######## design 1 ########
Fig. 1: design 1, track usage over the die
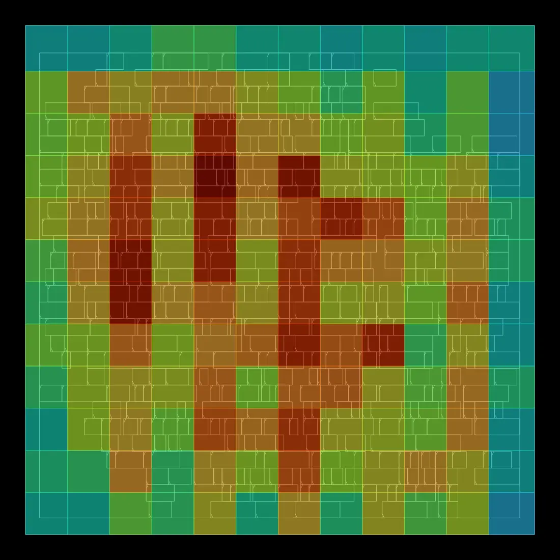
Fig. 2: design 1, M2 wires
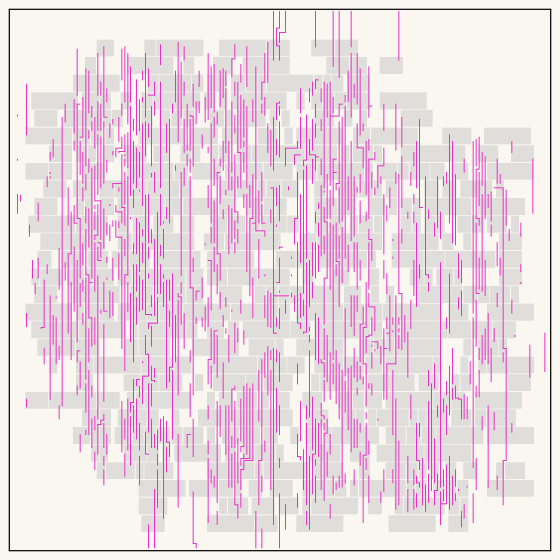
$ cat config.mk
export PLATFORM = sky130hd
export DESIGN_NAME = factor_round
export DESIGN_NICKNAME = d
export VERILOG_FILES = /design/src/rtl/factor_round.sv
export SDC_FILE = /design/constraint.sdc
export NUM_CORES = 1
export LEC_CHECK = 0
export CAP_MARGIN = 25
export CORE_MARGIN = 2
export CORE_UTILIZATION = 58
export DETAILED_ROUTE_END_ITERATION = 7
export PLACE_DENSITY = 0.85
export SLEW_MARGIN = 20
export SYNTH_ARGS = -nofsm -noshare
export SYNTH_HDL_FRONTEND = slang
export SYNTH_SLANG_ARGS = --single-unit
$ cat constraint.sdc
create_clock -name CLK -period 2.7 [get_ports CLK]
set_clock_uncertainty 0.15 [all_clocks]
set_input_delay 0.27 -clock CLK [delete_from_list [all_inputs] [get_ports CLK]]
set_output_delay 0.27 -clock CLK [all_outputs]
set_load 0.02 [all_outputs]
$ cat src/rtl/factor_round.sv
// Round controller for the factorization game: loads a seeded composite target, counts down
// the round timer and divides the target by prime guesses. Optional FACTOR_ROUND_PENALTY_EN
// makes every MISS also cost 3 seconds.
module factor_round #(
  parameter int CLK_HZ     = 50_000_000,
  parameter int TIME_LIMIT = 30
) (
  input  logic       CLK,
  input  logic       RST,
  input  logic       START,
  input  logic [3:0] SEED,
  input  logic [3:0] GUESS,
  input  logic       SUBMIT,
  output logic [7:0] TARGET,
  output logic [5:0] TIME_LEFT,
  output logic       BUSY,
  output logic       WIN,
  output logic       LOSE,
  output logic       MISS
);

  localparam int            CW       = (CLK_HZ > 1) ? $clog2(CLK_HZ) : 1;
  localparam logic [CW-1:0] TICK_MAX = CW'(CLK_HZ - 1);
  localparam logic [5:0]    TL_INIT  = 6'(TIME_LIMIT);

  typedef enum logic [2:0] {
    S_IDLE, S_LOAD, S_PLAY, S_DIV, S_WIN, S_LOSE
  } state_t;

  state_t        state, state_d;
  logic          start_q;
  logic [CW-1:0] cnt, cnt_d;
  logic [7:0]    work, work_d, quo, quo_d, target_d;
  logic [3:0]    g, g_d;
  logic [5:0]    tl_tick, tl_d;
  logic          busy_d, win_d, lose_d, miss_d;
  logic          start_rise, running, tick, guess_ok;
  logic [7:0]    seed_val, g_ext;

  assign start_rise = START & ~start_q;
  assign running    = (state == S_PLAY) || (state == S_DIV);
  assign tick       = running && (cnt == TICK_MAX);
  assign tl_tick    = (tick && TIME_LEFT != 6'd0) ? TIME_LEFT - 6'd1 : TIME_LEFT;
  assign g_ext      = {4'b0000, g};

  always_comb begin
    case (SEED)
      4'd1:    seed_val = 8'd18;
      4'd2:    seed_val = 8'd20;
      4'd3:    seed_val = 8'd28;
      4'd4:    seed_val = 8'd30;
      4'd5:    seed_val = 8'd36;
      4'd6:    seed_val = 8'd42;
      4'd7:    seed_val = 8'd45;
      4'd8:    seed_val = 8'd60;
      4'd9:    seed_val = 8'd84;
      default: seed_val = 8'd12;
    endcase
  end

  always_comb begin
    case (GUESS)
      4'd2, 4'd3, 4'd5, 4'd7: guess_ok = 1'b1;
      default:                guess_ok = 1'b0;
    endcase
  end

  // Outputs are computed alongside the next state so they register with the transition.
  always_comb begin
    state_d  = state;
    cnt_d    = running ? (tick ? '0 : cnt + CW'(1)) : cnt;
    work_d   = work;
    quo_d    = quo;
    g_d      = g;
    target_d = TARGET;
    tl_d     = tl_tick;
    busy_d   = BUSY;
    win_d    = WIN;
    lose_d   = LOSE;
    miss_d   = 1'b0;
    if (start_rise) begin
      state_d  = S_LOAD;
      target_d = seed_val;
      tl_d     = TL_INIT;
      cnt_d    = '0;
      busy_d   = 1'b1;
      win_d    = 1'b0;
      lose_d   = 1'b0;
    end else begin
      case (state)
        S_LOAD: begin
          state_d = S_PLAY;
          cnt_d   = '0;
        end
        S_PLAY: begin
          if (TIME_LEFT == 6'd0) begin
            state_d = S_LOSE;
            lose_d  = 1'b1;
            busy_d  = 1'b0;
          end else if (SUBMIT) begin
            if (!guess_ok) begin
              miss_d = 1'b1;
            end else begin
              g_d     = GUESS;
              work_d  = TARGET;
              quo_d   = 8'd0;
              state_d = S_DIV;
            end
          end
        end
        S_DIV: begin
          if (work >= g_ext) begin
            work_d = work - g_ext;
            quo_d  = quo + 8'd1;
          end else if (work == 8'd0) begin
            target_d = quo;
            if (quo == 8'd1) begin
              state_d = S_WIN;
              win_d   = 1'b1;
              busy_d  = 1'b0;
            end else begin
              state_d = S_PLAY;
            end
          end else begin
            miss_d  = 1'b1;
            state_d = S_PLAY;
          end
        end
        default: ;
      endcase
    end
`ifdef FACTOR_ROUND_PENALTY_EN
    // Penalty stacks on top of any tick landing in the same cycle.
    if (miss_d) tl_d = (tl_d >= 6'd3) ? tl_d - 6'd3 : 6'd0;
`endif
  end

  always_ff @(posedge CLK) begin
    if (RST) begin
      state     <= S_IDLE;
      start_q   <= 1'b0;
      cnt       <= '0;
      work      <= 8'd0;
      quo       <= 8'd0;
      g         <= 4'd0;
      TARGET    <= 8'd0;
      TIME_LEFT <= 6'd0;
      BUSY      <= 1'b0;
      WIN       <= 1'b0;
      LOSE      <= 1'b0;
      MISS      <= 1'b0;
    end else begin
      state     <= state_d;
      start_q   <= START;
      cnt       <= cnt_d;
      work      <= work_d;
      quo       <= quo_d;
      g         <= g_d;
      TARGET    <= target_d;
      TIME_LEFT <= tl_d;
      BUSY      <= busy_d;
      WIN       <= win_d;
      LOSE      <= lose_d;
      MISS      <= miss_d;
    end
  end

endmodule

==> qor.csv <==
stage,metric,value,unit
status,status,"complete, no violations",
finish,most frequent logic cell in the layout,dfxtp_1,
min_path,Min-Delay Path Class,reg2reg,
critical_path,worst r2r path cells,9,
power_and_ir_drop,Power Clock,0.000757,W
yosys,"XOR Share, Synth",5.75,%
timing,final setup fails,0,
floorplan,IO Count,30,
finish,buffers outside the clock class,46,
power_and_ir_drop,P_sw,0.000538,W
power_and_ir_drop,Power Density,471,mW/mm²
yosys,Most common reg cell,dfxtp_1,
yosys,#FFs+latches synth,68,
clock_tree,postcts setup bufs,0,
finish,nets,503,
clock_tree,CTS buffer count,9,
critical_path,Crit Reg-Reg Endpoint,quo[3],
timing,fin crit share,93.5,%
route,top sig layer,met4,
route,via count,3391,
critical_path,Crit path max-delay family,adder cells,
critical_path,CP required,2.83,ns
## Picture notes: Fig. 1
total track usage: 26.0%
GR peak layer: met2

## Picture notes: Fig. 2
share of all routed wire: 46%
nets with wire on the layer: 421
main direction: vertical

## worst max-delay path by stage
stage	startpoint	endpoint	cells after the start
after detailed placement	work[0]	quo[3]	9
after CTS	work[0]	quo[3]	9
after global routing	work[0]	quo[3]	9
after floorplan	TIME_LEFT[0]	quo[3]	7
final	work[0]	quo[3]	9
after global placement	g[3]	TARGET[5]	7
## sequential cells by signal, summed over array words and instances, names as in the netlist
signal,cells
quo,8
start_q,1
cnt,26
TARGET,8
WIN,1
g,4
state,3
work,8
BUSY,1
MISS,1
TIME_LEFT,6
LOSE,1

######## design 2 ########
Fig. 3: design 2, met1 routing
Bar = 20 µm. Supply wires on this layer in grey.
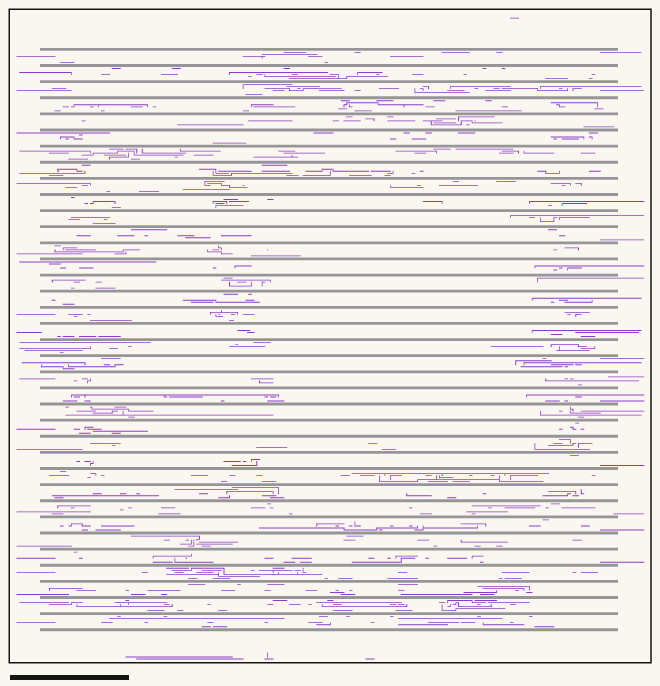
Fig. 4: design 2, M2 wires
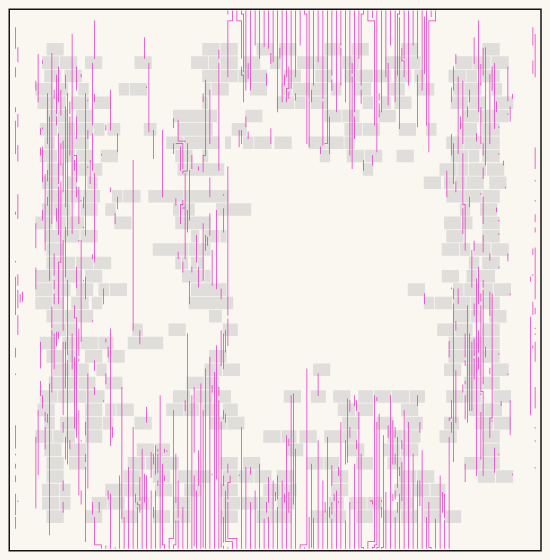
===== src/rtl/mem_port_arbiter.sv =====
// Arbiter sharing one single-ported, fixed-latency memory between instruction fetch and data access.
// Data wins ties; a starvation counter forces a fetch grant after STARVE_LIMIT consecutive losses.
module mem_port_arbiter #(
  parameter int MEM_LATENCY  = 1,
  parameter int STARVE_LIMIT = 4
) (
  input  logic        clk,
  input  logic        rst,
  input  logic        i_req,
  input  logic [31:0] i_addr,
  input  logic        i_flush,
  output logic        i_gnt,
  output logic        i_rvalid,
  output logic [31:0] i_rdata,
  input  logic        d_req,
  input  logic [31:0] d_addr,
  input  logic [3:0]  d_we,
  input  logic [31:0] d_wdata,
  output logic        d_gnt,
  output logic        d_rvalid,
  output logic [31:0] d_rdata,
  output logic        mem_req,
  output logic [31:0] mem_addr,
  output logic [3:0]  mem_we,
  output logic [31:0] mem_wdata,
  input  logic [31:0] mem_rdata
);

  localparam logic [3:0] LIMIT = 4'(STARVE_LIMIT);
  localparam int         TAIL  = MEM_LATENCY - 1;

  logic [3:0]             starve_cnt;
  logic                   starved;
  // One tag per in-flight read; own_pipe=1 marks a data-port read.
  logic [MEM_LATENCY-1:0] vld_pipe;
  logic [MEM_LATENCY-1:0] own_pipe;

  always_comb begin
    starved = (starve_cnt == LIMIT);
    d_gnt   = !rst && d_req && !(i_req && starved);
    i_gnt   = !rst && i_req && !d_gnt;
  end

  always_comb begin
    mem_req   = i_gnt || d_gnt;
    mem_addr  = '0;
    mem_we    = '0;
    mem_wdata = '0;
    if (d_gnt) begin
      mem_addr  = d_addr;
      mem_we    = d_we;
      mem_wdata = d_wdata;
    end else if (i_gnt) begin
      mem_addr  = i_addr;
    end
  end

  // A flush also kills the fetch tag leaving the pipe this cycle.
  always_comb begin
    i_rvalid = !rst && vld_pipe[TAIL] && !own_pipe[TAIL] && !i_flush;
    d_rvalid = !rst && vld_pipe[TAIL] &&  own_pipe[TAIL];
    i_rdata  = rst ? '0 : mem_rdata;
    d_rdata  = rst ? '0 : mem_rdata;
  end

  always_ff @(posedge clk) begin
    if (rst) begin
      starve_cnt <= '0;
      vld_pipe   <= '0;
      own_pipe   <= '0;
    end else begin
      if (i_gnt || !i_req)
        starve_cnt <= '0;
      else if (d_gnt && !starved)
        starve_cnt <= starve_cnt + 4'd1;
      vld_pipe[0] <= mem_req && (mem_we == 4'b0000);
      own_pipe[0] <= d_gnt;
      for (int k = 1; k < MEM_LATENCY; k++) begin
        vld_pipe[k] <= vld_pipe[k-1] && !(i_flush && !own_pipe[k-1]);
        own_pipe[k] <= own_pipe[k-1];
      end
    end
  end

endmodule


===== config.mk =====
export PLATFORM = sky130hd
export DESIGN_NAME = mem_port_arbiter
export DESIGN_NICKNAME = d
export VERILOG_FILES = /design/src/rtl/mem_port_arbiter.sv
export SDC_FILE = /design/constraint.sdc
export NUM_CORES = 1
export LEC_CHECK = 0
export CORE_AREA = 5 5 103 105
export CTS_BUF_LIST = sky130_fd_sc_hd__clkbuf_16
export DETAILED_ROUTE_END_ITERATION = 8
export DIE_AREA = 0 0 108 110
export PLACE_DENSITY_LB_ADDON = 0.12
export SETUP_SLACK_MARGIN = 0.5
export SLEW_MARGIN = 20
export SYNTH_ARGS = -nofsm -noshare
export SYNTH_HDL_FRONTEND = slang
export SYNTH_SLANG_ARGS = --single-unit

===== constraint.sdc =====
create_clock -name clk -period 4.5 [get_ports clk]
set_input_delay 0.45 -clock clk [delete_from_list [all_inputs] [get_ports clk]]
set_output_delay 0.45 -clock clk [all_outputs]
set_load 0.005 [all_outputs]

==> qor.csv <==
stage,metric,value,unit
job,count of tool warnings,27,
critical_path,number of cells on the critical path,7,
power_and_ir_drop,sw frac,22.4,%
finish,Non-clk invs,5,
place,gp weighted congestion,0.790,
timing,highest clock rate,0.313,GHz
grt,met1 Usage GRT,10.6,%
timing,fin crit period,3.20,ns
clock_tree,Root Buffer,clkbuf_16,
yosys,# Cells Yosys,178,
yosys,synth warn,0,
status,status,"complete, no violations",
place,IO Port Bufs,273,
timing,fin crit share,71.0,%
clock_tree,CTS H-tree depth,1,
grt,largest net degree at the start of global routing,39,
critical_path,CP required,4.05,ns
## Picture notes: Fig. 3
nets with wire on the layer: 439
wire length on this layer: 2,510 µm
longest straight run: 35.0 µm
share of all routed wire: 30%

## Picture notes: Fig. 4
wire length on this layer: 4,430 µm
longest straight run: 43.7 µm

==> synth_stat cells <==
cell      instances  area [µm²]
a21boi_0          1        7.51
buf_6             8        90.1
dfxtp_1           6         120
a211oi_4          1        20.0
xor2_1            1        8.76
and2_1           36         225
or4_1             1        7.51
clkbuf_1          3        11.3
nand3b_4          1        20.0
clkbuf_2          3        15.0
nand3_1           1        5.00
o211a_1           2        20.0
nor4b_1           1        8.76
nand4_1           1        6.26
ha_1              2        25.0
buf_2             1        5.00
nor2_1            6        22.5
inv_1             5        18.8
buf_4            32         240
xnor2_1           1        8.76
nor2b_1          32         200
and3_1            1        6.26
a22o_1           32         280

######## design 3 ########
Fig. 5: design 3, met1 routing
Bar = 20 µm. Supply wires on this layer in grey.
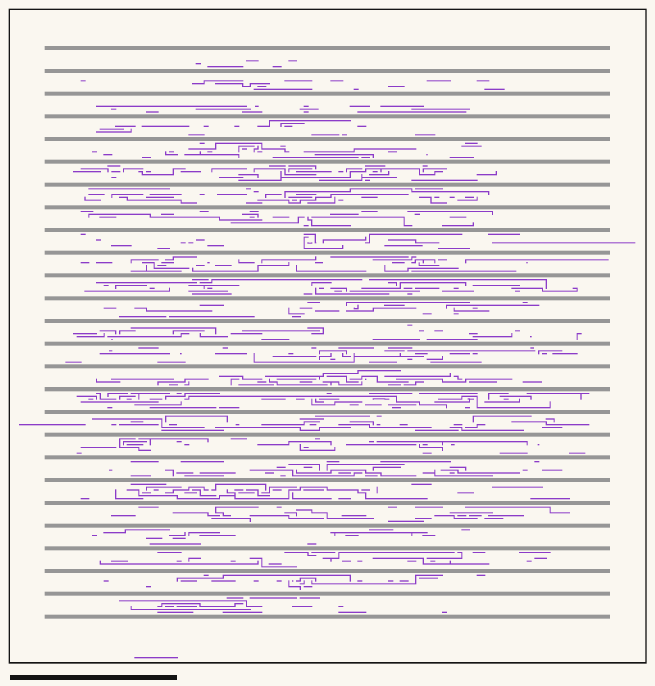
Fig. 6: design 3, M2 wires
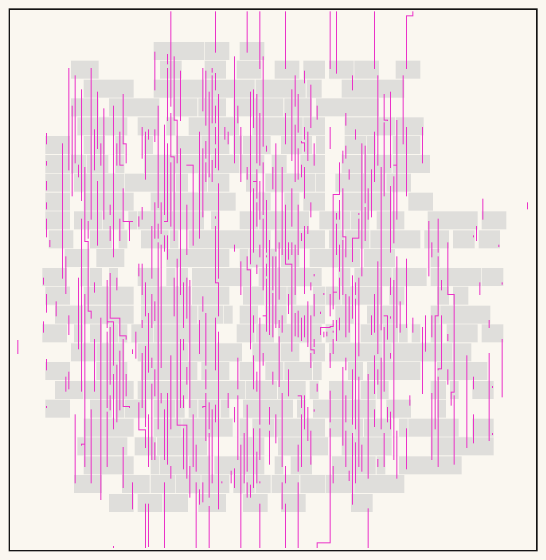
===== src/rtl/tdm_mux_16x1.sv =====
// ---------------------------------------------------------------------------
// tdm_mux_16x1
//   Time-division 16:1 multiplexer. A 16-bit word and a channel-enable mask are
//   captured on start, then one channel is presented per clock on y. The
//   channel address goes out on s3..s0 in the same cycle, so the outputs can
//   feed a demux_1x16 directly.
//
//   Frame timeline, relative to the accept edge E0:
//     E0       capture d/ch_en, busy rises
//     E1..E16  slot k drives channel k (DESCEND: 15-k)
//     E17      done pulses for one cycle, busy falls
//   A start seen while done is high is accepted, which chains frames.
//
// Parameters
//   IDLE_LEVEL  level driven on y when no enabled channel is presented
//   DESCEND     0: channels 0..15, 1: channels 15..0
//
// Ports
//   clk          system clock, rising edge
//   rst          synchronous active-high reset
//   start        frame request, honoured only in the idle or done cycle
//   d[15:0]      data word, bit k belongs to channel k
//   ch_en[15:0]  channel-enable mask
//   y            serial data
//   s3..s0       channel address of the current y (s3 = MSB)
//   valid        y carries an enabled channel this cycle
//   busy         frame in progress
//   done         one-cycle pulse after the last slot
// ---------------------------------------------------------------------------
module tdm_mux_16x1 #(
    parameter logic IDLE_LEVEL = 1'b0,
    parameter bit   DESCEND    = 1'b0
) (
    input  logic        clk,
    input  logic        rst,
    input  logic        start,
    input  logic [15:0] d,
    input  logic [15:0] ch_en,
    output logic        y,
    output logic        s3,
    output logic        s2,
    output logic        s1,
    output logic        s0,
    output logic        valid,
    output logic        busy,
    output logic        done
);

    // FINISH is the cycle in which slot 15 is on the outputs; its closing
    // edge raises done.
    typedef enum logic [1:0] {
        IDLE,
        SEND,
        FINISH,
        DONE
    } state_t;

    localparam logic [3:0] FIRST_CH = DESCEND ? 4'd15 : 4'd0;
    localparam logic [3:0] LAST_CH  = DESCEND ? 4'd0  : 4'd15;

    state_t      state_q, state_d;
    logic [3:0]  cnt_q,   cnt_d;
    logic [15:0] data_q,  data_d;
    logic [15:0] mask_q,  mask_d;
    logic [3:0]  sel_q,   sel_d;
    logic        y_q,     y_d;
    logic        valid_q, valid_d;
    logic        busy_q,  busy_d;
    logic        done_q,  done_d;

    logic accept;

    assign accept = start && ((state_q == IDLE) || (state_q == DONE));

    // State register plus all datapath registers.
    always_ff @(posedge clk) begin
        // NOTE: non-blocking assignments keep every register sampling the
        // pre-edge values, so ordering between statements does not matter.
        if (rst) begin
            state_q <= IDLE;
            cnt_q   <= '0;
            data_q  <= '0;
            mask_q  <= '0;
            sel_q   <= '0;
            y_q     <= IDLE_LEVEL;
            valid_q <= 1'b0;
            busy_q  <= 1'b0;
            done_q  <= 1'b0;
        end else begin
            state_q <= state_d;
            cnt_q   <= cnt_d;
            data_q  <= data_d;
            mask_q  <= mask_d;
            sel_q   <= sel_d;
            y_q     <= y_d;
            valid_q <= valid_d;
            busy_q  <= busy_d;
            done_q  <= done_d;
        end
    end

    // Next-state logic.
    always_comb begin
        state_d = state_q;
        unique case (state_q)
            IDLE:    state_d = accept ? SEND : IDLE;
            SEND:    state_d = (cnt_q == LAST_CH) ? FINISH : SEND;
            FINISH:  state_d = DONE;
            DONE:    state_d = accept ? SEND : IDLE;
            default: state_d = IDLE;
        endcase
    end

    // Output / datapath logic.
    always_comb begin
        // NOTE: every target gets a default first so no path leaves a latch.
        cnt_d   = cnt_q;
        data_d  = data_q;
        mask_d  = mask_q;
        sel_d   = sel_q;
        y_d     = IDLE_LEVEL;
        valid_d = 1'b0;
        busy_d  = busy_q;
        done_d  = 1'b0;

        unique case (state_q)
            IDLE, DONE: begin
                if (accept) begin
                    data_d = d;
                    mask_d = ch_en;
                    cnt_d  = FIRST_CH;
                    busy_d = 1'b1;
                end
            end
            SEND: begin
                sel_d   = cnt_q;
                valid_d = mask_q[cnt_q];
                y_d     = mask_q[cnt_q] ? data_q[cnt_q] : IDLE_LEVEL;
                // Wraps only after the last slot, where the counter is unused
                // until the next accept reloads it.
                cnt_d   = DESCEND ? (cnt_q - 4'd1) : (cnt_q + 4'd1);
            end
            FINISH: begin
                done_d = 1'b1;
                busy_d = 1'b0;
            end
            default: ;
        endcase
    end

    assign y     = y_q;
    assign s3    = sel_q[3];
    assign s2    = sel_q[2];
    assign s1    = sel_q[1];
    assign s0    = sel_q[0];
    assign valid = valid_q;
    assign busy  = busy_q;
    assign done  = done_q;

endmodule

===== config.mk =====
export PLATFORM = sky130hd
export DESIGN_NAME = tdm_mux_16x1
export DESIGN_NICKNAME = d
export VERILOG_FILES = /design/src/rtl/tdm_mux_16x1.sv
export SDC_FILE = /design/constraint.sdc
export NUM_CORES = 1
export LEC_CHECK = 0
export CAP_MARGIN = 15
export CORE_AREA = 4 4 72 74
export CTS_BUF_LIST = sky130_fd_sc_hd__clkbuf_16
export DETAILED_ROUTE_END_ITERATION = 6
export DIE_AREA = 0 0 76 78
export PLACE_DENSITY = 0.75
export REMOVE_ABC_BUFFERS = 1
export SETUP_SLACK_MARGIN = 0.3
export SLEW_MARGIN = 10
export SYNTH_ARGS = -nofsm -noshare
export SYNTH_HDL_FRONTEND = slang
export SYNTH_SLANG_ARGS = --single-unit
export TNS_END_PERCENT = 100

===== constraint.sdc =====
create_clock -name clk -period 1.7 [get_ports clk]
set_clock_uncertainty 0.1 [all_clocks]
set_input_delay 0.34 -clock clk [delete_from_list [all_inputs] [get_ports clk]]
set_output_delay 0.34 -clock clk [all_outputs]
set_load 0.005 [all_outputs]

==> qor.csv <==
stage,metric,value,unit
status,status,"complete, no violations",
grt,largest net degree at the start of global routing,23,
yosys,synth warn,0,
power_and_ir_drop,Seq. pwr,0.00116,W
finish,clock buffers,5,
place,dpl cells,324,
finish,Layout area overhead,54.3,%
yosys,#FFs+latches synth,46,
critical_path,CP startpoint,cnt_q[0],
finish,largest cell class by area,combinational gates,
route,DR WL met2,2580,µm
timing,Final Hold Violating Endpoints,0,
route,final wirelength,5150,µm
critical_path,CP required,1.78,ns
place,IO Port Bufs,42,
critical_path,R2R setup slack,0.15,ns
floorplan,fp_density,43.8,%
yosys,aoi share,12.2,%
finish,nets,320,
timing,RSZ-0062 raised after global routing,true,
power_and_ir_drop,sw frac,25.0,%
min_path,Hold Path Stages,2,
timing,fin crit period,1.55,ns
timing,Slew HR,80.0,%
Notes on Fig. 5 above:
main direction: horizontal
longest straight run: 24.8 µm
nets with wire on the layer: 285
share of all routed wire: 43%

Notes on Fig. 6 above:
longest straight run: 26.9 µm
share of all routed wire: 50%
wire length on this layer: 2,580 µm
main direction: vertical
nets with wire on the layer: 270

flip-flops by register name (all words and copies together), names as in the netlist:
| register | cells |
|---|---|
| mask_q | 16 |
| done | 1 |
| valid | 1 |
| y | 1 |
| sel_q | 4 |
| cnt_q | 4 |
| busy | 1 |
| state_q | 2 |
| data_q | 16 |
worst min-delay path: cells and delay by family (launching register included):
family / cells / cell delay, ns
AOI/OAI and AO/OA: 1 / 0.04
DFF: 1 / 0.30
and+or+nand+nor: 1 / 0.06

######## design 4 ########
Fig. 7: design 4, met1 routing
Bar = 20 µm. Supply wires on this layer in grey.
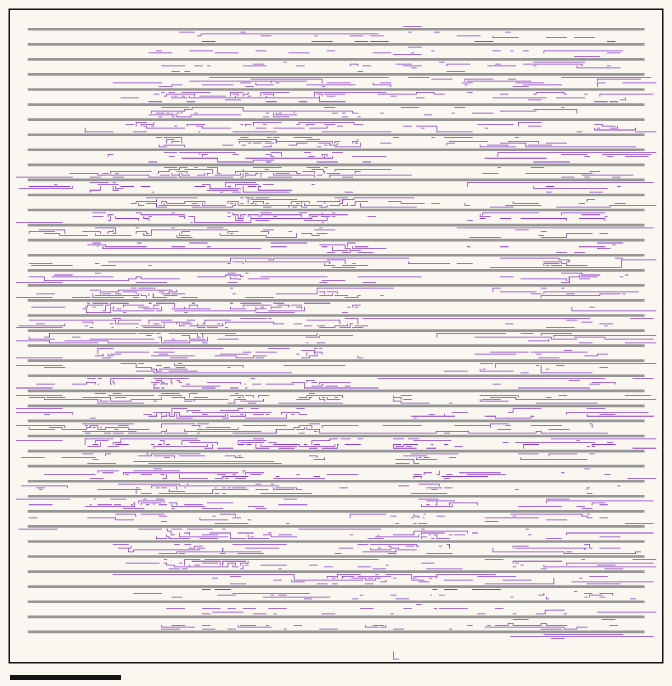
Fig. 8: design 4, M2 wires
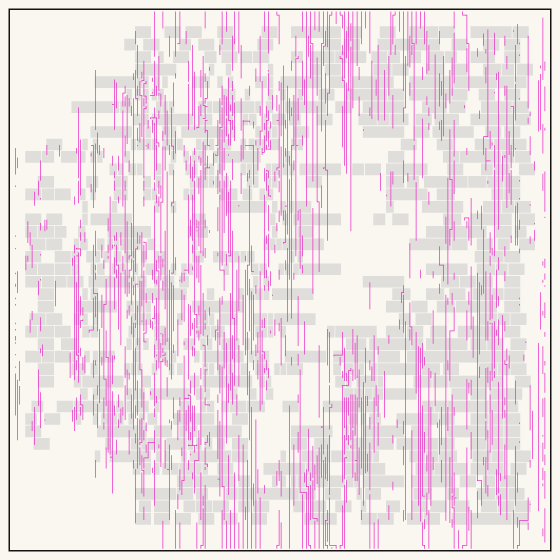
### src/rtl/fetch_pkg.sv
// Shared fetch definitions: FSM states, the NOP encoding and instruction field positions.
package fetch_pkg;

  typedef enum logic [1:0] {
    FETCH = 2'd0,
    WAIT  = 2'd1,
    HOLD  = 2'd2,
    FAULT = 2'd3
  } fetch_state_e;

  localparam logic [31:0] NOP_INSTR = 32'h0000_0013;

  localparam int OPC_LSB = 0;
  localparam int RD_LSB  = 7;
  localparam int F3_LSB  = 12;
  localparam int RS1_LSB = 15;
  localparam int RS2_LSB = 20;
  localparam int F7_LSB  = 25;

  // Wide enough for a latency counter load of MEM_LATENCY-1 with MEM_LATENCY up to 7.
  localparam int CNT_W = 3;

endpackage

### src/rtl/instr_field_split.sv
// Combinational split of an RV32 instruction word into its decode fields.
module instr_field_split
  import fetch_pkg::*;
(
  input  logic [31:0] instr_i,
  output logic [6:0]  opcode_o,
  output logic [2:0]  funct3_o,
  output logic [6:0]  funct7_o,
  output logic [4:0]  rd_o,
  output logic [4:0]  rs1_o,
  output logic [4:0]  rs2_o
);

  assign opcode_o = instr_i[OPC_LSB +: 7];
  assign funct3_o = instr_i[F3_LSB +: 3];
  assign funct7_o = instr_i[F7_LSB +: 7];
  assign rd_o     = instr_i[RD_LSB +: 5];
  assign rs1_o    = instr_i[RS1_LSB +: 5];
  assign rs2_o    = instr_i[RS2_LSB +: 5];

endmodule

### src/rtl/instr_fetch.sv
// Instruction fetch: PC, fixed-latency imem read, instruction register and field split.
// Define INSTR_FETCH_PERF_EN to add the perf_fetched/perf_stall/perf_redirect counters.
module instr_fetch
  import fetch_pkg::*;
#(
  parameter int unsigned     XLEN        = 32,
  parameter logic [XLEN-1:0] RESET_PC    = 32'h0000_1000,
  parameter int unsigned     MEM_LATENCY = 1
) (
  input  logic            clk,
  input  logic            rst,
  output logic [XLEN-1:0] imem_addr,
  output logic            imem_ren,
  input  logic [31:0]     imem_rdata,
  input  logic            exec_done,
  input  logic            redirect,
  input  logic [XLEN-1:0] redirect_pc,
  input  logic            halt,
  output logic [XLEN-1:0] pc,
  output logic [31:0]     instr,
  output logic [6:0]      opcode,
  output logic [2:0]      funct3,
  output logic [6:0]      funct7,
  output logic [4:0]      rd,
  output logic [4:0]      rs1,
  output logic [4:0]      rs2,
  output logic            instr_valid,
  output logic            fault
`ifdef INSTR_FETCH_PERF_EN
  ,
  output logic [31:0]     perf_fetched,
  output logic [31:0]     perf_stall,
  output logic [31:0]     perf_redirect
`endif
);

  fetch_state_e     state_q, state_d;
  logic [CNT_W-1:0] cnt_q, cnt_d;
  logic [XLEN-1:0]  pc_q, pc_d;
  logic [31:0]      instr_q, instr_d;
  logic             fault_q, fault_d;
  logic             capture, accept, misaligned;

  assign capture    = (state_q == WAIT) && (cnt_q == '0);
  assign accept     = (state_q == HOLD) && exec_done;
  assign misaligned = redirect && (redirect_pc[1:0] != 2'b00);

  always_ff @(posedge clk or posedge rst) begin
    if (rst) state_q <= FETCH;
    else     state_q <= state_d;
  end

  always_comb begin
    state_d = state_q;
    case (state_q)
      FETCH:   if (!halt) state_d = WAIT;
      WAIT:    if (cnt_q == '0) state_d = HOLD;
      HOLD:    if (exec_done) state_d = misaligned ? FAULT : FETCH;
      FAULT:   state_d = FAULT;
      default: state_d = FETCH;
    endcase
  end

  // The strobe is gated by rst so it reads low for the whole reset interval.
  always_comb begin
    imem_ren    = 1'b0;
    instr_valid = 1'b0;
    case (state_q)
      FETCH:   imem_ren = !halt && !rst;
      HOLD:    instr_valid = 1'b1;
      default: ;
    endcase
  end

  always_comb begin
    cnt_d   = cnt_q;
    pc_d    = pc_q;
    instr_d = instr_q;
    fault_d = fault_q;
    if (state_q == FETCH && !halt)
      cnt_d = CNT_W'(MEM_LATENCY - 1);
    else if (state_q == WAIT && cnt_q != '0)
      cnt_d = cnt_q - CNT_W'(1);
    if (capture)
      instr_d = imem_rdata;
    if (accept) begin
      if (!redirect)       pc_d = pc_q + XLEN'(4);
      else if (!misaligned) pc_d = redirect_pc;
      else                 fault_d = 1'b1;
    end
  end

  always_ff @(posedge clk or posedge rst) begin
    if (rst) begin
      cnt_q   <= '0;
      pc_q    <= RESET_PC;
      instr_q <= NOP_INSTR;
      fault_q <= 1'b0;
    end else begin
      cnt_q   <= cnt_d;
      pc_q    <= pc_d;
      instr_q <= instr_d;
      fault_q <= fault_d;
    end
  end

  assign imem_addr = pc_q;
  assign pc        = pc_q;
  assign instr     = instr_q;
  assign fault     = fault_q;

  instr_field_split u_split (
    .instr_i  (instr_q),
    .opcode_o (opcode),
    .funct3_o (funct3),
    .funct7_o (funct7),
    .rd_o     (rd),
    .rs1_o    (rs1),
    .rs2_o    (rs2)
  );

`ifdef INSTR_FETCH_PERF_EN
  // Index 0: captures, 1: HOLD cycles without exec_done, 2: accepted redirects.
  logic [2:0] perf_inc;
  assign perf_inc = {accept && redirect && !misaligned,
                     (state_q == HOLD) && !exec_done,
                     capture};

  for (genvar gi = 0; gi < 3; gi++) begin : g_perf
    logic [31:0] count_q;
    always_ff @(posedge clk or posedge rst) begin
      if (rst)
        count_q <= '0;
      else if (perf_inc[gi] && (count_q != '1))
        count_q <= count_q + 32'd1;
    end
  end

  assign perf_fetched  = g_perf[0].count_q;
  assign perf_stall    = g_perf[1].count_q;
  assign perf_redirect = g_perf[2].count_q;
`endif

endmodule

### config.mk
export PLATFORM = sky130hd
export DESIGN_NAME = instr_fetch
export DESIGN_NICKNAME = d
export VERILOG_FILES = /design/src/rtl/fetch_pkg.sv /design/src/rtl/instr_field_split.sv /design/src/rtl/instr_fetch.sv
export SDC_FILE = /design/constraint.sdc
export NUM_CORES = 1
export LEC_CHECK = 0
export ABC_AREA = 1
export ABC_CLOCK_PERIOD_IN_PS = 2800
export CAP_MARGIN = 20
export CORE_MARGIN = 3
export CORE_UTILIZATION = 35
export DETAILED_ROUTE_END_ITERATION = 7
export GPL_TIMING_DRIVEN = 0
export MAX_ROUTING_LAYER = met4
export PLACE_DENSITY = 0.7
export SLEW_MARGIN = 40
export SYNTH_ARGS = -nofsm -noshare
export SYNTH_HDL_FRONTEND = slang
export SYNTH_SLANG_ARGS = --single-unit
### constraint.sdc
create_clock -name clk -period 2.8 [get_ports clk]
set_input_delay 0.7 -clock clk [delete_from_list [all_inputs] [get_ports clk]]
set_output_delay 0.7 -clock clk [all_outputs]
set_load 0.005 [all_outputs]
==> qor.csv <==
stage,metric,value,unit
status,status,"complete, no violations",
critical_path,CP startpoint,halt,
min_path,Min-Delay Path Class,reg2reg,
job,count of tool warnings,26,
finish,fin area,0.00689,mm²
critical_path,Critical-path top delay cell,clkdlybuf4s50_1,
clock_tree,postcts setup bufs,0,
yosys,most instantiated library cell after synthesis,nand2_1,
yosys,# Cells Yosys,564,
critical_path,CP bufs+invs,3,
place,"Cell Area, Placed",0.00660,mm²
finish,post-layout util,56.9,%
critical_path,Most common cell on crit path,clkdlybuf4s50_1,
clock_tree,clock-pin slew on the worst setup and hold paths,0.06,ns
floorplan,die area,0.0139,mm²
finish,Layout area overhead,57.8,%
yosys,Synth Seq Share,40.2,%
yosys,synthesized area per cell,7.74,µm²
critical_path,crit-path max cell delay,0.50,ns
critical_path,CP required,2.10,ns
About Fig. 7:
main direction: horizontal
longest straight run: 40.9 µm
nets with wire on the layer: 758

About Fig. 8:
wire length on this layer: 6,760 µm
main direction: vertical
nets with wire on the layer: 699

[how the worst min path moves through the flow]
stage          startpoint  depth (start not counted)  slack [ns]     to
3_3_place_gp        fault                          1        0.46  fault
3_5_place_dp        fault                          1        0.48  fault
4_1_cts             fault                          1        0.50  fault
5_1_grt             fault                          1        0.54  fault
2_1_floorplan       fault                          1        0.47  fault
6_report            fault                          1        0.49  fault

######## design 5 ########
Fig. 9: design 5, met1 routing
Bar = 50 µm. Supply wires on this layer in grey.
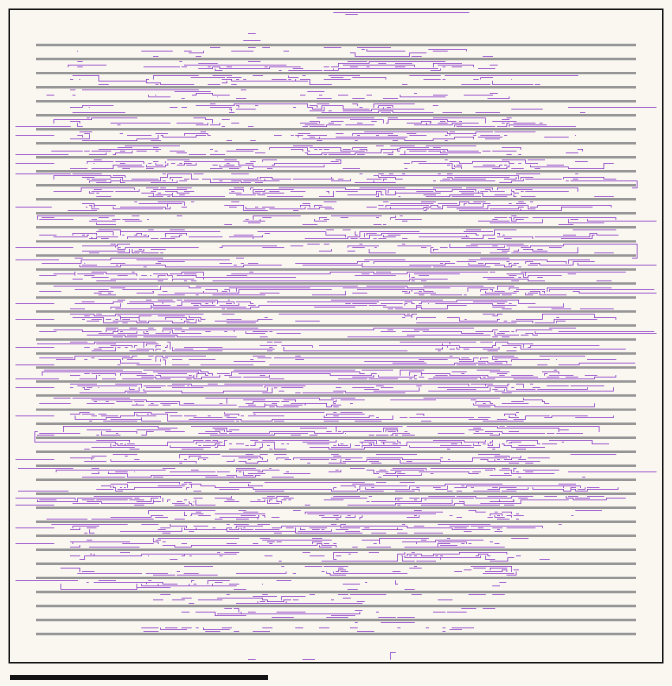
Fig. 10: design 5, M2 wires
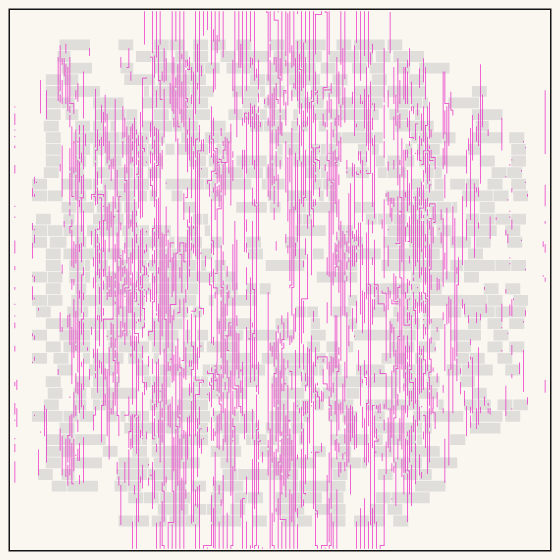
Fig. 11: design 5, signal wires on met3
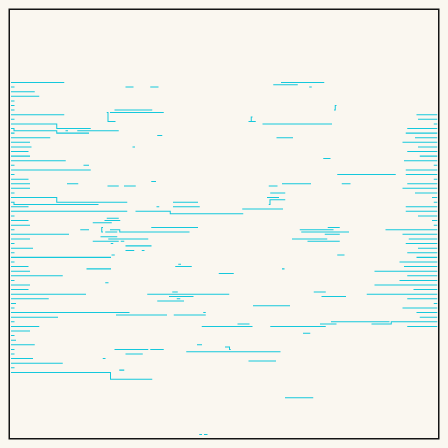
$ cat src/rtl/pc_pkg.sv
// Shared definitions for the program-counter unit.
// Contents:
//   PC_RESET_VECTOR_DEFAULT / PC_EXC_VECTOR_DEFAULT - default vectors (32-bit form)
//   pc_src_e                                        - next-PC source select
//   src_clears_pend()                               - which sources consume the pending redirect
package pc_pkg;

  localparam logic [31:0] PC_RESET_VECTOR_DEFAULT = 32'h0000_3000;
  localparam logic [31:0] PC_EXC_VECTOR_DEFAULT   = 32'h0000_4180;

  typedef enum logic [2:0] {
    SRC_RESET = 3'd0,
    SRC_EXC   = 3'd1,
    SRC_ERET  = 3'd2,
    SRC_HOLD  = 3'd3,
    SRC_JUMP  = 3'd4,
    SRC_BR    = 3'd5,
    SRC_PEND  = 3'd6,
    SRC_SEQ   = 3'd7
  } pc_src_e;

  // A pending redirect is dropped whenever the PC is steered by anything
  // other than a hold or plain sequential fetch: exception entry/return and
  // live redirects make the buffered target stale, and SRC_PEND consumes it.
  function automatic logic src_clears_pend(input pc_src_e src);
    logic clr;
    case (src)
      SRC_EXC, SRC_ERET, SRC_JUMP, SRC_BR, SRC_PEND: clr = 1'b1;
      default:                                       clr = 1'b0;
    endcase
    return clr;
  endfunction

endpackage

$ cat src/rtl/pc_next_sel.sv
// Combinational next-PC priority encoder. Holds no state.
// Ports:
//   Reset, ExcReq, Eret, Exl, Stall, Jump, BrTaken, PendValid - request/state inputs
//   JumpTarget, BrTarget, PendTarget, Pc, Epc                 - candidate PC values
//   Src    - selected next-PC source
//   NextPc - value the PC register loads on the next posedge
module pc_next_sel
  import pc_pkg::*;
#(
  parameter int               WIDTH        = 32,
  parameter logic [WIDTH-1:0] RESET_VECTOR = WIDTH'(PC_RESET_VECTOR_DEFAULT),
  parameter logic [WIDTH-1:0] EXC_VECTOR   = WIDTH'(PC_EXC_VECTOR_DEFAULT)
) (
  input  logic             Reset,
  input  logic             ExcReq,
  input  logic             Eret,
  input  logic             Exl,
  input  logic             Stall,
  input  logic             Jump,
  input  logic [WIDTH-1:0] JumpTarget,
  input  logic             BrTaken,
  input  logic [WIDTH-1:0] BrTarget,
  input  logic             PendValid,
  input  logic [WIDTH-1:0] PendTarget,
  input  logic [WIDTH-1:0] Pc,
  input  logic [WIDTH-1:0] Epc,
  output pc_src_e          Src,
  output logic [WIDTH-1:0] NextPc
);

  localparam logic [WIDTH-1:0] PC_STEP = WIDTH'(32'd4);

  pc_src_e          src_s;
  logic [WIDTH-1:0] next_pc_s;

  // Priority chain. Exception requests while already in the handler and
  // Eret outside the handler fall through to the lower-priority checks.
  always_comb begin
    src_s     = SRC_SEQ;
    next_pc_s = Pc + PC_STEP;
    if (Reset) begin
      src_s     = SRC_RESET;
      next_pc_s = RESET_VECTOR;
    end else if (ExcReq && !Exl) begin
      src_s     = SRC_EXC;
      next_pc_s = EXC_VECTOR;
    end else if (Eret && Exl) begin
      src_s     = SRC_ERET;
      next_pc_s = Epc;
    end else if (Stall) begin
      src_s     = SRC_HOLD;
      next_pc_s = Pc;
    end else if (Jump) begin
      src_s     = SRC_JUMP;
      next_pc_s = JumpTarget;
    end else if (BrTaken) begin
      src_s     = SRC_BR;
      next_pc_s = BrTarget;
    end else if (PendValid) begin
      src_s     = SRC_PEND;
      next_pc_s = PendTarget;
    end else begin
      src_s     = SRC_SEQ;
      next_pc_s = Pc + PC_STEP;
    end
  end

  assign Src    = src_s;
  assign NextPc = next_pc_s;

endmodule

$ cat src/rtl/pc_unit.sv
// Program-counter unit at the head of the fetch stage.
// Ports:
//   Clk, Reset            - clock; synchronous active-high reset
//   Stall                 - hold pc this cycle (redirects get buffered)
//   BrTaken/BrTarget      - branch redirect
//   Jump/JumpTarget       - jump/jr redirect (wins over a branch)
//   ExcReq/ExcPC          - exception entry and faulting PC
//   Eret                  - return from exception
//   pc, pc_plus4          - fetch address and its sequential successor
//   Epc, Exl              - saved exception PC and exception level
//   Misaligned            - pc not word aligned
module pc_unit
  import pc_pkg::*;
#(
  parameter int               WIDTH        = 32,
  parameter logic [WIDTH-1:0] RESET_VECTOR = WIDTH'(PC_RESET_VECTOR_DEFAULT),
  parameter logic [WIDTH-1:0] EXC_VECTOR   = WIDTH'(PC_EXC_VECTOR_DEFAULT)
) (
  input  logic             Clk,
  input  logic             Reset,
  input  logic             Stall,
  input  logic             BrTaken,
  input  logic [WIDTH-1:0] BrTarget,
  input  logic             Jump,
  input  logic [WIDTH-1:0] JumpTarget,
  input  logic             ExcReq,
  input  logic [WIDTH-1:0] ExcPC,
  input  logic             Eret,
  output logic [WIDTH-1:0] pc,
  output logic [WIDTH-1:0] pc_plus4,
  output logic [WIDTH-1:0] Epc,
  output logic             Exl,
  output logic             Misaligned
);

  localparam logic [0:0]       ST_NORMAL = 1'b0;
  localparam logic [0:0]       ST_EXC    = 1'b1;
  localparam logic [WIDTH-1:0] PC_STEP   = WIDTH'(32'd4);

  logic [WIDTH-1:0] pc_r;
  logic [WIDTH-1:0] epc_r;
  logic [0:0]       exl_r;
  logic             pend_valid_r;
  logic [WIDTH-1:0] pend_target_r;

  pc_src_e          src_s;
  logic [WIDTH-1:0] next_pc_s;

  pc_next_sel #(
    .WIDTH        (WIDTH),
    .RESET_VECTOR (RESET_VECTOR),
    .EXC_VECTOR   (EXC_VECTOR)
  ) u_next_sel (
    .Reset      (Reset),
    .ExcReq     (ExcReq),
    .Eret       (Eret),
    .Exl        (exl_r == ST_EXC),
    .Stall      (Stall),
    .Jump       (Jump),
    .JumpTarget (JumpTarget),
    .BrTaken    (BrTaken),
    .BrTarget   (BrTarget),
    .PendValid  (pend_valid_r),
    .PendTarget (pend_target_r),
    .Pc         (pc_r),
    .Epc        (epc_r),
    .Src        (src_s),
    .NextPc     (next_pc_s)
  );

  // PC register: always loads the selected next value.
  always_ff @(posedge Clk) begin
    if (Reset) begin
      pc_r <= RESET_VECTOR;
    end else begin
      pc_r <= next_pc_s;
    end
  end

  // Exception-level FSM and EPC capture. EPC is only written on an accepted
  // exception entry, so an ignored nested request leaves it untouched.
  always_ff @(posedge Clk) begin
    if (Reset) begin
      exl_r <= ST_NORMAL;
      epc_r <= '0;
    end else begin
      case (src_s)
        SRC_EXC: begin
          exl_r <= ST_EXC;
          epc_r <= ExcPC;
        end
        SRC_ERET: begin
          exl_r <= ST_NORMAL;
        end
        default: begin
        end
      endcase
    end
  end

  // One-entry pending redirect buffer. While stalled the newest redirect
  // overwrites whatever is buffered; Jump takes precedence over BrTaken.
  always_ff @(posedge Clk) begin
    if (Reset) begin
      pend_valid_r  <= 1'b0;
      pend_target_r <= '0;
    end else if (src_s == SRC_HOLD) begin
      if (Jump) begin
        pend_valid_r  <= 1'b1;
        pend_target_r <= JumpTarget;
      end else if (BrTaken) begin
        pend_valid_r  <= 1'b1;
        pend_target_r <= BrTarget;
      end
    end else if (src_clears_pend(src_s)) begin
      pend_valid_r <= 1'b0;
    end
  end

  assign pc         = pc_r;
  assign pc_plus4   = pc_r + PC_STEP;
  assign Epc        = epc_r;
  assign Exl        = exl_r[0];
  assign Misaligned = |pc_r[1:0];

endmodule

$ cat config.mk
export PLATFORM = sky130hd
export DESIGN_NAME = pc_unit
export DESIGN_NICKNAME = d
export VERILOG_FILES = /design/src/rtl/pc_pkg.sv /design/src/rtl/pc_next_sel.sv /design/src/rtl/pc_unit.sv
export SDC_FILE = /design/constraint.sdc
export NUM_CORES = 1
export LEC_CHECK = 0
export CAP_MARGIN = 20
export CORE_MARGIN = 5
export CORE_UTILIZATION = 40
export DETAILED_ROUTE_END_ITERATION = 8
export GPL_ROUTABILITY_DRIVEN = 0
export PLACE_DENSITY = 0.71
export SLEW_MARGIN = 40
export SYNTH_ARGS = -nofsm -noshare
export SYNTH_HDL_FRONTEND = slang
export SYNTH_SLANG_ARGS = --single-unit
$ cat constraint.sdc
create_clock -name Clk -period 4.5 [get_ports Clk]
set_input_delay 0.675 -clock Clk [delete_from_list [all_inputs] [get_ports Clk]]
set_output_delay 0.675 -clock Clk [all_outputs]
set_load 0.01 [all_outputs]
==> qor.csv <==
stage,metric,value,unit
yosys,"Adder Share, Synth",0.231,%
yosys,#FFs+latches synth,98,
timing,final worst slack,0.563,ns
critical_path,CP Launch Type,flip-flop,
clock_tree,Latency at later pin,0.35,ns
critical_path,CP bufs+invs,1,
grt,Overflow after GRT,0,
yosys,aoi share,31.4,%
route,Starting DRT DRC Count,618,
route,Detailed Routing Iterations Pass 1,6,
yosys,MUX share of area,6.48,%
route,met3 WL,1520,µm
floorplan,fp_density,40.8,%
status,status,"complete, no violations",
min_path,Hold Path Stages,2,
timing,highest clock rate,0.254,GHz
place,dpl cells,957,
power_and_ir_drop,sequential share of power,43.5,%
clock_tree,clock-pin slew on the worst setup and hold paths,0.07,ns
min_path,HP Start,pend_target_r[9],
About Fig. 9:
wire length on this layer: 9,150 µm
longest straight run: 47.4 µm
share of all routed wire: 44%
nets with wire on the layer: 812

About Fig. 10:
longest straight run: 56.1 µm
main direction: vertical
share of all routed wire: 46%
nets with wire on the layer: 788

About Fig. 11:
nets with wire on the layer: 172
wire length on this layer: 1,520 µm
longest straight run: 34.7 µm

-- layout make-up --
cell class / instances / share of cell area (%)
Clock buffer: 11 / 3.12
Clock inverter: 5 / 0.386
Timing Repair Buffer: 211 / 26.8
Multi-Input combinational cell: 460 / 41.0
Tap cell: 176 / 2.83
Sequential cell: 98 / 25.2
Inverter: 12 / 0.579
-- registers in the layout, indices dropped and copies added (netlist names), named ones only --
signal         cells
Epc               32
Exl                1
pc                30
pend_target_r     32
pend_valid_r       1

######## design 6 ########
Fig. 12: design 6, met1 routing
Bar = 20 µm. Supply wires on this layer in grey.
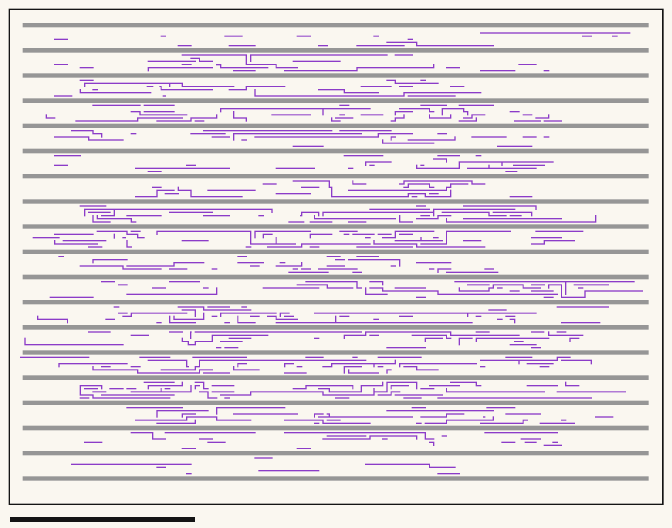
Fig. 13: design 6, M2 wires
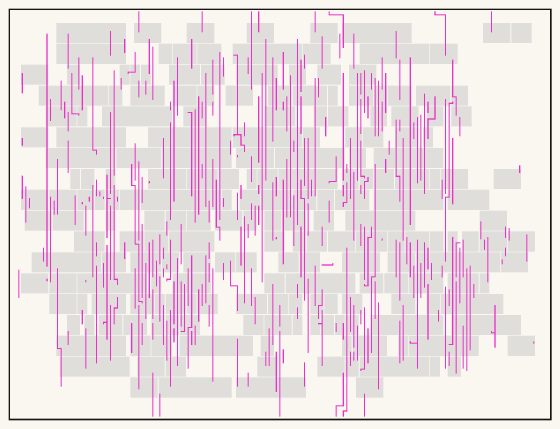
File: src/rtl/burst_sequencer_if.sv
// Handshake and configuration bundle between the pattern controller and burst_sequencer.
// master drives start/enable/abort/config; slave returns pattern, status and counters.
interface burst_sequencer_if #(
    parameter int CNT_W = 4
);
    logic             start;
    logic             enable;
    logic             abort;
    logic [CNT_W-1:0] n_cfg;
    logic [CNT_W-1:0] m_cfg;
    logic [CNT_W-1:0] gap_cfg;
    logic             out;
    logic             busy;
    logic             done;
    logic             cfg_err;
    logic [CNT_W-1:0] n_cnt;
    logic [CNT_W-1:0] m_cnt;

    modport master (
        output start, enable, abort, n_cfg, m_cfg, gap_cfg,
        input  out, busy, done, cfg_err, n_cnt, m_cnt
    );

    modport slave (
        input  start, enable, abort, n_cfg, m_cfg, gap_cfg,
        output out, busy, done, cfg_err, n_cnt, m_cnt
    );
endinterface

File: src/rtl/burst_sequencer.sv
// Programmable burst-pattern sequencer: M bursts of N out pulses separated by G idle
// cycles, followed by a one-cycle done pulse; enable stretches the pattern, abort cancels it.
module burst_sequencer #(
    parameter int CNT_W = 4
) (
    input  logic             clk,
    input  logic             reset,
    burst_sequencer_if.slave bus
);
    typedef enum logic [1:0] {IDLE, RUN, GAP, DONE} state_e;

    localparam logic [CNT_W-1:0] ONE = CNT_W'(1);

    state_e           state_q,   state_d;
    logic [CNT_W-1:0] n_cnt_q,   n_cnt_d;
    logic [CNT_W-1:0] m_cnt_q,   m_cnt_d;
    logic [CNT_W-1:0] gap_cnt_q, gap_cnt_d;
    logic [CNT_W-1:0] n_lat_q,   n_lat_d;
    logic [CNT_W-1:0] m_lat_q,   m_lat_d;
    logic [CNT_W-1:0] g_lat_q,   g_lat_d;
    logic             done_q,    done_d;
    logic             cfg_err_q, cfg_err_d;

    logic n_last;
    logic m_last;
    logic g_last;
    logic cfg_ok;

    // Terminal compares against latched-minus-one so counters stop before they could wrap.
    assign n_last = (n_cnt_q == n_lat_q - ONE);
    assign m_last = (m_cnt_q == m_lat_q - ONE);
    assign g_last = (gap_cnt_q == g_lat_q - ONE);
    assign cfg_ok = (bus.n_cfg != '0) && (bus.m_cfg != '0);

    always_comb begin
        state_d   = state_q;
        n_cnt_d   = n_cnt_q;
        m_cnt_d   = m_cnt_q;
        gap_cnt_d = gap_cnt_q;
        n_lat_d   = n_lat_q;
        m_lat_d   = m_lat_q;
        g_lat_d   = g_lat_q;
        done_d    = 1'b0;
        cfg_err_d = 1'b0;

        if (bus.abort) begin
            state_d   = IDLE;
            n_cnt_d   = '0;
            m_cnt_d   = '0;
            gap_cnt_d = '0;
        end else begin
            case (state_q)
                IDLE: begin
                    if (bus.start) begin
                        if (cfg_ok) begin
                            n_lat_d   = bus.n_cfg;
                            m_lat_d   = bus.m_cfg;
                            g_lat_d   = bus.gap_cfg;
                            n_cnt_d   = '0;
                            m_cnt_d   = '0;
                            gap_cnt_d = '0;
                            state_d   = RUN;
                        end else begin
                            cfg_err_d = 1'b1;
                        end
                    end
                end
                RUN: begin
                    if (bus.enable) begin
                        if (!n_last) begin
                            n_cnt_d = n_cnt_q + ONE;
                        end else if (m_last) begin
                            state_d = DONE;
                            done_d  = 1'b1;
                        end else begin
                            n_cnt_d = '0;
                            m_cnt_d = m_cnt_q + ONE;
                            if (g_lat_q != '0) begin
                                gap_cnt_d = '0;
                                state_d   = GAP;
                            end
                        end
                    end
                end
                GAP: begin
                    if (bus.enable) begin
                        if (g_last) begin
                            state_d = RUN;
                        end else begin
                            gap_cnt_d = gap_cnt_q + ONE;
                        end
                    end
                end
                DONE: begin
                    state_d = IDLE;
                end
                default: begin
                    state_d = IDLE;
                end
            endcase
        end
    end

    always_ff @(posedge clk or negedge reset) begin
        if (!reset) begin
            state_q   <= IDLE;
            n_cnt_q   <= '0;
            m_cnt_q   <= '0;
            gap_cnt_q <= '0;
            n_lat_q   <= '0;
            m_lat_q   <= '0;
            g_lat_q   <= '0;
            done_q    <= 1'b0;
            cfg_err_q <= 1'b0;
        end else begin
            state_q   <= state_d;
            n_cnt_q   <= n_cnt_d;
            m_cnt_q   <= m_cnt_d;
            gap_cnt_q <= gap_cnt_d;
            n_lat_q   <= n_lat_d;
            m_lat_q   <= m_lat_d;
            g_lat_q   <= g_lat_d;
            done_q    <= done_d;
            cfg_err_q <= cfg_err_d;
        end
    end

    assign bus.out     = (state_q == RUN) && bus.enable;
    assign bus.busy    = (state_q == RUN) || (state_q == GAP);
    assign bus.done    = done_q;
    assign bus.cfg_err = cfg_err_q;
    assign bus.n_cnt   = n_cnt_q;
    assign bus.m_cnt   = m_cnt_q;
endmodule

File: src/flat_wrapper.sv
// flat-port wrapper written by rule: the top's interface ports become plain ports
module burst_sequencer_flat 
#(
    parameter int CNT_W = 4
)
  (clk, reset, bus_start, bus_enable, bus_abort, bus_n_cfg, bus_m_cfg, bus_gap_cfg, bus_out, bus_busy, bus_done, bus_cfg_err, bus_n_cnt, bus_m_cnt);
  burst_sequencer_if #(.CNT_W(CNT_W)) bus_i ();
  input  logic clk;
  input  logic reset;
  input wire logic [$bits(bus_i.start)-1:0] bus_start;
  input wire logic [$bits(bus_i.enable)-1:0] bus_enable;
  input wire logic [$bits(bus_i.abort)-1:0] bus_abort;
  input wire logic [$bits(bus_i.n_cfg)-1:0] bus_n_cfg;
  input wire logic [$bits(bus_i.m_cfg)-1:0] bus_m_cfg;
  input wire logic [$bits(bus_i.gap_cfg)-1:0] bus_gap_cfg;
  output wire logic [$bits(bus_i.out)-1:0] bus_out;
  output wire logic [$bits(bus_i.busy)-1:0] bus_busy;
  output wire logic [$bits(bus_i.done)-1:0] bus_done;
  output wire logic [$bits(bus_i.cfg_err)-1:0] bus_cfg_err;
  output wire logic [$bits(bus_i.n_cnt)-1:0] bus_n_cnt;
  output wire logic [$bits(bus_i.m_cnt)-1:0] bus_m_cnt;
  assign bus_i.start = bus_start;
  assign bus_i.enable = bus_enable;
  assign bus_i.abort = bus_abort;
  assign bus_i.n_cfg = bus_n_cfg;
  assign bus_i.m_cfg = bus_m_cfg;
  assign bus_i.gap_cfg = bus_gap_cfg;
  assign bus_out = bus_i.out;
  assign bus_busy = bus_i.busy;
  assign bus_done = bus_i.done;
  assign bus_cfg_err = bus_i.cfg_err;
  assign bus_n_cnt = bus_i.n_cnt;
  assign bus_m_cnt = bus_i.m_cnt;
  burst_sequencer #(.CNT_W(CNT_W)) u_core (.clk(clk), .reset(reset), .bus(bus_i));
endmodule
File: config.mk
export PLATFORM = sky130hd
export DESIGN_NAME = burst_sequencer_flat
export DESIGN_NICKNAME = d
export VERILOG_FILES = /design/src/rtl/burst_sequencer_if.sv /design/src/rtl/burst_sequencer.sv /design/src/flat_wrapper.sv
export SDC_FILE = /design/constraint.sdc
export NUM_CORES = 1
export LEC_CHECK = 0
export CAP_MARGIN = 0
export CORE_ASPECT_RATIO = 0.75
export CORE_UTILIZATION = 47
export DETAILED_ROUTE_END_ITERATION = 12
export GPL_ROUTABILITY_DRIVEN = 0
export HOLD_SLACK_MARGIN = 0.05
export PLACE_DENSITY_LB_ADDON = 0.12
export SYNTH_ARGS = -nofsm -noshare
export SYNTH_HDL_FRONTEND = slang
export SYNTH_SLANG_ARGS = --single-unit
File: constraint.sdc
create_clock -name clk -period 2.4 [get_ports clk]
set_input_delay 0.24 -clock clk [delete_from_list [all_inputs] [get_ports clk]]
set_output_delay 0.24 -clock clk [all_outputs]
set_load 0.05 [all_outputs]
==> qor.csv <==
stage,metric,value,unit
status,status,"complete, but fails checks",
status,failing checks,setup timing,
power_and_ir_drop,combinational power,0.00137,W
timing,final worst slack,-0.0115,ns
grt,largest net degree at the start of global routing,29,
timing,fin crit period,2.41,ns
finish,share of post-route cells with drive strength above 1,24.1,%
critical_path,CP startpoint,u_core.n_lat_q[1],
yosys,Most common reg cell,dfrtp_1,
timing,final setup fails,1,
critical_path,Crit Reg-Reg Endpoint,u_core.bus.m_cnt[3],
finish,Layout area overhead,37.5,%
yosys,post-synthesis net count,188,
yosys,yosys simple share,19.4,%
power_and_ir_drop,peak supply drop,0.670,mV
power_and_ir_drop,Pwr top,combinational logic,
power_and_ir_drop,Tot Pwr,0.00251,W
floorplan,fp_density,49.8,%
critical_path,Worst EP arrival,2.64,ns
power_and_ir_drop,P_sw,0.000979,W
Notes on Fig. 12 above:
wire length on this layer: 1,770 µm
share of all routed wire: 49%
longest straight run: 23.9 µm

Notes on Fig. 13 above:
share of all routed wire: 47%
main direction: vertical
nets with wire on the layer: 209

[cell type report]
type	count	area [µm²]	share of cell area [%]
clock buffer	3	41.3	1.82
clock inverter	1	30.0	1.32
inverter	10	37.5	1.65
multi-input combinational	121	965	42.5
sequential	28	704	31.0
tap	40	50.0	2.21
timing repair buffer	49	442	19.5
[routing by layer]
layer  global-route usage [%]  routed length, µm  vias up
li1                         -                  -      671
met1                     27.1               1770      655
met2                     34.6               1700       33
met3                     4.95                155        4
met4                     4.33                 25        0
met5                        0                  0        -

######## design 7 ########
$ cat config.mk
export PLATFORM = sky130hd
export DESIGN_NAME = perf_trace_monitor
export DESIGN_NICKNAME = d
export VERILOG_FILES = /design/src/rtl/perf_trace_monitor.sv
export SDC_FILE = /design/constraint.sdc
export NUM_CORES = 1
export LEC_CHECK = 0
export CELL_PAD_IN_SITES_DETAIL_PLACEMENT = 2
export CELL_PAD_IN_SITES_GLOBAL_PLACEMENT = 2
export CORE_ASPECT_RATIO = 0.8
export CORE_UTILIZATION = 43
export DETAILED_ROUTE_END_ITERATION = 7
export GPL_ROUTABILITY_DRIVEN = 0
export PLACE_DENSITY_LB_ADDON = 0.1
export SLEW_MARGIN = 40
export SYNTH_ARGS = -nofsm -noshare
export SYNTH_HDL_FRONTEND = slang
export SYNTH_SLANG_ARGS = --single-unit
$ cat constraint.sdc
create_clock -name clk -period 6.24 [get_ports clk]
set_input_delay 0.936 -clock clk [delete_from_list [all_inputs] [get_ports clk]]
set_output_delay 0.936 -clock clk [all_outputs]
set_load 0.01 [all_outputs]
$ cat src/rtl/perf_trace_monitor.sv
// perf_trace_monitor: run-control FSM, saturating performance counters
// and a commit-trace FIFO with a sticky overflow flag.
module perf_trace_monitor #(
   parameter int N_EV       = 4,
   parameter int CNT_W      = 32,
   parameter int TIMEOUT    = 100000,
   parameter int FIFO_DEPTH = 8
) (
   input  logic             clk,
   input  logic             rst_n,
   input  logic             start,
   input  logic             clear,
   input  logic             stall,
   input  logic             hlt,
   input  logic [N_EV-1:0]  ev_in,
   input  logic             commit_valid,
   input  logic [1:0]       commit_type,
   input  logic [15:0]      commit_tag,
   input  logic [15:0]      commit_data,
   input  logic [4:0]       rd_sel,
   output logic [CNT_W-1:0] rd_data,
   output logic             tr_valid,
   input  logic             tr_ready,
   output logic [33:0]      tr_data,
   output logic [1:0]       state,
   output logic             overflow
);

   localparam int NCNT = N_EV + 2;
   localparam int AW   = $clog2(FIFO_DEPTH);
   localparam logic [AW:0] FULL_V = (AW+1)'(FIFO_DEPTH);

   typedef enum logic [1:0] {
      S_IDLE = 2'd0,
      S_RUN  = 2'd1,
      S_HALT = 2'd2,
      S_TOUT = 2'd3
   } state_t;

   state_t           state_q, state_d;
   logic [CNT_W-1:0] cnt_q [NCNT];
   logic [CNT_W-1:0] cnt_d [NCNT];
   logic [CNT_W-1:0] rd_q, rd_d;
   logic [33:0]      mem_q [FIFO_DEPTH];
   logic [AW-1:0]    wp_q, wp_d, rp_q, rp_d;
   logic [AW:0]      fill_q, fill_d;
   logic             ovf_q, ovf_d;
   logic             live, push, pop, full, wr_en, drop;
   logic [33:0]      rec;
   logic [NCNT-1:0]  inc;
   logic [31:0]      cyc_ext;

   assign live    = (state_q == S_RUN) && !stall;
   assign cyc_ext = 32'(cnt_q[0]);

   assign tr_valid = (fill_q != '0);
   assign full     = (fill_q == FULL_V);
   assign pop      = tr_valid && tr_ready;
   assign push     = live && (commit_valid || hlt) && !clear;
   assign wr_en    = push && (!full || pop);
   assign drop     = push && full && !pop;
   assign rec      = commit_valid ? {commit_type, commit_tag, commit_data}
                                  : {2'd3, 32'd0};

   assign tr_data  = tr_valid ? mem_q[rp_q] : '0;
   assign rd_data  = rd_q;
   assign state    = state_q;
   assign overflow = ovf_q;

   // run-control next state; clear overrides everything, halt beats timeout
   always_comb begin
      state_d = state_q;
      if (clear) begin
         state_d = S_IDLE;
      end else begin
         unique case (state_q)
            S_IDLE: if (start) state_d = S_RUN;
            S_RUN: begin
               if (live && hlt) state_d = S_HALT;
               else if (cyc_ext >= 32'(TIMEOUT - 1)) state_d = S_TOUT;
            end
            default: ;
         endcase
      end
   end

   // per-counter increment strobes: 0 cycles, 1 instructions, 2+i events
   always_comb begin
      inc    = '0;
      inc[0] = (state_q == S_RUN);
      inc[1] = live && (commit_valid || hlt);
      for (int i = 0; i < N_EV; i++) inc[2+i] = live && ev_in[i];
   end

   // saturating counter update
   always_comb begin
      for (int i = 0; i < NCNT; i++) begin
         cnt_d[i] = cnt_q[i];
         if (clear) cnt_d[i] = '0;
         else if (inc[i] && (cnt_q[i] != '1))
            cnt_d[i] = cnt_q[i] + CNT_W'(1);
      end
   end

   // counter readback mux; unmapped selects read as zero
   always_comb begin
      rd_d = '0;
      for (int i = 0; i < NCNT; i++)
         if (rd_sel == 5'(i)) rd_d = cnt_q[i];
   end

   // FIFO pointers, fill level and sticky overflow
   always_comb begin
      wp_d   = wp_q;
      rp_d   = rp_q;
      fill_d = fill_q;
      ovf_d  = ovf_q;
      if (clear) begin
         wp_d   = '0;
         rp_d   = '0;
         fill_d = '0;
         ovf_d  = 1'b0;
      end else begin
         if (wr_en) wp_d = wp_q + AW'(1);
         if (pop)   rp_d = rp_q + AW'(1);
         if (wr_en && !pop) fill_d = fill_q + (AW+1)'(1);
         if (!wr_en && pop) fill_d = fill_q - (AW+1)'(1);
         if (drop) ovf_d = 1'b1;
      end
   end

   // state, counters, readback and FIFO control registers
   always_ff @(posedge clk or negedge rst_n) begin
      if (!rst_n) begin
         state_q <= S_IDLE;
         rd_q    <= '0;
         wp_q    <= '0;
         rp_q    <= '0;
         fill_q  <= '0;
         ovf_q   <= 1'b0;
         for (int i = 0; i < NCNT; i++) cnt_q[i] <= '0;
      end else begin
         state_q <= state_d;
         rd_q    <= rd_d;
         wp_q    <= wp_d;
         rp_q    <= rp_d;
         fill_q  <= fill_d;
         ovf_q   <= ovf_d;
         for (int i = 0; i < NCNT; i++) cnt_q[i] <= cnt_d[i];
      end
   end

   // trace record storage
   always_ff @(posedge clk or negedge rst_n) begin
      if (!rst_n) begin
         for (int i = 0; i < FIFO_DEPTH; i++) mem_q[i] <= '0;
      end else if (wr_en) begin
         mem_q[wp_q] <= rec;
      end
   end

endmodule

==> qor.csv <==
stage,metric,value,unit
critical_path,worst r2r path cells,7,
timing,fin crit period,4.16,ns
power_and_ir_drop,Logic pwr share,13.9,%
yosys,#FFs+latches synth,509,
place,"Cell Area, Placed",0.0263,mm²
status,status,"complete, no violations",
route,met3 WL,4990,µm
power_and_ir_drop,Seq. pwr,0.00355,W
yosys,number of enable flip-flop cells,0,
yosys,synthesized cell area,0.0245,mm²
critical_path,CP required,5.30,ns
yosys,synth warn,0,
finish,largest cell class by area,flip-flops and latches,
finish,post-layout util,50.4,%
grt,vias in the first global route,22600,
route,vias per cell,6.17,
finish,fin area,0.0281,mm²
route,Detailed Routing Iterations Pass 1,6,
critical_path,Crit path max-delay family,multiplexers,
finish,buffering overhead,5.56,%
clock_tree,Root Buffer,clkbuf_16,
critical_path,Crit Reg-Reg Endpoint,mem_q[112],
route,top sig layer,met5,
route,via count,20300,
power_and_ir_drop,Power Clock,0.00333,W
finish,register area,0.0127,mm²
timing,final setup fails,0,
clock_tree,clock-pin slew on the worst setup and hold paths,0.06,ns
-- logic make-up (layout without fill, tap and decap cells) --
| group | count (synthesis) | count (layout) | synth area share, % |
|---|---|---|---|
| and+or+nand+nor | 1014 | 1014 | 19.4 |
| DFF | 509 | 509 | 52.0 |
| AOI/OAI and AO/OA | 468 | 468 | 11.2 |
| buffers and inverters | 174 | 261 | 3.22 |
| xor gates and xnor gates | 157 | 157 | 5.62 |
| muxes | 111 | 111 | 8.02 |
| adders and majority gates | 10 | 10 | 0.511 |
| other | 0 | 3 | 0 |
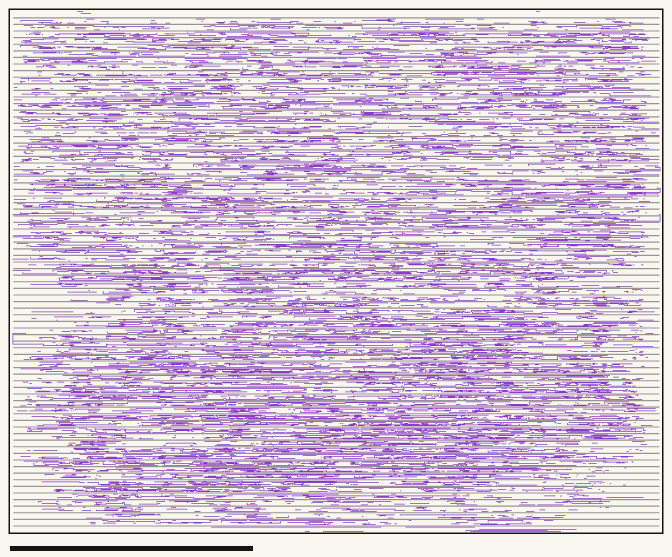
Fig. 14. Met1 routing (design 7).
Bar = 100 µm. Supply wires on this layer in grey.
longest straight run: 96.6 µm
wire length on this layer: 39.0 mm
share of all routed wire: 45%
nets with wire on the layer: 2,423

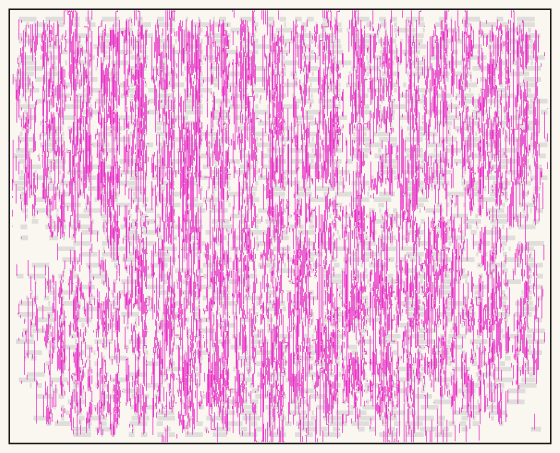
Fig. 15. M2 wires (design 7).
wire length on this layer: 41.1 mm
main direction: vertical


######## design 8 ########
Fig. 16: design 8, met1 routing
Bar = 20 µm. Supply wires on this layer in grey.
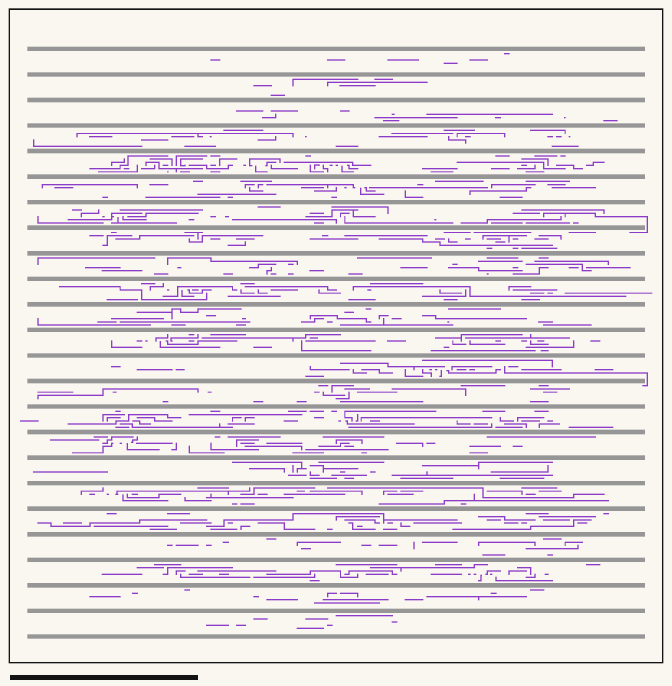
Fig. 17: design 8, M2 wires
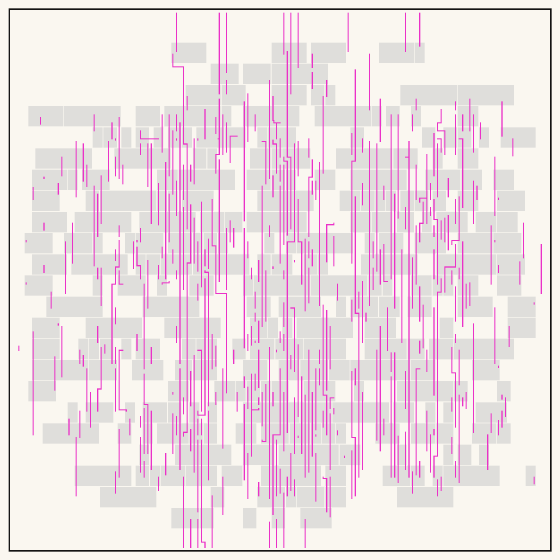
Fig. 18: design 8, signal wires on met3
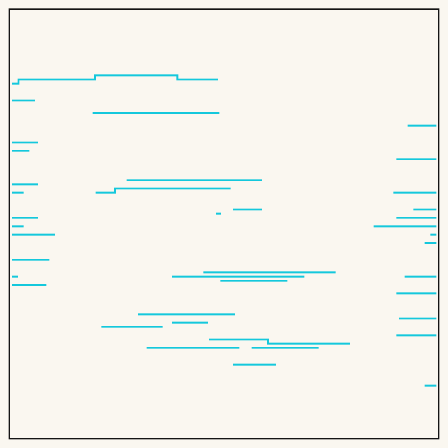
**src/rtl/isa_pkg.sv**
```systemverilog
// WISC ISA constants shared by decode, control and the constant loader.
// Also holds the constant-loader sequencing state type.
package isa_pkg;

    localparam logic [4:0] LBI_OP  = 5'b11000;
    localparam logic [4:0] SLBI_OP = 5'b10010;

    typedef enum logic [1:0] {
        IDLE      = 2'd0,
        EMIT_LBI  = 2'd1,
        EMIT_SLBI = 2'd2
    } cl_state_t;

    function automatic logic [15:0] enc_ri(
        input logic [4:0] op,
        input logic [2:0] rd,
        input logic [7:0] imm
    );
        return {op, rd, imm};
    endfunction

endpackage

```
**src/rtl/imm8_fit_check.sv**
```systemverilog
// Reports whether a 16-bit value survives a round trip through a
// sign-extended 8-bit immediate.
module imm8_fit_check (
    input  logic [15:0] value,
    output logic        fits
);

    assign fits = (&value[15:7]) | ~(|value[15:7]);

endmodule

```
**src/rtl/const_loader.sv**
```systemverilog
// Turns a 16-bit constant into the shortest LBI / LBI+SLBI sequence
// that rebuilds it in the destination register.
module const_loader
    import isa_pkg::*;
#(
    parameter logic [4:0] LBI_OP    = isa_pkg::LBI_OP,
    parameter logic [4:0] SLBI_OP   = isa_pkg::SLBI_OP,
    parameter bit         FORCE_TWO = 1'b0
) (
    input  logic        clk,
    input  logic        rst,
    input  logic        in_valid,
    output logic        in_ready,
    input  logic [15:0] in_value,
    input  logic [2:0]  in_rd,
    output logic        out_valid,
    input  logic        out_ready,
    output logic [15:0] out_instr,
    output logic        out_last,
    output logic        err_busy_drop
);

    cl_state_t   state;
    logic [15:0] value_q;
    logic [2:0]  rd_q;
    logic        fits_q;
    logic        fits_raw;
    logic        fits_now;
    logic        req_changed;

    imm8_fit_check u_fit (
        .value (in_value),
        .fits  (fits_raw)
    );

    assign fits_now    = fits_raw & ~FORCE_TWO;
    assign req_changed = (in_value != value_q) || (in_rd != rd_q);

    always_ff @(posedge clk) begin
        if (rst) begin
            state         <= IDLE;
            value_q       <= 16'h0000;
            rd_q          <= 3'd0;
            fits_q        <= 1'b0;
            in_ready      <= 1'b1;
            out_valid     <= 1'b0;
            out_instr     <= 16'h0000;
            out_last      <= 1'b0;
            err_busy_drop <= 1'b0;
        end else begin
            if (in_valid && !in_ready && req_changed)
                err_busy_drop <= 1'b1;

            case (state)
                IDLE: begin
                    if (in_valid && in_ready) begin
                        value_q   <= in_value;
                        rd_q      <= in_rd;
                        fits_q    <= fits_now;
                        state     <= EMIT_LBI;
                        in_ready  <= 1'b0;
                        out_valid <= 1'b1;
                        out_last  <= fits_now;
                        out_instr <= enc_ri(LBI_OP, in_rd,
                            fits_now ? in_value[7:0] : in_value[15:8]);
                    end
                end
                EMIT_LBI: begin
                    if (out_ready) begin
                        if (fits_q) begin
                            state     <= IDLE;
                            in_ready  <= 1'b1;
                            out_valid <= 1'b0;
                            out_last  <= 1'b0;
                        end else begin
                            // high byte already placed; shift it up, OR in low
                            state     <= EMIT_SLBI;
                            out_last  <= 1'b1;
                            out_instr <= enc_ri(SLBI_OP, rd_q,
                                value_q[7:0]);
                        end
                    end
                end
                EMIT_SLBI: begin
                    if (out_ready) begin
                        state     <= IDLE;
                        in_ready  <= 1'b1;
                        out_valid <= 1'b0;
                        out_last  <= 1'b0;
                    end
                end
                default: begin
                    state     <= IDLE;
                    in_ready  <= 1'b1;
                    out_valid <= 1'b0;
                    out_last  <= 1'b0;
                end
            endcase
        end
    end

endmodule

```
**config.mk**
```make
export PLATFORM = sky130hd
export DESIGN_NAME = const_loader
export DESIGN_NICKNAME = d
export VERILOG_FILES = /design/src/rtl/isa_pkg.sv /design/src/rtl/imm8_fit_check.sv /design/src/rtl/const_loader.sv
export SDC_FILE = /design/constraint.sdc
export NUM_CORES = 1
export LEC_CHECK = 0
export CORE_MARGIN = 1.5
export CORE_UTILIZATION = 42
export CTS_BUF_LIST = sky130_fd_sc_hd__clkbuf_4
export DETAILED_ROUTE_END_ITERATION = 10
export PLACE_DENSITY = 0.72
export SLEW_MARGIN = 20
export SYNTH_ARGS = -nofsm -noshare
export SYNTH_HDL_FRONTEND = slang
export SYNTH_HIERARCHICAL = 1
export SYNTH_SLANG_ARGS = --single-unit
```
**constraint.sdc**
```tcl
create_clock -name clk -period 1.8 [get_ports clk]
set_clock_uncertainty 0.15 [all_clocks]
set_input_delay 0.36 -clock clk [delete_from_list [all_inputs] [get_ports clk]]
set_output_delay 0.36 -clock clk [all_outputs]
set_load 0.01 [all_outputs]
```
==> qor.csv <==
stage,metric,value,unit
power_and_ir_drop,P_sw,0.000589,W
finish,ant diodes,0,
floorplan,core area,0.00412,mm²
power_and_ir_drop,Tot Pwr,0.00194,W
clock_tree,clock-pin slew on the worst setup and hold paths,0.12,ns
yosys,number of enable flip-flop cells,0,
clock_tree,clock sink total,40,
critical_path,CP cell instances,clkdlybuf4s50_1,
power_and_ir_drop,Internal Power,0.00135,W
critical_path,CP bufs+invs,1,
place,Post-Place Worst Slack,-0.720,ns
floorplan,Cell Rows,23,
finish,Finished Layout Cells,317,
status,status,"complete, no violations",
finish,fin area,0.00251,mm²
timing,WHS,0.230,ns
## Picture notes: Fig. 16
wire length on this layer: 2,040 µm
main direction: horizontal
share of all routed wire: 45%
longest straight run: 23.0 µm
nets with wire on the layer: 259

## Picture notes: Fig. 17
longest straight run: 43.2 µm
nets with wire on the layer: 237

## Picture notes: Fig. 18
share of all routed wire: 7.6%
nets with wire on the layer: 34
longest straight run: 21.6 µm
wire length on this layer: 346 µm

==> metal layers <==
layer  GRT usage [%]  part of all wire [%]  wire [µm]
met1            26.3                    45       2040
met2            31.2                    47       2140
met3            5.23                   7.5        345
met4            5.23                   1.0         46
met5               0                     0          0
==> timing repair <==
item | in CTS | in global routing
pin swaps | 7 | 8
gates resized | 30 | 37
setup buffers | 0 | 0
gates cloned | 0 | 0
setup endpoints to repair | 9 | 23
==> cell type report <==
class                   count  area, µm²
fillers                   382       1610
multi-input cells         156        993
flip-flops and latches     40        806
repair buffers             62        588
well taps                  50       62.6
clock buffers               5       37.5
clock inverters             2       12.5
inverters                   2       7.51

######## design 9 ########
File: src/rtl/top_servo.sv
// rtl/top_servo.sv - servo PWM generator with proportional position correction and latched overcurrent trip
// Width is recomputed only at the frame wrap, so mid-frame input changes never disturb the running pulse.
module top_servo #(
  parameter int PWM_PERIOD = 2000000,
  parameter int MIN_PULSE  = 100000,
  parameter int STEP       = 556,
  parameter int KP_SHIFT   = 1,
  parameter int I_LIMIT    = 1500,
  parameter int OC_CYCLES  = 16
) (
  input  logic        clk,
  input  logic        rst_n,
  input  logic [7:0]  grades,
  input  logic [11:0] measure_current,
  input  logic [7:0]  measure_grades,
  output logic        pwm_out
);

  localparam int CW = (PWM_PERIOD > 1) ? $clog2(PWM_PERIOD) : 1;
  localparam int OW = $clog2(OC_CYCLES + 1);
  localparam logic [CW-1:0] LAST      = CW'(PWM_PERIOD - 1);
  localparam logic [31:0]   MIN_W     = 32'(MIN_PULSE);
  localparam logic [31:0]   STEP_W    = 32'(STEP);
  localparam logic [11:0]   ILIM      = 12'(I_LIMIT);
  localparam logic [OW-1:0] OC_MAX    = OW'(OC_CYCLES);
  localparam logic [7:0]    MAX_DEG   = 8'd180;

  logic [CW-1:0] r_cnt;
  logic [31:0]   r_width;
  logic [OW-1:0] r_oc;
  logic          r_fault;
  logic          r_pwm;

  logic [7:0]        w_cmd;
  logic [7:0]        w_meas;
  logic signed [8:0] w_err;
  logic signed [9:0] w_err_x;
  logic signed [9:0] w_corr_raw;
  logic [7:0]        w_corr;
  logic [31:0]       w_new_width;
  logic [31:0]       w_width_eff;
  logic              w_frame_start;
  logic              w_over;
  logic [OW-1:0]     w_oc_next;
  logic              w_fault_next;

  always_comb begin
    w_cmd      = (grades > MAX_DEG) ? MAX_DEG : grades;
    w_meas     = (measure_grades > MAX_DEG) ? MAX_DEG : measure_grades;
    w_err      = $signed({1'b0, w_cmd}) - $signed({1'b0, w_meas});
    w_err_x    = {w_err[8], w_err};
    w_corr_raw = $signed({2'b00, w_cmd}) + (w_err_x >>> KP_SHIFT);
    if (w_corr_raw < 0)
      w_corr = 8'd0;
    else if (w_corr_raw > $signed({2'b00, MAX_DEG}))
      w_corr = MAX_DEG;
    else
      w_corr = w_corr_raw[7:0];
    w_new_width   = MIN_W + ({24'd0, w_corr} * STEP_W);
    w_frame_start = (r_cnt == '0);
    w_width_eff   = w_frame_start ? w_new_width : r_width;
  end

  // Consecutive over-limit counter saturates at the trip level; the trip also blanks pwm on the same edge.
  always_comb begin
    w_over = (measure_current > ILIM);
    if (!w_over)
      w_oc_next = '0;
    else if (r_oc == OC_MAX)
      w_oc_next = r_oc;
    else
      w_oc_next = r_oc + OW'(1);
    w_fault_next = r_fault | (w_oc_next == OC_MAX);
  end

  always_ff @(posedge clk) begin
    if (rst_n) begin
      r_cnt   <= '0;
      r_width <= MIN_W;
      r_oc    <= '0;
      r_fault <= 1'b0;
      r_pwm   <= 1'b0;
    end else begin
      r_cnt <= (r_cnt == LAST) ? '0 : r_cnt + CW'(1);
      if (w_frame_start)
        r_width <= w_new_width;
      r_oc    <= w_oc_next;
      r_fault <= w_fault_next;
      r_pwm   <= !w_fault_next && ({{(32-CW){1'b0}}, r_cnt} < w_width_eff);
    end
  end

  assign pwm_out = r_pwm;

endmodule

File: config.mk
export PLATFORM = sky130hd
export DESIGN_NAME = top_servo
export DESIGN_NICKNAME = d
export VERILOG_FILES = /design/src/rtl/top_servo.sv
export SDC_FILE = /design/constraint.sdc
export NUM_CORES = 1
export LEC_CHECK = 0
export CAP_MARGIN = 0
export CORE_MARGIN = 2
export CORE_UTILIZATION = 50
export CTS_BUF_LIST = sky130_fd_sc_hd__clkbuf_8
export CTS_CLUSTER_DIAMETER = 30
export CTS_CLUSTER_SIZE = 14
export DETAILED_ROUTE_END_ITERATION = 10
export DONT_BUFFER_PORTS = 1
export PLACE_DENSITY = 0.68
export SETUP_SLACK_MARGIN = 0.02
export SLEW_MARGIN = 10
export SYNTH_ARGS = -nofsm -noshare
export SYNTH_HDL_FRONTEND = slang
export SYNTH_SLANG_ARGS = --single-unit
export TNS_END_PERCENT = 30
File: constraint.sdc
create_clock -name clk -period 18.4 [get_ports clk]
set_input_delay 3.68 -clock clk [delete_from_list [all_inputs] [get_ports clk]]
set_output_delay 3.68 -clock clk [all_outputs]
set_load 0.1 [all_outputs]
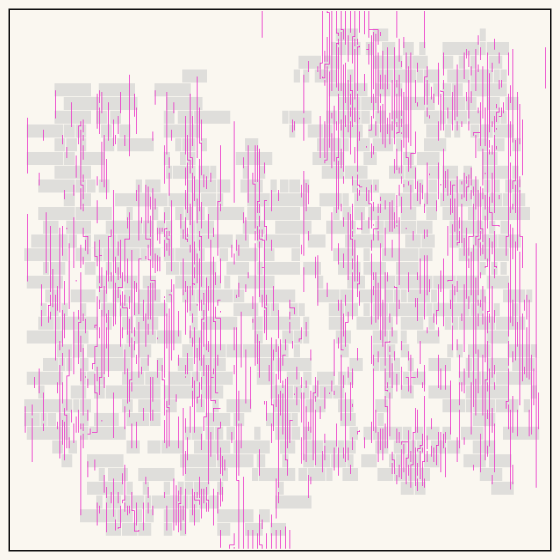
Fig. 19. M2 wires (design 9).
nets with wire on the layer: 647
wire length on this layer: 5,280 µm
longest straight run: 48.3 µm
share of all routed wire: 47%

==> qor.csv <==
stage,metric,value,unit
clock_tree,clock buffer depth,2,
timing,Slew HR,34.7,%
yosys,aoi share,19.6,%
job,max_cap viols,0,
clock_tree,clock sink total,60,
route,met3 WL,354,µm
status,status,"complete, no violations",
yosys,#FFs+latches synth,60,
critical_path,worst r2r src,r_cnt[0],
yosys,"XOR Share, Synth",7.61,%
route,Wirelength per Cell,14.2,µm
yosys,synth warn,0,
route,DRC errors left,0,
critical_path,Most common cell on crit path,o21ai_0,
yosys,Yosys Chip Area,0.00530,mm²
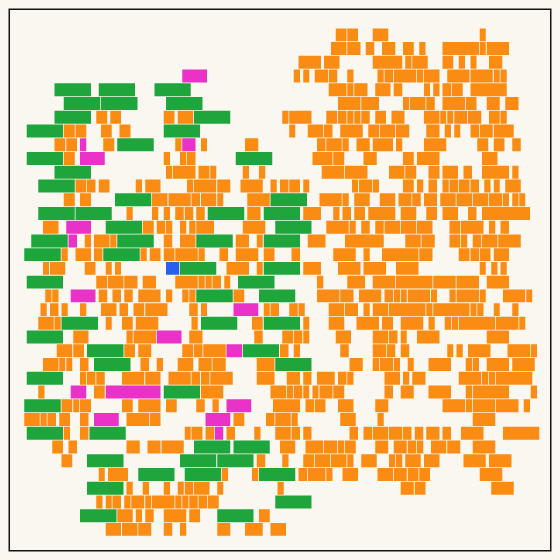
Fig. 20. Placed cells, one colour a class (design 9).
legend:
  combinational and other logic:
    colour: orange
    cells: 572
    share_of_their_area: 74%
  other buffers and delay cells:
    colour: blue
    cells: 1
    share_of_their_area: 0.14%
  clock drivers and dummy loads:
    colour: magenta
    cells: 16
    share_of_their_area: 3.5%
  flops:
    colour: green
    cells: 60
    share_of_their_area: 22%

[stage by stage]
step | setup slack [ns] | instances | hold WS, ns | utilization [%]
6_report | 5.64 | 785 | 0.451 | 54.4
5_1_grt | 4.97 | 785 | 0.473 | 54.4
4_1_cts | 5.71 | 785 | 0.450 | 54.4
3_5_place_dp | 5.36 | 769 | 0.441 | 52.5
3_3_place_gp | 5.79 | 769 | 0.430 | 52.5
2_1_floorplan | 6.44 | 646 | 0.422 | -
[worst min-delay path, stage by stage, from the launching register on]
cell and delay [ns]:
dfxtp_1 0.30, nand2_1 0.06, a21oi_1 0.05

######## design 10 ########
Fig. 21: design 10, met1 routing
Bar = 20 µm. Supply wires on this layer in grey.
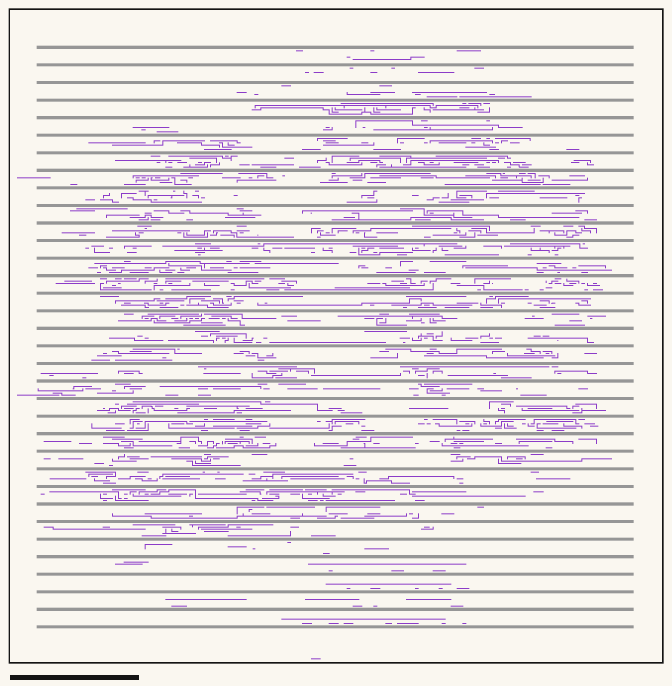
Fig. 22: design 10, M2 wires
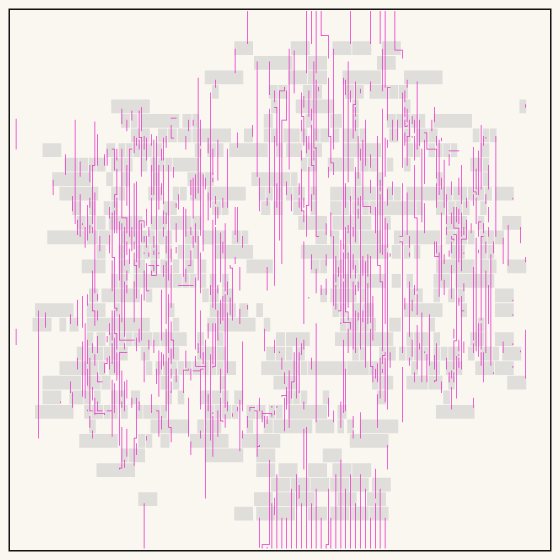
Fig. 23: design 10, signal wires on met3
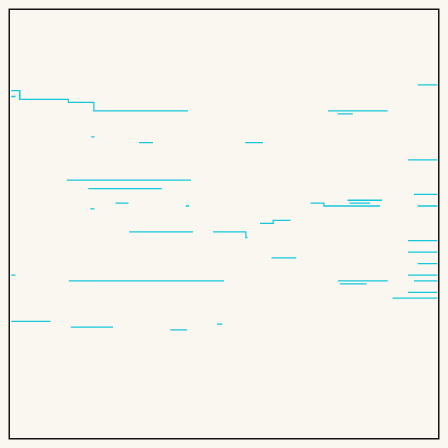
===== src/rtl/vga_scanout_if.sv =====
// vga_scanout_if
//   Framebuffer read port between the VGA scanout engine and the pixel RAM.
//   The scanout side presents a linear pixel address. The RAM returns the
//   addressed 1-bit pixel within two CLOCK_50 cycles.
//
//   Signals:
//     rd_addr [18:0]  pixel index y*H_VISIBLE+x, driven by the scanout (master)
//     rd_data         pixel bit returned by the RAM (slave)
//
//   Modports:
//     master  scanout engine
//     slave   framebuffer RAM read port
interface vga_scanout_if;
   logic [18:0] rd_addr;
   logic        rd_data;

   modport master (output rd_addr, input  rd_data);
   modport slave  (input  rd_addr, output rd_data);
endinterface


===== src/rtl/vga_scanout.sv =====
// vga_scanout
//   Read side of the 1-bit framebuffer. Generates 640x480@60 VGA timing from
//   CLOCK_50 using a 25 MHz pixel tick. Walks a linear read address through
//   the visible area and turns each returned pixel bit into 24-bit RGB for
//   the board DAC.
//
//   Ports:
//     CLOCK_50     in   50 MHz system clock
//     reset        in   synchronous, active-high reset
//     fb_rd        if   framebuffer read port (rd_addr out, rd_data in)
//     VGA_R/G/B    out  8-bit colour channels
//     VGA_CLK      out  25 MHz DAC pixel clock
//     VGA_HS       out  horizontal sync, active low
//     VGA_VS       out  vertical sync, active low
//     VGA_BLANK_N  out  low outside the visible region
//     VGA_SYNC_N   out  tied low (no sync-on-green)
//     frame_start  out  one-cycle pulse when the counters wrap to (0,0)
module vga_scanout #(
   parameter int          H_VISIBLE = 640,
   parameter int          H_FP      = 16,
   parameter int          H_SYNC    = 96,
   parameter int          H_BP      = 48,
   parameter int          V_VISIBLE = 480,
   parameter int          V_FP      = 10,
   parameter int          V_SYNC    = 2,
   parameter int          V_BP      = 33,
   parameter logic [23:0] COLOR_ON  = 24'hFFFFFF
) (
   input  logic          CLOCK_50,
   input  logic          reset,
   vga_scanout_if.master fb_rd,
   output logic [7:0]    VGA_R,
   output logic [7:0]    VGA_G,
   output logic [7:0]    VGA_B,
   output logic          VGA_CLK,
   output logic          VGA_HS,
   output logic          VGA_VS,
   output logic          VGA_BLANK_N,
   output logic          VGA_SYNC_N,
   output logic          frame_start
);

   localparam int H_TOTAL = H_VISIBLE + H_FP + H_SYNC + H_BP;
   localparam int V_TOTAL = V_VISIBLE + V_FP + V_SYNC + V_BP;

   localparam logic [10:0] H_VIS_C     = 11'(H_VISIBLE);
   localparam logic [10:0] H_LAST_C    = 11'(H_TOTAL - 1);
   localparam logic [10:0] HS_FIRST_C  = 11'(H_VISIBLE + H_FP);
   localparam logic [10:0] HS_LAST_C   = 11'(H_VISIBLE + H_FP + H_SYNC - 1);
   localparam logic [10:0] V_VIS_C     = 11'(V_VISIBLE);
   localparam logic [10:0] V_LAST_C    = 11'(V_TOTAL - 1);
   localparam logic [10:0] VS_FIRST_C  = 11'(V_VISIBLE + V_FP);
   localparam logic [10:0] VS_LAST_C   = 11'(V_VISIBLE + V_FP + V_SYNC - 1);
   localparam logic [18:0] ADDR_LAST_C = 19'(H_VISIBLE * V_VISIBLE - 1);

   logic        pix_en_q,      pix_en_d;
   logic [10:0] h_cnt_q,       h_cnt_d;
   logic [10:0] v_cnt_q,       v_cnt_d;
   logic [18:0] rd_addr_q,     rd_addr_d;
   logic        blank_n_q,     blank_n_d;
   logic        hs_q,          hs_d;
   logic        vs_q,          vs_d;
   logic [23:0] rgb_q,         rgb_d;
   logic        frame_start_q, frame_start_d;

   logic tick_s;
   logic h_last_s;
   logic v_last_s;
   logic visible_s;
   logic hs_zone_s;
   logic vs_zone_s;

   // Decode the current counter position.
   always_comb begin
      tick_s    = pix_en_q;
      h_last_s  = (h_cnt_q == H_LAST_C);
      v_last_s  = (v_cnt_q == V_LAST_C);
      visible_s = (h_cnt_q < H_VIS_C) && (v_cnt_q < V_VIS_C);
      hs_zone_s = (h_cnt_q >= HS_FIRST_C) && (h_cnt_q <= HS_LAST_C);
      vs_zone_s = (v_cnt_q >= VS_FIRST_C) && (v_cnt_q <= VS_LAST_C);
   end

   // Next state of the counters, read address and output stage.
   // The output stage captures the position the counters are leaving, so the
   // pins run one pixel behind the address and the RAM gets a full pixel
   // (two CLOCK_50 cycles) to answer before rd_data is sampled.
   always_comb begin
      pix_en_d      = ~pix_en_q;
      h_cnt_d       = h_cnt_q;
      v_cnt_d       = v_cnt_q;
      rd_addr_d     = rd_addr_q;
      blank_n_d     = blank_n_q;
      hs_d          = hs_q;
      vs_d          = vs_q;
      rgb_d         = rgb_q;
      frame_start_d = 1'b0;
      if (tick_s) begin
         if (h_last_s) begin
            h_cnt_d = 11'd0;
            if (v_last_s) begin
               v_cnt_d = 11'd0;
            end else begin
               v_cnt_d = v_cnt_q + 11'd1;
            end
         end else begin
            h_cnt_d = h_cnt_q + 11'd1;
            v_cnt_d = v_cnt_q;
         end

         // Running index: advances across visible pixels so that the end of
         // a row lands on the first pixel of the next row, saturates on the
         // last pixel of the frame and rewinds only at the frame wrap.
         if (h_last_s && v_last_s) begin
            rd_addr_d = 19'd0;
         end else if (visible_s && (rd_addr_q != ADDR_LAST_C)) begin
            rd_addr_d = rd_addr_q + 19'd1;
         end else begin
            rd_addr_d = rd_addr_q;
         end

         blank_n_d     = visible_s;
         hs_d          = ~hs_zone_s;
         vs_d          = ~vs_zone_s;
         rgb_d         = (visible_s && fb_rd.rd_data) ? COLOR_ON : 24'h000000;
         frame_start_d = h_last_s && v_last_s;
      end else begin
         frame_start_d = 1'b0;
      end
   end

   // State register with synchronous reset; a mid-frame reset abandons the line.
   always_ff @(posedge CLOCK_50) begin
      if (reset) begin
         pix_en_q      <= 1'b0;
         h_cnt_q       <= 11'd0;
         v_cnt_q       <= 11'd0;
         rd_addr_q     <= 19'd0;
         blank_n_q     <= 1'b0;
         hs_q          <= 1'b1;
         vs_q          <= 1'b1;
         rgb_q         <= 24'h000000;
         frame_start_q <= 1'b0;
      end else begin
         pix_en_q      <= pix_en_d;
         h_cnt_q       <= h_cnt_d;
         v_cnt_q       <= v_cnt_d;
         rd_addr_q     <= rd_addr_d;
         blank_n_q     <= blank_n_d;
         hs_q          <= hs_d;
         vs_q          <= vs_d;
         rgb_q         <= rgb_d;
         frame_start_q <= frame_start_d;
      end
   end

   assign fb_rd.rd_addr = rd_addr_q;
   assign VGA_R         = rgb_q[23:16];
   assign VGA_G         = rgb_q[15:8];
   assign VGA_B         = rgb_q[7:0];
   assign VGA_CLK       = pix_en_q;
   assign VGA_HS        = hs_q;
   assign VGA_VS        = vs_q;
   assign VGA_BLANK_N   = blank_n_q;
   assign VGA_SYNC_N    = 1'b0;
   assign frame_start   = frame_start_q;

endmodule


===== src/flat_wrapper.sv =====
// flat-port wrapper written by rule: the top's interface ports become plain ports
module vga_scanout_flat 
#(
   parameter int          H_VISIBLE = 640,
   parameter int          H_FP      = 16,
   parameter int          H_SYNC    = 96,
   parameter int          H_BP      = 48,
   parameter int          V_VISIBLE = 480,
   parameter int          V_FP      = 10,
   parameter int          V_SYNC    = 2,
   parameter int          V_BP      = 33,
   parameter logic [23:0] COLOR_ON  = 24'hFFFFFF
)
  (CLOCK_50, reset, VGA_R, VGA_G, VGA_B, VGA_CLK, VGA_HS, VGA_VS, VGA_BLANK_N, VGA_SYNC_N, frame_start, fb_rd_rd_addr, fb_rd_rd_data);
  vga_scanout_if fb_rd_i ();
  input  logic CLOCK_50;
  input  logic reset;
  output logic [7:0] VGA_R;
  output logic [7:0] VGA_G;
  output logic [7:0] VGA_B;
  output logic VGA_CLK;
  output logic VGA_HS;
  output logic VGA_VS;
  output logic VGA_BLANK_N;
  output logic VGA_SYNC_N;
  output logic frame_start;
  output wire logic [$bits(fb_rd_i.rd_addr)-1:0] fb_rd_rd_addr;
  input wire logic [$bits(fb_rd_i.rd_data)-1:0] fb_rd_rd_data;
  assign fb_rd_rd_addr = fb_rd_i.rd_addr;
  assign fb_rd_i.rd_data = fb_rd_rd_data;
  vga_scanout #(.H_VISIBLE(H_VISIBLE), .H_FP(H_FP), .H_SYNC(H_SYNC), .H_BP(H_BP), .V_VISIBLE(V_VISIBLE), .V_FP(V_FP), .V_SYNC(V_SYNC), .V_BP(V_BP), .COLOR_ON(COLOR_ON)) u_core (.CLOCK_50(CLOCK_50), .reset(reset), .fb_rd(fb_rd_i), .VGA_R(VGA_R), .VGA_G(VGA_G), .VGA_B(VGA_B), .VGA_CLK(VGA_CLK), .VGA_HS(VGA_HS), .VGA_VS(VGA_VS), .VGA_BLANK_N(VGA_BLANK_N), .VGA_SYNC_N(VGA_SYNC_N), .frame_start(frame_start));
endmodule

===== config.mk =====
export PLATFORM = sky130hd
export DESIGN_NAME = vga_scanout_flat
export DESIGN_NICKNAME = d
export VERILOG_FILES = /design/src/rtl/vga_scanout_if.sv /design/src/rtl/vga_scanout.sv /design/src/flat_wrapper.sv
export SDC_FILE = /design/constraint.sdc
export NUM_CORES = 1
export LEC_CHECK = 0
export ABC_AREA = 1
export CAP_MARGIN = 25
export CORE_MARGIN = 4
export CORE_UTILIZATION = 35
export DETAILED_ROUTE_END_ITERATION = 7
export GPL_ROUTABILITY_DRIVEN = 0
export HOLD_SLACK_MARGIN = 0.02
export PLACE_DENSITY = 0.57
export REMOVE_ABC_BUFFERS = 1
export SYNTH_ARGS = -nofsm -noshare
export SYNTH_HDL_FRONTEND = slang
export SYNTH_SLANG_ARGS = --single-unit

===== constraint.sdc =====
create_clock -name CLOCK_50 -period 3.3 [get_ports CLOCK_50]
set_input_delay 0.33 -clock CLOCK_50 [delete_from_list [all_inputs] [get_ports CLOCK_50]]
set_output_delay 0.33 -clock CLOCK_50 [all_outputs]
set_load 0.02 [all_outputs]

==> qor.csv <==
stage,metric,value,unit
status,status,"complete, no violations",
power_and_ir_drop,Power Density,320,mW/mm²
finish,largest cell class by area,combinational gates,
power_and_ir_drop,Pwr top,registers,
route,final wirelength,7620,µm
power_and_ir_drop,peak supply drop,0.137,mV
power_and_ir_drop,Clock Power Share,38.1,%
yosys,MUX share of area,0,%
yosys,Top logic family,simple AND/OR/NAND/NOR gates,
job,count of tool warnings,29,
critical_path,CP required,3.55,ns
place,IO Port Bufs,50,
power_and_ir_drop,sw frac,25.7,%
finish,Combinational Gates,341,
power_and_ir_drop,combinational power,0.000115,W
timing,Slew HR,44.5,%
route,WL met1,3590,µm
finish,fin area,0.00354,mm²
## Picture notes: Fig. 21
longest straight run: 29.9 µm
wire length on this layer: 3,590 µm

## Picture notes: Fig. 22
longest straight run: 32.0 µm
share of all routed wire: 47%
nets with wire on the layer: 386
wire length on this layer: 3,620 µm

## Picture notes: Fig. 23
nets with wire on the layer: 32
share of all routed wire: 4.4%
wire length on this layer: 332 µm
main direction: horizontal
longest straight run: 36.3 µm

## cell usage in the layout (no fill, tap or decap), types with 3 or more instances in the layout
master             n
nand2_1          111
nor2_1            70
nand3_1           55
clkdlybuf4s50_1   50
inv_1             47
dfxtp_1           47
a21oi_1           24
nand4_1           19
o21ai_0           12
xor2_1             7
nor3_1             6
ha_1               6
clkbuf_8           5
nand2_2            4
nor2_4             4
nor2_2             3
o21bai_1           3

######## design 11 ########
Fig. 24: design 11, met1 routing
Bar = 20 µm. Supply wires on this layer in grey.
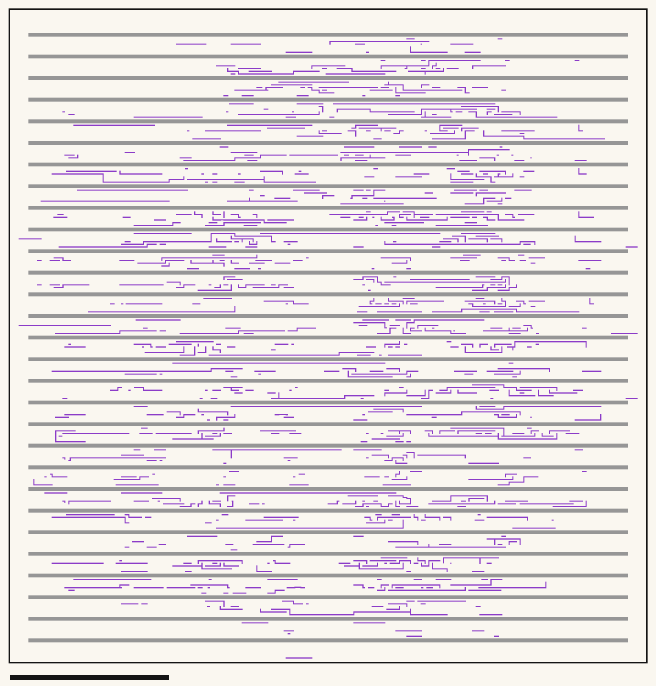
Fig. 25: design 11, M2 wires
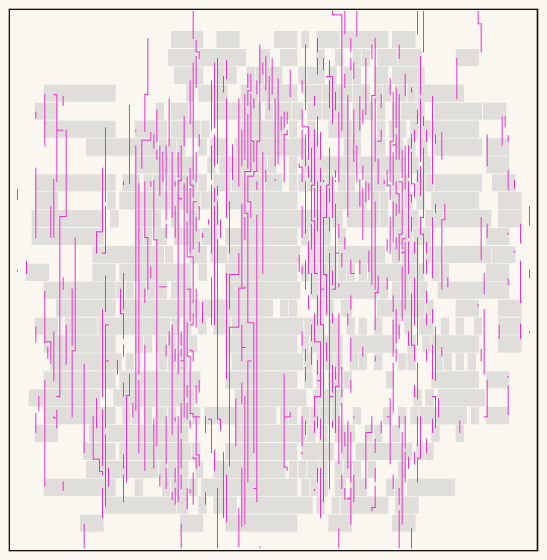
Fig. 26: design 11, signal wires on met3
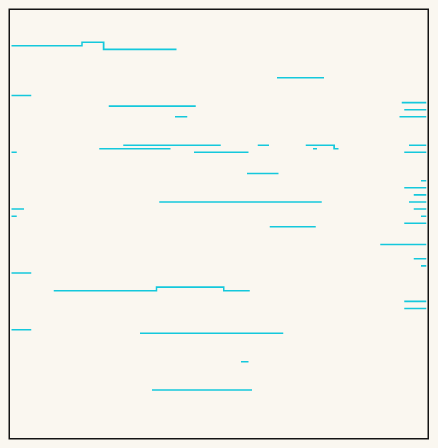
**src/rtl/reg_file_pkg.sv**
```systemverilog
// reg_file_pkg
// Shared definitions for the register-file write path.
//   REG_FILE_W / REG_FILE_A / REG_FILE_DEPTH : default data width, address
//                                              width and queue depth
//   reg_file_entry_t                         : one queued write {addr, data}
//                                              at the default geometry
//   clog2()                                  : ceiling log2 for sizing
//                                              pointers and counters
package reg_file_pkg;

    localparam int REG_FILE_W     = 8;
    localparam int REG_FILE_A     = 3;
    localparam int REG_FILE_DEPTH = 4;

    typedef struct packed {
        logic [REG_FILE_A-1:0] addr;
        logic [REG_FILE_W-1:0] data;
    } reg_file_entry_t;

    // Smallest r with 2**r >= value; clog2(1) is 0.
    function automatic int clog2(input int value);
        int r;
        r = 0;
        for (int i = 0; i < 31; i++) begin
            if ((1 << i) < value) begin
                r = i + 1;
            end
        end
        return r;
    endfunction

endpackage

```
**src/rtl/reg_file_addr_decoder.sv**
```systemverilog
// reg_file_addr_decoder
// Combinational A-to-2**A one-hot decoder with enable.
// Ports:
//   addr   in  A       register index to decode
//   en     in  1       when low the output is all-zero
//   onehot out 2**A    one bit set at position addr when enabled
module reg_file_addr_decoder #(
    parameter int A = 3
) (
    input  logic [A-1:0]    addr,
    input  logic            en,
    output logic [2**A-1:0] onehot
);

    always_comb begin
        onehot = '0;
        if (en) begin
            onehot[addr] = 1'b1;
        end
    end

endmodule

```
**src/rtl/reg_file_write_queue.sv**
```systemverilog
// reg_file_write_queue
// Write-port front end for the register file. Requests {addr, data} arrive
// over a valid/ready handshake, are buffered in a DEPTH-entry FIFO and drain
// one per cycle as a registered one-hot write_enable with shared data.
//
// Optional feature macro: REG_FILE_WRITE_QUEUE_BYPASS_EN
//   When defined, a request arriving while the queue is empty and the bank is
//   not held is loaded straight into the output registers, saving one cycle.
//
// Ports:
//   clk                  in  1            clock, rising edge
//   reset_synchronous_n  in  1            synchronous active-low reset
//   wr_valid             in  1            request present
//   wr_ready             out 1            queue not full
//   wr_addr              in  A            target register index
//   wr_data              in  W            value to write
//   rf_hold              in  1            bank busy, suppresses draining
//   out_write_enable     out 2**A         registered one-hot write enable
//   out_addr             out A            index of the current write
//   out_data             out W            data of the current write
//   count                out clog2(DEPTH)+1  occupied entries
module reg_file_write_queue
    import reg_file_pkg::*;
#(
    parameter int W     = REG_FILE_W,
    parameter int A     = REG_FILE_A,
    parameter int DEPTH = REG_FILE_DEPTH
) (
    input  logic                   clk,
    input  logic                   reset_synchronous_n,
    input  logic                   wr_valid,
    output logic                   wr_ready,
    input  logic [A-1:0]           wr_addr,
    input  logic [W-1:0]           wr_data,
    input  logic                   rf_hold,
    output logic [2**A-1:0]        out_write_enable,
    output logic [A-1:0]           out_addr,
    output logic [W-1:0]           out_data,
    output logic [clog2(DEPTH):0]  count
);

    localparam int PW = clog2(DEPTH);
    localparam int CW = PW + 1;

    // Entry layout at this instance's geometry; matches reg_file_entry_t at
    // the default parameters.
    typedef struct packed {
        logic [A-1:0] addr;
        logic [W-1:0] data;
    } entry_t;

    entry_t          mem [DEPTH];
    logic [PW-1:0]   rd_ptr;
    logic [PW-1:0]   wr_ptr;
    entry_t          head;

    logic            push_req;
    logic            bypass;
    logic            push_fifo;
    logic            pop;
    logic            load;
    logic [A-1:0]    dec_addr;
    logic [W-1:0]    dec_data;
    logic [2**A-1:0] dec_onehot;

    // Ready depends on occupancy only, so a full queue cannot take a push
    // in the same cycle it pops.
    assign wr_ready = (count != CW'(DEPTH));
    assign push_req = wr_valid && wr_ready;
    assign pop      = (count != '0) && !rf_hold;
    assign head     = mem[rd_ptr];

`ifdef REG_FILE_WRITE_QUEUE_BYPASS_EN
    // An empty, unheld queue forwards the request straight to the outputs.
    assign bypass = push_req && (count == '0) && !rf_hold;
`else
    assign bypass = 1'b0;
`endif

    // Bypass and pop are exclusive: bypass needs an empty queue, pop a
    // non-empty one.
    assign push_fifo = push_req && !bypass;
    assign load      = pop || bypass;
    assign dec_addr  = bypass ? wr_addr : head.addr;
    assign dec_data  = bypass ? wr_data : head.data;

    reg_file_addr_decoder #(
        .A (A)
    ) u_addr_decoder (
        .addr   (dec_addr),
        .en     (load),
        .onehot (dec_onehot)
    );

    // Storage has no reset; clearing the pointers discards its contents.
    always_ff @(posedge clk) begin
        if (reset_synchronous_n && push_fifo) begin
            mem[wr_ptr] <= '{addr: wr_addr, data: wr_data};
        end
    end

    // Pointers, occupancy and the registered write port. Pointers wrap
    // naturally because DEPTH is a power of two.
    always_ff @(posedge clk) begin
        if (!reset_synchronous_n) begin
            rd_ptr           <= '0;
            wr_ptr           <= '0;
            count            <= '0;
            out_write_enable <= '0;
            out_addr         <= '0;
            out_data         <= '0;
        end else begin
            if (push_fifo) begin
                wr_ptr <= wr_ptr + PW'(1);
            end
            if (pop) begin
                rd_ptr <= rd_ptr + PW'(1);
            end
            case ({push_fifo, pop})
                2'b10:   count <= count + CW'(1);
                2'b01:   count <= count - CW'(1);
                default: count <= count;
            endcase
            // Enable is zero on idle cycles; addr/data keep the last write.
            out_write_enable <= dec_onehot;
            if (load) begin
                out_addr <= dec_addr;
                out_data <= dec_data;
            end
        end
    end

endmodule

```
**config.mk**
```make
export PLATFORM = sky130hd
export DESIGN_NAME = reg_file_write_queue
export DESIGN_NICKNAME = d
export VERILOG_FILES = /design/src/rtl/reg_file_pkg.sv /design/src/rtl/reg_file_addr_decoder.sv /design/src/rtl/reg_file_write_queue.sv
export SDC_FILE = /design/constraint.sdc
export NUM_CORES = 1
export LEC_CHECK = 0
export ABC_AREA = 1
export CORE_AREA = 2 2 78 80
export CTS_CLUSTER_SIZE = 24
export DETAILED_ROUTE_END_ITERATION = 12
export DIE_AREA = 0 0 80 82
export HOLD_SLACK_MARGIN = 0.03
export PLACE_DENSITY = 0.78
export RECOVER_POWER = 50
export SYNTH_ARGS = -nofsm -noshare
export SYNTH_HDL_FRONTEND = slang
export SYNTH_HIERARCHICAL = 1
export SYNTH_SLANG_ARGS = --single-unit
```
**constraint.sdc**
```tcl
create_clock -name clk -period 2.2 [get_ports clk]
set_clock_uncertainty 0.05 [all_clocks]
set_input_delay 0.55 -clock clk [delete_from_list [all_inputs] [get_ports clk]]
set_output_delay 0.55 -clock clk [all_outputs]
set_load 0.01 [all_outputs]
```
==> qor.csv <==
stage,metric,value,unit
critical_path,CP Launch Type,flip-flop,
place,IO Port Bufs,37,
yosys,most instantiated library cell after synthesis,nand2_1,
route,Detailed Routing Iterations Pass 1,4,
critical_path,CP Capture Type,primary output,
yosys,MUX share of area,0,%
yosys,yosys simple share,22.6,%
timing,final worst slack,0.109,ns
min_path,Hold Path Stages,4,
yosys,Yosys Chip Area,0.00309,mm²
yosys,Top logic family,simple AND/OR/NAND/NOR gates,
status,status,"complete, no violations",
finish,top flop regs,"mem: 44 flops, out_data: 8 flops, out_write_enable: 8 flops",
critical_path,Crit Reg-Reg Endpoint,count[2],
yosys,cells after synthesis,355,
timing,Slew HR,38.8,%
floorplan,IO Count,38,
power_and_ir_drop,Power Clock,0.00104,W
critical_path,critical path peak fanout,4,
## Picture notes: Fig. 24
share of all routed wire: 43%
nets with wire on the layer: 393
wire length on this layer: 2,290 µm
longest straight run: 26.7 µm
main direction: horizontal

## Picture notes: Fig. 25
longest straight run: 43.5 µm
nets with wire on the layer: 295
share of all routed wire: 50%
main direction: vertical

## Picture notes: Fig. 26
wire length on this layer: 311 µm
longest straight run: 30.8 µm
share of all routed wire: 5.8%
nets with wire on the layer: 33
main direction: horizontal

-- final cells by class --
cell class	instances	area [µm²]	share of cell area (%)
clock inverter	5	36.3	0.948
sequential	72	1880	49.2
timing repair buffer	55	502	13.1
inverter	84	315	8.24
tap	75	93.8	2.45
multi-input combinational	188	822	21.5
clock buffer	11	174	4.55
-- repair_timing --
item	4_1_cts	5_1_grt
endpoints found under the setup margin	0	3
endpoints found under the hold margin	0	0
resized	0	2
-- layer usage --
layer | GRT usage [%] | part of all wire (%)
met1 | 21.6 | 43
met2 | 31.9 | 50
met3 | 6.26 | 5.8
met4 | 6.10 | 1.4
met5 | 0 | 0

######## design 12 ########
Fig. 27: design 12, met1 routing
Bar = 200 µm. Supply wires on this layer in grey.
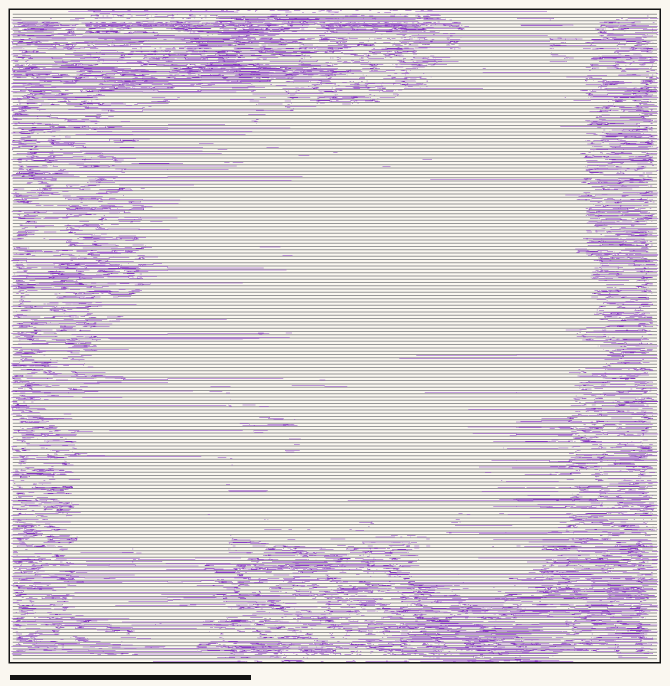
## config.mk

```make
export PLATFORM = sky130hd
export DESIGN_NAME = cacheline_mem_arbiter
export DESIGN_NICKNAME = d
export VERILOG_FILES = /design/src/rtl/cacheline_mem_arbiter.sv
export SDC_FILE = /design/constraint.sdc
export NUM_CORES = 1
export LEC_CHECK = 0
export CAP_MARGIN = 20
export CORE_AREA = 2 2 538 540
export CTS_BUF_LIST = sky130_fd_sc_hd__clkbuf_4 sky130_fd_sc_hd__clkbuf_8 sky130_fd_sc_hd__clkbuf_16
export DETAILED_ROUTE_END_ITERATION = 16
export DIE_AREA = 0 0 540 542
export HOLD_SLACK_MARGIN = 0.1
export PLACE_DENSITY = 0.35
export SYNTH_ARGS = -nofsm -noshare
export SYNTH_HDL_FRONTEND = slang
export SYNTH_SLANG_ARGS = --single-unit
```

## constraint.sdc

```tcl
create_clock -name clk -period 3.39 [get_ports clk]
set_clock_uncertainty 0.15 [all_clocks]
set_input_delay 0.5085 -clock clk [delete_from_list [all_inputs] [get_ports clk]]
set_output_delay 0.5085 -clock clk [all_outputs]
set_load 0.005 [all_outputs]
```

## src/rtl/cacheline_mem_arbiter.sv

```systemverilog
// cacheline_mem_arbiter
//
// Shares one cacheline adapter between the I-cache (read-only) and the D-cache
// (read/write). One requester owns the adapter at a time. Its address, command
// and write line are latched when it is granted and held until the adapter
// completes. The returned line and a one-cycle resp pulse go to the owner only.
//
// Optional feature (compile-time macro ARB_ROUND_ROBIN_EN):
//   defined   - a tie in IDLE goes to the requester that was not served last.
//               After reset the first tie goes to the D-cache.
//   undefined - fixed priority: the D-cache always wins a tie.
//
// Ports:
//   clk, rst_n                     clock (rising edge), synchronous active-low reset
//   i_addr, i_read                 I-cache request (level, held until i_resp)
//   i_rdata, i_resp                I-cache response line and completion pulse
//   d_addr, d_read, d_write        D-cache request (level, held until d_resp)
//   d_wdata                        D-cache writeback line
//   d_rdata, d_resp                D-cache response line and completion pulse
//   m_addr, m_read, m_write        adapter command (driven only while busy)
//   m_wdata                        adapter write line
//   m_rdata, m_resp                adapter return line and completion pulse
//   grant                          00 none, 01 I-cache, 10 D-cache

module cacheline_mem_arbiter #(
    parameter int unsigned ADDR_W = 32,
    parameter int unsigned LINE_W = 256
) (
    input  logic              clk,
    input  logic              rst_n,
    input  logic [ADDR_W-1:0] i_addr,
    input  logic              i_read,
    output logic [LINE_W-1:0] i_rdata,
    output logic              i_resp,
    input  logic [ADDR_W-1:0] d_addr,
    input  logic              d_read,
    input  logic              d_write,
    input  logic [LINE_W-1:0] d_wdata,
    output logic [LINE_W-1:0] d_rdata,
    output logic              d_resp,
    output logic [ADDR_W-1:0] m_addr,
    output logic              m_read,
    output logic              m_write,
    output logic [LINE_W-1:0] m_wdata,
    input  logic [LINE_W-1:0] m_rdata,
    input  logic              m_resp,
    output logic [1:0]        grant
);

    typedef enum logic [1:0] {
        StIdle,
        StIBusy,
        StDBusy,
        StDone
    } state_e;

    state_e              state_q, state_d;
    logic                owner_d_q, owner_d_d;     // 1: D-cache owns the transaction
    logic [ADDR_W-1:0]   lat_addr_q, lat_addr_d;
    logic                lat_rd_q, lat_rd_d;
    logic                lat_wr_q, lat_wr_d;
    logic [LINE_W-1:0]   lat_wdata_q, lat_wdata_d;
    logic [LINE_W-1:0]   rdata_q, rdata_d;

    logic d_req;
    logic pick_d;

`ifdef ARB_ROUND_ROBIN_EN
    logic last_d_q, last_d_d;                       // 1: D-cache was served last

    always_comb begin
        d_req  = d_read | d_write;
        // Tie goes to D only if I was served last; reset leaves last = I.
        pick_d = d_req & (~i_read | ~last_d_q);
    end
`else
    always_comb begin
        d_req  = d_read | d_write;
        pick_d = d_req;
    end
`endif

    // Next-state and latch update.
    always_comb begin
        state_d     = state_q;
        owner_d_d   = owner_d_q;
        lat_addr_d  = lat_addr_q;
        lat_rd_d    = lat_rd_q;
        lat_wr_d    = lat_wr_q;
        lat_wdata_d = lat_wdata_q;
        rdata_d     = rdata_q;
`ifdef ARB_ROUND_ROBIN_EN
        last_d_d    = last_d_q;
`endif

        unique case (state_q)
            StIdle: begin
                if (i_read || d_req) begin
                    owner_d_d   = pick_d;
                    lat_addr_d  = pick_d ? d_addr : i_addr;
                    // Writeback takes precedence when D asserts both commands.
                    lat_wr_d    = pick_d & d_write;
                    lat_rd_d    = pick_d ? (d_read & ~d_write) : 1'b1;
                    lat_wdata_d = pick_d ? d_wdata : '0;
                    state_d     = pick_d ? StDBusy : StIBusy;
                end
            end
            StIBusy, StDBusy: begin
                if (m_resp) begin
                    rdata_d = m_rdata;
`ifdef ARB_ROUND_ROBIN_EN
                    last_d_d = owner_d_q;
`endif
                    state_d = StDone;
                end
            end
            StDone: begin
                state_d = StIdle;
            end
            default: begin
                state_d = StIdle;
            end
        endcase
    end

    always_ff @(posedge clk) begin
        if (!rst_n) begin
            state_q     <= StIdle;
            owner_d_q   <= 1'b0;
            lat_addr_q  <= '0;
            lat_rd_q    <= 1'b0;
            lat_wr_q    <= 1'b0;
            lat_wdata_q <= '0;
            rdata_q     <= '0;
`ifdef ARB_ROUND_ROBIN_EN
            last_d_q    <= 1'b0;
`endif
        end else begin
            state_q     <= state_d;
            owner_d_q   <= owner_d_d;
            lat_addr_q  <= lat_addr_d;
            lat_rd_q    <= lat_rd_d;
            lat_wr_q    <= lat_wr_d;
            lat_wdata_q <= lat_wdata_d;
            rdata_q     <= rdata_d;
`ifdef ARB_ROUND_ROBIN_EN
            last_d_q    <= last_d_d;
`endif
        end
    end

    // Outputs decode from the state only, so the adapter command drops in the
    // same cycle m_resp moves the FSM into DONE.
    always_comb begin
        m_addr  = '0;
        m_read  = 1'b0;
        m_write = 1'b0;
        m_wdata = '0;
        i_rdata = '0;
        i_resp  = 1'b0;
        d_rdata = '0;
        d_resp  = 1'b0;
        grant   = 2'b00;

        unique case (state_q)
            StIBusy, StDBusy: begin
                m_addr  = lat_addr_q;
                m_read  = lat_rd_q;
                m_write = lat_wr_q;
                m_wdata = lat_wdata_q;
                grant   = (state_q == StDBusy) ? 2'b10 : 2'b01;
            end
            StDone: begin
                if (owner_d_q) begin
                    d_resp  = 1'b1;
                    d_rdata = rdata_q;
                    grant   = 2'b10;
                end else begin
                    i_resp  = 1'b1;
                    i_rdata = rdata_q;
                    grant   = 2'b01;
                end
            end
            default: begin
            end
        endcase
    end

endmodule

```

==> qor.csv <==
stage,metric,value,unit
status,status,"complete, no violations",
finish,Layout area overhead,88.9,%
route,Wirelength per Cell,23.8,µm
yosys,Most common reg cell,dfxtp_1,
yosys,Synth Seq Share,45.3,%
power_and_ir_drop,sw frac,38.1,%
job,count of tool warnings,40,
timing,Fin Setup TNS,0,ns
timing,fin crit share,98.2,%
finish,clock buffers,110,
clock_tree,CTS H-tree depth,3,
route,met3 WL,16200,µm
timing,WHS,0.251,ns
route,vias per cell,3.25,
power_and_ir_drop,P_sw,0.0109,W
critical_path,WS Path Type,reg2out,
place,gp weighted congestion,0.855,
clock_tree,CTS buffer count,77,
yosys,Async SR Flop Fraction,0,%
## Picture notes: Fig. 27
wire length on this layer: 72.2 mm
nets with wire on the layer: 4,153
share of all routed wire: 38%

cells by family after synthesis:
group / share of synthesized area, %
AND/OR/NAND/NOR: 28.9
AND-OR/OR-AND: 18.8
flip-flops: 45.3
buffers and inverters: 5.51
multiplexers: 1.36
adder cells (fa/ha/maj): 0.155
power by group through the flow:
stage / registers, W / clock network, W / logic, W
global placement: 0.0101 / 0 / 0.00941
CTS: 0.00996 / 0.00878 / 0.00978
detailed placement: 0.0101 / 0 / 0.00946
global route: 0.0100 / 0.00900 / 0.0113
finish: 0.00988 / 0.00838 / 0.0103
floorplan: 0.00869 / 0 / 0.00461

######## design 13 ########
[config.mk]
export PLATFORM = sky130hd
export DESIGN_NAME = bat_motion_ctrl
export DESIGN_NICKNAME = d
export VERILOG_FILES = /design/src/rtl/bat_pkg.sv /design/src/rtl/bat_speed_ramp.sv /design/src/rtl/bat_motion_ctrl.sv
export SDC_FILE = /design/constraint.sdc
export NUM_CORES = 1
export LEC_CHECK = 0
export CORE_UTILIZATION = 35
export DETAILED_ROUTE_END_ITERATION = 8
export HOLD_SLACK_MARGIN = 0.08
export SLEW_MARGIN = 20
export SYNTH_ARGS = -nofsm -noshare
export SYNTH_HDL_FRONTEND = slang
export SYNTH_SLANG_ARGS = --single-unit
[constraint.sdc]
create_clock -name clk -period 13.04 [get_ports clk]
set_input_delay 1.304 -clock clk [delete_from_list [all_inputs] [get_ports clk]]
set_output_delay 1.304 -clock clk [all_outputs]
set_load 0.01 [all_outputs]
[src/rtl/bat_pkg.sv]
`default_nettype none
// ============================================================================
//  Module      : bat_pkg
//  Description : Shared definitions for the bat motion controller: the speed
//                FSM state encoding, the default fixed-point fraction width
//                and the width of the speed datapath.
//  Revision    : 1.0 - initial release
// ============================================================================
package bat_pkg;

    // Default number of fraction bits in the fixed-point position.
    localparam int FRAC_BITS_DEF = 6;

    // Speed register width; wide enough for any practical MAX_SPEED + ACCEL.
    localparam int SPEED_W = 16;

    typedef enum logic [1:0] {
        ST_IDLE   = 2'd0,
        ST_ACCEL  = 2'd1,
        ST_CRUISE = 2'd2,
        ST_BRAKE  = 2'd3
    } bat_state_t;

endpackage
`default_nettype wire

[src/rtl/bat_speed_ramp.sv]
`default_nettype none
// ============================================================================
//  Module      : bat_speed_ramp
//  Description : Per-frame speed FSM (IDLE/ACCEL/CRUISE/BRAKE) with the speed
//                and direction registers. The next speed/direction are also
//                exported combinationally so the parent can move the bat by
//                the new speed within the same frame.
//  Ports       : clk, resetN      - clock, asynchronous active-low reset
//                i_advance        - frame update enable (frame pulse, no hit)
//                i_clamp          - position clamped this frame: stop dead
//                i_right, i_left  - movement requests
//                o_speed, o_dir   - registered speed / direction (1 = right)
//                o_speed_nxt      - speed that will be loaded on this frame
//                o_dir_nxt        - direction that will be loaded this frame
//                o_state          - registered FSM state
//  Revision    : 1.0 - initial release
// ============================================================================
module bat_speed_ramp
    import bat_pkg::*;
#(
    parameter int MIN_SPEED = 64,
    parameter int MAX_SPEED = 256,
    parameter int ACCEL     = 32
) (
    input  logic               clk,
    input  logic               resetN,
    input  logic               i_advance,
    input  logic               i_clamp,
    input  logic               i_right,
    input  logic               i_left,
    output logic [SPEED_W-1:0] o_speed,
    output logic               o_dir,
    output logic [SPEED_W-1:0] o_speed_nxt,
    output logic               o_dir_nxt,
    output bat_state_t         o_state
);

    bat_state_t         r_state;
    bat_state_t         w_state_nxt;
    logic [SPEED_W-1:0] r_speed;
    logic [SPEED_W-1:0] w_speed_nxt;
    logic               r_dir;
    logic               w_dir_nxt;
    logic [SPEED_W:0]   w_up_sum;
    logic [SPEED_W-1:0] w_up_sat;
    logic [SPEED_W-1:0] w_down_sat;
    logic               w_key_held;

    // Only the key matching the current direction, alone, keeps us going.
    assign w_key_held = r_dir ? (i_right & ~i_left) : (i_left & ~i_right);

    assign w_up_sum   = {1'b0, r_speed} + (SPEED_W+1)'(ACCEL);
    assign w_up_sat   = (w_up_sum >= (SPEED_W+1)'(MAX_SPEED)) ? SPEED_W'(MAX_SPEED)
                                                              : w_up_sum[SPEED_W-1:0];
    assign w_down_sat = (r_speed > SPEED_W'(ACCEL)) ? (r_speed - SPEED_W'(ACCEL)) : '0;

    always_ff @(posedge clk or negedge resetN) begin
        if (!resetN) begin
            r_state <= ST_IDLE;
            r_speed <= '0;
            r_dir   <= 1'b1;
        end else if (i_advance) begin
            r_dir <= w_dir_nxt;
            if (i_clamp) begin
                r_state <= ST_IDLE;
                r_speed <= '0;
            end else begin
                r_state <= w_state_nxt;
                r_speed <= w_speed_nxt;
            end
        end
    end

    always_comb begin
        w_state_nxt = r_state;
        w_speed_nxt = r_speed;
        w_dir_nxt   = r_dir;
        case (r_state)
            ST_IDLE: begin
                if (i_right ^ i_left) begin
                    w_dir_nxt   = i_right;
                    w_speed_nxt = SPEED_W'(MIN_SPEED);
                    w_state_nxt = ST_ACCEL;
                end else begin
                    w_speed_nxt = '0;
                end
            end
            ST_ACCEL, ST_CRUISE: begin
                if (w_key_held) begin
                    w_speed_nxt = w_up_sat;
                    w_state_nxt = (w_up_sat == SPEED_W'(MAX_SPEED)) ? ST_CRUISE : ST_ACCEL;
                end else begin
                    // Braking starts in the release frame itself.
                    w_speed_nxt = w_down_sat;
                    w_state_nxt = (w_down_sat == '0) ? ST_IDLE : ST_BRAKE;
                end
            end
            ST_BRAKE: begin
                w_speed_nxt = w_down_sat;
                if (w_down_sat == '0) begin
                    w_state_nxt = ST_IDLE;
                end
            end
            default: begin
                w_speed_nxt = '0;
                w_state_nxt = ST_IDLE;
            end
        endcase
    end

    assign o_speed     = r_speed;
    assign o_dir       = r_dir;
    assign o_speed_nxt = w_speed_nxt;
    assign o_dir_nxt   = w_dir_nxt;
    assign o_state     = r_state;

endmodule
`default_nettype wire

[src/rtl/bat_motion_ctrl.sv]
`default_nettype none
// ============================================================================
//  Module      : bat_motion_ctrl
//  Description : Horizontal bat motion with acceleration, cruise and braking.
//                Position is kept in signed fixed point and clamped to the
//                playfield; the bat width follows the length code.
//  Ports       : clk, resetN     - clock, asynchronous active-low reset
//                startOfFrame    - one-cycle pulse per video frame
//                right, left     - movement requests
//                collision       - ball/bat hit; freezes the frame update
//                length          - bat length code (bits [2:1] scale width)
//                topLeftX        - integer pixel column of the bat
//                batWidth        - bat width in pixels
//                moving          - speed FSM not idle
//  Revision    : 1.0 - initial release
// ============================================================================
module bat_motion_ctrl
    import bat_pkg::*;
#(
    parameter int INITIAL_X   = 285,
    parameter int FRAC_BITS   = FRAC_BITS_DEF,
    parameter int MIN_SPEED   = 64,
    parameter int MAX_SPEED   = 256,
    parameter int ACCEL       = 32,
    parameter int FRAME_MAX_X = 639,
    parameter int BASE_WIDTH  = 27,
    parameter int LEFT_LIMIT  = 0
) (
    input  logic        clk,
    input  logic        resetN,
    input  logic        startOfFrame,
    input  logic        right,
    input  logic        left,
    input  logic        collision,
    input  logic [2:0]  length,
    output logic [10:0] topLeftX,
    output logic [10:0] batWidth,
    output logic        moving
);

    localparam logic signed [31:0] c_init_fx = 32'(INITIAL_X)  <<< FRAC_BITS;
    localparam logic signed [31:0] c_min_fx  = 32'(LEFT_LIMIT) <<< FRAC_BITS;

    logic signed [31:0] r_pos;
    logic signed [31:0] w_step;
    logic signed [31:0] w_pos_sum;
    logic signed [31:0] w_pos_nxt;
    logic signed [31:0] w_max_fx;
    logic signed [31:0] w_width_s;
    logic signed [31:0] w_pos_int;
    logic [10:0]        w_width;
    logic [SPEED_W-1:0] w_speed;
    logic [SPEED_W-1:0] w_speed_nxt;
    logic               w_dir;
    logic               w_dir_nxt;
    logic               w_advance;
    logic               w_clamp;
    bat_state_t         w_state;
    logic               w_unused;

    // A collision in the frame cycle freezes position, speed and state.
    assign w_advance = startOfFrame & ~collision;

    bat_speed_ramp #(
        .MIN_SPEED (MIN_SPEED),
        .MAX_SPEED (MAX_SPEED),
        .ACCEL     (ACCEL)
    ) u_ramp (
        .clk         (clk),
        .resetN      (resetN),
        .i_advance   (w_advance),
        .i_clamp     (w_clamp),
        .i_right     (right),
        .i_left      (left),
        .o_speed     (w_speed),
        .o_dir       (w_dir),
        .o_speed_nxt (w_speed_nxt),
        .o_dir_nxt   (w_dir_nxt),
        .o_state     (w_state)
    );

    assign w_width   = 11'(BASE_WIDTH) << length[2:1];
    assign w_width_s = {21'b0, w_width};
    assign w_max_fx  = (32'(FRAME_MAX_X) - w_width_s) <<< FRAC_BITS;

    // Move by the speed being loaded this frame, not the previous one.
    assign w_step    = {{(32-SPEED_W){1'b0}}, w_speed_nxt};
    assign w_pos_sum = w_dir_nxt ? (r_pos + w_step) : (r_pos - w_step);

    // The clamp also runs while idle, so a bat that grew past the right edge
    // is pulled back on the next frame.
    always_comb begin
        w_pos_nxt = w_pos_sum;
        w_clamp   = 1'b0;
        if (w_pos_sum > w_max_fx) begin
            w_pos_nxt = w_max_fx;
            w_clamp   = 1'b1;
        end else if (w_pos_sum < c_min_fx) begin
            w_pos_nxt = c_min_fx;
            w_clamp   = 1'b1;
        end
    end

    always_ff @(posedge clk or negedge resetN) begin
        if (!resetN) begin
            r_pos <= c_init_fx;
        end else if (w_advance) begin
            r_pos <= w_pos_nxt;
        end
    end

    assign w_pos_int = r_pos >>> FRAC_BITS;
    assign topLeftX  = w_pos_int[10:0];
    assign batWidth  = w_width;
    assign moving    = (w_state != ST_IDLE);

    // Bits not needed by any output, gathered to document that on purpose.
    assign w_unused = length[0] ^ (|w_pos_int[31:11]) ^ w_dir ^ (|w_speed);

endmodule
`default_nettype wire

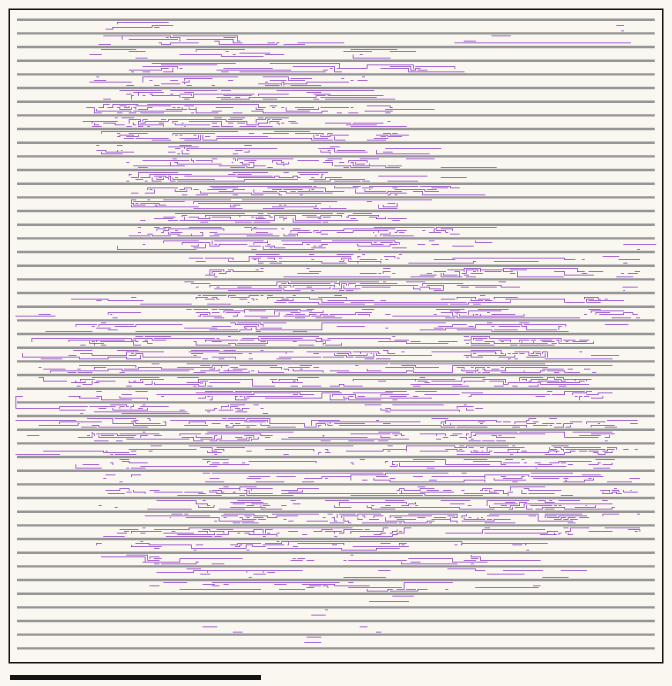
Fig. 28. Met1 routing (design 13).
Bar = 50 µm. Supply wires on this layer in grey.
nets with wire on the layer: 730
longest straight run: 40.0 µm
wire length on this layer: 7,680 µm

==> qor.csv <==
stage,metric,value,unit
job,count of tool warnings,38,
clock_tree,Root Buffer,clkbuf_16,
job,max_cap viols,0,
floorplan,Die X,130,µm
timing,Worst-Margin Slew,0.802,ns
place,DP HPWL,11300,µm
floorplan,die area,0.0168,mm²
yosys,Top logic family,AND-OR/OR-AND gates,
finish,Combinational Gates,602,
critical_path,CP bufs+invs,2,
power_and_ir_drop,Power Density,90.1,mW/mm²
status,status,"complete, no violations",
route,Wirelength per Cell,15.8,µm
yosys,cell taking the most area after synthesis,dfrtp_1,
critical_path,CP startpoint,right,
route,final wirelength,14900,µm
route,DRC errors left,0,
floorplan,fp_density,36.0,%
clock_tree,Latency at later pin,0.31,ns
clock_tree,Post-CTS Hold Fix Bufs,0,
finish,Seq cells,50,
finish,flop share of the area,20.5,%
power_and_ir_drop,Seq. pwr,0.000170,W
clock_tree,clock sink total,50,
## registers in the layout (all words and copies together), names as in the netlist
name and count:
r_pos 31, u_ramp.o_speed 16, u_ramp.o_state 2, u_ramp.o_dir 1
## routing by layer
layer  track usage, %  vias up
met5                0        -
met4             4.65        0
met3             2.87       11
met2             28.5      105
met1             27.2     2383
li1                 -     2601
## worst reg2reg max path: cells and delay by family (launching register included)
kind                       cells  cell delay (ns)
DFF                            1             0.51
adders and majority gates      3             0.83
and+or+nand+nor               14             4.26
AOI/OAI and AO/OA              9             1.98
xor gates and xnor gates       2             0.41

######## design 14 ########
Fig. 29: design 14, met1 routing
Bar = 20 µm. Supply wires on this layer in grey.
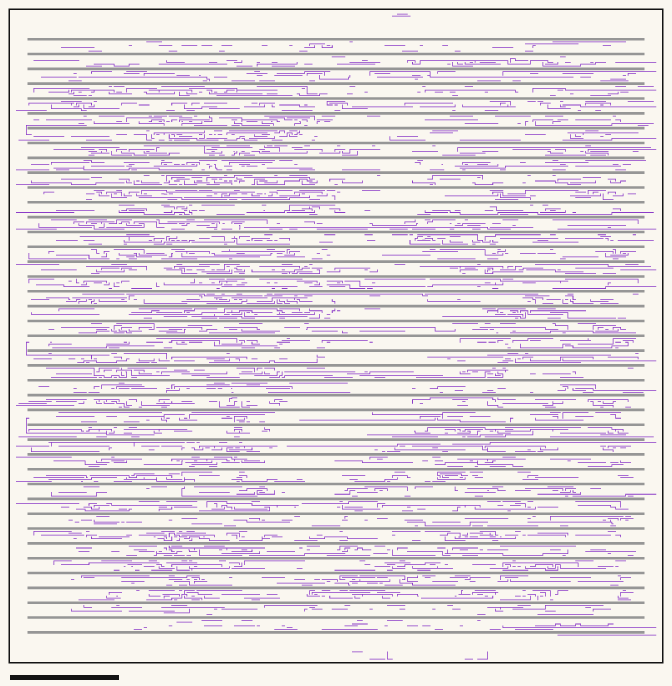
===== src/rtl/soc_bus_pkg.sv =====
`default_nettype none
// ============================================================================
// Module      : soc_bus_pkg
// Description : Shared encodings for SoC bus masters. It holds the access
//               size codes, the master FSM states, bus width defaults and
//               the misalignment helper.
// Revision    : 1.0 - initial release
// ============================================================================
package soc_bus_pkg;

   localparam int DEF_ADDR_W = 32;
   localparam int DEF_DATA_W = 32;

   // CPU access size encodings
   localparam logic [1:0] SZ_BYTE = 2'b00;
   localparam logic [1:0] SZ_HALF = 2'b01;
   localparam logic [1:0] SZ_WORD = 2'b10;
   localparam logic [1:0] SZ_RSVD = 2'b11;

   // Bus master transaction states
   typedef enum logic [1:0] {
      ST_IDLE = 2'd0,
      ST_REQ  = 2'd1,
      ST_WAIT = 2'd2,
      ST_RESP = 2'd3
   } state_t;

   // An access is misaligned if it is a half on an odd byte address, a word
   // that is not on a 4-byte boundary, or it uses the reserved size code.
   function automatic logic is_misaligned(input logic [1:0] size,
                                          input logic [1:0] addr_lo);
      logic r;
      r = 1'b0;
      case (size)
         SZ_BYTE: r = 1'b0;
         SZ_HALF: r = addr_lo[0];
         SZ_WORD: r = (addr_lo != 2'b00);
         default: r = 1'b1;
      endcase
      return r;
   endfunction

endpackage
`default_nettype wire


===== src/rtl/wb_lane_steer.sv =====
`default_nettype none
// ============================================================================
// Module      : wb_lane_steer
// Description : Combinational byte-lane steering for a 32-bit Wishbone
//               master. It produces the byte enables and the lane-replicated
//               write data, and extracts and extends the load data.
// Revision    : 1.0 - initial release
// ============================================================================
module wb_lane_steer
   import soc_bus_pkg::*;
(
   input  logic [1:0]  size_i,
   input  logic [1:0]  addr_lo_i,
   input  logic        uns_i,
   input  logic [31:0] wdata_i,
   input  logic [31:0] bus_rdata_i,
   output logic [3:0]  sel_o,
   output logic [31:0] wdata_o,
   output logic [31:0] rdata_o
);

   logic [31:0] w_shifted;
   logic [15:0] w_half;

   assign w_shifted = bus_rdata_i >> {addr_lo_i, 3'b000};
   assign w_half    = addr_lo_i[1] ? bus_rdata_i[31:16] : bus_rdata_i[15:0];

   // Byte enables and write data replication. Each lane carries the data a
   // slave expects, whichever lane it decodes.
   always_comb begin
      sel_o   = 4'b0000;
      wdata_o = 32'h0;
      case (size_i)
         SZ_BYTE: begin
            sel_o   = 4'b0001 << addr_lo_i;
            wdata_o = {4{wdata_i[7:0]}};
         end
         SZ_HALF: begin
            sel_o   = addr_lo_i[1] ? 4'b1100 : 4'b0011;
            wdata_o = {2{wdata_i[15:0]}};
         end
         SZ_WORD: begin
            sel_o   = 4'b1111;
            wdata_o = wdata_i;
         end
         default: begin
            sel_o   = 4'b0000;
            wdata_o = 32'h0;
         end
      endcase
   end

   // Load lane extraction followed by sign or zero extension
   always_comb begin
      rdata_o = 32'h0;
      case (size_i)
         SZ_BYTE: rdata_o = {{24{~uns_i & w_shifted[7]}}, w_shifted[7:0]};
         SZ_HALF: rdata_o = {{16{~uns_i & w_half[15]}}, w_half};
         SZ_WORD: rdata_o = bus_rdata_i;
         default: rdata_o = 32'h0;
      endcase
   end

endmodule
`default_nettype wire


===== src/rtl/cpu_wb_master_bridge.sv =====
`default_nettype none
// ============================================================================
// Module      : cpu_wb_master_bridge
// Description : Single-outstanding CPU load/store to pipelined Wishbone B4
//               master. It handles byte-lane steering, load extension and
//               misalignment rejection, and gives one response per request.
//               Optional macro WB_BUS_TIMEOUT_EN adds a bus timeout that
//               completes a stuck cycle with an error.
// Revision    : 1.0 - initial release
// ============================================================================
module cpu_wb_master_bridge
   import soc_bus_pkg::*;
#(
   parameter int ADDR_W         = DEF_ADDR_W,
   parameter int DATA_W         = DEF_DATA_W,
   parameter int TIMEOUT_CYCLES = 255
) (
   input  logic              clk,
   input  logic              rst,
   input  logic              cpu_req,
   output logic              cpu_ready,
   input  logic              cpu_we,
   input  logic [1:0]        cpu_size,
   input  logic              cpu_unsigned,
   input  logic [ADDR_W-1:0] cpu_addr,
   input  logic [DATA_W-1:0] cpu_wdata,
   output logic              cpu_done,
   output logic [DATA_W-1:0] cpu_rdata,
   output logic              cpu_err,
   output logic              o_wb_cyc,
   output logic              o_wb_stb,
   output logic [3:0]        o_wb_sel,
   output logic [ADDR_W-1:0] o_wb_addr,
   output logic [DATA_W-1:0] o_wb_data,
   output logic              o_re,
   output logic              o_we,
   input  logic [DATA_W-1:0] i_wb_data,
   input  logic              i_wb_ack,
   input  logic              i_wb_stall
);

   state_t            state_q;
   logic [1:0]        addr_lo_q;
   logic [1:0]        size_q;
   logic              we_q;
   logic              uns_q;
   logic              cyc_q;
   logic              stb_q;
   logic [3:0]        sel_q;
   logic [ADDR_W-1:0] wbaddr_q;
   logic [DATA_W-1:0] wbdata_q;
   logic              re_q;
   logic              wbwe_q;
   logic              done_q;
   logic              err_q;
   logic [DATA_W-1:0] rdata_q;

   logic              w_idle;
   logic              w_busy;
   logic              w_misaligned;
   logic              w_accept;
   logic              w_ack_take;
   logic              w_to_hit;
   logic              w_timeout;
   logic [1:0]        w_size;
   logic [1:0]        w_addr_lo;
   logic              w_uns;
   logic [3:0]        w_sel;
   logic [31:0]       w_wdata_rep;
   logic [31:0]       w_rdata_ext;

   assign w_idle       = (state_q == ST_IDLE);
   assign w_busy       = (state_q == ST_REQ) || (state_q == ST_WAIT);
   assign w_misaligned = is_misaligned(cpu_size, cpu_addr[1:0]);
   assign w_accept     = w_idle && cpu_req;

   // An ack only counts once the strobe has been accepted by the slave:
   // either in WAIT, or in REQ in the same cycle the stall is low.
   assign w_ack_take = i_wb_ack &&
                       ((state_q == ST_WAIT) || ((state_q == ST_REQ) && !i_wb_stall));
   assign w_timeout  = w_busy && w_to_hit && !w_ack_take;

   // While idle the steering looks at the live request so the bus outputs
   // can be registered at acceptance; afterwards it sees the latched fields.
   assign w_size    = w_idle ? cpu_size       : size_q;
   assign w_addr_lo = w_idle ? cpu_addr[1:0]  : addr_lo_q;
   assign w_uns     = w_idle ? cpu_unsigned   : uns_q;

   wb_lane_steer u_steer (
      .size_i      (w_size),
      .addr_lo_i   (w_addr_lo),
      .uns_i       (w_uns),
      .wdata_i     (cpu_wdata),
      .bus_rdata_i (i_wb_data),
      .sel_o       (w_sel),
      .wdata_o     (w_wdata_rep),
      .rdata_o     (w_rdata_ext)
   );

`ifdef WB_BUS_TIMEOUT_EN
   localparam int TO_W = $clog2(TIMEOUT_CYCLES + 1);
   logic [TO_W-1:0] to_cnt_q;

   assign w_to_hit = (to_cnt_q == TO_W'(TIMEOUT_CYCLES - 1));

   // Cycle counter for the current bus cycle, restarted on every new cycle
   always_ff @(posedge clk or posedge rst) begin
      if (rst) begin
         to_cnt_q <= '0;
      end else if (w_accept && !w_misaligned) begin
         to_cnt_q <= '0;
      end else if (w_busy) begin
         to_cnt_q <= to_cnt_q + 1'b1;
      end
   end
`else
   logic w_unused_to;
   assign w_unused_to = (TIMEOUT_CYCLES != 0);
   assign w_to_hit    = 1'b0;
`endif

   // Transaction FSM with all bus and response outputs registered
   always_ff @(posedge clk or posedge rst) begin
      if (rst) begin
         state_q   <= ST_IDLE;
         addr_lo_q <= 2'b00;
         size_q    <= SZ_BYTE;
         we_q      <= 1'b0;
         uns_q     <= 1'b0;
         cyc_q     <= 1'b0;
         stb_q     <= 1'b0;
         sel_q     <= 4'b0000;
         wbaddr_q  <= '0;
         wbdata_q  <= '0;
         re_q      <= 1'b0;
         wbwe_q    <= 1'b0;
         done_q    <= 1'b0;
         err_q     <= 1'b0;
         rdata_q   <= '0;
      end else begin
         done_q <= 1'b0;
         case (state_q)
            ST_IDLE: begin
               if (cpu_req) begin
                  addr_lo_q <= cpu_addr[1:0];
                  size_q    <= cpu_size;
                  we_q      <= cpu_we;
                  uns_q     <= cpu_unsigned;
                  if (w_misaligned) begin
                     state_q <= ST_RESP;
                     done_q  <= 1'b1;
                     err_q   <= 1'b1;
                     rdata_q <= '0;
                  end else begin
                     state_q  <= ST_REQ;
                     cyc_q    <= 1'b1;
                     stb_q    <= 1'b1;
                     re_q     <= ~cpu_we;
                     wbwe_q   <= cpu_we;
                     sel_q    <= w_sel;
                     wbaddr_q <= {cpu_addr[ADDR_W-1:2], 2'b00};
                     wbdata_q <= w_wdata_rep;
                  end
               end
            end
            ST_REQ, ST_WAIT: begin
               if ((state_q == ST_REQ) && !i_wb_stall) begin
                  stb_q   <= 1'b0;
                  state_q <= ST_WAIT;
               end
               if (w_ack_take) begin
                  cyc_q   <= 1'b0;
                  stb_q   <= 1'b0;
                  re_q    <= 1'b0;
                  wbwe_q  <= 1'b0;
                  state_q <= ST_RESP;
                  done_q  <= 1'b1;
                  err_q   <= 1'b0;
                  rdata_q <= we_q ? '0 : w_rdata_ext;
               end else if (w_timeout) begin
                  cyc_q   <= 1'b0;
                  stb_q   <= 1'b0;
                  re_q    <= 1'b0;
                  wbwe_q  <= 1'b0;
                  state_q <= ST_RESP;
                  done_q  <= 1'b1;
                  err_q   <= 1'b1;
                  rdata_q <= '0;
               end
            end
            ST_RESP: begin
               err_q   <= 1'b0;
               state_q <= ST_IDLE;
            end
            default: state_q <= ST_IDLE;
         endcase
      end
   end

   assign cpu_ready = w_idle;
   assign cpu_done  = done_q;
   assign cpu_err   = err_q;
   assign cpu_rdata = rdata_q;
   assign o_wb_cyc  = cyc_q;
   assign o_wb_stb  = stb_q;
   assign o_wb_sel  = sel_q;
   assign o_wb_addr = wbaddr_q;
   assign o_wb_data = wbdata_q;
   assign o_re      = re_q;
   assign o_we      = wbwe_q;

endmodule
`default_nettype wire


===== config.mk =====
export PLATFORM = sky130hd
export DESIGN_NAME = cpu_wb_master_bridge
export DESIGN_NICKNAME = d
export VERILOG_FILES = /design/src/rtl/soc_bus_pkg.sv /design/src/rtl/wb_lane_steer.sv /design/src/rtl/cpu_wb_master_bridge.sv
export SDC_FILE = /design/constraint.sdc
export NUM_CORES = 1
export LEC_CHECK = 0
export ABC_AREA = 1
export CAP_MARGIN = 20
export CORE_MARGIN = 3
export CORE_UTILIZATION = 46
export CTS_CLUSTER_DIAMETER = 40
export DETAILED_ROUTE_END_ITERATION = 16
export GPL_TIMING_DRIVEN = 0
export PLACE_DENSITY = 0.82
export SYNTH_ARGS = -nofsm -noshare
export SYNTH_HDL_FRONTEND = slang
export SYNTH_SLANG_ARGS = --single-unit

===== constraint.sdc =====
create_clock -name clk -period 4.5 [get_ports clk]
set_input_delay 0.45 -clock clk [delete_from_list [all_inputs] [get_ports clk]]
set_output_delay 0.45 -clock clk [all_outputs]
set_load 0.02 [all_outputs]

==> qor.csv <==
stage,metric,value,unit
timing,Final Hold Violating Endpoints,0,
route,Post-DRT Antenna Nets,0,
critical_path,Crit path max-delay family,buffers and inverters,
yosys,Most common reg cell,dfrtp_1,
clock_tree,clock sink total,112,
clock_tree,postcts setup bufs,0,
timing,Worst-Margin Slew,0.661,ns
critical_path,CP required,4.74,ns
critical_path,CP bufs+invs,4,
power_and_ir_drop,Tot Pwr,0.00628,W
timing,skew final,0.00473,ns
yosys,yosys simple share,34.4,%
finish,share of post-route cells with drive strength above 1,6.42,%
floorplan,IO Count,212,
critical_path,R2R setup slack,2.29,ns
timing,Fin Setup TNS,0,ns
critical_path,Critical-path top delay cell,clkbuf_1,
status,status,"complete, no violations",
min_path,Min-Delay Path Class,reg2reg,
yosys,number of enable flip-flop cells,0,
Notes on Fig. 29 above:
share of all routed wire: 42%
main direction: horizontal
nets with wire on the layer: 1,042
longest straight run: 44.6 µm
wire length on this layer: 7,770 µm

==> report_power, final <==
| part | switching (W) | internal (W) | total, W |
|---|---|---|---|
| Sequential | 0.000222 | 0.00142 | 0.00164 |
| Clock | 0.000370 | 0.000424 | 0.000794 |
| Combinational | 0.00232 | 0.00153 | 0.00385 |
==> final cells by class <==
cell class                      count  area, µm²
Buffer                             42        251
Clock inverter                      3       25.0
Fill cell                        1046       3740
Timing Repair Buffer              210       2120
Tap cell                          168        210
Inverter                           62        235
Sequential cell                   112       2800
Multi-Input combinational cell    617       2650
Clock buffer                       13        270

######## design 15 ########
File: src/rtl/ddr4_cmd_decoder.sv
// DDR4 command-bus decoder: tracks per-bank open/close state and enforces tRCD, tRP and tRRD,
// reporting each accepted or rejected command one cycle after it is sampled.
module ddr4_cmd_decoder #(
  parameter int unsigned BGWIDTH   = 2,
  parameter int unsigned BAWIDTH   = 2,
  parameter int unsigned ADDRWIDTH = 17,
  parameter int unsigned COLWIDTH  = 10,
  parameter int unsigned TRCD      = 16,
  parameter int unsigned TRP       = 16,
  parameter int unsigned TRRD      = 4,
  localparam int unsigned BANKW    = BGWIDTH + BAWIDTH,
  localparam int unsigned NBANKS   = 2 ** BANKW
) (
  input  logic                 ck_t,
  input  logic                 reset_n,
  input  logic                 cke,
  input  logic                 cs_n,
  input  logic                 act_n,
  input  logic [ADDRWIDTH-1:0] A,
  input  logic [BGWIDTH-1:0]   bg,
  input  logic [BAWIDTH-1:0]   ba,
  output logic                 cmd_valid,
  output logic [2:0]           cmd_type,
  output logic [BANKW-1:0]     cmd_bank,
  output logic [ADDRWIDTH-1:0] cmd_row,
  output logic [COLWIDTH-1:0]  cmd_col,
  output logic [NBANKS-1:0]    bank_open,
  output logic                 err_valid,
  output logic [2:0]           err_code
);

  localparam int unsigned TMAX = (TRCD > TRP) ? TRCD : TRP;
  localparam int unsigned CW   = $clog2(TMAX + 1);
  localparam int unsigned GW   = $clog2(TRRD + 1);

  localparam logic [2:0] CmdAct  = 3'd0;
  localparam logic [2:0] CmdRd   = 3'd1;
  localparam logic [2:0] CmdWr   = 3'd2;
  localparam logic [2:0] CmdPre  = 3'd3;
  localparam logic [2:0] CmdPrea = 3'd4;
  localparam logic [2:0] CmdRef  = 3'd5;

  localparam logic [2:0] ErrActBusy    = 3'd1;
  localparam logic [2:0] ErrTrrd       = 3'd2;
  localparam logic [2:0] ErrRwNotOpen  = 3'd3;
  localparam logic [2:0] ErrRefNotIdle = 3'd4;

  typedef enum logic [1:0] {BkIdle, BkOpening, BkActive, BkClosing} bank_st_e;

  bank_st_e             st_q  [NBANKS];
  bank_st_e             st_d  [NBANKS];
  logic [CW-1:0]        cnt_q [NBANKS];
  logic [CW-1:0]        cnt_d [NBANKS];
  logic [ADDRWIDTH-1:0] row_q [NBANKS];
  logic [ADDRWIDTH-1:0] row_d [NBANKS];
  logic [GW-1:0]        gap_q, gap_d;

  logic                 cmd_valid_q, cmd_valid_d;
  logic [2:0]           cmd_type_q, cmd_type_d;
  logic [BANKW-1:0]     cmd_bank_q, cmd_bank_d;
  logic [ADDRWIDTH-1:0] cmd_row_q, cmd_row_d;
  logic [COLWIDTH-1:0]  cmd_col_q, cmd_col_d;
  logic [NBANKS-1:0]    bank_open_q, bank_open_d;
  logic                 err_valid_q, err_valid_d;
  logic [2:0]           err_code_q, err_code_d;

  logic       sel, is_cmd, is_act, is_rd, is_wr, is_pre, is_prea, is_ref;
  logic       all_idle, gap_ok, act_ok, rw_ok, ref_ok;
  logic [2:0] op;
  logic [BANKW-1:0] bank_idx;
  bank_st_e   cur_st;

  assign sel      = cke & ~cs_n;
  assign bank_idx = {bg, ba};
  assign cur_st   = st_q[bank_idx];
  assign op       = A[16:14];
  assign is_act   = sel & ~act_n;
  assign is_cmd   = sel & act_n;
  assign is_rd    = is_cmd & (op == 3'b101);
  assign is_wr    = is_cmd & (op == 3'b100);
  assign is_pre   = is_cmd & (op == 3'b010) & ~A[10];
  assign is_prea  = is_cmd & (op == 3'b010) & A[10];
  assign is_ref   = is_cmd & (op == 3'b001);

  always_comb begin
    all_idle = 1'b1;
    for (int i = 0; i < NBANKS; i++) begin
      if (st_q[i] != BkIdle) all_idle = 1'b0;
    end
  end

  assign gap_ok = (gap_q >= GW'(TRRD));
  assign act_ok = is_act & (cur_st == BkIdle) & gap_ok;
  assign rw_ok  = (is_rd | is_wr) & (cur_st == BkActive);
  assign ref_ok = is_ref & all_idle;

  // Timers run first; an accepted command then overrides its bank's next state.
  always_comb begin
    for (int i = 0; i < NBANKS; i++) begin
      st_d[i]  = st_q[i];
      cnt_d[i] = cnt_q[i];
      row_d[i] = row_q[i];
      case (st_q[i])
        BkOpening: begin
          if (cnt_q[i] <= CW'(1)) begin
            st_d[i]  = BkActive;
            cnt_d[i] = '0;
          end else begin
            cnt_d[i] = cnt_q[i] - CW'(1);
          end
        end
        BkClosing: begin
          if (cnt_q[i] <= CW'(1)) begin
            st_d[i]  = BkIdle;
            cnt_d[i] = '0;
          end else begin
            cnt_d[i] = cnt_q[i] - CW'(1);
          end
        end
        default: ;
      endcase
      if (act_ok && (bank_idx == BANKW'(i))) begin
        row_d[i] = A;
        if (TRCD == 1) begin
          st_d[i]  = BkActive;
          cnt_d[i] = '0;
        end else begin
          st_d[i]  = BkOpening;
          cnt_d[i] = CW'(TRCD - 1);
        end
      end
      if (((is_pre && (bank_idx == BANKW'(i))) || is_prea) &&
          ((st_q[i] == BkOpening) || (st_q[i] == BkActive))) begin
        if (TRP == 1) begin
          st_d[i]  = BkIdle;
          cnt_d[i] = '0;
        end else begin
          st_d[i]  = BkClosing;
          cnt_d[i] = CW'(TRP - 1);
        end
      end
      bank_open_d[i] = (st_d[i] == BkActive);
    end
  end

  always_comb begin
    if (act_ok) begin
      gap_d = GW'(1);
    end else if (!gap_ok) begin
      gap_d = gap_q + GW'(1);
    end else begin
      gap_d = gap_q;
    end
  end

  always_comb begin
    cmd_valid_d = 1'b0;
    cmd_type_d  = '0;
    cmd_bank_d  = '0;
    cmd_row_d   = '0;
    cmd_col_d   = '0;
    err_valid_d = 1'b0;
    err_code_d  = '0;
    if (is_act) begin
      if (act_ok) begin
        cmd_valid_d = 1'b1;
        cmd_type_d  = CmdAct;
        cmd_bank_d  = bank_idx;
        cmd_row_d   = A;
      end else begin
        err_valid_d = 1'b1;
        err_code_d  = (cur_st != BkIdle) ? ErrActBusy : ErrTrrd;
      end
    end else if (is_rd || is_wr) begin
      if (rw_ok) begin
        cmd_valid_d = 1'b1;
        cmd_type_d  = is_rd ? CmdRd : CmdWr;
        cmd_bank_d  = bank_idx;
        cmd_row_d   = row_q[bank_idx];
        cmd_col_d   = A[COLWIDTH-1:0];
      end else begin
        err_valid_d = 1'b1;
        err_code_d  = ErrRwNotOpen;
      end
    end else if (is_pre) begin
      cmd_valid_d = 1'b1;
      cmd_type_d  = CmdPre;
      cmd_bank_d  = bank_idx;
    end else if (is_prea) begin
      cmd_valid_d = 1'b1;
      cmd_type_d  = CmdPrea;
    end else if (is_ref) begin
      if (ref_ok) begin
        cmd_valid_d = 1'b1;
        cmd_type_d  = CmdRef;
        cmd_bank_d  = bank_idx;
      end else begin
        err_valid_d = 1'b1;
        err_code_d  = ErrRefNotIdle;
      end
    end
  end

  always_ff @(posedge ck_t or negedge reset_n) begin
    if (!reset_n) begin
      for (int i = 0; i < NBANKS; i++) begin
        st_q[i]  <= BkIdle;
        cnt_q[i] <= '0;
        row_q[i] <= '0;
      end
      gap_q       <= GW'(TRRD);
      cmd_valid_q <= 1'b0;
      cmd_type_q  <= '0;
      cmd_bank_q  <= '0;
      cmd_row_q   <= '0;
      cmd_col_q   <= '0;
      bank_open_q <= '0;
      err_valid_q <= 1'b0;
      err_code_q  <= '0;
    end else begin
      for (int i = 0; i < NBANKS; i++) begin
        st_q[i]  <= st_d[i];
        cnt_q[i] <= cnt_d[i];
        row_q[i] <= row_d[i];
      end
      gap_q       <= gap_d;
      cmd_valid_q <= cmd_valid_d;
      cmd_type_q  <= cmd_type_d;
      cmd_bank_q  <= cmd_bank_d;
      cmd_row_q   <= cmd_row_d;
      cmd_col_q   <= cmd_col_d;
      bank_open_q <= bank_open_d;
      err_valid_q <= err_valid_d;
      err_code_q  <= err_code_d;
    end
  end

  assign cmd_valid = cmd_valid_q;
  assign cmd_type  = cmd_type_q;
  assign cmd_bank  = cmd_bank_q;
  assign cmd_row   = cmd_row_q;
  assign cmd_col   = cmd_col_q;
  assign bank_open = bank_open_q;
  assign err_valid = err_valid_q;
  assign err_code  = err_code_q;

endmodule

File: config.mk
export PLATFORM = sky130hd
export DESIGN_NAME = ddr4_cmd_decoder
export DESIGN_NICKNAME = d
export VERILOG_FILES = /design/src/rtl/ddr4_cmd_decoder.sv
export SDC_FILE = /design/constraint.sdc
export NUM_CORES = 1
export LEC_CHECK = 0
export ABC_AREA = 1
export CAP_MARGIN = 10
export CORE_UTILIZATION = 60
export DETAILED_ROUTE_END_ITERATION = 16
export PLACE_DENSITY_LB_ADDON = 0.15
export REMOVE_ABC_BUFFERS = 1
export SETUP_SLACK_MARGIN = 0.15
export SYNTH_ARGS = -nofsm -noshare
export SYNTH_HDL_FRONTEND = slang
export SYNTH_SLANG_ARGS = --single-unit
export TNS_END_PERCENT = 5
File: constraint.sdc
create_clock -name ck_t -period 5.5 [get_ports ck_t]
set_clock_uncertainty 0.05 [all_clocks]
set_input_delay 0.55 -clock ck_t [delete_from_list [all_inputs] [get_ports ck_t]]
set_output_delay 0.55 -clock ck_t [all_outputs]
set_load 0.01 [all_outputs]
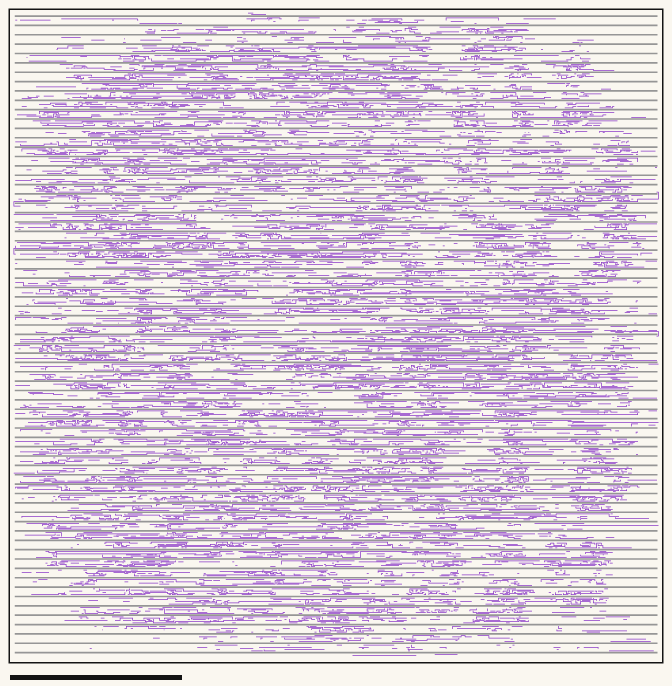
Fig. 30. Met1 routing (design 15).
Bar = 50 µm. Supply wires on this layer in grey.
wire length on this layer: 23.5 mm
main direction: horizontal
nets with wire on the layer: 2,399
longest straight run: 49.7 µm
share of all routed wire: 42%

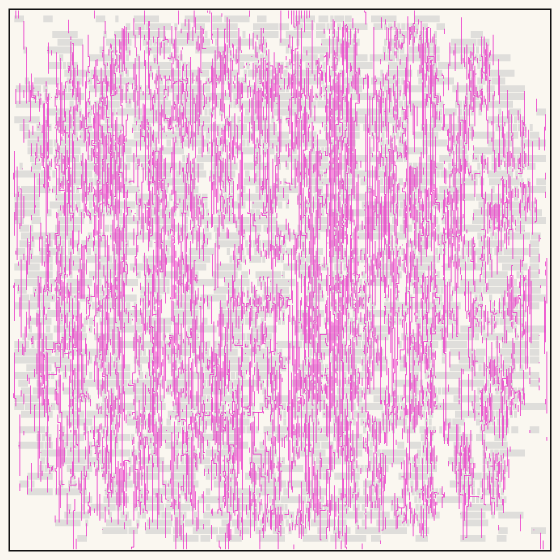
Fig. 31. M2 wires (design 15).
share of all routed wire: 47%
longest straight run: 80.9 µm
nets with wire on the layer: 2,041

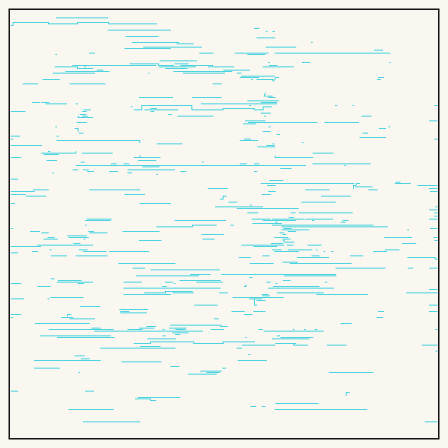
Fig. 32. Signal wires on met3 (design 15).
share of all routed wire: 6.7%
main direction: horizontal
wire length on this layer: 3,720 µm

==> qor.csv <==
stage,metric,value,unit
finish,nets,2594,
yosys,Synth area leaders,"dfrtp_1 52%, nand2_1 11%, o21ai_0 7.7%, ha_1 4.9%, o22ai_1 4.2%",
route,WL met1,23500,µm
place,dpl cells,2894,
finish,footprint of the multi-input gates,0.00886,mm²
critical_path,CP required,5.87,ns
place,IO Port Bufs,80,
status,status,"complete, but fails checks",
finish,share of post-route cells with drive strength above 1,4.77,%
finish,post-layout util,68.2,%
timing,highest clock rate,0.263,GHz
timing,Final Hold Violating Endpoints,4,
finish,ant diodes,0,
clock_tree,clock sink total,442,
power_and_ir_drop,P_sw,0.00362,W
route,Starting DRT DRC Count,1653,
grt,met2 usage,50.4,%
critical_path,worst r2r path cells,14,
timing,WHS,-0.0191,ns
place,DP HPWL,34600,µm
status,failing checks,hold timing,
power_and_ir_drop,Power Density,448,mW/mm²
critical_path,Most common cell on crit path,nand2_1,
grt,met3 Use GR,4.76,%
timing,Pins Over Slew Limit,0,
critical_path,critical path peak fanout,34,
job,max_cap viols,0,
finish,most frequent cells in the layout,"593 x nand2_1, 441 x dfrtp_1, 326 x o21ai_0",
yosys,synthesized cell area,0.0211,mm²
==> final cells by class <==
cell class	count	share of cell area, %
clock inverters	7	0.303
clock buffers	68	5.67
well taps	455	2.42
inverters	161	2.57
repair buffers	108	4.42
multi-input cells	1728	37.6
flip-flops and latches	442	47.0
==> registers in the layout (all words and copies together) (netlist names) <==
name       flops
gap_q          3
err_valid      1
cmd_type       3
cmd_bank       4
bank_open     16
cmd_valid      1
st_q          32
row_q        272
err_code       3
cnt_q         80
cmd_col       10
cmd_row       17

######## design 16 ########
File: src/rtl/player_key_ctrl.sv
// Player keyboard front-end: per-frame debounce of up/down/kick keys and the kick FSM.
// Define PLAYER_KICK_COOLDOWN_EN to add a COOLDOWN_FRAMES lockout after each kick.
module player_key_ctrl #(
    parameter int unsigned DEBOUNCE_FRAMES = 2,
    parameter int unsigned KICK_WINDOW     = 8,
    parameter int unsigned KICK_HOLD       = 15,
    parameter int unsigned COOLDOWN_FRAMES = 30
) (
    input  logic       clk,
    input  logic       reset,
    input  logic       startOfFrame,
    input  logic       key_up,
    input  logic       key_down,
    input  logic       key_kick,
    output logic       Y_up,
    output logic       Y_down,
    output logic       pressed,
    output logic       second,
    output logic [1:0] kick_state
);

    localparam logic [1:0] S_IDLE  = 2'd0;
    localparam logic [1:0] S_ARMED = 2'd1;
    localparam logic [1:0] S_HOLD  = 2'd2;
    localparam logic [1:0] S_LOCK  = 2'd3;

    localparam int unsigned KMAX = (KICK_WINDOW > KICK_HOLD) ? KICK_WINDOW : KICK_HOLD;
    localparam int unsigned KW   = ($clog2(KMAX + 1) < 1) ? 1 : $clog2(KMAX + 1);
    localparam logic [KW-1:0] C_KMAX = KW'(KMAX);
    localparam logic [KW-1:0] C_WIN  = KW'(KICK_WINDOW);
    localparam logic [KW-1:0] C_HOLD = KW'(KICK_HOLD);
    localparam logic [4:0]    C_DB   = 5'(DEBOUNCE_FRAMES);
    localparam bit HOLD_IN_WINDOW    = (KICK_HOLD <= KICK_WINDOW);

    logic [2:0]    w_raw;
    logic [2:0]    r_deb;
    logic [2:0]    w_deb_nxt;
    logic [3:0]    r_dcnt     [3];
    logic [3:0]    w_dcnt_nxt [3];
    logic [1:0]    r_state;
    logic [KW-1:0] r_kcnt;
    logic [KW-1:0] w_k_inc;
    logic          w_kick_rise;
    logic          w_cool_done;
    logic          r_y_up;
    logic          r_y_down;
    logic          r_pressed;
    logic          r_second;

    assign w_raw = {key_kick, key_down, key_up};

    // A sample equal to the accepted level clears the run; otherwise the run grows until accepted.
    always_comb begin
        w_deb_nxt = r_deb;
        for (int unsigned k = 0; k < 3; k++) begin
            w_dcnt_nxt[k] = r_dcnt[k];
            if (startOfFrame) begin
                if (w_raw[k] == r_deb[k]) begin
                    w_dcnt_nxt[k] = '0;
                end else if ({1'b0, r_dcnt[k]} + 5'd1 >= C_DB) begin
                    w_deb_nxt[k]  = w_raw[k];
                    w_dcnt_nxt[k] = '0;
                end else begin
                    w_dcnt_nxt[k] = r_dcnt[k] + 4'd1;
                end
            end
        end
    end

    assign w_kick_rise = w_deb_nxt[2] & ~r_deb[2];
    assign w_k_inc     = (r_kcnt == C_KMAX) ? r_kcnt : r_kcnt + KW'(1);

`ifdef PLAYER_KICK_COOLDOWN_EN
    localparam int unsigned CW = ($clog2(COOLDOWN_FRAMES + 1) < 1) ? 1 : $clog2(COOLDOWN_FRAMES + 1);
    localparam logic [CW-1:0] C_COOL = CW'(COOLDOWN_FRAMES);

    logic [CW-1:0] r_ccnt;
    logic [CW-1:0] w_c_inc;

    assign w_c_inc     = (r_ccnt == C_COOL) ? r_ccnt : r_ccnt + CW'(1);
    assign w_cool_done = (w_c_inc >= C_COOL);

    always_ff @(posedge clk) begin
        if (reset || r_state != S_LOCK) begin
            r_ccnt <= '0;
        end else if (startOfFrame) begin
            r_ccnt <= w_c_inc;
        end
    end
`else
    assign w_cool_done = 1'b1;
`endif

    always_ff @(posedge clk) begin
        if (reset) begin
            r_deb     <= '0;
            for (int unsigned k = 0; k < 3; k++) r_dcnt[k] <= '0;
            r_y_up    <= 1'b0;
            r_y_down  <= 1'b0;
            r_state   <= S_IDLE;
            r_kcnt    <= '0;
            r_pressed <= 1'b0;
            r_second  <= 1'b0;
        end else begin
            r_deb    <= w_deb_nxt;
            for (int unsigned k = 0; k < 3; k++) r_dcnt[k] <= w_dcnt_nxt[k];
            r_y_up   <= w_deb_nxt[0] & ~w_deb_nxt[1];
            r_y_down <= w_deb_nxt[1] & ~w_deb_nxt[0];
            r_second <= 1'b0;
            if (startOfFrame) begin
                case (r_state)
                    S_IDLE: begin
                        if (w_kick_rise) begin
                            r_state   <= S_ARMED;
                            r_pressed <= 1'b1;
                            r_kcnt    <= '0;
                        end
                    end
                    S_ARMED: begin
                        r_kcnt <= w_k_inc;
                        if (w_k_inc >= C_WIN) begin
                            r_pressed <= 1'b0;
                            // A hold shorter than the window releases at the window's end.
                            if (HOLD_IN_WINDOW) begin
                                r_second <= 1'b1;
                                r_state  <= S_LOCK;
                            end else begin
                                r_state  <= S_HOLD;
                            end
                        end
                    end
                    S_HOLD: begin
                        r_kcnt <= w_k_inc;
                        if (w_k_inc >= C_HOLD) begin
                            r_second <= 1'b1;
                            r_state  <= S_LOCK;
                        end
                    end
                    S_LOCK: begin
                        if (w_cool_done && !w_deb_nxt[2]) r_state <= S_IDLE;
                    end
                    default: r_state <= S_IDLE;
                endcase
            end
        end
    end

    assign Y_up       = r_y_up;
    assign Y_down     = r_y_down;
    assign pressed    = r_pressed;
    assign second     = r_second;
    assign kick_state = r_state;

endmodule

File: config.mk
export PLATFORM = sky130hd
export DESIGN_NAME = player_key_ctrl
export DESIGN_NICKNAME = d
export VERILOG_FILES = /design/src/rtl/player_key_ctrl.sv
export SDC_FILE = /design/constraint.sdc
export NUM_CORES = 1
export LEC_CHECK = 0
export CORE_AREA = 2 2 61 63
export CTS_CLUSTER_DIAMETER = 150
export CTS_CLUSTER_SIZE = 30
export DETAILED_ROUTE_END_ITERATION = 8
export DIE_AREA = 0 0 63 65
export PLACE_DENSITY = 0.66
export SLEW_MARGIN = 25
export SYNTH_ARGS = -nofsm -noshare
export SYNTH_HDL_FRONTEND = slang
export SYNTH_SLANG_ARGS = --single-unit
File: constraint.sdc
create_clock -name clk -period 5.8 [get_ports clk]
set_input_delay 1.16 -clock clk [delete_from_list [all_inputs] [get_ports clk]]
set_output_delay 1.16 -clock clk [all_outputs]
set_load 0.01 [all_outputs]
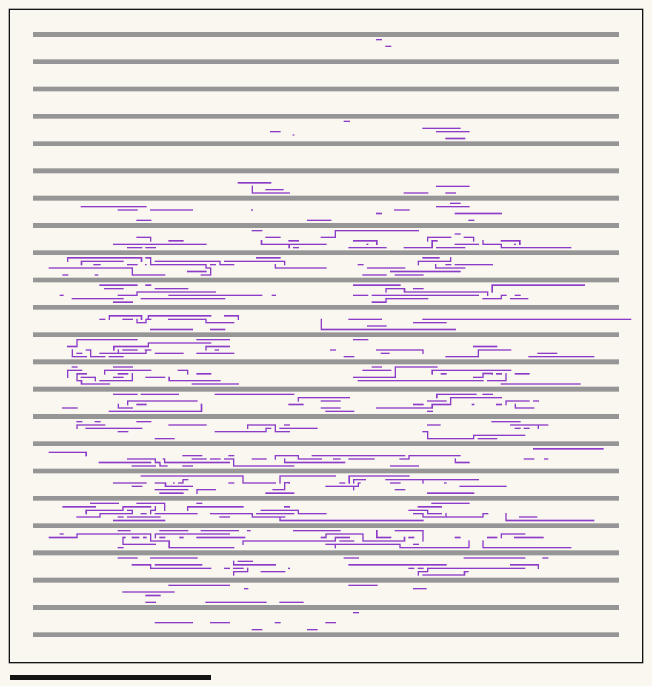
Fig. 33. Met1 routing (design 16).
Bar = 20 µm. Supply wires on this layer in grey.
nets with wire on the layer: 162
share of all routed wire: 47%
main direction: horizontal
longest straight run: 20.7 µm
wire length on this layer: 1,140 µm

==> qor.csv <==
stage,metric,value,unit
power_and_ir_drop,Pwr top,registers,
min_path,Hold Path Stages,1,
status,status,"complete, no violations",
grt,met1 Usage GRT,16.3,%
timing,fin crit share,49.0,%
finish,most frequent logic cell in the layout,dfxtp_1,
finish,share of post-route cells with drive strength above 1,8.18,%
yosys,# Cells Yosys,149,
yosys,Synth area leaders,"dfxtp_1 37%, ha_1 10%, and2_1 5.1%, nor2_1 4.5%, mux2i_1 3.7%",
yosys,yosys simple share,21.4,%
yosys,synthesized area per cell,9.02,µm²
place,IO Port Bufs,11,
critical_path,CP Capture Type,flip-flop,
route,Detailed Routing Iterations Pass 1,5,
critical_path,CP Launch Type,input port,
clock_tree,Latency at later pin,0.31,ns
critical_path,worst r2r src,r_kcnt[0],
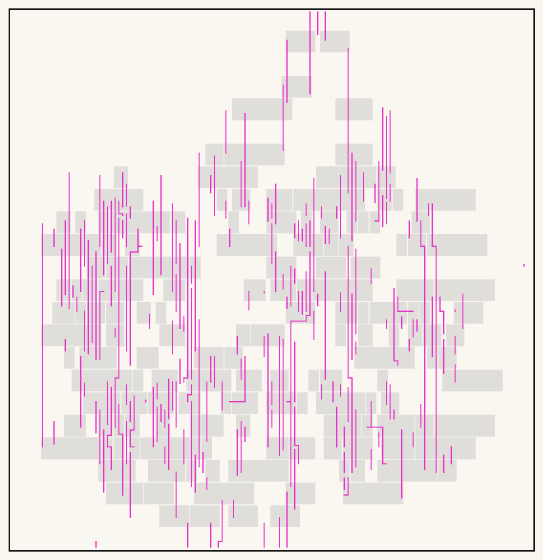
Fig. 34. M2 wires (design 16).
wire length on this layer: 1,190 µm
share of all routed wire: 49%

==> cell type report <==
type                       count  area [µm²]  area share, %
tap                           48        60.1           4.01
sequential                    25         500           33.4
inverter                      11        41.3           2.76
clock buffer                   4        26.3           1.75
multi-input combinational    108         759           50.7
timing repair buffer          11         110           7.35
==> stage by stage <==
step	utilization [%]	area, µm²	setup WS [ns]	cells
floorplan	-	1340	3.62	149
global placement	42.1	1470	2.72	203
detailed placement	42.1	1470	2.63	203
CTS	42.8	1500	2.96	207
global route	42.8	1500	2.85	207
finish	42.8	1500	2.96	207

######## design 17 ########
Fig. 35: design 17, met1 routing
Bar = 20 µm. Supply wires on this layer in grey.
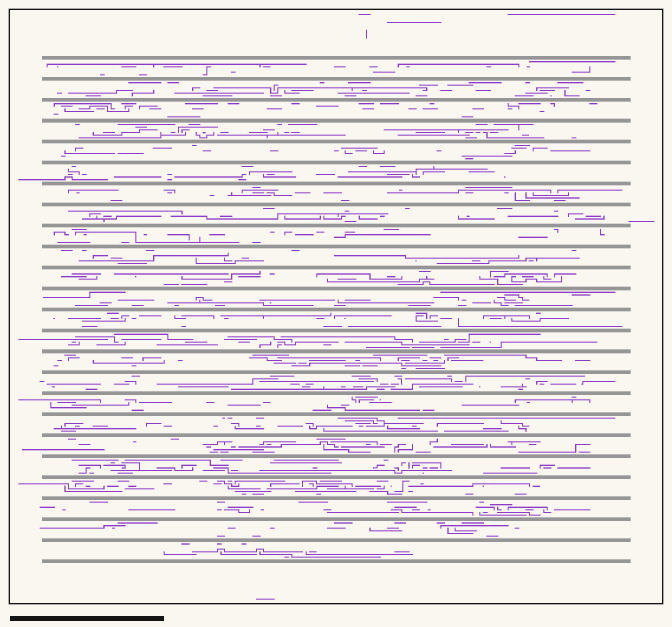
Fig. 36: design 17, M2 wires
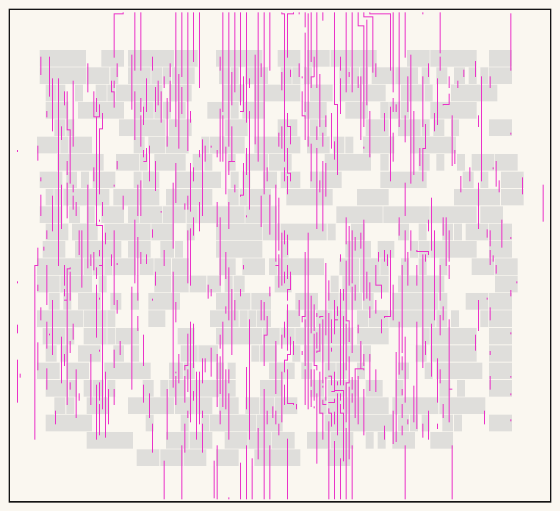
### src/rtl/instruction_fetch_pkg.sv
// Shared fetch/decode constants: bus widths, opcode field location, halt opcode and NOP.
package instruction_fetch_pkg;

  localparam int          IF_ADDR_W  = 10;
  localparam int          IF_DATA_W  = 32;
  localparam int          OPC_HI     = 31;
  localparam int          OPC_LO     = 26;
  localparam logic [5:0]  IF_HALT_OP = 6'b111111;
  localparam logic [31:0] IF_NOP     = 32'b0;

  typedef enum logic {
    S_FETCH = 1'b0,
    S_HALT  = 1'b1
  } if_state_e;

  function automatic logic is_halt_op(input logic [5:0] opc, input logic [5:0] halt_op);
    return opc == halt_op;
  endfunction

endpackage

### src/rtl/instruction_fetch_if.sv
// Fetch-stage bus: instruction-memory address/data, pipeline control in, IF/ID register out.
interface instruction_fetch_if
  import instruction_fetch_pkg::*;
#(
  parameter int ADDR_W = IF_ADDR_W,
  parameter int DATA_W = IF_DATA_W
);

  logic [ADDR_W-1:0] addy;
  logic [DATA_W-1:0] RAMOuput;
  logic              stall;
  logic              branch_taken;
  logic [ADDR_W-1:0] branch_target;
  logic [DATA_W-1:0] instr_out;
  logic [ADDR_W-1:0] instr_pc;
  logic              instr_valid;
  logic              halted;

  modport master (
    output addy, instr_out, instr_pc, instr_valid, halted,
    input  RAMOuput, stall, branch_taken, branch_target
  );

  modport slave (
    input  addy, instr_out, instr_pc, instr_valid, halted,
    output RAMOuput, stall, branch_taken, branch_target
  );

endinterface

### src/rtl/instruction_fetch.sv
// Instruction fetch stage: drives pc to the memory and registers the returned word into IF/ID.
module instruction_fetch
  import instruction_fetch_pkg::*;
#(
  parameter int         ADDR_W  = IF_ADDR_W,
  parameter int         DATA_W  = IF_DATA_W,
  parameter logic [5:0] HALT_OP = IF_HALT_OP
) (
  input logic                 clock,
  input logic                 reset,
  instruction_fetch_if.master bus
);

  if_state_e         state_q, state_d;
  logic [ADDR_W-1:0] pc_q, pc_d;
  logic [ADDR_W-1:0] ipc_q, ipc_d;
  logic [DATA_W-1:0] instr_q, instr_d;
  logic              vld_q, vld_d;
  logic              halt_word;

  assign halt_word = is_halt_op(bus.RAMOuput[OPC_HI:OPC_LO], HALT_OP);

  always_ff @(posedge clock) begin
    if (reset) begin
      state_q <= S_FETCH;
      pc_q    <= '0;
      ipc_q   <= '0;
      instr_q <= DATA_W'(IF_NOP);
      vld_q   <= 1'b0;
    end else begin
      state_q <= state_d;
      pc_q    <= pc_d;
      ipc_q   <= ipc_d;
      instr_q <= instr_d;
      vld_q   <= vld_d;
    end
  end

  // Branch beats halt beats stall; a halt word only counts once it is actually captured.
  always_comb begin
    state_d = state_q;
    pc_d    = pc_q;
    ipc_d   = ipc_q;
    instr_d = instr_q;
    vld_d   = vld_q;
    if (bus.branch_taken) begin
      state_d = S_FETCH;
      pc_d    = bus.branch_target;
      instr_d = DATA_W'(IF_NOP);
      vld_d   = 1'b0;
    end else if (state_q == S_HALT) begin
      vld_d = 1'b0;
    end else if (!bus.stall) begin
      instr_d = bus.RAMOuput;
      ipc_d   = pc_q;
      vld_d   = 1'b1;
      if (halt_word) begin
        state_d = S_HALT;
      end else begin
        pc_d = pc_q + ADDR_W'(1);
      end
    end
  end

  always_comb begin
    bus.addy        = pc_q;
    bus.instr_out   = instr_q;
    bus.instr_pc    = ipc_q;
    bus.instr_valid = vld_q;
    bus.halted      = (state_q == S_HALT);
  end

endmodule

### src/flat_wrapper.sv
// flat-port wrapper written by rule: the top's interface ports become plain ports
module instruction_fetch_flat import instruction_fetch_pkg::*;
#(
  parameter int         ADDR_W  = IF_ADDR_W,
  parameter int         DATA_W  = IF_DATA_W,
  parameter logic [5:0] HALT_OP = IF_HALT_OP
)
  (clock, reset, bus_addy, bus_instr_out, bus_instr_pc, bus_instr_valid, bus_halted, bus_RAMOuput, bus_stall, bus_branch_taken, bus_branch_target);
  instruction_fetch_if #(.ADDR_W(ADDR_W), .DATA_W(DATA_W)) bus_i ();
  input logic clock;
  input logic reset;
  output wire logic [$bits(bus_i.addy)-1:0] bus_addy;
  output wire logic [$bits(bus_i.instr_out)-1:0] bus_instr_out;
  output wire logic [$bits(bus_i.instr_pc)-1:0] bus_instr_pc;
  output wire logic [$bits(bus_i.instr_valid)-1:0] bus_instr_valid;
  output wire logic [$bits(bus_i.halted)-1:0] bus_halted;
  input wire logic [$bits(bus_i.RAMOuput)-1:0] bus_RAMOuput;
  input wire logic [$bits(bus_i.stall)-1:0] bus_stall;
  input wire logic [$bits(bus_i.branch_taken)-1:0] bus_branch_taken;
  input wire logic [$bits(bus_i.branch_target)-1:0] bus_branch_target;
  assign bus_addy = bus_i.addy;
  assign bus_instr_out = bus_i.instr_out;
  assign bus_instr_pc = bus_i.instr_pc;
  assign bus_instr_valid = bus_i.instr_valid;
  assign bus_halted = bus_i.halted;
  assign bus_i.RAMOuput = bus_RAMOuput;
  assign bus_i.stall = bus_stall;
  assign bus_i.branch_taken = bus_branch_taken;
  assign bus_i.branch_target = bus_branch_target;
  instruction_fetch #(.ADDR_W(ADDR_W), .DATA_W(DATA_W), .HALT_OP(HALT_OP)) u_core (.clock(clock), .reset(reset), .bus(bus_i));
endmodule
### config.mk
export PLATFORM = sky130hd
export DESIGN_NAME = instruction_fetch_flat
export DESIGN_NICKNAME = d
export VERILOG_FILES = /design/src/rtl/instruction_fetch_pkg.sv /design/src/rtl/instruction_fetch_if.sv /design/src/rtl/instruction_fetch.sv /design/src/flat_wrapper.sv
export SDC_FILE = /design/constraint.sdc
export NUM_CORES = 1
export LEC_CHECK = 0
export CAP_MARGIN = 20
export CORE_ASPECT_RATIO = 0.9
export CORE_MARGIN = 4
export CORE_UTILIZATION = 40
export DETAILED_ROUTE_END_ITERATION = 12
export PLACE_DENSITY_LB_ADDON = 0.2
export SYNTH_ARGS = -nofsm -noshare
export SYNTH_HDL_FRONTEND = slang
export SYNTH_SLANG_ARGS = --single-unit
export TNS_END_PERCENT = 10
### constraint.sdc
create_clock -name clock -period 2.1 [get_ports clock]
set_input_delay 0.42 -clock clock [delete_from_list [all_inputs] [get_ports clock]]
set_output_delay 0.42 -clock clock [all_outputs]
set_load 0.01 [all_outputs]
==> qor.csv <==
stage,metric,value,unit
critical_path,critical path peak fanout,9,
place,gp weighted congestion,0.864,
power_and_ir_drop,Leakage,1.22,nW
timing,Pins Over Slew Limit,0,
grt,vias in the first global route,2042,
timing,Fin Setup TNS,0,ns
status,status,"complete, no violations",
finish,Layout area overhead,58.5,%
critical_path,worst r2r src,u_core.bus.addy[2],
place,IO Port Bufs,99,
power_and_ir_drop,Power Density,614,mW/mm²
yosys,# Cells Yosys,265,
job,max_cap viols,0,
power_and_ir_drop,P_sw,0.000521,W
yosys,number of enable flip-flop cells,0,
floorplan,IO Count,100,
finish,final-layout clock-cell area share,2.84,%
min_path,Min-Delay Path Class,reg2reg,
yosys,synthesized area per cell,7.97,µm²
yosys,Synth area leaders,"dfxtp_1 51%, nand2_1 16%, a21oi_1 10%, clkbuf_1 2.5%, a211oi_1 1.8%",
yosys,most instantiated library cell after synthesis,nand2_1,
critical_path,WS Path Type,reg2out,
route,via count,2188,
timing,fin crit share,87.9,%
grt,global-route wire length before repair,9830,µm
yosys,post-synthesis net count,312,
place,Post-Place Worst Slack,-0.00292,ns
Notes on Fig. 35 above:
longest straight run: 33.6 µm
share of all routed wire: 42%
nets with wire on the layer: 356
main direction: horizontal
wire length on this layer: 2,480 µm

Notes on Fig. 36 above:
main direction: vertical
wire length on this layer: 2,680 µm
longest straight run: 29.2 µm

## cell families after synthesis
family	count (synthesis)	share of synthesized area, %
buffers and inverters	21	4.09
AOI/OAI and AO/OA	64	18.3
and+or+nand+nor	121	24.1
adders and majority gates	1	0.593
DFF	54	51.2
muxes	1	0.474
xor gates and xnor gates	3	1.25
## per-layer routing
| metal | vias to the layer above | track usage, % | wire [µm] |
|---|---|---|---|
| li1 | 1108 | - | - |
| met1 | 980 | 23.6 | 2480 |
| met2 | 90 | 28.2 | 2680 |
| met3 | 10 | 7.18 | 630 |
| met4 | 0 | 5.22 | 78 |
| met5 | - | 0 | 0 |

######## design 18 ########
Fig. 37: design 18, met1 routing
Bar = 50 µm. Supply wires on this layer in grey.
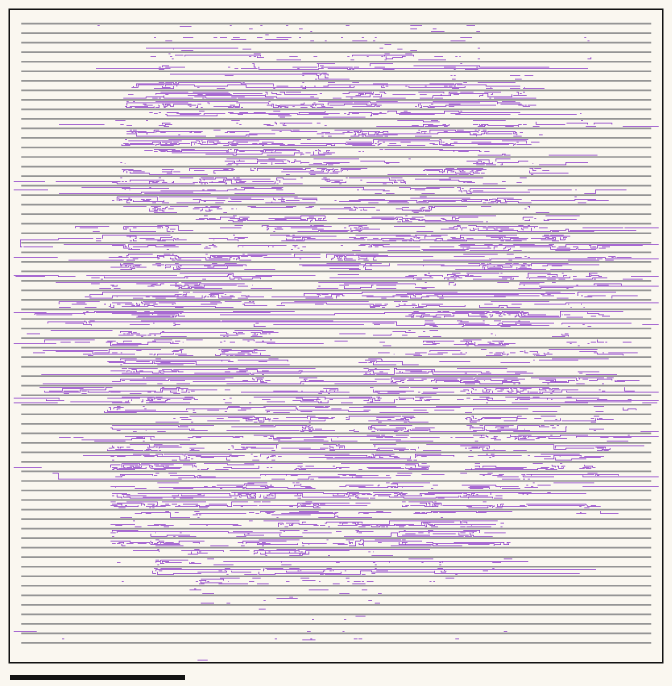
Fig. 38: design 18, M2 wires
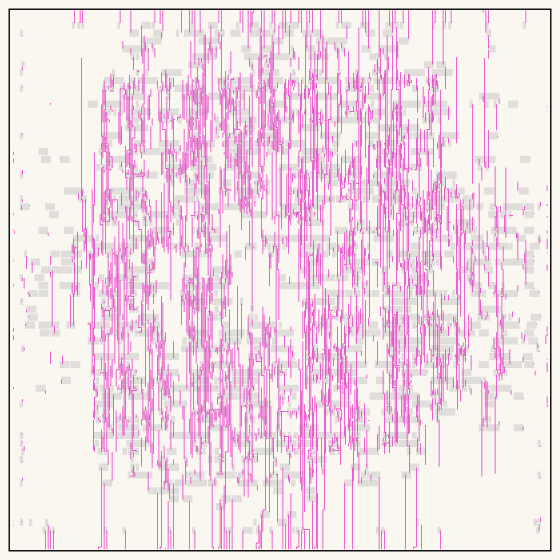
<file path="config.mk">
export PLATFORM = sky130hd
export DESIGN_NAME = reg_wb_queue
export DESIGN_NICKNAME = d
export VERILOG_FILES = /design/src/rtl/reg_wb_queue.sv
export SDC_FILE = /design/constraint.sdc
export NUM_CORES = 1
export LEC_CHECK = 0
export CELL_PAD_IN_SITES_DETAIL_PLACEMENT = 0
export CELL_PAD_IN_SITES_GLOBAL_PLACEMENT = 1
export CORE_MARGIN = 3
export CORE_UTILIZATION = 30
export CTS_CLUSTER_DIAMETER = 40
export DETAILED_ROUTE_END_ITERATION = 8
export PLACE_DENSITY = 0.68
export REMOVE_ABC_BUFFERS = 1
export SYNTH_ARGS = -nofsm -noshare
export SYNTH_HDL_FRONTEND = slang
export SYNTH_SLANG_ARGS = --single-unit
</file>
<file path="constraint.sdc">
create_clock -name clk -period 10.2 [get_ports clk]
set_clock_uncertainty 0.1 [all_clocks]
set_input_delay 2.04 -clock clk [delete_from_list [all_inputs] [get_ports clk]]
set_output_delay 2.04 -clock clk [all_outputs]
set_load 0.01 [all_outputs]
</file>
<file path="src/rtl/reg_wb_queue.sv">
// reg_wb_queue: in-order writeback buffer in front of the register file's
// single write port. Takes ALU and load results (both in one cycle if
// needed), retires one write per cycle, and offers bypass data for pending
// writes on the two read indices.
// Optional feature macro: WB_BYPASS_EN (when undefined, bypass outputs tie to 0).
module reg_wb_queue #(
  parameter int DATA_W = 32,
  parameter int IDX_W  = 5,
  parameter int DEPTH  = 4
) (
  input  logic                       clk,
  input  logic                       rst,
  input  logic                       alu_valid,
  output logic                       alu_ready,
  input  logic [IDX_W-1:0]           alu_index,
  input  logic [DATA_W-1:0]          alu_data,
  input  logic                       ld_valid,
  output logic                       ld_ready,
  input  logic [IDX_W-1:0]           ld_index,
  input  logic [DATA_W-1:0]          ld_data,
  output logic                       wr_en,
  output logic [IDX_W-1:0]           wr_reg_index,
  output logic [DATA_W-1:0]          wr_reg_data,
  input  logic [IDX_W-1:0]           rd_reg_index_1,
  input  logic [IDX_W-1:0]           rd_reg_index_2,
  output logic                       byp_hit_1,
  output logic                       byp_hit_2,
  output logic [DATA_W-1:0]          byp_data_1,
  output logic [DATA_W-1:0]          byp_data_2,
  output logic [$clog2(DEPTH):0]     pending,
  output logic                       idle
);

  localparam int PTR_W = $clog2(DEPTH);
  localparam int CNT_W = PTR_W + 1;

  logic [IDX_W-1:0]  idx_mem_q  [DEPTH];
  logic [IDX_W-1:0]  idx_mem_d  [DEPTH];
  logic [DATA_W-1:0] data_mem_q [DEPTH];
  logic [DATA_W-1:0] data_mem_d [DEPTH];

  logic [PTR_W-1:0]  head_q, head_d;
  logic [PTR_W-1:0]  tail_q, tail_d;
  logic [CNT_W-1:0]  count_q, count_d;
  logic              wr_en_q, wr_en_d;
  logic [IDX_W-1:0]  wr_idx_q, wr_idx_d;
  logic [DATA_W-1:0] wr_data_q, wr_data_d;

  logic [CNT_W-1:0]  free_slots;
  logic              space_ok;
  logic              take_ready;
  logic              alu_push;
  logic              ld_push;
  logic              pop;
  logic [PTR_W-1:0]  wr_slot;

  // Ready depends only on registered occupancy: two free slots lets both
  // sources be accepted in the same cycle without looking at valid.
  assign free_slots = CNT_W'(DEPTH) - count_q;
  assign space_ok   = free_slots >= CNT_W'(2);
  assign take_ready = !rst && space_ok;
  assign alu_ready  = take_ready;
  assign ld_ready   = take_ready;

  // Index 0 completes the handshake but is dropped instead of queued.
  assign alu_push = alu_valid && take_ready && (alu_index != '0);
  assign ld_push  = ld_valid  && take_ready && (ld_index  != '0);
  assign pop      = (count_q != '0);

  assign wr_en        = wr_en_q;
  assign wr_reg_index = wr_idx_q;
  assign wr_reg_data  = wr_data_q;
  assign pending      = count_q;
  assign idle         = (count_q == '0) && !wr_en_q;

  // Next-state: pop head into the output stage, then append ALU (older) and load (younger).
  always_comb begin
    idx_mem_d  = idx_mem_q;
    data_mem_d = data_mem_q;
    head_d     = head_q;
    tail_d     = tail_q;
    wr_en_d    = 1'b0;
    wr_idx_d   = wr_idx_q;
    wr_data_d  = wr_data_q;
    wr_slot    = tail_q;

    if (pop) begin
      wr_en_d   = 1'b1;
      wr_idx_d  = idx_mem_q[head_q];
      wr_data_d = data_mem_q[head_q];
      head_d    = head_q + PTR_W'(1);
    end

    if (alu_push) begin
      idx_mem_d[wr_slot]  = alu_index;
      data_mem_d[wr_slot] = alu_data;
      wr_slot             = wr_slot + PTR_W'(1);
    end

    if (ld_push) begin
      idx_mem_d[wr_slot]  = ld_index;
      data_mem_d[wr_slot] = ld_data;
      wr_slot             = wr_slot + PTR_W'(1);
    end

    tail_d  = wr_slot;
    count_d = count_q + CNT_W'(alu_push) + CNT_W'(ld_push) - CNT_W'(pop);
  end

  // Control and output-stage registers; reset discards anything pending.
  always_ff @(posedge clk) begin
    if (rst) begin
      head_q    <= '0;
      tail_q    <= '0;
      count_q   <= '0;
      wr_en_q   <= 1'b0;
      wr_idx_q  <= '0;
      wr_data_q <= '0;
    end else begin
      head_q    <= head_d;
      tail_q    <= tail_d;
      count_q   <= count_d;
      wr_en_q   <= wr_en_d;
      wr_idx_q  <= wr_idx_d;
      wr_data_q <= wr_data_d;
    end
  end

  // Entry storage needs no reset: occupancy is tracked by count/head/tail.
  always_ff @(posedge clk) begin
    idx_mem_q  <= idx_mem_d;
    data_mem_q <= data_mem_d;
  end

`ifdef WB_BYPASS_EN
  logic [PTR_W-1:0] byp_slot;

  // Bypass scan: output stage first, then queue oldest to youngest so the
  // youngest matching write overrides everything older.
  always_comb begin
    byp_hit_1  = 1'b0;
    byp_hit_2  = 1'b0;
    byp_data_1 = '0;
    byp_data_2 = '0;
    byp_slot   = head_q;

    if (wr_en_q && (rd_reg_index_1 != '0) && (wr_idx_q == rd_reg_index_1)) begin
      byp_hit_1  = 1'b1;
      byp_data_1 = wr_data_q;
    end
    if (wr_en_q && (rd_reg_index_2 != '0) && (wr_idx_q == rd_reg_index_2)) begin
      byp_hit_2  = 1'b1;
      byp_data_2 = wr_data_q;
    end

    for (int i = 0; i < DEPTH; i++) begin
      byp_slot = head_q + PTR_W'(i);
      if (CNT_W'(i) < count_q) begin
        if ((rd_reg_index_1 != '0) && (idx_mem_q[byp_slot] == rd_reg_index_1)) begin
          byp_hit_1  = 1'b1;
          byp_data_1 = data_mem_q[byp_slot];
        end
        if ((rd_reg_index_2 != '0) && (idx_mem_q[byp_slot] == rd_reg_index_2)) begin
          byp_hit_2  = 1'b1;
          byp_data_2 = data_mem_q[byp_slot];
        end
      end
    end
  end
`else
  logic unused_rd_idx;

  assign unused_rd_idx = ^{rd_reg_index_1, rd_reg_index_2};
  assign byp_hit_1     = 1'b0;
  assign byp_hit_2     = 1'b0;
  assign byp_data_1    = '0;
  assign byp_data_2    = '0;
`endif

endmodule

</file>
==> qor.csv <==
stage,metric,value,unit
status,status,"complete, no violations",
critical_path,worst r2r path cells,13,
critical_path,Worst Setup EP,idx_mem_q[4],
yosys,Top logic family,AND-OR/OR-AND gates,
yosys,#FFs+latches synth,193,
critical_path,R2R setup slack,4.73,ns
finish,share of post-route cells with drive strength above 1,7.96,%
power_and_ir_drop,Power Density,324,mW/mm²
yosys,"Adder Share, Synth",1.95,%
yosys,number of enable flip-flop cells,0,
finish,logic share of the area,43.8,%
place,DP HPWL,18000,µm
critical_path,Critical-path top delay cell,buf_4,
yosys,top cells by count,"193 x dfxtp_1, 154 x nor2_1, 148 x a31oi_1, 128 x nand3_1, 95 x o21ai_1",
job,max_cap viols,0,
finish,most frequent logic cell in the layout,dfxtp_1,
yosys,Area leader share,39.7,%
grt,GR peak layer,met2,
floorplan,core area,0.0318,mm²
floorplan,IO Count,198,
finish,most frequent cells in the layout,"191 x dfxtp_1, 154 x nor2_1, 148 x a31oi_1",
critical_path,critical path peak fanout,67,
timing,fin crit period,6.48,ns
finish,Seq cells,193,
timing,Pins Over Slew Limit,0,
critical_path,Crit Reg-Reg Endpoint,idx_mem_q[4],
Notes on Fig. 37 above:
wire length on this layer: 14,700 µm
longest straight run: 93.8 µm
main direction: horizontal

Notes on Fig. 38 above:
main direction: vertical
nets with wire on the layer: 1,006
wire length on this layer: 15,300 µm
share of all routed wire: 47%

state kept, by name, summed over array words and instances (netlist names):
| signal | cells |
|---|---|
| pending | 3 |
| head_q | 2 |
| data_mem_q | 128 |
| tail_q | 2 |
| wr_reg_data | 32 |
| idx_mem_q | 20 |
| wr_en | 1 |
| wr_reg_index | 5 |
per-stage QoR:
step,power [W],instances,setup slack (ns),instance area [µm²]
floorplan,0.00239,1064,0.353,8890
global placement,0.00297,1634,3.36,10800
detailed placement,0.00300,1634,3.33,10800
CTS,0.00370,1666,3.82,11400
global route,0.00394,1666,3.41,11400
finish,0.00368,1666,3.72,11400

######## design 19 ########
Fig. 39: design 19, met1 routing
Bar = 20 µm. Supply wires on this layer in grey.
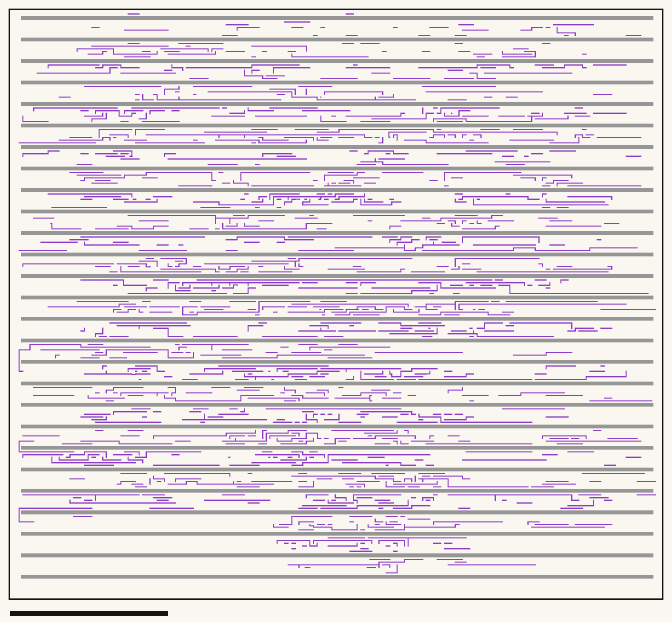
Fig. 40: design 19, M2 wires
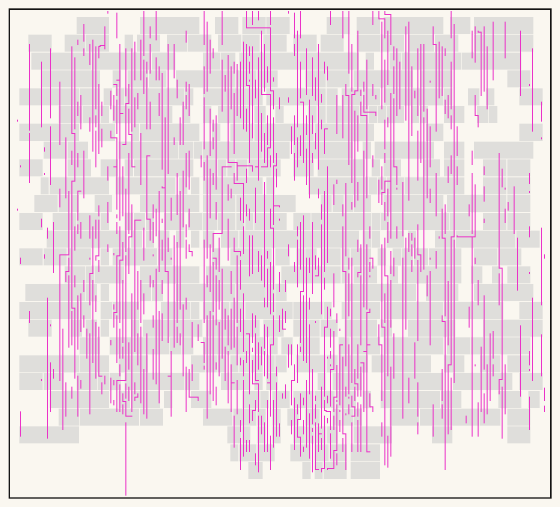
<file path="src/rtl/temp_average_divider_pkg.sv">
// Shared constants for the temperature average divider: FSM encoding and default widths/thresholds.
// No logic, no latency.
// No flow control.
package temp_average_divider_pkg;

    localparam int SUM_W_DEF = 16;
    localparam int CNT_W_DEF = 8;

    localparam logic [15:0] HOT_TH_DEF  = 16'd40;
    localparam logic [15:0] COLD_TH_DEF = 16'd10;

    typedef enum logic [1:0] {
        ST_IDLE = 2'd0,
        ST_DIV  = 2'd1,
        ST_DONE = 2'd2
    } state_t;

endpackage

</file>
<file path="src/rtl/temp_average_divider_div_step.sv">
// One restoring-division iteration: shift in a dividend bit, trial-subtract the divisor.
// Combinational, zero latency.
// No flow control.
module temp_average_divider_div_step #(
    parameter int CNT_W = 8
) (
    input  logic [CNT_W:0]   rem_in,
    input  logic             dvd_bit,
    input  logic [CNT_W-1:0] divisor,
    output logic [CNT_W:0]   rem_out,
    output logic             q_bit
);

    logic [CNT_W:0] shifted;
    logic [CNT_W:0] dvs_ext;

    // Incoming remainder is always below the divisor, so its top bit is zero and
    // the left shift never loses information.
    assign shifted = {rem_in[CNT_W-1:0], dvd_bit};
    assign dvs_ext = {1'b0, divisor};

    always_comb begin
        q_bit   = 1'b0;
        rem_out = shifted;
        if (shifted >= dvs_ext) begin
            q_bit   = 1'b1;
            rem_out = shifted - dvs_ext;
        end
    end

endmodule

</file>
<file path="src/rtl/temp_average_divider.sv">
// Averages the temperature sum over the active-sensor count with a bit-serial restoring divider plus hot/cold alarms.
// Latency: valid_o one cycle, SUM_W+1 edges after accept (1 edge when count is zero).
// start_i is only taken while idle and not busy; requests during a division are dropped.
module temp_average_divider
    import temp_average_divider_pkg::*;
#(
    parameter int                SUM_W   = SUM_W_DEF,
    parameter int                CNT_W   = CNT_W_DEF,
    parameter logic [SUM_W-1:0]  HOT_TH  = SUM_W'(HOT_TH_DEF),
    parameter logic [SUM_W-1:0]  COLD_TH = SUM_W'(COLD_TH_DEF),
    parameter bit                ROUND   = 1'b0
) (
    input  logic             clk_i,
    input  logic             rst_n_i,
    input  logic             start_i,
    input  logic [SUM_W-1:0] temp_sum_i,
    input  logic [CNT_W-1:0] nr_active_sensors_i,
    output logic             busy_o,
    output logic             valid_o,
    output logic [SUM_W-1:0] avg_o,
    output logic [CNT_W-1:0] rem_o,
    output logic             err_no_sensor_o,
    output logic             alert_hot_o,
    output logic             alert_cold_o
);

    localparam int CW = $clog2(SUM_W + 1);

    state_t           state_q, state_d;
    logic             accept;
    logic [SUM_W-1:0] dq_q;
    logic [CNT_W:0]   prem_q;
    logic [CNT_W-1:0] dvs_q;
    logic [CW-1:0]    cnt_q;

    logic [CNT_W:0]   step_rem;
    logic             step_q;

    logic             dvs_zero;
    logic             round_up;
    logic [SUM_W-1:0] avg_d;
    logic [CNT_W-1:0] rem_d;

    temp_average_divider_div_step #(
        .CNT_W (CNT_W)
    ) u_step (
        .rem_in  (prem_q),
        .dvd_bit (dq_q[SUM_W-1]),
        .divisor (dvs_q),
        .rem_out (step_rem),
        .q_bit   (step_q)
    );

    always_comb begin
        state_d = state_q;
        accept  = 1'b0;
        case (state_q)
            ST_IDLE: begin
                // busy_o is still high in the cycle valid_o is shown
                if (start_i && !busy_o) begin
                    accept  = 1'b1;
                    state_d = (nr_active_sensors_i == '0) ? ST_DONE : ST_DIV;
                end
            end
            ST_DIV: begin
                if (cnt_q == CW'(1)) begin
                    state_d = ST_DONE;
                end
            end
            ST_DONE: state_d = ST_IDLE;
            default: state_d = ST_IDLE;
        endcase
    end

    // Once the iterations finish, dq_q holds the quotient and prem_q the remainder.
    always_comb begin
        dvs_zero = (dvs_q == '0);
        round_up = ROUND && ({prem_q[CNT_W-1:0], 1'b0} >= {1'b0, dvs_q});
        avg_d    = '0;
        rem_d    = '0;
        if (!dvs_zero) begin
            avg_d = dq_q + SUM_W'(round_up);
            rem_d = prem_q[CNT_W-1:0];
        end
    end

    always_ff @(posedge clk_i or negedge rst_n_i) begin
        if (!rst_n_i) begin
            state_q <= ST_IDLE;
        end else begin
            state_q <= state_d;
        end
    end

    always_ff @(posedge clk_i or negedge rst_n_i) begin
        if (!rst_n_i) begin
            dq_q   <= '0;
            prem_q <= '0;
            dvs_q  <= '0;
            cnt_q  <= '0;
        end else if (accept) begin
            dq_q   <= temp_sum_i;
            prem_q <= '0;
            dvs_q  <= nr_active_sensors_i;
            cnt_q  <= CW'(SUM_W);
        end else if (state_q == ST_DIV) begin
            dq_q   <= {dq_q[SUM_W-2:0], step_q};
            prem_q <= step_rem;
            cnt_q  <= cnt_q - CW'(1);
        end
    end

    always_ff @(posedge clk_i or negedge rst_n_i) begin
        if (!rst_n_i) begin
            busy_o          <= 1'b0;
            valid_o         <= 1'b0;
            avg_o           <= '0;
            rem_o           <= '0;
            err_no_sensor_o <= 1'b0;
            alert_hot_o     <= 1'b0;
            alert_cold_o    <= 1'b0;
        end else begin
            if (accept) begin
                busy_o <= 1'b1;
            end
            if (state_q == ST_DONE) begin
                valid_o         <= 1'b1;
                avg_o           <= avg_d;
                rem_o           <= rem_d;
                err_no_sensor_o <= dvs_zero;
                alert_hot_o     <= (avg_d > HOT_TH);
                alert_cold_o    <= (avg_d < COLD_TH);
            end else if (valid_o) begin
                valid_o <= 1'b0;
                busy_o  <= 1'b0;
            end
        end
    end

endmodule
</file>
<file path="config.mk">
export PLATFORM = sky130hd
export DESIGN_NAME = temp_average_divider
export DESIGN_NICKNAME = d
export VERILOG_FILES = /design/src/rtl/temp_average_divider_pkg.sv /design/src/rtl/temp_average_divider_div_step.sv /design/src/rtl/temp_average_divider.sv
export SDC_FILE = /design/constraint.sdc
export NUM_CORES = 1
export LEC_CHECK = 0
export CORE_ASPECT_RATIO = 0.9
export CORE_UTILIZATION = 57
export CTS_CLUSTER_SIZE = 24
export DETAILED_ROUTE_END_ITERATION = 6
export PLACE_DENSITY = 0.85
export REMOVE_ABC_BUFFERS = 1
export SETUP_SLACK_MARGIN = 0.4
export SYNTH_ARGS = -nofsm -noshare
export SYNTH_HDL_FRONTEND = slang
export SYNTH_SLANG_ARGS = --single-unit
</file>
<file path="constraint.sdc">
create_clock -name clk_i -period 2.9 [get_ports clk_i]
set_input_delay 0.58 -clock clk_i [delete_from_list [all_inputs] [get_ports clk_i]]
set_output_delay 0.58 -clock clk_i [all_outputs]
set_load 0.01 [all_outputs]
</file>
==> qor.csv <==
stage,metric,value,unit
finish,buffering overhead,14.7,%
route,top sig layer,met4,
place,DP HPWL,5380,µm
grt,largest net degree at the start of global routing,40,
clock_tree,clock buffer depth,2,
yosys,MUX share of area,0.602,%
floorplan,height of the die,74.5,µm
finish,clock buffers,12,
yosys,Yosys cell types,44,
grt,met3 Use GR,7.98,%
status,status,"complete, no violations",
grt,met1 Usage GRT,37.8,%
finish,Fill cells,411,
route,Detailed Routing Iterations Pass 1,5,
finish,fin area,0.00412,mm²
yosys,Synth area leaders,"dfrtp_1 51%, nand2_1 7.6%, a22o_1 6.1%, ha_1 3.8%, o21ai_0 3.5%",
power_and_ir_drop,Internal Power,0.00296,W
grt,initial antenna violation count,0,
grt,vias in the first global route,2604,
grt,Overflow after GRT,0,
yosys,Area leader share,51.2,%
critical_path,Critical-path top delay cell,dfrtp_1,
yosys,synth warn,0,
critical_path,CP Launch Type,flip-flop,
critical_path,R2R setup slack,0.66,ns
critical_path,Worst EP arrival,2.45,ns
place,dpl cells,441,
Notes on Fig. 39 above:
longest straight run: 37.3 µm
wire length on this layer: 3,440 µm
main direction: horizontal

Notes on Fig. 40 above:
wire length on this layer: 3,920 µm
main direction: vertical
longest straight run: 32.5 µm
share of all routed wire: 49%
nets with wire on the layer: 359

==> flip-flops by register name, indices dropped and copies added, names as in the netlist <==
signal           flops
rem_o                8
avg_o               16
valid_o              1
cnt_q                5
state_q              2
dvs_q                8
alert_hot_o          1
err_no_sensor_o      1
busy_o               1
prem_q               8
alert_cold_o         1
dq_q                16
==> power groups by stage <==
stage,logic [W],clock network [W],registers (W)
5_1_grt,0.00276,0.000839,0.00181
6_report,0.00246,0.000790,0.00176
3_5_place_dp,0.00243,0,0.00176
4_1_cts,0.00246,0.000799,0.00175
3_3_place_gp,0.00233,0,0.00173
2_1_floorplan,0.00158,0,0.00174

######## design 20 ########
File: config.mk
export PLATFORM = sky130hd
export DESIGN_NAME = wb_initiator
export DESIGN_NICKNAME = d
export VERILOG_FILES = /design/src/rtl/wb_initiator_pkg.sv /design/src/rtl/wb_initiator.sv
export SDC_FILE = /design/constraint.sdc
export NUM_CORES = 1
export LEC_CHECK = 0
export CORE_MARGIN = 2
export CORE_UTILIZATION = 39
export CTS_BUF_LIST = sky130_fd_sc_hd__clkbuf_8
export DETAILED_ROUTE_END_ITERATION = 6
export HOLD_SLACK_MARGIN = 0.03
export PLACE_DENSITY_LB_ADDON = 0.15
export SKIP_CTS_REPAIR_TIMING = 1
export SLEW_MARGIN = 20
export SYNTH_ARGS = -nofsm -noshare
export SYNTH_HDL_FRONTEND = slang
export SYNTH_SLANG_ARGS = --single-unit
File: constraint.sdc
create_clock -name clk -period 1.3 [get_ports clk]
set_input_delay 0.26 -clock clk [delete_from_list [all_inputs] [get_ports clk]]
set_output_delay 0.26 -clock clk [all_outputs]
set_load 0.02 [all_outputs]
File: src/rtl/wb_initiator_pkg.sv
// Shared types and constants for the Wishbone classic initiator.
package wb_initiator_pkg;

  localparam int unsigned DefaultAddrW = 32;
  localparam int unsigned DefaultDataW = 32;

  typedef enum logic [1:0] {
    StIdle,
    StBus,
    StResp
  } wb_state_e;

  function automatic int unsigned sel_width(int unsigned data_w);
    return data_w / 8;
  endfunction

endpackage

File: src/rtl/wb_initiator.sv
// Wishbone B4 classic single-transfer initiator driven by a cmd/resp valid-ready pair.
// Define WB_INITIATOR_TIMEOUT_EN to build the ack timeout counter and abort path.
module wb_initiator
  import wb_initiator_pkg::*;
#(
  parameter int unsigned ADDR_W         = DefaultAddrW,
  parameter int unsigned DATA_W         = DefaultDataW,
  parameter int unsigned TIMEOUT_CYCLES = 255,
  localparam int unsigned SEL_W         = sel_width(DATA_W)
) (
  input  logic              clk,
  input  logic              reset,
  input  logic              cmd_val,
  output logic              cmd_rdy,
  input  logic              cmd_we,
  input  logic [ADDR_W-1:0] cmd_adr,
  input  logic [DATA_W-1:0] cmd_dat,
  input  logic [SEL_W-1:0]  cmd_sel,
  output logic              resp_val,
  input  logic              resp_rdy,
  output logic [DATA_W-1:0] resp_dat,
  output logic              resp_err,
  output logic              wbm_cyc_o,
  output logic              wbm_stb_o,
  output logic              wbm_we_o,
  output logic [ADDR_W-1:0] wbm_adr_o,
  output logic [DATA_W-1:0] wbm_dat_o,
  output logic [SEL_W-1:0]  wbm_sel_o,
  input  logic              wbm_ack_i,
  input  logic [DATA_W-1:0] wbm_dat_i
);

  wb_state_e         state_q, state_d;
  logic              cmd_rdy_q, cmd_rdy_d;
  logic              cyc_q, cyc_d;
  logic              we_q, we_d;
  logic [ADDR_W-1:0] adr_q, adr_d;
  logic [DATA_W-1:0] dat_q, dat_d;
  logic [SEL_W-1:0]  sel_q, sel_d;
  logic              resp_val_q, resp_val_d;
  logic [DATA_W-1:0] resp_dat_q, resp_dat_d;

`ifdef WB_INITIATOR_TIMEOUT_EN
  localparam int unsigned       CntW    = $clog2(TIMEOUT_CYCLES + 1);
  localparam logic [CntW-1:0]   CntLast = CntW'(TIMEOUT_CYCLES - 1);
  logic [CntW-1:0] cnt_q, cnt_d;
  logic            resp_err_q, resp_err_d;
`else
  logic unused_timeout_cfg;
  assign unused_timeout_cfg = ^TIMEOUT_CYCLES;
`endif

  always_comb begin
    state_d    = state_q;
    cyc_d      = cyc_q;
    we_d       = we_q;
    adr_d      = adr_q;
    dat_d      = dat_q;
    sel_d      = sel_q;
    resp_val_d = resp_val_q;
    resp_dat_d = resp_dat_q;
`ifdef WB_INITIATOR_TIMEOUT_EN
    cnt_d      = cnt_q;
    resp_err_d = resp_err_q;
`endif
    unique case (state_q)
      StIdle: begin
        if (cmd_val && cmd_rdy_q) begin
          we_d    = cmd_we;
          adr_d   = cmd_adr;
          dat_d   = cmd_dat;
          sel_d   = cmd_sel;
          cyc_d   = 1'b1;
          state_d = StBus;
`ifdef WB_INITIATOR_TIMEOUT_EN
          cnt_d   = '0;
`endif
        end
      end
      StBus: begin
        // Ack takes priority over a coincident timeout.
        if (wbm_ack_i) begin
          cyc_d      = 1'b0;
          resp_dat_d = we_q ? '0 : wbm_dat_i;
          resp_val_d = 1'b1;
          state_d    = StResp;
`ifdef WB_INITIATOR_TIMEOUT_EN
          resp_err_d = 1'b0;
        end else if (cnt_q == CntLast) begin
          cyc_d      = 1'b0;
          resp_dat_d = '0;
          resp_err_d = 1'b1;
          resp_val_d = 1'b1;
          state_d    = StResp;
        end else if (cnt_q != '1) begin
          cnt_d = cnt_q + 1'b1;
`endif
        end
      end
      StResp: begin
        if (resp_rdy) begin
          resp_val_d = 1'b0;
          state_d    = StIdle;
        end
      end
      default: state_d = StIdle;
    endcase
    cmd_rdy_d = (state_d == StIdle);
  end

  always_ff @(posedge clk) begin
    if (reset) begin
      state_q    <= StIdle;
      cmd_rdy_q  <= 1'b0;
      cyc_q      <= 1'b0;
      we_q       <= 1'b0;
      adr_q      <= '0;
      dat_q      <= '0;
      sel_q      <= '0;
      resp_val_q <= 1'b0;
      resp_dat_q <= '0;
`ifdef WB_INITIATOR_TIMEOUT_EN
      cnt_q      <= '0;
      resp_err_q <= 1'b0;
`endif
    end else begin
      state_q    <= state_d;
      cmd_rdy_q  <= cmd_rdy_d;
      cyc_q      <= cyc_d;
      we_q       <= we_d;
      adr_q      <= adr_d;
      dat_q      <= dat_d;
      sel_q      <= sel_d;
      resp_val_q <= resp_val_d;
      resp_dat_q <= resp_dat_d;
`ifdef WB_INITIATOR_TIMEOUT_EN
      cnt_q      <= cnt_d;
      resp_err_q <= resp_err_d;
`endif
    end
  end

  assign cmd_rdy   = cmd_rdy_q;
  assign resp_val  = resp_val_q;
  assign resp_dat  = resp_dat_q;
  assign wbm_cyc_o = cyc_q;
  assign wbm_stb_o = cyc_q;
  assign wbm_we_o  = we_q;
  assign wbm_adr_o = adr_q;
  assign wbm_dat_o = dat_q;
  assign wbm_sel_o = sel_q;
`ifdef WB_INITIATOR_TIMEOUT_EN
  assign resp_err  = resp_err_q;
`else
  assign resp_err  = 1'b0;
`endif

endmodule

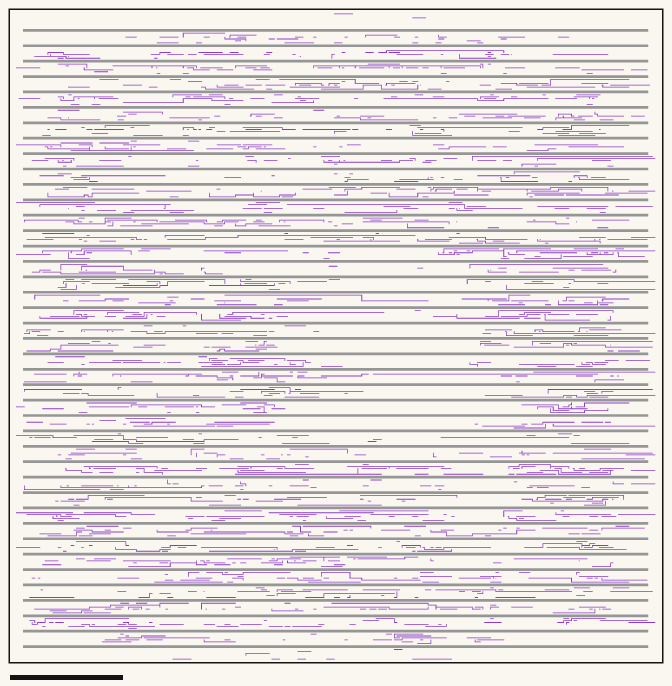
Fig. 41. Met1 routing (design 20).
Bar = 20 µm. Supply wires on this layer in grey.
share of all routed wire: 43%
longest straight run: 39.6 µm

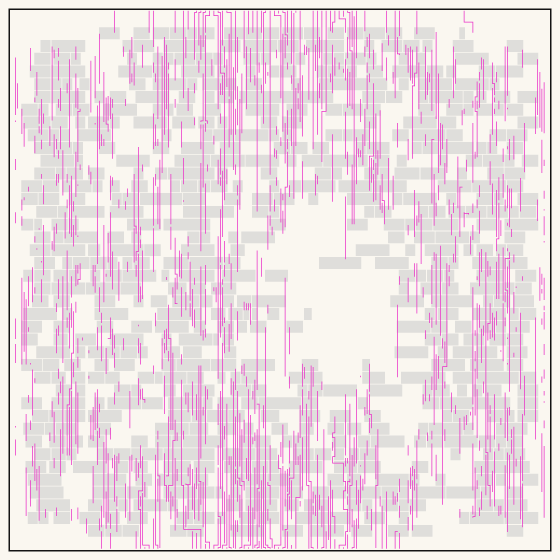
Fig. 42. M2 wires (design 20).
wire length on this layer: 6,190 µm
main direction: vertical
share of all routed wire: 48%
longest straight run: 46.4 µm
nets with wire on the layer: 696

==> qor.csv <==
stage,metric,value,unit
yosys,Synth Seq Share,44.1,%
route,DRC errors left,0,
yosys,yosys simple share,29.3,%
timing,final worst slack,-0.00697,ns
status,status,"complete, but fails checks",
critical_path,CP bufs+invs,3,
clock_tree,clock sink total,106,
grt,GR peak layer,met2,
place,gp weighted congestion,0.736,
floorplan,die area,0.0133,mm²
grt,total track usage,17.8,%
grt,global-route wire length before repair,18600,µm
yosys,Yosys cell types,20,
critical_path,CP Capture Type,flip-flop,
timing,fin crit period,1.31,ns
timing,final setup fails,3,
yosys,Top logic family,simple AND/OR/NAND/NOR gates,
power_and_ir_drop,Leakage,4.47,nW
yosys,"Adder Share, Synth",0,%
status,failing checks,setup timing,
yosys,aoi share,0.962,%
critical_path,worst r2r path cells,5,
power_and_ir_drop,Pwr top,registers,
power_and_ir_drop,P_sw,0.00187,W
yosys,"XOR Share, Synth",0,%
floorplan,height of the die,115,µm
min_path,HP Start,cmd_adr[22],
final cells by class:
type,count,area [µm²],area share [%]
clock buffer,9,124,1.58
tap,147,184,2.35
multi-input combinational,317,2480,31.7
clock inverter,7,93.8,1.20
sequential,106,2130,27.1
inverter,3,11.3,0.144
timing repair buffer,243,2820,35.9
registers in the layout, summed over array words and instances (netlist names):
name	count
resp_dat	32
wbm_cyc_o	1
resp_val	1
state_q	2
wbm_dat_o	32
wbm_sel_o	4
wbm_we_o	1
cmd_rdy	1
wbm_adr_o	32

######## design 21 ########
Fig. 43: design 21, signal wires on met4
Bar = 50 µm. Supply wires on this layer in grey.
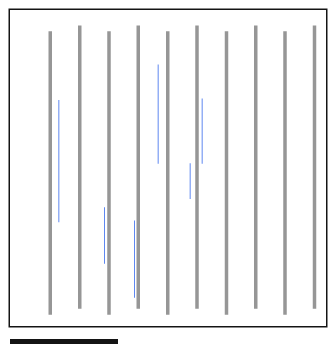
Fig. 44: design 21, track usage over the die
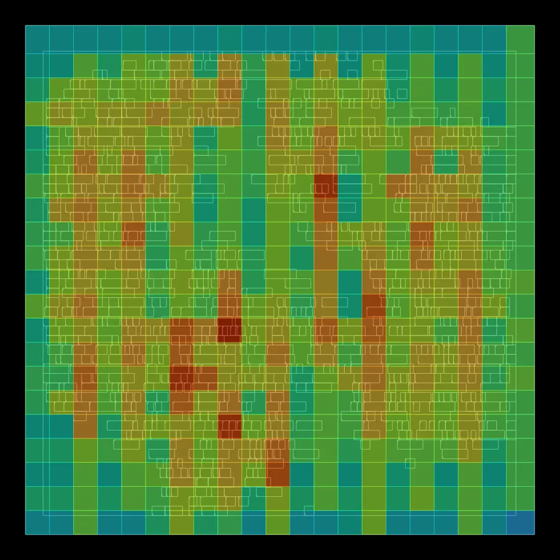
==> src/rtl/sd_cmd_engine.sv <==
`default_nettype none
// ============================================================================
// sd_cmd_engine : serialises one 48-bit SD command, then captures an R1/R7
//                 response or flags a timeout, then holds CS high for a gap.
// Revision      : 1.0
// ============================================================================
module sd_cmd_engine #(
  parameter int TIMEOUT  = 255,
  parameter int GAP_CLKS = 8
) (
  input  logic        SD_CLK,
  input  logic        rst,
  input  logic        cmd_valid_i,
  output logic        cmd_ready_o,
  input  logic [47:0] cmd_data_i,
  input  logic [5:0]  resp_len_i,
  output logic        resp_valid_o,
  output logic [47:0] resp_data_o,
  output logic        resp_timeout_o,
  output logic        busy_o,
  output logic        SD_CS_o,
  output logic        SD_DATAIN_o,
  input  logic        SD_DATAOUT_i
);

  typedef enum logic [2:0] {
    S_IDLE = 3'd0,
    S_SEND = 3'd1,
    S_WAIT = 3'd2,
    S_RECV = 3'd3,
    S_GAP  = 3'd4
  } state_t;

  localparam logic [7:0] TMO_LAST = 8'(TIMEOUT - 1);
  localparam logic [3:0] GAP_LAST = 4'(GAP_CLKS - 1);
  localparam logic [5:0] TX_LAST  = 6'd47;

  state_t      state_q, state_d;
  logic [47:0] tx_sh_q, tx_sh_d;
  logic [46:0] rx_sh_q, rx_sh_d;
  logic [5:0]  tx_cnt_q, tx_cnt_d;
  logic [5:0]  rx_cnt_q, rx_cnt_d;
  logic [7:0]  timer_q, timer_d;
  logic [3:0]  gap_cnt_q, gap_cnt_d;
  logic [5:0]  len_q, len_d;
  logic        cmd_ready_q, cmd_ready_d;
  logic        busy_q, busy_d;
  logic        resp_valid_q, resp_valid_d;
  logic        resp_timeout_q, resp_timeout_d;
  logic [47:0] resp_data_q, resp_data_d;
  logic        cs_q, cs_d;
  logic        datain_q, datain_d;

  logic [5:0]  len_clamped;
  logic [47:0] rx_shift;

  // Out-of-range lengths fall back to the longest frame the engine can hold.
  assign len_clamped = (resp_len_i == 6'd0 || resp_len_i > 6'd48) ? 6'd48 : resp_len_i;
  assign rx_shift    = {rx_sh_q, SD_DATAOUT_i};

  always_comb begin
    state_d        = state_q;
    tx_sh_d        = tx_sh_q;
    rx_sh_d        = rx_sh_q;
    tx_cnt_d       = tx_cnt_q;
    rx_cnt_d       = rx_cnt_q;
    timer_d        = timer_q;
    gap_cnt_d      = gap_cnt_q;
    len_d          = len_q;
    cmd_ready_d    = cmd_ready_q;
    busy_d         = busy_q;
    resp_valid_d   = 1'b0;
    resp_timeout_d = 1'b0;
    resp_data_d    = resp_data_q;
    cs_d           = cs_q;
    datain_d       = datain_q;

    case (state_q)
      S_IDLE: begin
        if (cmd_valid_i && cmd_ready_q) begin
          state_d     = S_SEND;
          datain_d    = cmd_data_i[47];
          tx_sh_d     = {cmd_data_i[46:0], 1'b0};
          tx_cnt_d    = 6'd0;
          rx_sh_d     = '0;
          len_d       = len_clamped;
          cs_d        = 1'b0;
          cmd_ready_d = 1'b0;
          busy_d      = 1'b1;
        end
      end

      S_SEND: begin
        if (tx_cnt_q >= TX_LAST) begin
          state_d  = S_WAIT;
          datain_d = 1'b1;
          timer_d  = 8'd0;
        end else begin
          datain_d = tx_sh_q[47];
          tx_sh_d  = {tx_sh_q[46:0], 1'b0};
          tx_cnt_d = tx_cnt_q + 6'd1;
        end
      end

      S_WAIT: begin
        // A low sample is the start bit even on the final timer count.
        if (!SD_DATAOUT_i) begin
          rx_sh_d  = rx_shift[46:0];
          rx_cnt_d = len_q - 6'd1;
          if (len_q == 6'd1) begin
            resp_data_d  = rx_shift;
            resp_valid_d = 1'b1;
            state_d      = S_GAP;
            cs_d         = 1'b1;
            gap_cnt_d    = 4'd0;
          end else begin
            state_d = S_RECV;
          end
        end else if (timer_q == TMO_LAST) begin
          resp_timeout_d = 1'b1;
          resp_data_d    = {48{1'b1}};
          state_d        = S_GAP;
          cs_d           = 1'b1;
          gap_cnt_d      = 4'd0;
        end else if (timer_q != 8'hFF) begin
          timer_d = timer_q + 8'd1;
        end
      end

      S_RECV: begin
        rx_sh_d = rx_shift[46:0];
        if (rx_cnt_q != 6'd0) begin
          rx_cnt_d = rx_cnt_q - 6'd1;
        end
        if (rx_cnt_q <= 6'd1) begin
          resp_data_d  = rx_shift;
          resp_valid_d = 1'b1;
          state_d      = S_GAP;
          cs_d         = 1'b1;
          gap_cnt_d    = 4'd0;
        end
      end

      S_GAP: begin
        if (gap_cnt_q >= GAP_LAST) begin
          state_d     = S_IDLE;
          cmd_ready_d = 1'b1;
          busy_d      = 1'b0;
        end else begin
          gap_cnt_d = gap_cnt_q + 4'd1;
        end
      end

      default: begin
        state_d     = S_IDLE;
        cmd_ready_d = 1'b1;
        busy_d      = 1'b0;
        cs_d        = 1'b1;
        datain_d    = 1'b1;
      end
    endcase
  end

  always_ff @(posedge SD_CLK) begin
    if (rst) begin
      state_q        <= S_IDLE;
      tx_sh_q        <= '0;
      rx_sh_q        <= '0;
      tx_cnt_q       <= 6'd0;
      rx_cnt_q       <= 6'd0;
      timer_q        <= 8'd0;
      gap_cnt_q      <= 4'd0;
      len_q          <= 6'd0;
      cmd_ready_q    <= 1'b1;
      busy_q         <= 1'b0;
      resp_valid_q   <= 1'b0;
      resp_timeout_q <= 1'b0;
      resp_data_q    <= '0;
      cs_q           <= 1'b1;
      datain_q       <= 1'b1;
    end else begin
      state_q        <= state_d;
      tx_sh_q        <= tx_sh_d;
      rx_sh_q        <= rx_sh_d;
      tx_cnt_q       <= tx_cnt_d;
      rx_cnt_q       <= rx_cnt_d;
      timer_q        <= timer_d;
      gap_cnt_q      <= gap_cnt_d;
      len_q          <= len_d;
      cmd_ready_q    <= cmd_ready_d;
      busy_q         <= busy_d;
      resp_valid_q   <= resp_valid_d;
      resp_timeout_q <= resp_timeout_d;
      resp_data_q    <= resp_data_d;
      cs_q           <= cs_d;
      datain_q       <= datain_d;
    end
  end

  assign cmd_ready_o    = cmd_ready_q;
  assign busy_o         = busy_q;
  assign resp_valid_o   = resp_valid_q;
  assign resp_timeout_o = resp_timeout_q;
  assign resp_data_o    = resp_data_q;
  assign SD_CS_o        = cs_q;
  assign SD_DATAIN_o    = datain_q;

endmodule
`default_nettype wire
==> config.mk <==
export PLATFORM = sky130hd
export DESIGN_NAME = sd_cmd_engine
export DESIGN_NICKNAME = d
export VERILOG_FILES = /design/src/rtl/sd_cmd_engine.sv
export SDC_FILE = /design/constraint.sdc
export NUM_CORES = 1
export LEC_CHECK = 0
export CAP_MARGIN = 20
export CORE_MARGIN = 5
export CORE_UTILIZATION = 40
export DETAILED_ROUTE_END_ITERATION = 6
export PLACE_DENSITY = 0.73
export SLEW_MARGIN = 10
export SYNTH_ARGS = -nofsm -noshare
export SYNTH_HDL_FRONTEND = slang
export SYNTH_SLANG_ARGS = --single-unit
==> constraint.sdc <==
create_clock -name SD_CLK -period 2.55 [get_ports SD_CLK]
set_input_delay 0.3825 -clock SD_CLK [delete_from_list [all_inputs] [get_ports SD_CLK]]
set_output_delay 0.3825 -clock SD_CLK [all_outputs]
set_load 0.1 [all_outputs]
==> qor.csv <==
stage,metric,value,unit
status,status,"complete, no violations",
timing,fin crit share,88.8,%
grt,Overflow after GRT,0,
finish,ant diodes,0,
critical_path,critical path peak fanout,19,
timing,Final Hold Violating Endpoints,0,
timing,Worst-Margin Slew,0.641,ns
finish,buffering overhead,13.2,%
yosys,most instantiated library cell after synthesis,dfxtp_1,
yosys,cell taking the most area after synthesis,dfxtp_1,
finish,buffers outside the clock class,131,
finish,Fill cells,1636,
route,DRC errors left,0,
place,IO Port Bufs,111,
yosys,Most common reg cell,dfxtp_1,
finish,logic share of the area,37.3,%
yosys,yosys simple share,18.2,%
route,Detailed Routing Iterations Pass 1,6,
floorplan,IO Count,112,
## Picture notes: Fig. 43
wire length on this layer: 209 µm
main direction: vertical

## Picture notes: Fig. 44
met1 Usage GRT: 20.4%
GR peak layer: met2
post-layout util: 50.9%
Wirelength per Cell: 14.1 µm

-- through the flow --
step                cells  hold WS [ns]  utilization (%)  total power [W]  worst slack (ns)
floorplan             840         0.432                -          0.00887             0.442
global placement     1132         0.447             47.5           0.0100             0.351
detailed placement   1132         0.453             47.5           0.0101             0.299
CTS                  1164         0.400             50.9           0.0128             0.276
global route         1164         0.411             50.9           0.0134             0.109
finish               1164         0.406             50.9           0.0127             0.284
-- path summary, 6_finish.rpt --
check | end | cells after the start
min reg2reg | rx_sh_q[46] | 2
max | resp_data_o[35] | 8
max reg2reg | resp_data_o[35] | 8
min | resp_data_o[14] | 2

######## design 22 ########
Fig. 45: design 22, signal wires on met4
Bar = 20 µm. Supply wires on this layer in grey.
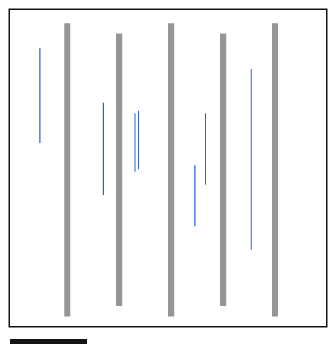
Fig. 46: design 22, met1 routing
Bar = 20 µm. Supply wires on this layer in grey.
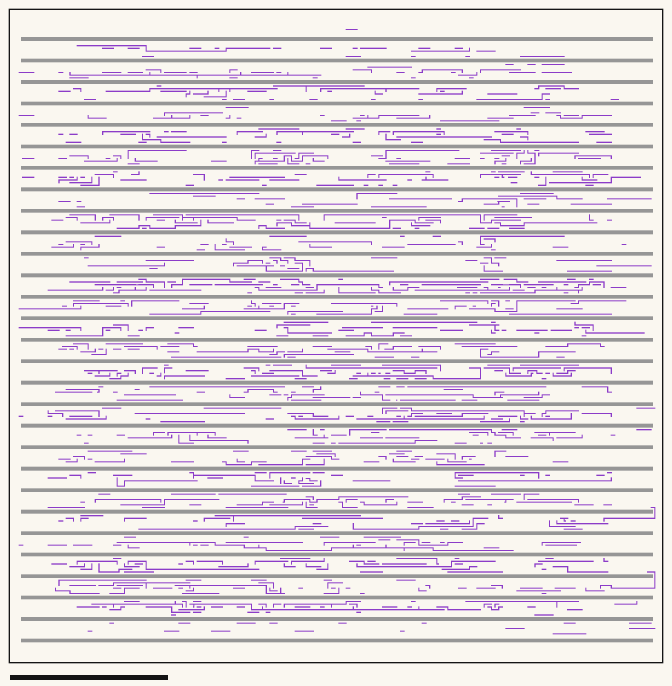
<file path="config.mk">
export PLATFORM = sky130hd
export DESIGN_NAME = add_arb_seq_flat
export DESIGN_NICKNAME = d
export VERILOG_FILES = /design/src/rtl/add_arb_seq_if.sv /design/src/rtl/add_arb_seq.sv /design/src/flat_wrapper.sv
export SDC_FILE = /design/constraint.sdc
export NUM_CORES = 1
export LEC_CHECK = 0
export ABC_AREA = 1
export CORE_UTILIZATION = 50
export CTS_BUF_LIST = sky130_fd_sc_hd__clkbuf_4 sky130_fd_sc_hd__clkbuf_8
export CTS_CLUSTER_DIAMETER = 150
export CTS_CLUSTER_SIZE = 25
export DETAILED_ROUTE_END_ITERATION = 6
export HOLD_SLACK_MARGIN = 0.1
export PLACE_DENSITY_LB_ADDON = 0.05
export REMOVE_ABC_BUFFERS = 1
export SETUP_SLACK_MARGIN = 0.3
export SLEW_MARGIN = 20
export SYNTH_ARGS = -nofsm -noshare
export SYNTH_HDL_FRONTEND = slang
export SYNTH_SLANG_ARGS = --single-unit
</file>
<file path="constraint.sdc">
create_clock -name clk -period 3 [get_ports clk]
set_input_delay 0.3 -clock clk [delete_from_list [all_inputs] [get_ports clk]]
set_output_delay 0.3 -clock clk [all_outputs]
set_load 0.05 [all_outputs]
</file>
<file path="src/rtl/add_arb_seq_if.sv">
// add_arb_seq_if -- request/operand/result bundle for add_arb_seq.
//
// Requester side (master) drives:
//   req[1:0]          request per requester, held until its gnt bit pulses
//   x0, y0, x1, y1    16-bit operands for requester 0 and requester 1
//   sub[1:0]          per-requester subtract select (only with ADD_ARB_SEQ_SUB_EN)
// Arbiter/adder side (slave) drives:
//   gnt[1:0]          one-hot, one-cycle grant pulse
//   busy              high from the cycle after grant through the DONE cycle
//   done              one-cycle result-valid pulse
//   owner             requester index of the current/last result
//   S[16:0]           carry/borrow-out in bit 16, sum in bits 15:0
//
// Optional feature macro: ADD_ARB_SEQ_SUB_EN (adds the sub signal).
interface add_arb_seq_if;
    logic [1:0]  req;
    logic [15:0] x0;
    logic [15:0] y0;
    logic [15:0] x1;
    logic [15:0] y1;
`ifdef ADD_ARB_SEQ_SUB_EN
    logic [1:0]  sub;
`endif
    logic [1:0]  gnt;
    logic        busy;
    logic        done;
    logic        owner;
    logic [16:0] S;

`ifdef ADD_ARB_SEQ_SUB_EN
    modport master (output req, x0, y0, x1, y1, sub,
                    input  gnt, busy, done, owner, S);
    modport slave  (input  req, x0, y0, x1, y1, sub,
                    output gnt, busy, done, owner, S);
`else
    modport master (output req, x0, y0, x1, y1,
                    input  gnt, busy, done, owner, S);
    modport slave  (input  req, x0, y0, x1, y1,
                    output gnt, busy, done, owner, S);
`endif
endinterface

</file>
<file path="src/rtl/add_arb_seq.sv">
// add_arb_seq -- two-requester round-robin arbiter in front of a 16-bit
// adder built from a single 4-bit adder stepped over four nibbles.
//
// Ports:
//   clk    system clock, rising-edge
//   rst_n  asynchronous active-low reset
//   bus    add_arb_seq_if.slave (req/operands in, gnt/busy/done/owner/S out)
//
// Timeline of one operation (cycle c = gnt cycle):
//   c        gnt pulse, state still IDLE, operands already latched
//   c+1..c+4 ADD, one nibble per cycle, LSB first
//   c+5      DONE, done pulse
// A grant can be issued on the edge leaving DONE, so back-to-back requests
// see their gnt in the cycle right after done.
//
// Optional feature macro: ADD_ARB_SEQ_SUB_EN -- when defined, a latched
// sub=1 inverts Y per nibble and starts with carry 1 (X-Y, S[16]=1 = no borrow).
module add_arb_seq (
    input  logic         clk,
    input  logic         rst_n,
    add_arb_seq_if.slave bus
);

    typedef enum logic [1:0] {IDLE, ADD, DONE} state_t;

    state_t      state_q, state_d;
    logic [1:0]  gnt_q, gnt_d;
    logic        busy_q, busy_d;
    logic        done_q, done_d;
    logic        owner_q, owner_d;
    logic [16:0] s_q, s_d;
    logic        carry_q, carry_d;
    logic [1:0]  nib_q, nib_d;
    logic        last_q, last_d;
    logic [15:0] x_q, x_d;
    logic [15:0] y_q, y_d;
`ifdef ADD_ARB_SEQ_SUB_EN
    logic        sub_q, sub_d;
`endif

    logic        grant_ok;
    logic        sel;
    logic [3:0]  base;
    logic [3:0]  nib_x;
    logic [3:0]  nib_y;
    logic [4:0]  nib_sum;

    // Next-state logic: the single 4-bit adder, the FSM and the arbiter.
    always_comb begin
        state_d = state_q;
        gnt_d   = 2'b00;
        busy_d  = busy_q;
        done_d  = 1'b0;
        owner_d = owner_q;
        s_d     = s_q;
        carry_d = carry_q;
        nib_d   = nib_q;
        last_d  = last_q;
        x_d     = x_q;
        y_d     = y_q;
`ifdef ADD_ARB_SEQ_SUB_EN
        sub_d   = sub_q;
`endif

        // The only adder in the design: one nibble of the latched operands.
        base  = {nib_q, 2'b00};
        nib_x = x_q[base +: 4];
`ifdef ADD_ARB_SEQ_SUB_EN
        nib_y = sub_q ? ~y_q[base +: 4] : y_q[base +: 4];
`else
        nib_y = y_q[base +: 4];
`endif
        nib_sum = {1'b0, nib_x} + {1'b0, nib_y} + {4'b0000, carry_q};

        case (state_q)
            IDLE: begin
                // A pending gnt pulse means operands are latched: start adding.
                if (gnt_q != 2'b00) begin
                    state_d = ADD;
                    busy_d  = 1'b1;
                end
            end
            ADD: begin
                s_d[base +: 4] = nib_sum[3:0];
                carry_d        = nib_sum[4];
                nib_d          = nib_q + 2'd1;
                if (nib_q == 2'd3) begin
                    s_d[16] = nib_sum[4];
                    state_d = DONE;
                    done_d  = 1'b1;
                end
            end
            DONE: begin
                state_d = IDLE;
                busy_d  = 1'b0;
            end
            default: begin
                state_d = IDLE;
                busy_d  = 1'b0;
            end
        endcase

        // Grants are issued from idle (when none is pending) or on the edge
        // leaving DONE, so a request seen during DONE is not lost.
        grant_ok = (state_q == DONE) || ((state_q == IDLE) && (gnt_q == 2'b00));
        // Round-robin: on a tie pick the requester not granted last.
        sel = (bus.req == 2'b11) ? ~last_q : bus.req[1];

        if (grant_ok && (bus.req != 2'b00)) begin
            gnt_d   = sel ? 2'b10 : 2'b01;
            last_d  = sel;
            owner_d = sel;
            x_d     = sel ? bus.x1 : bus.x0;
            y_d     = sel ? bus.y1 : bus.y0;
            nib_d   = 2'd0;
`ifdef ADD_ARB_SEQ_SUB_EN
            sub_d   = bus.sub[sel];
            carry_d = bus.sub[sel];
`else
            carry_d = 1'b0;
`endif
        end
    end

    // State register. last_q resets to 1 so requester 0 wins the first tie.
    always_ff @(posedge clk or negedge rst_n) begin
        if (!rst_n) begin
            state_q <= IDLE;
            gnt_q   <= 2'b00;
            busy_q  <= 1'b0;
            done_q  <= 1'b0;
            owner_q <= 1'b0;
            s_q     <= 17'd0;
            carry_q <= 1'b0;
            nib_q   <= 2'd0;
            last_q  <= 1'b1;
            x_q     <= 16'd0;
            y_q     <= 16'd0;
`ifdef ADD_ARB_SEQ_SUB_EN
            sub_q   <= 1'b0;
`endif
        end else begin
            state_q <= state_d;
            gnt_q   <= gnt_d;
            busy_q  <= busy_d;
            done_q  <= done_d;
            owner_q <= owner_d;
            s_q     <= s_d;
            carry_q <= carry_d;
            nib_q   <= nib_d;
            last_q  <= last_d;
            x_q     <= x_d;
            y_q     <= y_d;
`ifdef ADD_ARB_SEQ_SUB_EN
            sub_q   <= sub_d;
`endif
        end
    end

    assign bus.gnt   = gnt_q;
    assign bus.busy  = busy_q;
    assign bus.done  = done_q;
    assign bus.owner = owner_q;
    assign bus.S     = s_q;

endmodule
</file>
<file path="src/flat_wrapper.sv">
// flat-port wrapper written by rule: the top's interface ports become plain ports
module add_arb_seq_flat 
  (clk, rst_n, bus_req, bus_x0, bus_y0, bus_x1, bus_y1, bus_gnt, bus_busy, bus_done, bus_owner, bus_S);
  add_arb_seq_if bus_i ();
  input  logic clk;
  input  logic rst_n;
  input wire logic [$bits(bus_i.req)-1:0] bus_req;
  input wire logic [$bits(bus_i.x0)-1:0] bus_x0;
  input wire logic [$bits(bus_i.y0)-1:0] bus_y0;
  input wire logic [$bits(bus_i.x1)-1:0] bus_x1;
  input wire logic [$bits(bus_i.y1)-1:0] bus_y1;
  output wire logic [$bits(bus_i.gnt)-1:0] bus_gnt;
  output wire logic [$bits(bus_i.busy)-1:0] bus_busy;
  output wire logic [$bits(bus_i.done)-1:0] bus_done;
  output wire logic [$bits(bus_i.owner)-1:0] bus_owner;
  output wire logic [$bits(bus_i.S)-1:0] bus_S;
  assign bus_i.req = bus_req;
  assign bus_i.x0 = bus_x0;
  assign bus_i.y0 = bus_y0;
  assign bus_i.x1 = bus_x1;
  assign bus_i.y1 = bus_y1;
  assign bus_gnt = bus_i.gnt;
  assign bus_busy = bus_i.busy;
  assign bus_done = bus_i.done;
  assign bus_owner = bus_i.owner;
  assign bus_S = bus_i.S;
  add_arb_seq u_core (.clk(clk), .rst_n(rst_n), .bus(bus_i));
endmodule
</file>
==> qor.csv <==
stage,metric,value,unit
place,DP HPWL,5330,µm
clock_tree,clock buffer depth,2,
critical_path,worst r2r path cells,10,
clock_tree,CTS buffer count,9,
finish,Seq cells,60,
timing,Worst-Margin Slew,0.759,ns
floorplan,Cell Rows,28,
power_and_ir_drop,Power Density,1040,mW/mm²
yosys,Async SR Flop Fraction,100,%
critical_path,CP required,3.25,ns
critical_path,CP bufs+invs,2,
route,DR WL met2,3600,µm
power_and_ir_drop,combinational power,0.00254,W
power_and_ir_drop,Logic pwr share,55.6,%
power_and_ir_drop,sw frac,46.8,%
status,status,"complete, no violations",
timing,fin crit share,81.3,%
job,max_cap viols,0,
grt,met1 Usage GRT,28.9,%
power_and_ir_drop,Pwr top,combinational logic,
Notes on Fig. 45 above:
nets with wire on the layer: 6
main direction: vertical
wire length on this layer: 159 µm
share of all routed wire: 2.2%

Notes on Fig. 46 above:
share of all routed wire: 44%
nets with wire on the layer: 523
wire length on this layer: 3,230 µm
main direction: horizontal
longest straight run: 31.7 µm

==> worst paths after layout <==
check	startpoint	to	slack [ns]
min in group asynchronous	rst_n	u_core.bus.S[3]	0.57
max in group asynchronous	rst_n	u_core.nib_q[0]	1.59
worst max-delay path	u_core.nib_q[0]	u_core.bus.S[6]	0.56
worst min-delay path	u_core.x_q[4]	u_core.x_q[4]	0.48
worst max register to register	u_core.nib_q[0]	u_core.bus.S[6]	0.56
worst min register to register	u_core.x_q[4]	u_core.x_q[4]	0.48

######## design 23 ########
Fig. 47: design 23, met1 routing
Bar = 20 µm. Supply wires on this layer in grey.
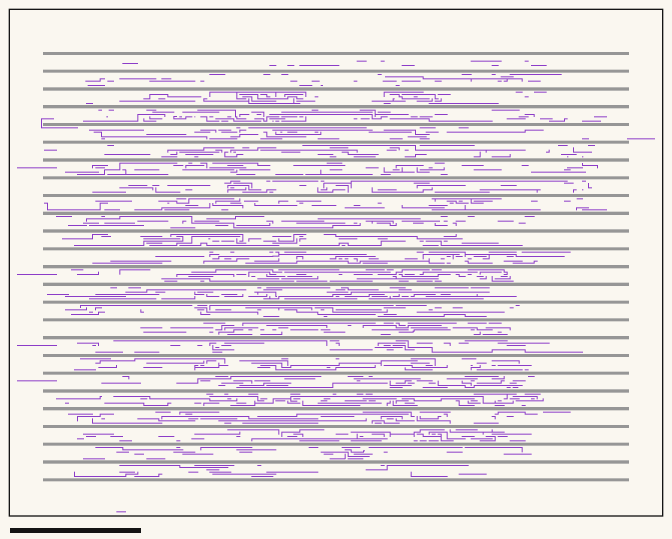
`config.mk`:
```
export PLATFORM = sky130hd
export DESIGN_NAME = acs_sched
export DESIGN_NICKNAME = d
export VERILOG_FILES = /design/src/rtl/vit_pkg.sv /design/src/rtl/vit_delay_line.sv /design/src/rtl/acs_sched.sv
export SDC_FILE = /design/constraint.sdc
export NUM_CORES = 1
export LEC_CHECK = 0
export ABC_CLOCK_PERIOD_IN_PS = 6700
export CAP_MARGIN = 30
export CORE_ASPECT_RATIO = 0.75
export CORE_MARGIN = 5
export CORE_UTILIZATION = 50
export CTS_BUF_LIST = sky130_fd_sc_hd__clkbuf_8
export DETAILED_ROUTE_END_ITERATION = 10
export PLACE_DENSITY = 0.72
export SLEW_MARGIN = 25
export SYNTH_ARGS = -nofsm -noshare
export SYNTH_HDL_FRONTEND = slang
export SYNTH_SLANG_ARGS = --single-unit
```
`constraint.sdc`:
```
create_clock -name clk -period 6.7 [get_ports clk]
set_input_delay 1.005 -clock clk [delete_from_list [all_inputs] [get_ports clk]]
set_output_delay 1.005 -clock clk [all_outputs]
set_load 0.005 [all_outputs]
```
`src/rtl/vit_pkg.sv`:
```
// Shared definitions for the Viterbi ACS scheduler: default trellis geometry,
// default ACS pipeline latency and the scheduler state type.
package vit_pkg;

   localparam int K_DEF       = 5;
   localparam int M_DEF       = K_DEF - 1;
   localparam int S_DEF       = 1 << M_DEF;
   localparam int ACS_LAT_DEF = 1;

   typedef enum logic [2:0] {
      ST_IDLE     = 3'd0,
      ST_INIT     = 3'd1,
      ST_ISWAP    = 3'd2,
      ST_WAIT_SYM = 3'd3,
      ST_ISSUE    = 3'd4,
      ST_DRAIN    = 3'd5,
      ST_SWAP     = 3'd6
   } sched_state_e;

endpackage

```
`src/rtl/vit_delay_line.sv`:
```
// Fixed-depth shift register that carries {valid, index} from the ACS read
// issue to the matching path-metric write. Flush empties every stage at once.
module vit_delay_line
   import vit_pkg::*;
#(
   parameter int DEPTH = ACS_LAT_DEF,
   parameter int W     = 1
) (
   input  logic         clk,
   input  logic         rst_n,
   input  logic         flush_i,
   input  logic [W-1:0] d_i,
   output logic [W-1:0] q_o
);

   logic [DEPTH-1:0][W-1:0] pipe_q;

   // Shift one stage per cycle; flush drops everything in flight.
   always_ff @(posedge clk or negedge rst_n) begin
      if (!rst_n) begin
         pipe_q <= '0;
      end else if (flush_i) begin
         pipe_q <= '0;
      end else begin
         pipe_q[0] <= d_i;
         for (int i = 1; i < DEPTH; i++) begin
            pipe_q[i] <= pipe_q[i-1];
         end
      end
   end

   assign q_o = pipe_q[DEPTH-1];

endmodule

```
`src/rtl/acs_sched.sv`:
```
// Add-compare-select step scheduler: sequences one trellis step per branch
// symbol, issues predecessor reads for every state, tracks the delayed
// path-metric writes and manages bank swaps and metric normalization.
module acs_sched
   import vit_pkg::*;
#(
   parameter int K       = K_DEF,
   parameter int M       = K - 1,
   parameter int S       = 1 << M,
   parameter int ACS_LAT = ACS_LAT_DEF,
   parameter int LEN_W   = 16
) (
   input  logic             clk,
   input  logic             rst_n,
   input  logic             start,
   input  logic [LEN_W-1:0] frame_len,
   input  logic             abort,
   input  logic             sym_valid,
   output logic             sym_ready,
   input  logic             norm_flag,
   output logic             init_frame,
   output logic             swap_banks,
   output logic [M-1:0]     rd_idx0,
   output logic [M-1:0]     rd_idx1,
   output logic             acs_valid,
   output logic [M-1:0]     acs_ns,
   output logic             wr_en,
   output logic [M-1:0]     wr_idx,
   output logic             norm_en,
   output logic             busy,
   output logic             step_done,
   output logic             frame_done
);

   sched_state_e     state_q, state_d;
   logic [M-1:0]     cnt_q, cnt_d;       // state index during ISSUE
   logic [2:0]       dcnt_q, dcnt_d;     // cycles spent in DRAIN
   logic [LEN_W-1:0] step_q, step_d;
   logic [LEN_W-1:0] len_q, len_d;
   logic [LEN_W-1:0] step_inc;
   logic             sticky_q, sticky_d; // any overflow seen this step
   logic             norm_en_q, norm_en_d;
   logic             abort_hit;
   logic [M:0]       dl_q;

   assign abort_hit = abort && (state_q != ST_IDLE);
   assign step_inc  = step_q + LEN_W'(1);
   assign busy      = (state_q != ST_IDLE);
   assign norm_en   = norm_en_q;

   // Next-state and output decode; abort overrides every other event.
   always_comb begin
      state_d    = state_q;
      cnt_d      = cnt_q;
      dcnt_d     = dcnt_q;
      step_d     = step_q;
      len_d      = len_q;
      sticky_d   = sticky_q;
      norm_en_d  = norm_en_q;
      init_frame = 1'b0;
      swap_banks = 1'b0;
      step_done  = 1'b0;
      frame_done = 1'b0;
      sym_ready  = 1'b0;
      acs_valid  = 1'b0;
      acs_ns     = '0;
      rd_idx0    = '0;
      rd_idx1    = '0;

      // Overflow can be reported by any write of the step, including the
      // ones that land during DRAIN.
      if (state_q == ST_ISSUE || state_q == ST_DRAIN) begin
         sticky_d = sticky_q | norm_flag;
      end

      case (state_q)
         ST_IDLE: begin
            if (start) begin
               state_d   = ST_INIT;
               len_d     = frame_len;
               step_d    = '0;
               cnt_d     = '0;
               dcnt_d    = '0;
               sticky_d  = 1'b0;
               norm_en_d = 1'b0;
            end
         end
         ST_INIT: begin
            init_frame = 1'b1;
            state_d    = ST_ISWAP;
         end
         ST_ISWAP: begin
            // Preloaded bank becomes the read bank for the first step.
            swap_banks = 1'b1;
            if (len_q == '0) begin
               frame_done = 1'b1;
               state_d    = ST_IDLE;
            end else begin
               state_d = ST_WAIT_SYM;
            end
         end
         ST_WAIT_SYM: begin
            sym_ready = 1'b1;
            if (sym_valid) begin
               state_d = ST_ISSUE;
               cnt_d   = '0;
            end
         end
         ST_ISSUE: begin
            acs_valid = 1'b1;
            acs_ns    = cnt_q;
            rd_idx0   = cnt_q >> 1;
            rd_idx1   = (cnt_q >> 1) | M'(S / 2);
            cnt_d     = cnt_q + M'(1);
            if (cnt_q == M'(S - 1)) begin
               state_d = ST_DRAIN;
               dcnt_d  = '0;
            end
         end
         ST_DRAIN: begin
            dcnt_d = dcnt_q + 3'd1;
            if (dcnt_q == 3'(ACS_LAT - 1)) begin
               state_d = ST_SWAP;
            end
         end
         ST_SWAP: begin
            swap_banks = 1'b1;
            step_done  = 1'b1;
            step_d     = step_inc;
            norm_en_d  = sticky_q;
            sticky_d   = 1'b0;
            if (step_inc == len_q) begin
               frame_done = 1'b1;
               norm_en_d  = 1'b0;
               state_d    = ST_IDLE;
            end else begin
               state_d = ST_WAIT_SYM;
            end
         end
         default: state_d = ST_IDLE;
      endcase

      if (abort_hit) begin
         state_d    = ST_IDLE;
         swap_banks = 1'b0;
         step_done  = 1'b0;
         frame_done = 1'b0;
         sticky_d   = 1'b0;
         norm_en_d  = 1'b0;
      end
   end

   // Scheduler registers.
   always_ff @(posedge clk or negedge rst_n) begin
      if (!rst_n) begin
         state_q   <= ST_IDLE;
         cnt_q     <= '0;
         dcnt_q    <= '0;
         step_q    <= '0;
         len_q     <= '0;
         sticky_q  <= 1'b0;
         norm_en_q <= 1'b0;
      end else begin
         state_q   <= state_d;
         cnt_q     <= cnt_d;
         dcnt_q    <= dcnt_d;
         step_q    <= step_d;
         len_q     <= len_d;
         sticky_q  <= sticky_d;
         norm_en_q <= norm_en_d;
      end
   end

   vit_delay_line #(
      .DEPTH (ACS_LAT),
      .W     (M + 1)
   ) u_wr_dly (
      .clk     (clk),
      .rst_n   (rst_n),
      .flush_i (abort_hit),
      .d_i     ({acs_valid, acs_ns}),
      .q_o     (dl_q)
   );

   // A write still in the line when abort arrives is dropped too.
   assign wr_en  = dl_q[M] && !abort_hit;
   assign wr_idx = wr_en ? dl_q[M-1:0] : '0;

endmodule
```
==> qor.csv <==
stage,metric,value,unit
status,status,"complete, no violations",
yosys,Most common reg cell,dfrtp_1,
yosys,# Cells Yosys,337,
critical_path,CP startpoint,step_q[4],
timing,RSZ-0062 raised after global routing,false,
power_and_ir_drop,Pwr top,registers,
route,Wirelength per Cell,15.9,µm
grt,global-route wire length before repair,11900,µm
place,gp weighted congestion,0.937,
floorplan,height of the die,77.4,µm
critical_path,Critical-path top delay cell,nor3_1,
power_and_ir_drop,combinational power,0.000361,W
place,DP HPWL,5250,µm
clock_tree,Resize count post-CTS,0,
yosys,top cells by count,"49 x dfrtp_1, 35 x o21ai_0, 29 x nand2_1, 26 x nor2_1",
finish,most frequent logic cell in the layout,dfrtp_1,
timing,final worst slack,2.35,ns
power_and_ir_drop,sw frac,37.4,%
yosys,Synth Seq Share,40.5,%
clock_tree,postcts setup bufs,0,
min_path,Min-Delay Path Class,reg2reg,
yosys,synthesized cell area,0.00303,mm²
critical_path,R2R setup slack,3.96,ns
grt,vias in the first global route,2312,
grt,GR peak layer,met1,
finish,footprint of the multi-input gates,0.00160,mm²
critical_path,worst r2r src,step_q[4],
About Fig. 47:
longest straight run: 33.1 µm
nets with wire on the layer: 355
share of all routed wire: 51%

## kinds of logic (layout without fill, tap and decap cells)
group,after synthesis,count (layout),share of synthesized area (%)
compound gates,74,74,15.2
xor+xnor,19,19,5.50
fa+ha+maj,4,4,1.65
buf+inv,38,62,6.53
flops,49,49,40.5
mux,17,17,6.24
other cells,1,1,0.124
simple gates,135,135,24.2
## cell type report
type,instances,area share (%)
clock inverters,3,0.429
inverters,7,0.751
repair buffers,47,13.2
multi-input cells,250,45.8
well taps,78,2.79
flip-flops and latches,49,35.1
clock buffers,5,1.97

######## design 24 ########
Fig. 48: design 24, met1 routing
Bar = 50 µm. Supply wires on this layer in grey.
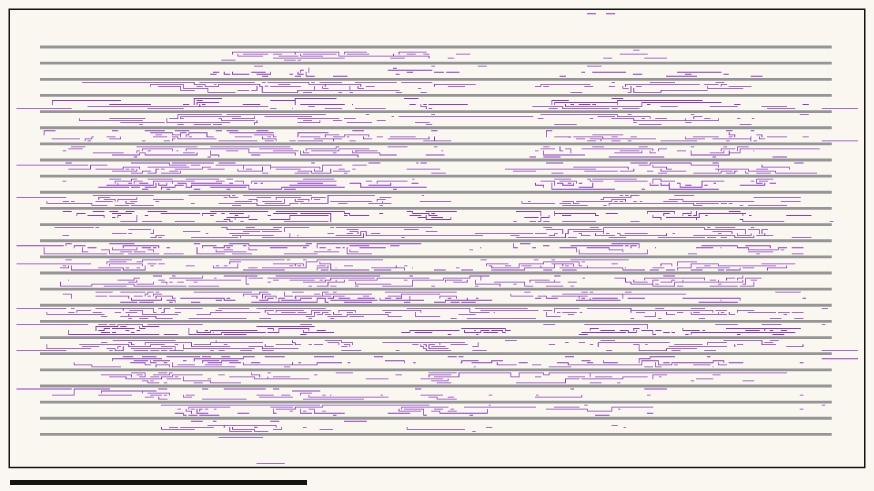
===== src/rtl/pixel_stream_source_if.sv =====
// Avalon-ST video pixel stream between pixel_stream_source and video_sync_generator.
interface pixel_stream_source_if #(
  parameter int DATA_W = 8
) ();
  logic [3*DATA_W-1:0] out_data;
  logic                out_valid;
  logic                out_ready;
  logic                out_sop;
  logic                out_eop;
  logic                out_empty;

  modport master (
    output out_data, out_valid, out_sop, out_eop, out_empty,
    input  out_ready
  );

  modport slave (
    input  out_data, out_valid, out_sop, out_eop, out_empty,
    output out_ready
  );
endinterface


===== src/rtl/pixel_stream_source.sv =====
// Raster-scans a grayscale framebuffer into an Avalon-ST pixel stream with sop/eop framing.
// Optional build macro TEST_PATTERN_EN adds a pattern_en port selecting a horizontal-ramp frame.
module pixel_stream_source #(
  parameter int WIDTH      = 640,
  parameter int HEIGHT     = 480,
  parameter int ADDR_W     = 19,
  parameter int DATA_W     = 8,
  parameter int FIFO_DEPTH = 4
) (
  input  logic              clk,
  input  logic              reset,
  input  logic              enable,
  input  logic [ADDR_W-1:0] base_addr,
`ifdef TEST_PATTERN_EN
  input  logic              pattern_en,
`endif
  output logic              mem_rd_en,
  output logic [ADDR_W-1:0] mem_addr,
  input  logic [DATA_W-1:0] mem_rdata,
  pixel_stream_source_if.master st,
  output logic              frame_done,
  output logic              busy
);
  localparam int NPIX  = WIDTH * HEIGHT;
  localparam int IDX_W = (NPIX > 1) ? $clog2(NPIX) : 1;
  localparam int X_W   = (WIDTH > 1) ? $clog2(WIDTH) : 1;
  localparam int PTR_W = $clog2(FIFO_DEPTH);
  localparam int CNT_W = PTR_W + 1;
  localparam logic [IDX_W-1:0] LAST_IDX = IDX_W'(NPIX - 1);
  localparam logic [X_W-1:0]   LAST_X   = X_W'(WIDTH - 1);
  localparam logic [CNT_W-1:0] DEPTH_C  = CNT_W'(FIFO_DEPTH);

  typedef enum logic [1:0] {S_IDLE, S_FETCH, S_DRAIN} state_t;

  typedef struct packed {
    logic              sop;
    logic              eop;
    logic [DATA_W-1:0] data;
  } entry_t;

  state_t            state_q, state_d;
  logic [ADDR_W-1:0] base_q, base_d;
  logic [IDX_W-1:0]  idx_q, idx_d;
  logic [X_W-1:0]    x_q, x_d;
  logic              pat_q, pat_d;
  logic              inflight_q, inflight_d;
  logic              infl_sop_q, infl_sop_d;
  logic              infl_eop_q, infl_eop_d;
  logic [DATA_W-1:0] infl_pat_q, infl_pat_d;
  entry_t            fifo_q [FIFO_DEPTH];
  entry_t            fifo_d [FIFO_DEPTH];
  logic [PTR_W-1:0]  wr_ptr_q, wr_ptr_d;
  logic [PTR_W-1:0]  rd_ptr_q, rd_ptr_d;
  logic [CNT_W-1:0]  count_q, count_d;

  logic              pattern_in;
  logic [CNT_W:0]    credit;
  logic              issue;
  logic              push;
  logic              pop;
  logic              start;
  entry_t            head;

`ifdef TEST_PATTERN_EN
  assign pattern_in = pattern_en;
`else
  assign pattern_in = 1'b0;
`endif

  // A read is only issued if its data is guaranteed a FIFO slot on capture.
  assign credit = {1'b0, count_q} + (CNT_W+1)'(inflight_q);
  assign issue  = (state_q == S_FETCH) && (credit < (CNT_W+1)'(FIFO_DEPTH));
  assign push   = inflight_q;
  assign pop    = (count_q != '0) && st.out_ready;
  assign head   = fifo_q[rd_ptr_q];

  always_comb begin
    state_d    = state_q;
    base_d     = base_q;
    idx_d      = idx_q;
    x_d        = x_q;
    pat_d      = pat_q;
    frame_done = 1'b0;
    start      = 1'b0;
    case (state_q)
      S_IDLE: begin
        if (enable) begin
          start   = 1'b1;
          state_d = S_FETCH;
        end
      end
      S_FETCH: begin
        if (issue) begin
          idx_d = idx_q + 1'b1;
          x_d   = (x_q == LAST_X) ? '0 : x_q + 1'b1;
          if (idx_q == LAST_IDX) state_d = S_DRAIN;
        end
      end
      S_DRAIN: begin
        if (count_q == '0 && !inflight_q) begin
          frame_done = 1'b1;
          if (enable) begin
            start   = 1'b1;
            state_d = S_FETCH;
          end else begin
            state_d = S_IDLE;
          end
        end
      end
      default: state_d = S_IDLE;
    endcase
    if (start) begin
      base_d = base_addr;
      idx_d  = '0;
      x_d    = '0;
      pat_d  = pattern_in;
    end
  end

  always_comb begin
    inflight_d = issue;
    infl_sop_d = (idx_q == '0);
    infl_eop_d = (idx_q == LAST_IDX);
    infl_pat_d = DATA_W'(x_q);
    fifo_d     = fifo_q;
    wr_ptr_d   = wr_ptr_q;
    rd_ptr_d   = rd_ptr_q;
    count_d    = count_q + CNT_W'(push) - CNT_W'(pop);
    if (push) begin
      fifo_d[wr_ptr_q].sop  = infl_sop_q;
      fifo_d[wr_ptr_q].eop  = infl_eop_q;
      fifo_d[wr_ptr_q].data = pat_q ? infl_pat_q : mem_rdata;
      wr_ptr_d              = wr_ptr_q + 1'b1;
    end
    if (pop) rd_ptr_d = rd_ptr_q + 1'b1;
  end

  always_ff @(posedge clk) begin
    if (reset) begin
      state_q    <= S_IDLE;
      base_q     <= '0;
      idx_q      <= '0;
      x_q        <= '0;
      pat_q      <= 1'b0;
      inflight_q <= 1'b0;
      infl_sop_q <= 1'b0;
      infl_eop_q <= 1'b0;
      infl_pat_q <= '0;
      fifo_q     <= '{default: '0};
      wr_ptr_q   <= '0;
      rd_ptr_q   <= '0;
      count_q    <= '0;
    end else begin
      state_q    <= state_d;
      base_q     <= base_d;
      idx_q      <= idx_d;
      x_q        <= x_d;
      pat_q      <= pat_d;
      inflight_q <= inflight_d;
      infl_sop_q <= infl_sop_d;
      infl_eop_q <= infl_eop_d;
      infl_pat_q <= infl_pat_d;
      fifo_q     <= fifo_d;
      wr_ptr_q   <= wr_ptr_d;
      rd_ptr_q   <= rd_ptr_d;
      count_q    <= count_d;
    end
  end

  a_no_overflow: assert property (@(posedge clk) disable iff (reset)
    !(push && count_q == DEPTH_C));

  assign mem_rd_en    = issue && !pat_q;
  assign mem_addr     = base_q + ADDR_W'(idx_q);
  assign st.out_valid = (count_q != '0);
  assign st.out_data  = st.out_valid ? {3{head.data}} : '0;
  assign st.out_sop   = st.out_valid && head.sop;
  assign st.out_eop   = st.out_valid && head.eop;
  assign st.out_empty = 1'b0;
  assign busy         = (state_q != S_IDLE);
endmodule


===== src/flat_wrapper.sv =====
// flat-port wrapper written by rule: the top's interface ports become plain ports
module pixel_stream_source_flat 
#(
  parameter int WIDTH      = 640,
  parameter int HEIGHT     = 480,
  parameter int ADDR_W     = 19,
  parameter int DATA_W     = 8,
  parameter int FIFO_DEPTH = 4
)
  (clk, reset, enable, base_addr, mem_rd_en, mem_addr, mem_rdata, frame_done, busy, st_out_data, st_out_valid, st_out_sop, st_out_eop, st_out_empty, st_out_ready);
  pixel_stream_source_if #(.DATA_W(DATA_W)) st_i ();
  input  logic clk;
  input  logic reset;
  input  logic enable;
  input  logic [ADDR_W-1:0] base_addr;
  output logic mem_rd_en;
  output logic [ADDR_W-1:0] mem_addr;
  input  logic [DATA_W-1:0] mem_rdata;
  output logic frame_done;
  output logic busy;
  output wire logic [$bits(st_i.out_data)-1:0] st_out_data;
  output wire logic [$bits(st_i.out_valid)-1:0] st_out_valid;
  output wire logic [$bits(st_i.out_sop)-1:0] st_out_sop;
  output wire logic [$bits(st_i.out_eop)-1:0] st_out_eop;
  output wire logic [$bits(st_i.out_empty)-1:0] st_out_empty;
  input wire logic [$bits(st_i.out_ready)-1:0] st_out_ready;
  assign st_out_data = st_i.out_data;
  assign st_out_valid = st_i.out_valid;
  assign st_out_sop = st_i.out_sop;
  assign st_out_eop = st_i.out_eop;
  assign st_out_empty = st_i.out_empty;
  assign st_i.out_ready = st_out_ready;
  pixel_stream_source #(.WIDTH(WIDTH), .HEIGHT(HEIGHT), .ADDR_W(ADDR_W), .DATA_W(DATA_W), .FIFO_DEPTH(FIFO_DEPTH)) u_core (.clk(clk), .reset(reset), .enable(enable), .base_addr(base_addr), .mem_rd_en(mem_rd_en), .mem_addr(mem_addr), .mem_rdata(mem_rdata), .st(st_i), .frame_done(frame_done), .busy(busy));
endmodule

===== config.mk =====
export PLATFORM = sky130hd
export DESIGN_NAME = pixel_stream_source_flat
export DESIGN_NICKNAME = d
export VERILOG_FILES = /design/src/rtl/pixel_stream_source_if.sv /design/src/rtl/pixel_stream_source.sv /design/src/flat_wrapper.sv
export SDC_FILE = /design/constraint.sdc
export NUM_CORES = 1
export LEC_CHECK = 0
export CAP_MARGIN = 20
export CORE_ASPECT_RATIO = 0.5
export CORE_MARGIN = 5
export CORE_UTILIZATION = 54
export DETAILED_ROUTE_END_ITERATION = 10
export PLACE_DENSITY = 0.91
export SYNTH_ARGS = -nofsm -noshare
export SYNTH_HDL_FRONTEND = slang
export SYNTH_SLANG_ARGS = --single-unit

===== constraint.sdc =====
create_clock -name clk -period 8.85 [get_ports clk]
set_input_delay 2.2125 -clock clk [delete_from_list [all_inputs] [get_ports clk]]
set_output_delay 2.2125 -clock clk [all_outputs]
set_load 0.005 [all_outputs]

==> qor.csv <==
stage,metric,value,unit
finish,Seq cells,90,
route,DR WL met2,5490,µm
clock_tree,Root Buffer,clkbuf_16,
clock_tree,CTS H-tree depth,3,
critical_path,Crit path max-delay family,AND-OR/OR-AND gates,
timing,final worst slack,3.12,ns
timing,RSZ-0062 raised after global routing,false,
yosys,cells after synthesis,599,
timing,Pins Over Slew Limit,0,
floorplan,fp_density,55.6,%
critical_path,critical path peak fanout,5,
critical_path,Crit Reg-Reg Endpoint,u_core.idx_q[4],
grt,Overflow after GRT,0,
job,max_cap viols,0,
finish,most frequent logic cell in the layout,nand2_1,
status,status,"complete, no violations",
floorplan,height of the die,77.0,µm
About Fig. 48:
wire length on this layer: 5,030 µm
share of all routed wire: 44%
nets with wire on the layer: 650
longest straight run: 40.0 µm
main direction: horizontal

state kept, by name, indices dropped and copies added (netlist names):
name	cells
u_core.fifo_q	40
u_core.base_q	19
u_core.idx_q	19
u_core.count_q	3
u_core.rd_ptr_q	2
u_core.state_q	2
u_core.wr_ptr_q	2
u_core.infl_eop_q	1
u_core.infl_sop_q	1
u_core.inflight_q	1
cell families after synthesis:
family | count (synthesis)
xor gates and xnor gates | 38
AOI/OAI and AO/OA | 113
and+or+nand+nor | 260
adders and majority gates | 29
muxes | 11
other | 1
buffers and inverters | 57
DFF | 90


## Gallery

Track usage over the die.
shot_01.png
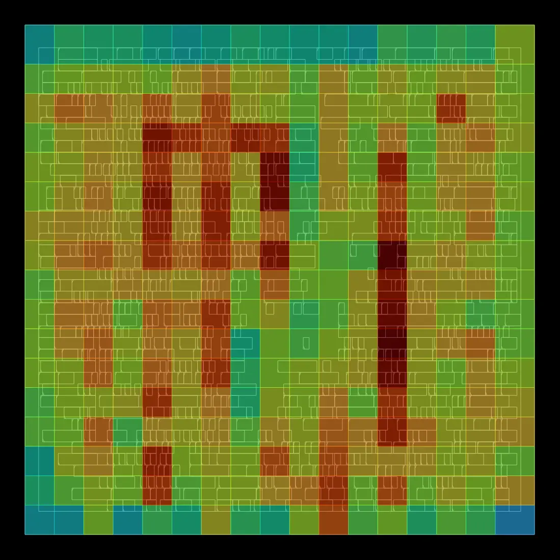
shot_02.png
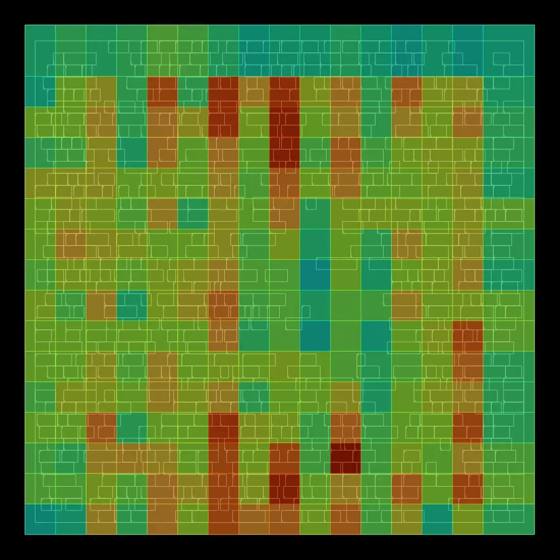
shot_03.png
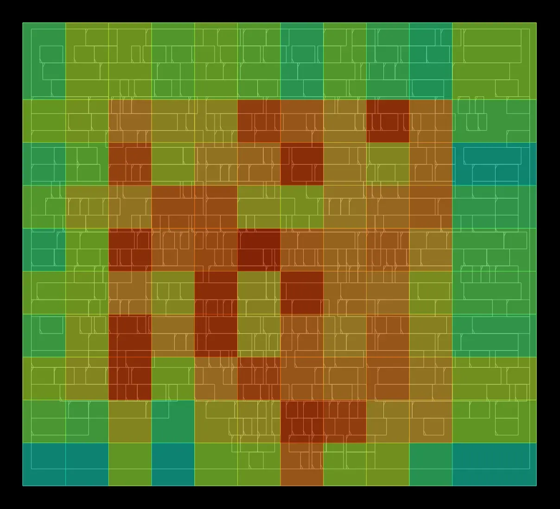
shot_04.png
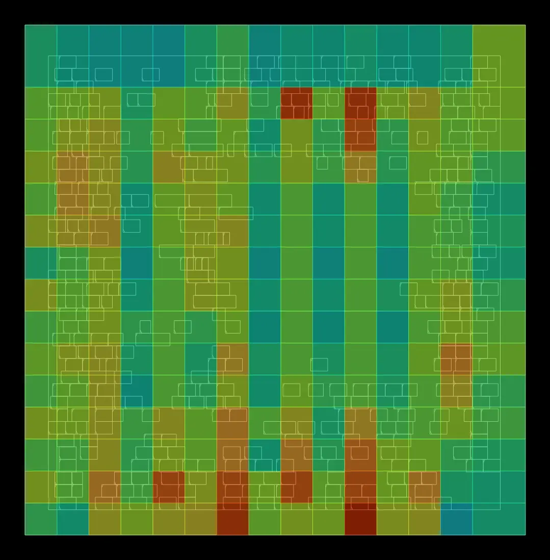
shot_05.png
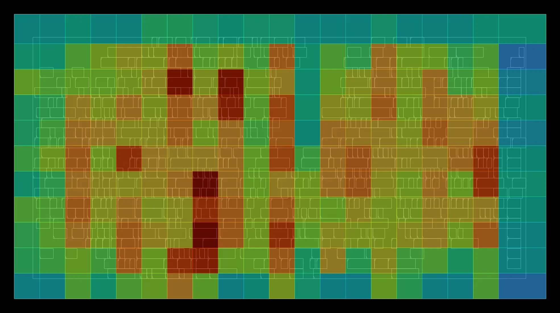
shot_06.png
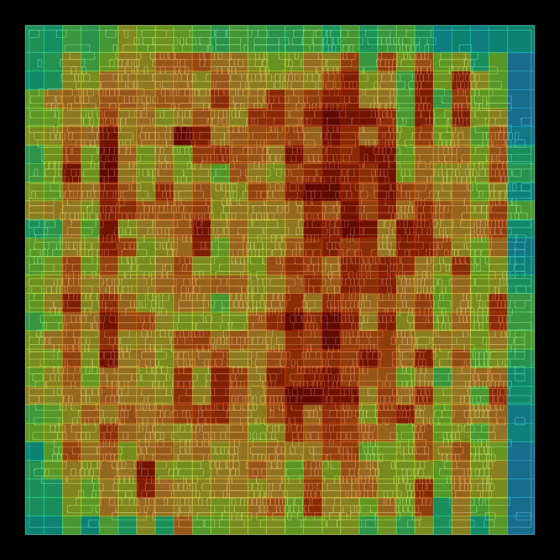
Design 24 is shot_05.png.
Design 19 is shot_03.png.
Design 20 is shot_02.png.
Design 2 is shot_04.png.
Design 14 is shot_01.png.
Design 15 is shot_06.png.


==> notes/layouts.md <==
Pictures saved along the way, in no particular order.

Placed cells, one colour a class.
panel A
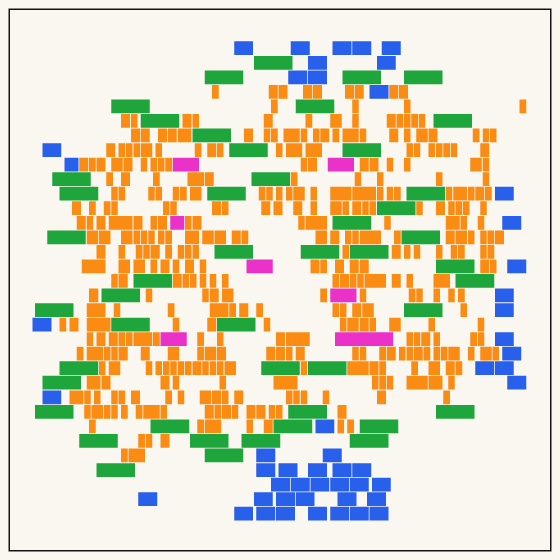
panel B
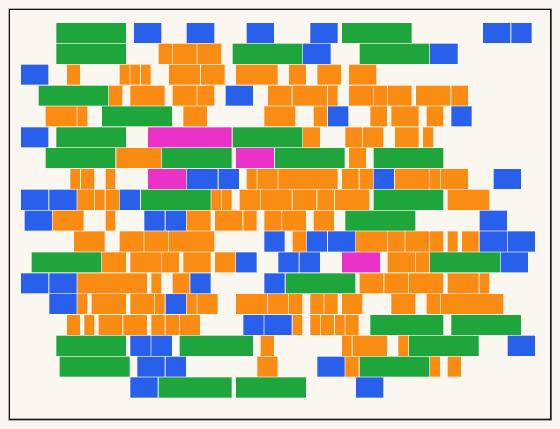
panel C
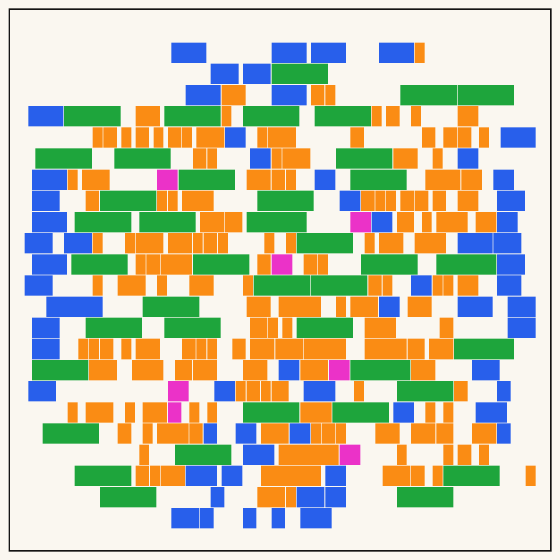
panel D
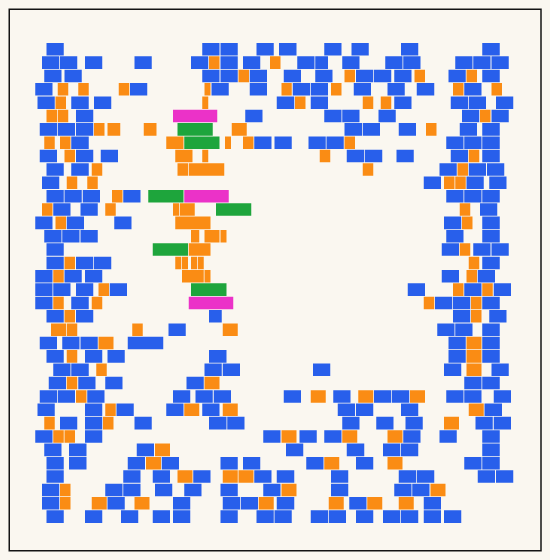
panel E
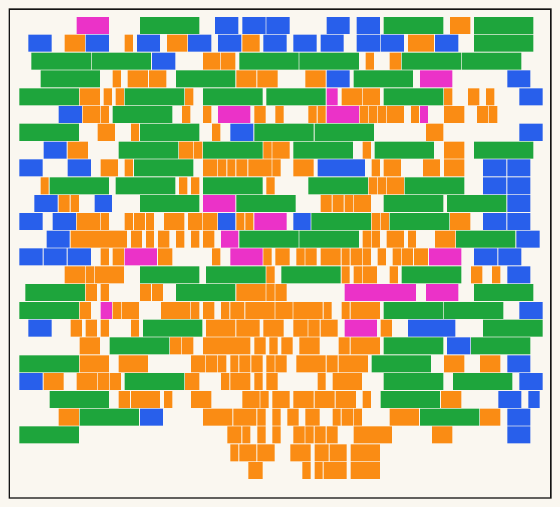
- panel C = design 8
- panel E = design 19
- panel D = design 2
- panel B = design 6
- panel A = design 10
- fewest sequential cells: panel D

Power is estimated from default activity; no workload was simulated.
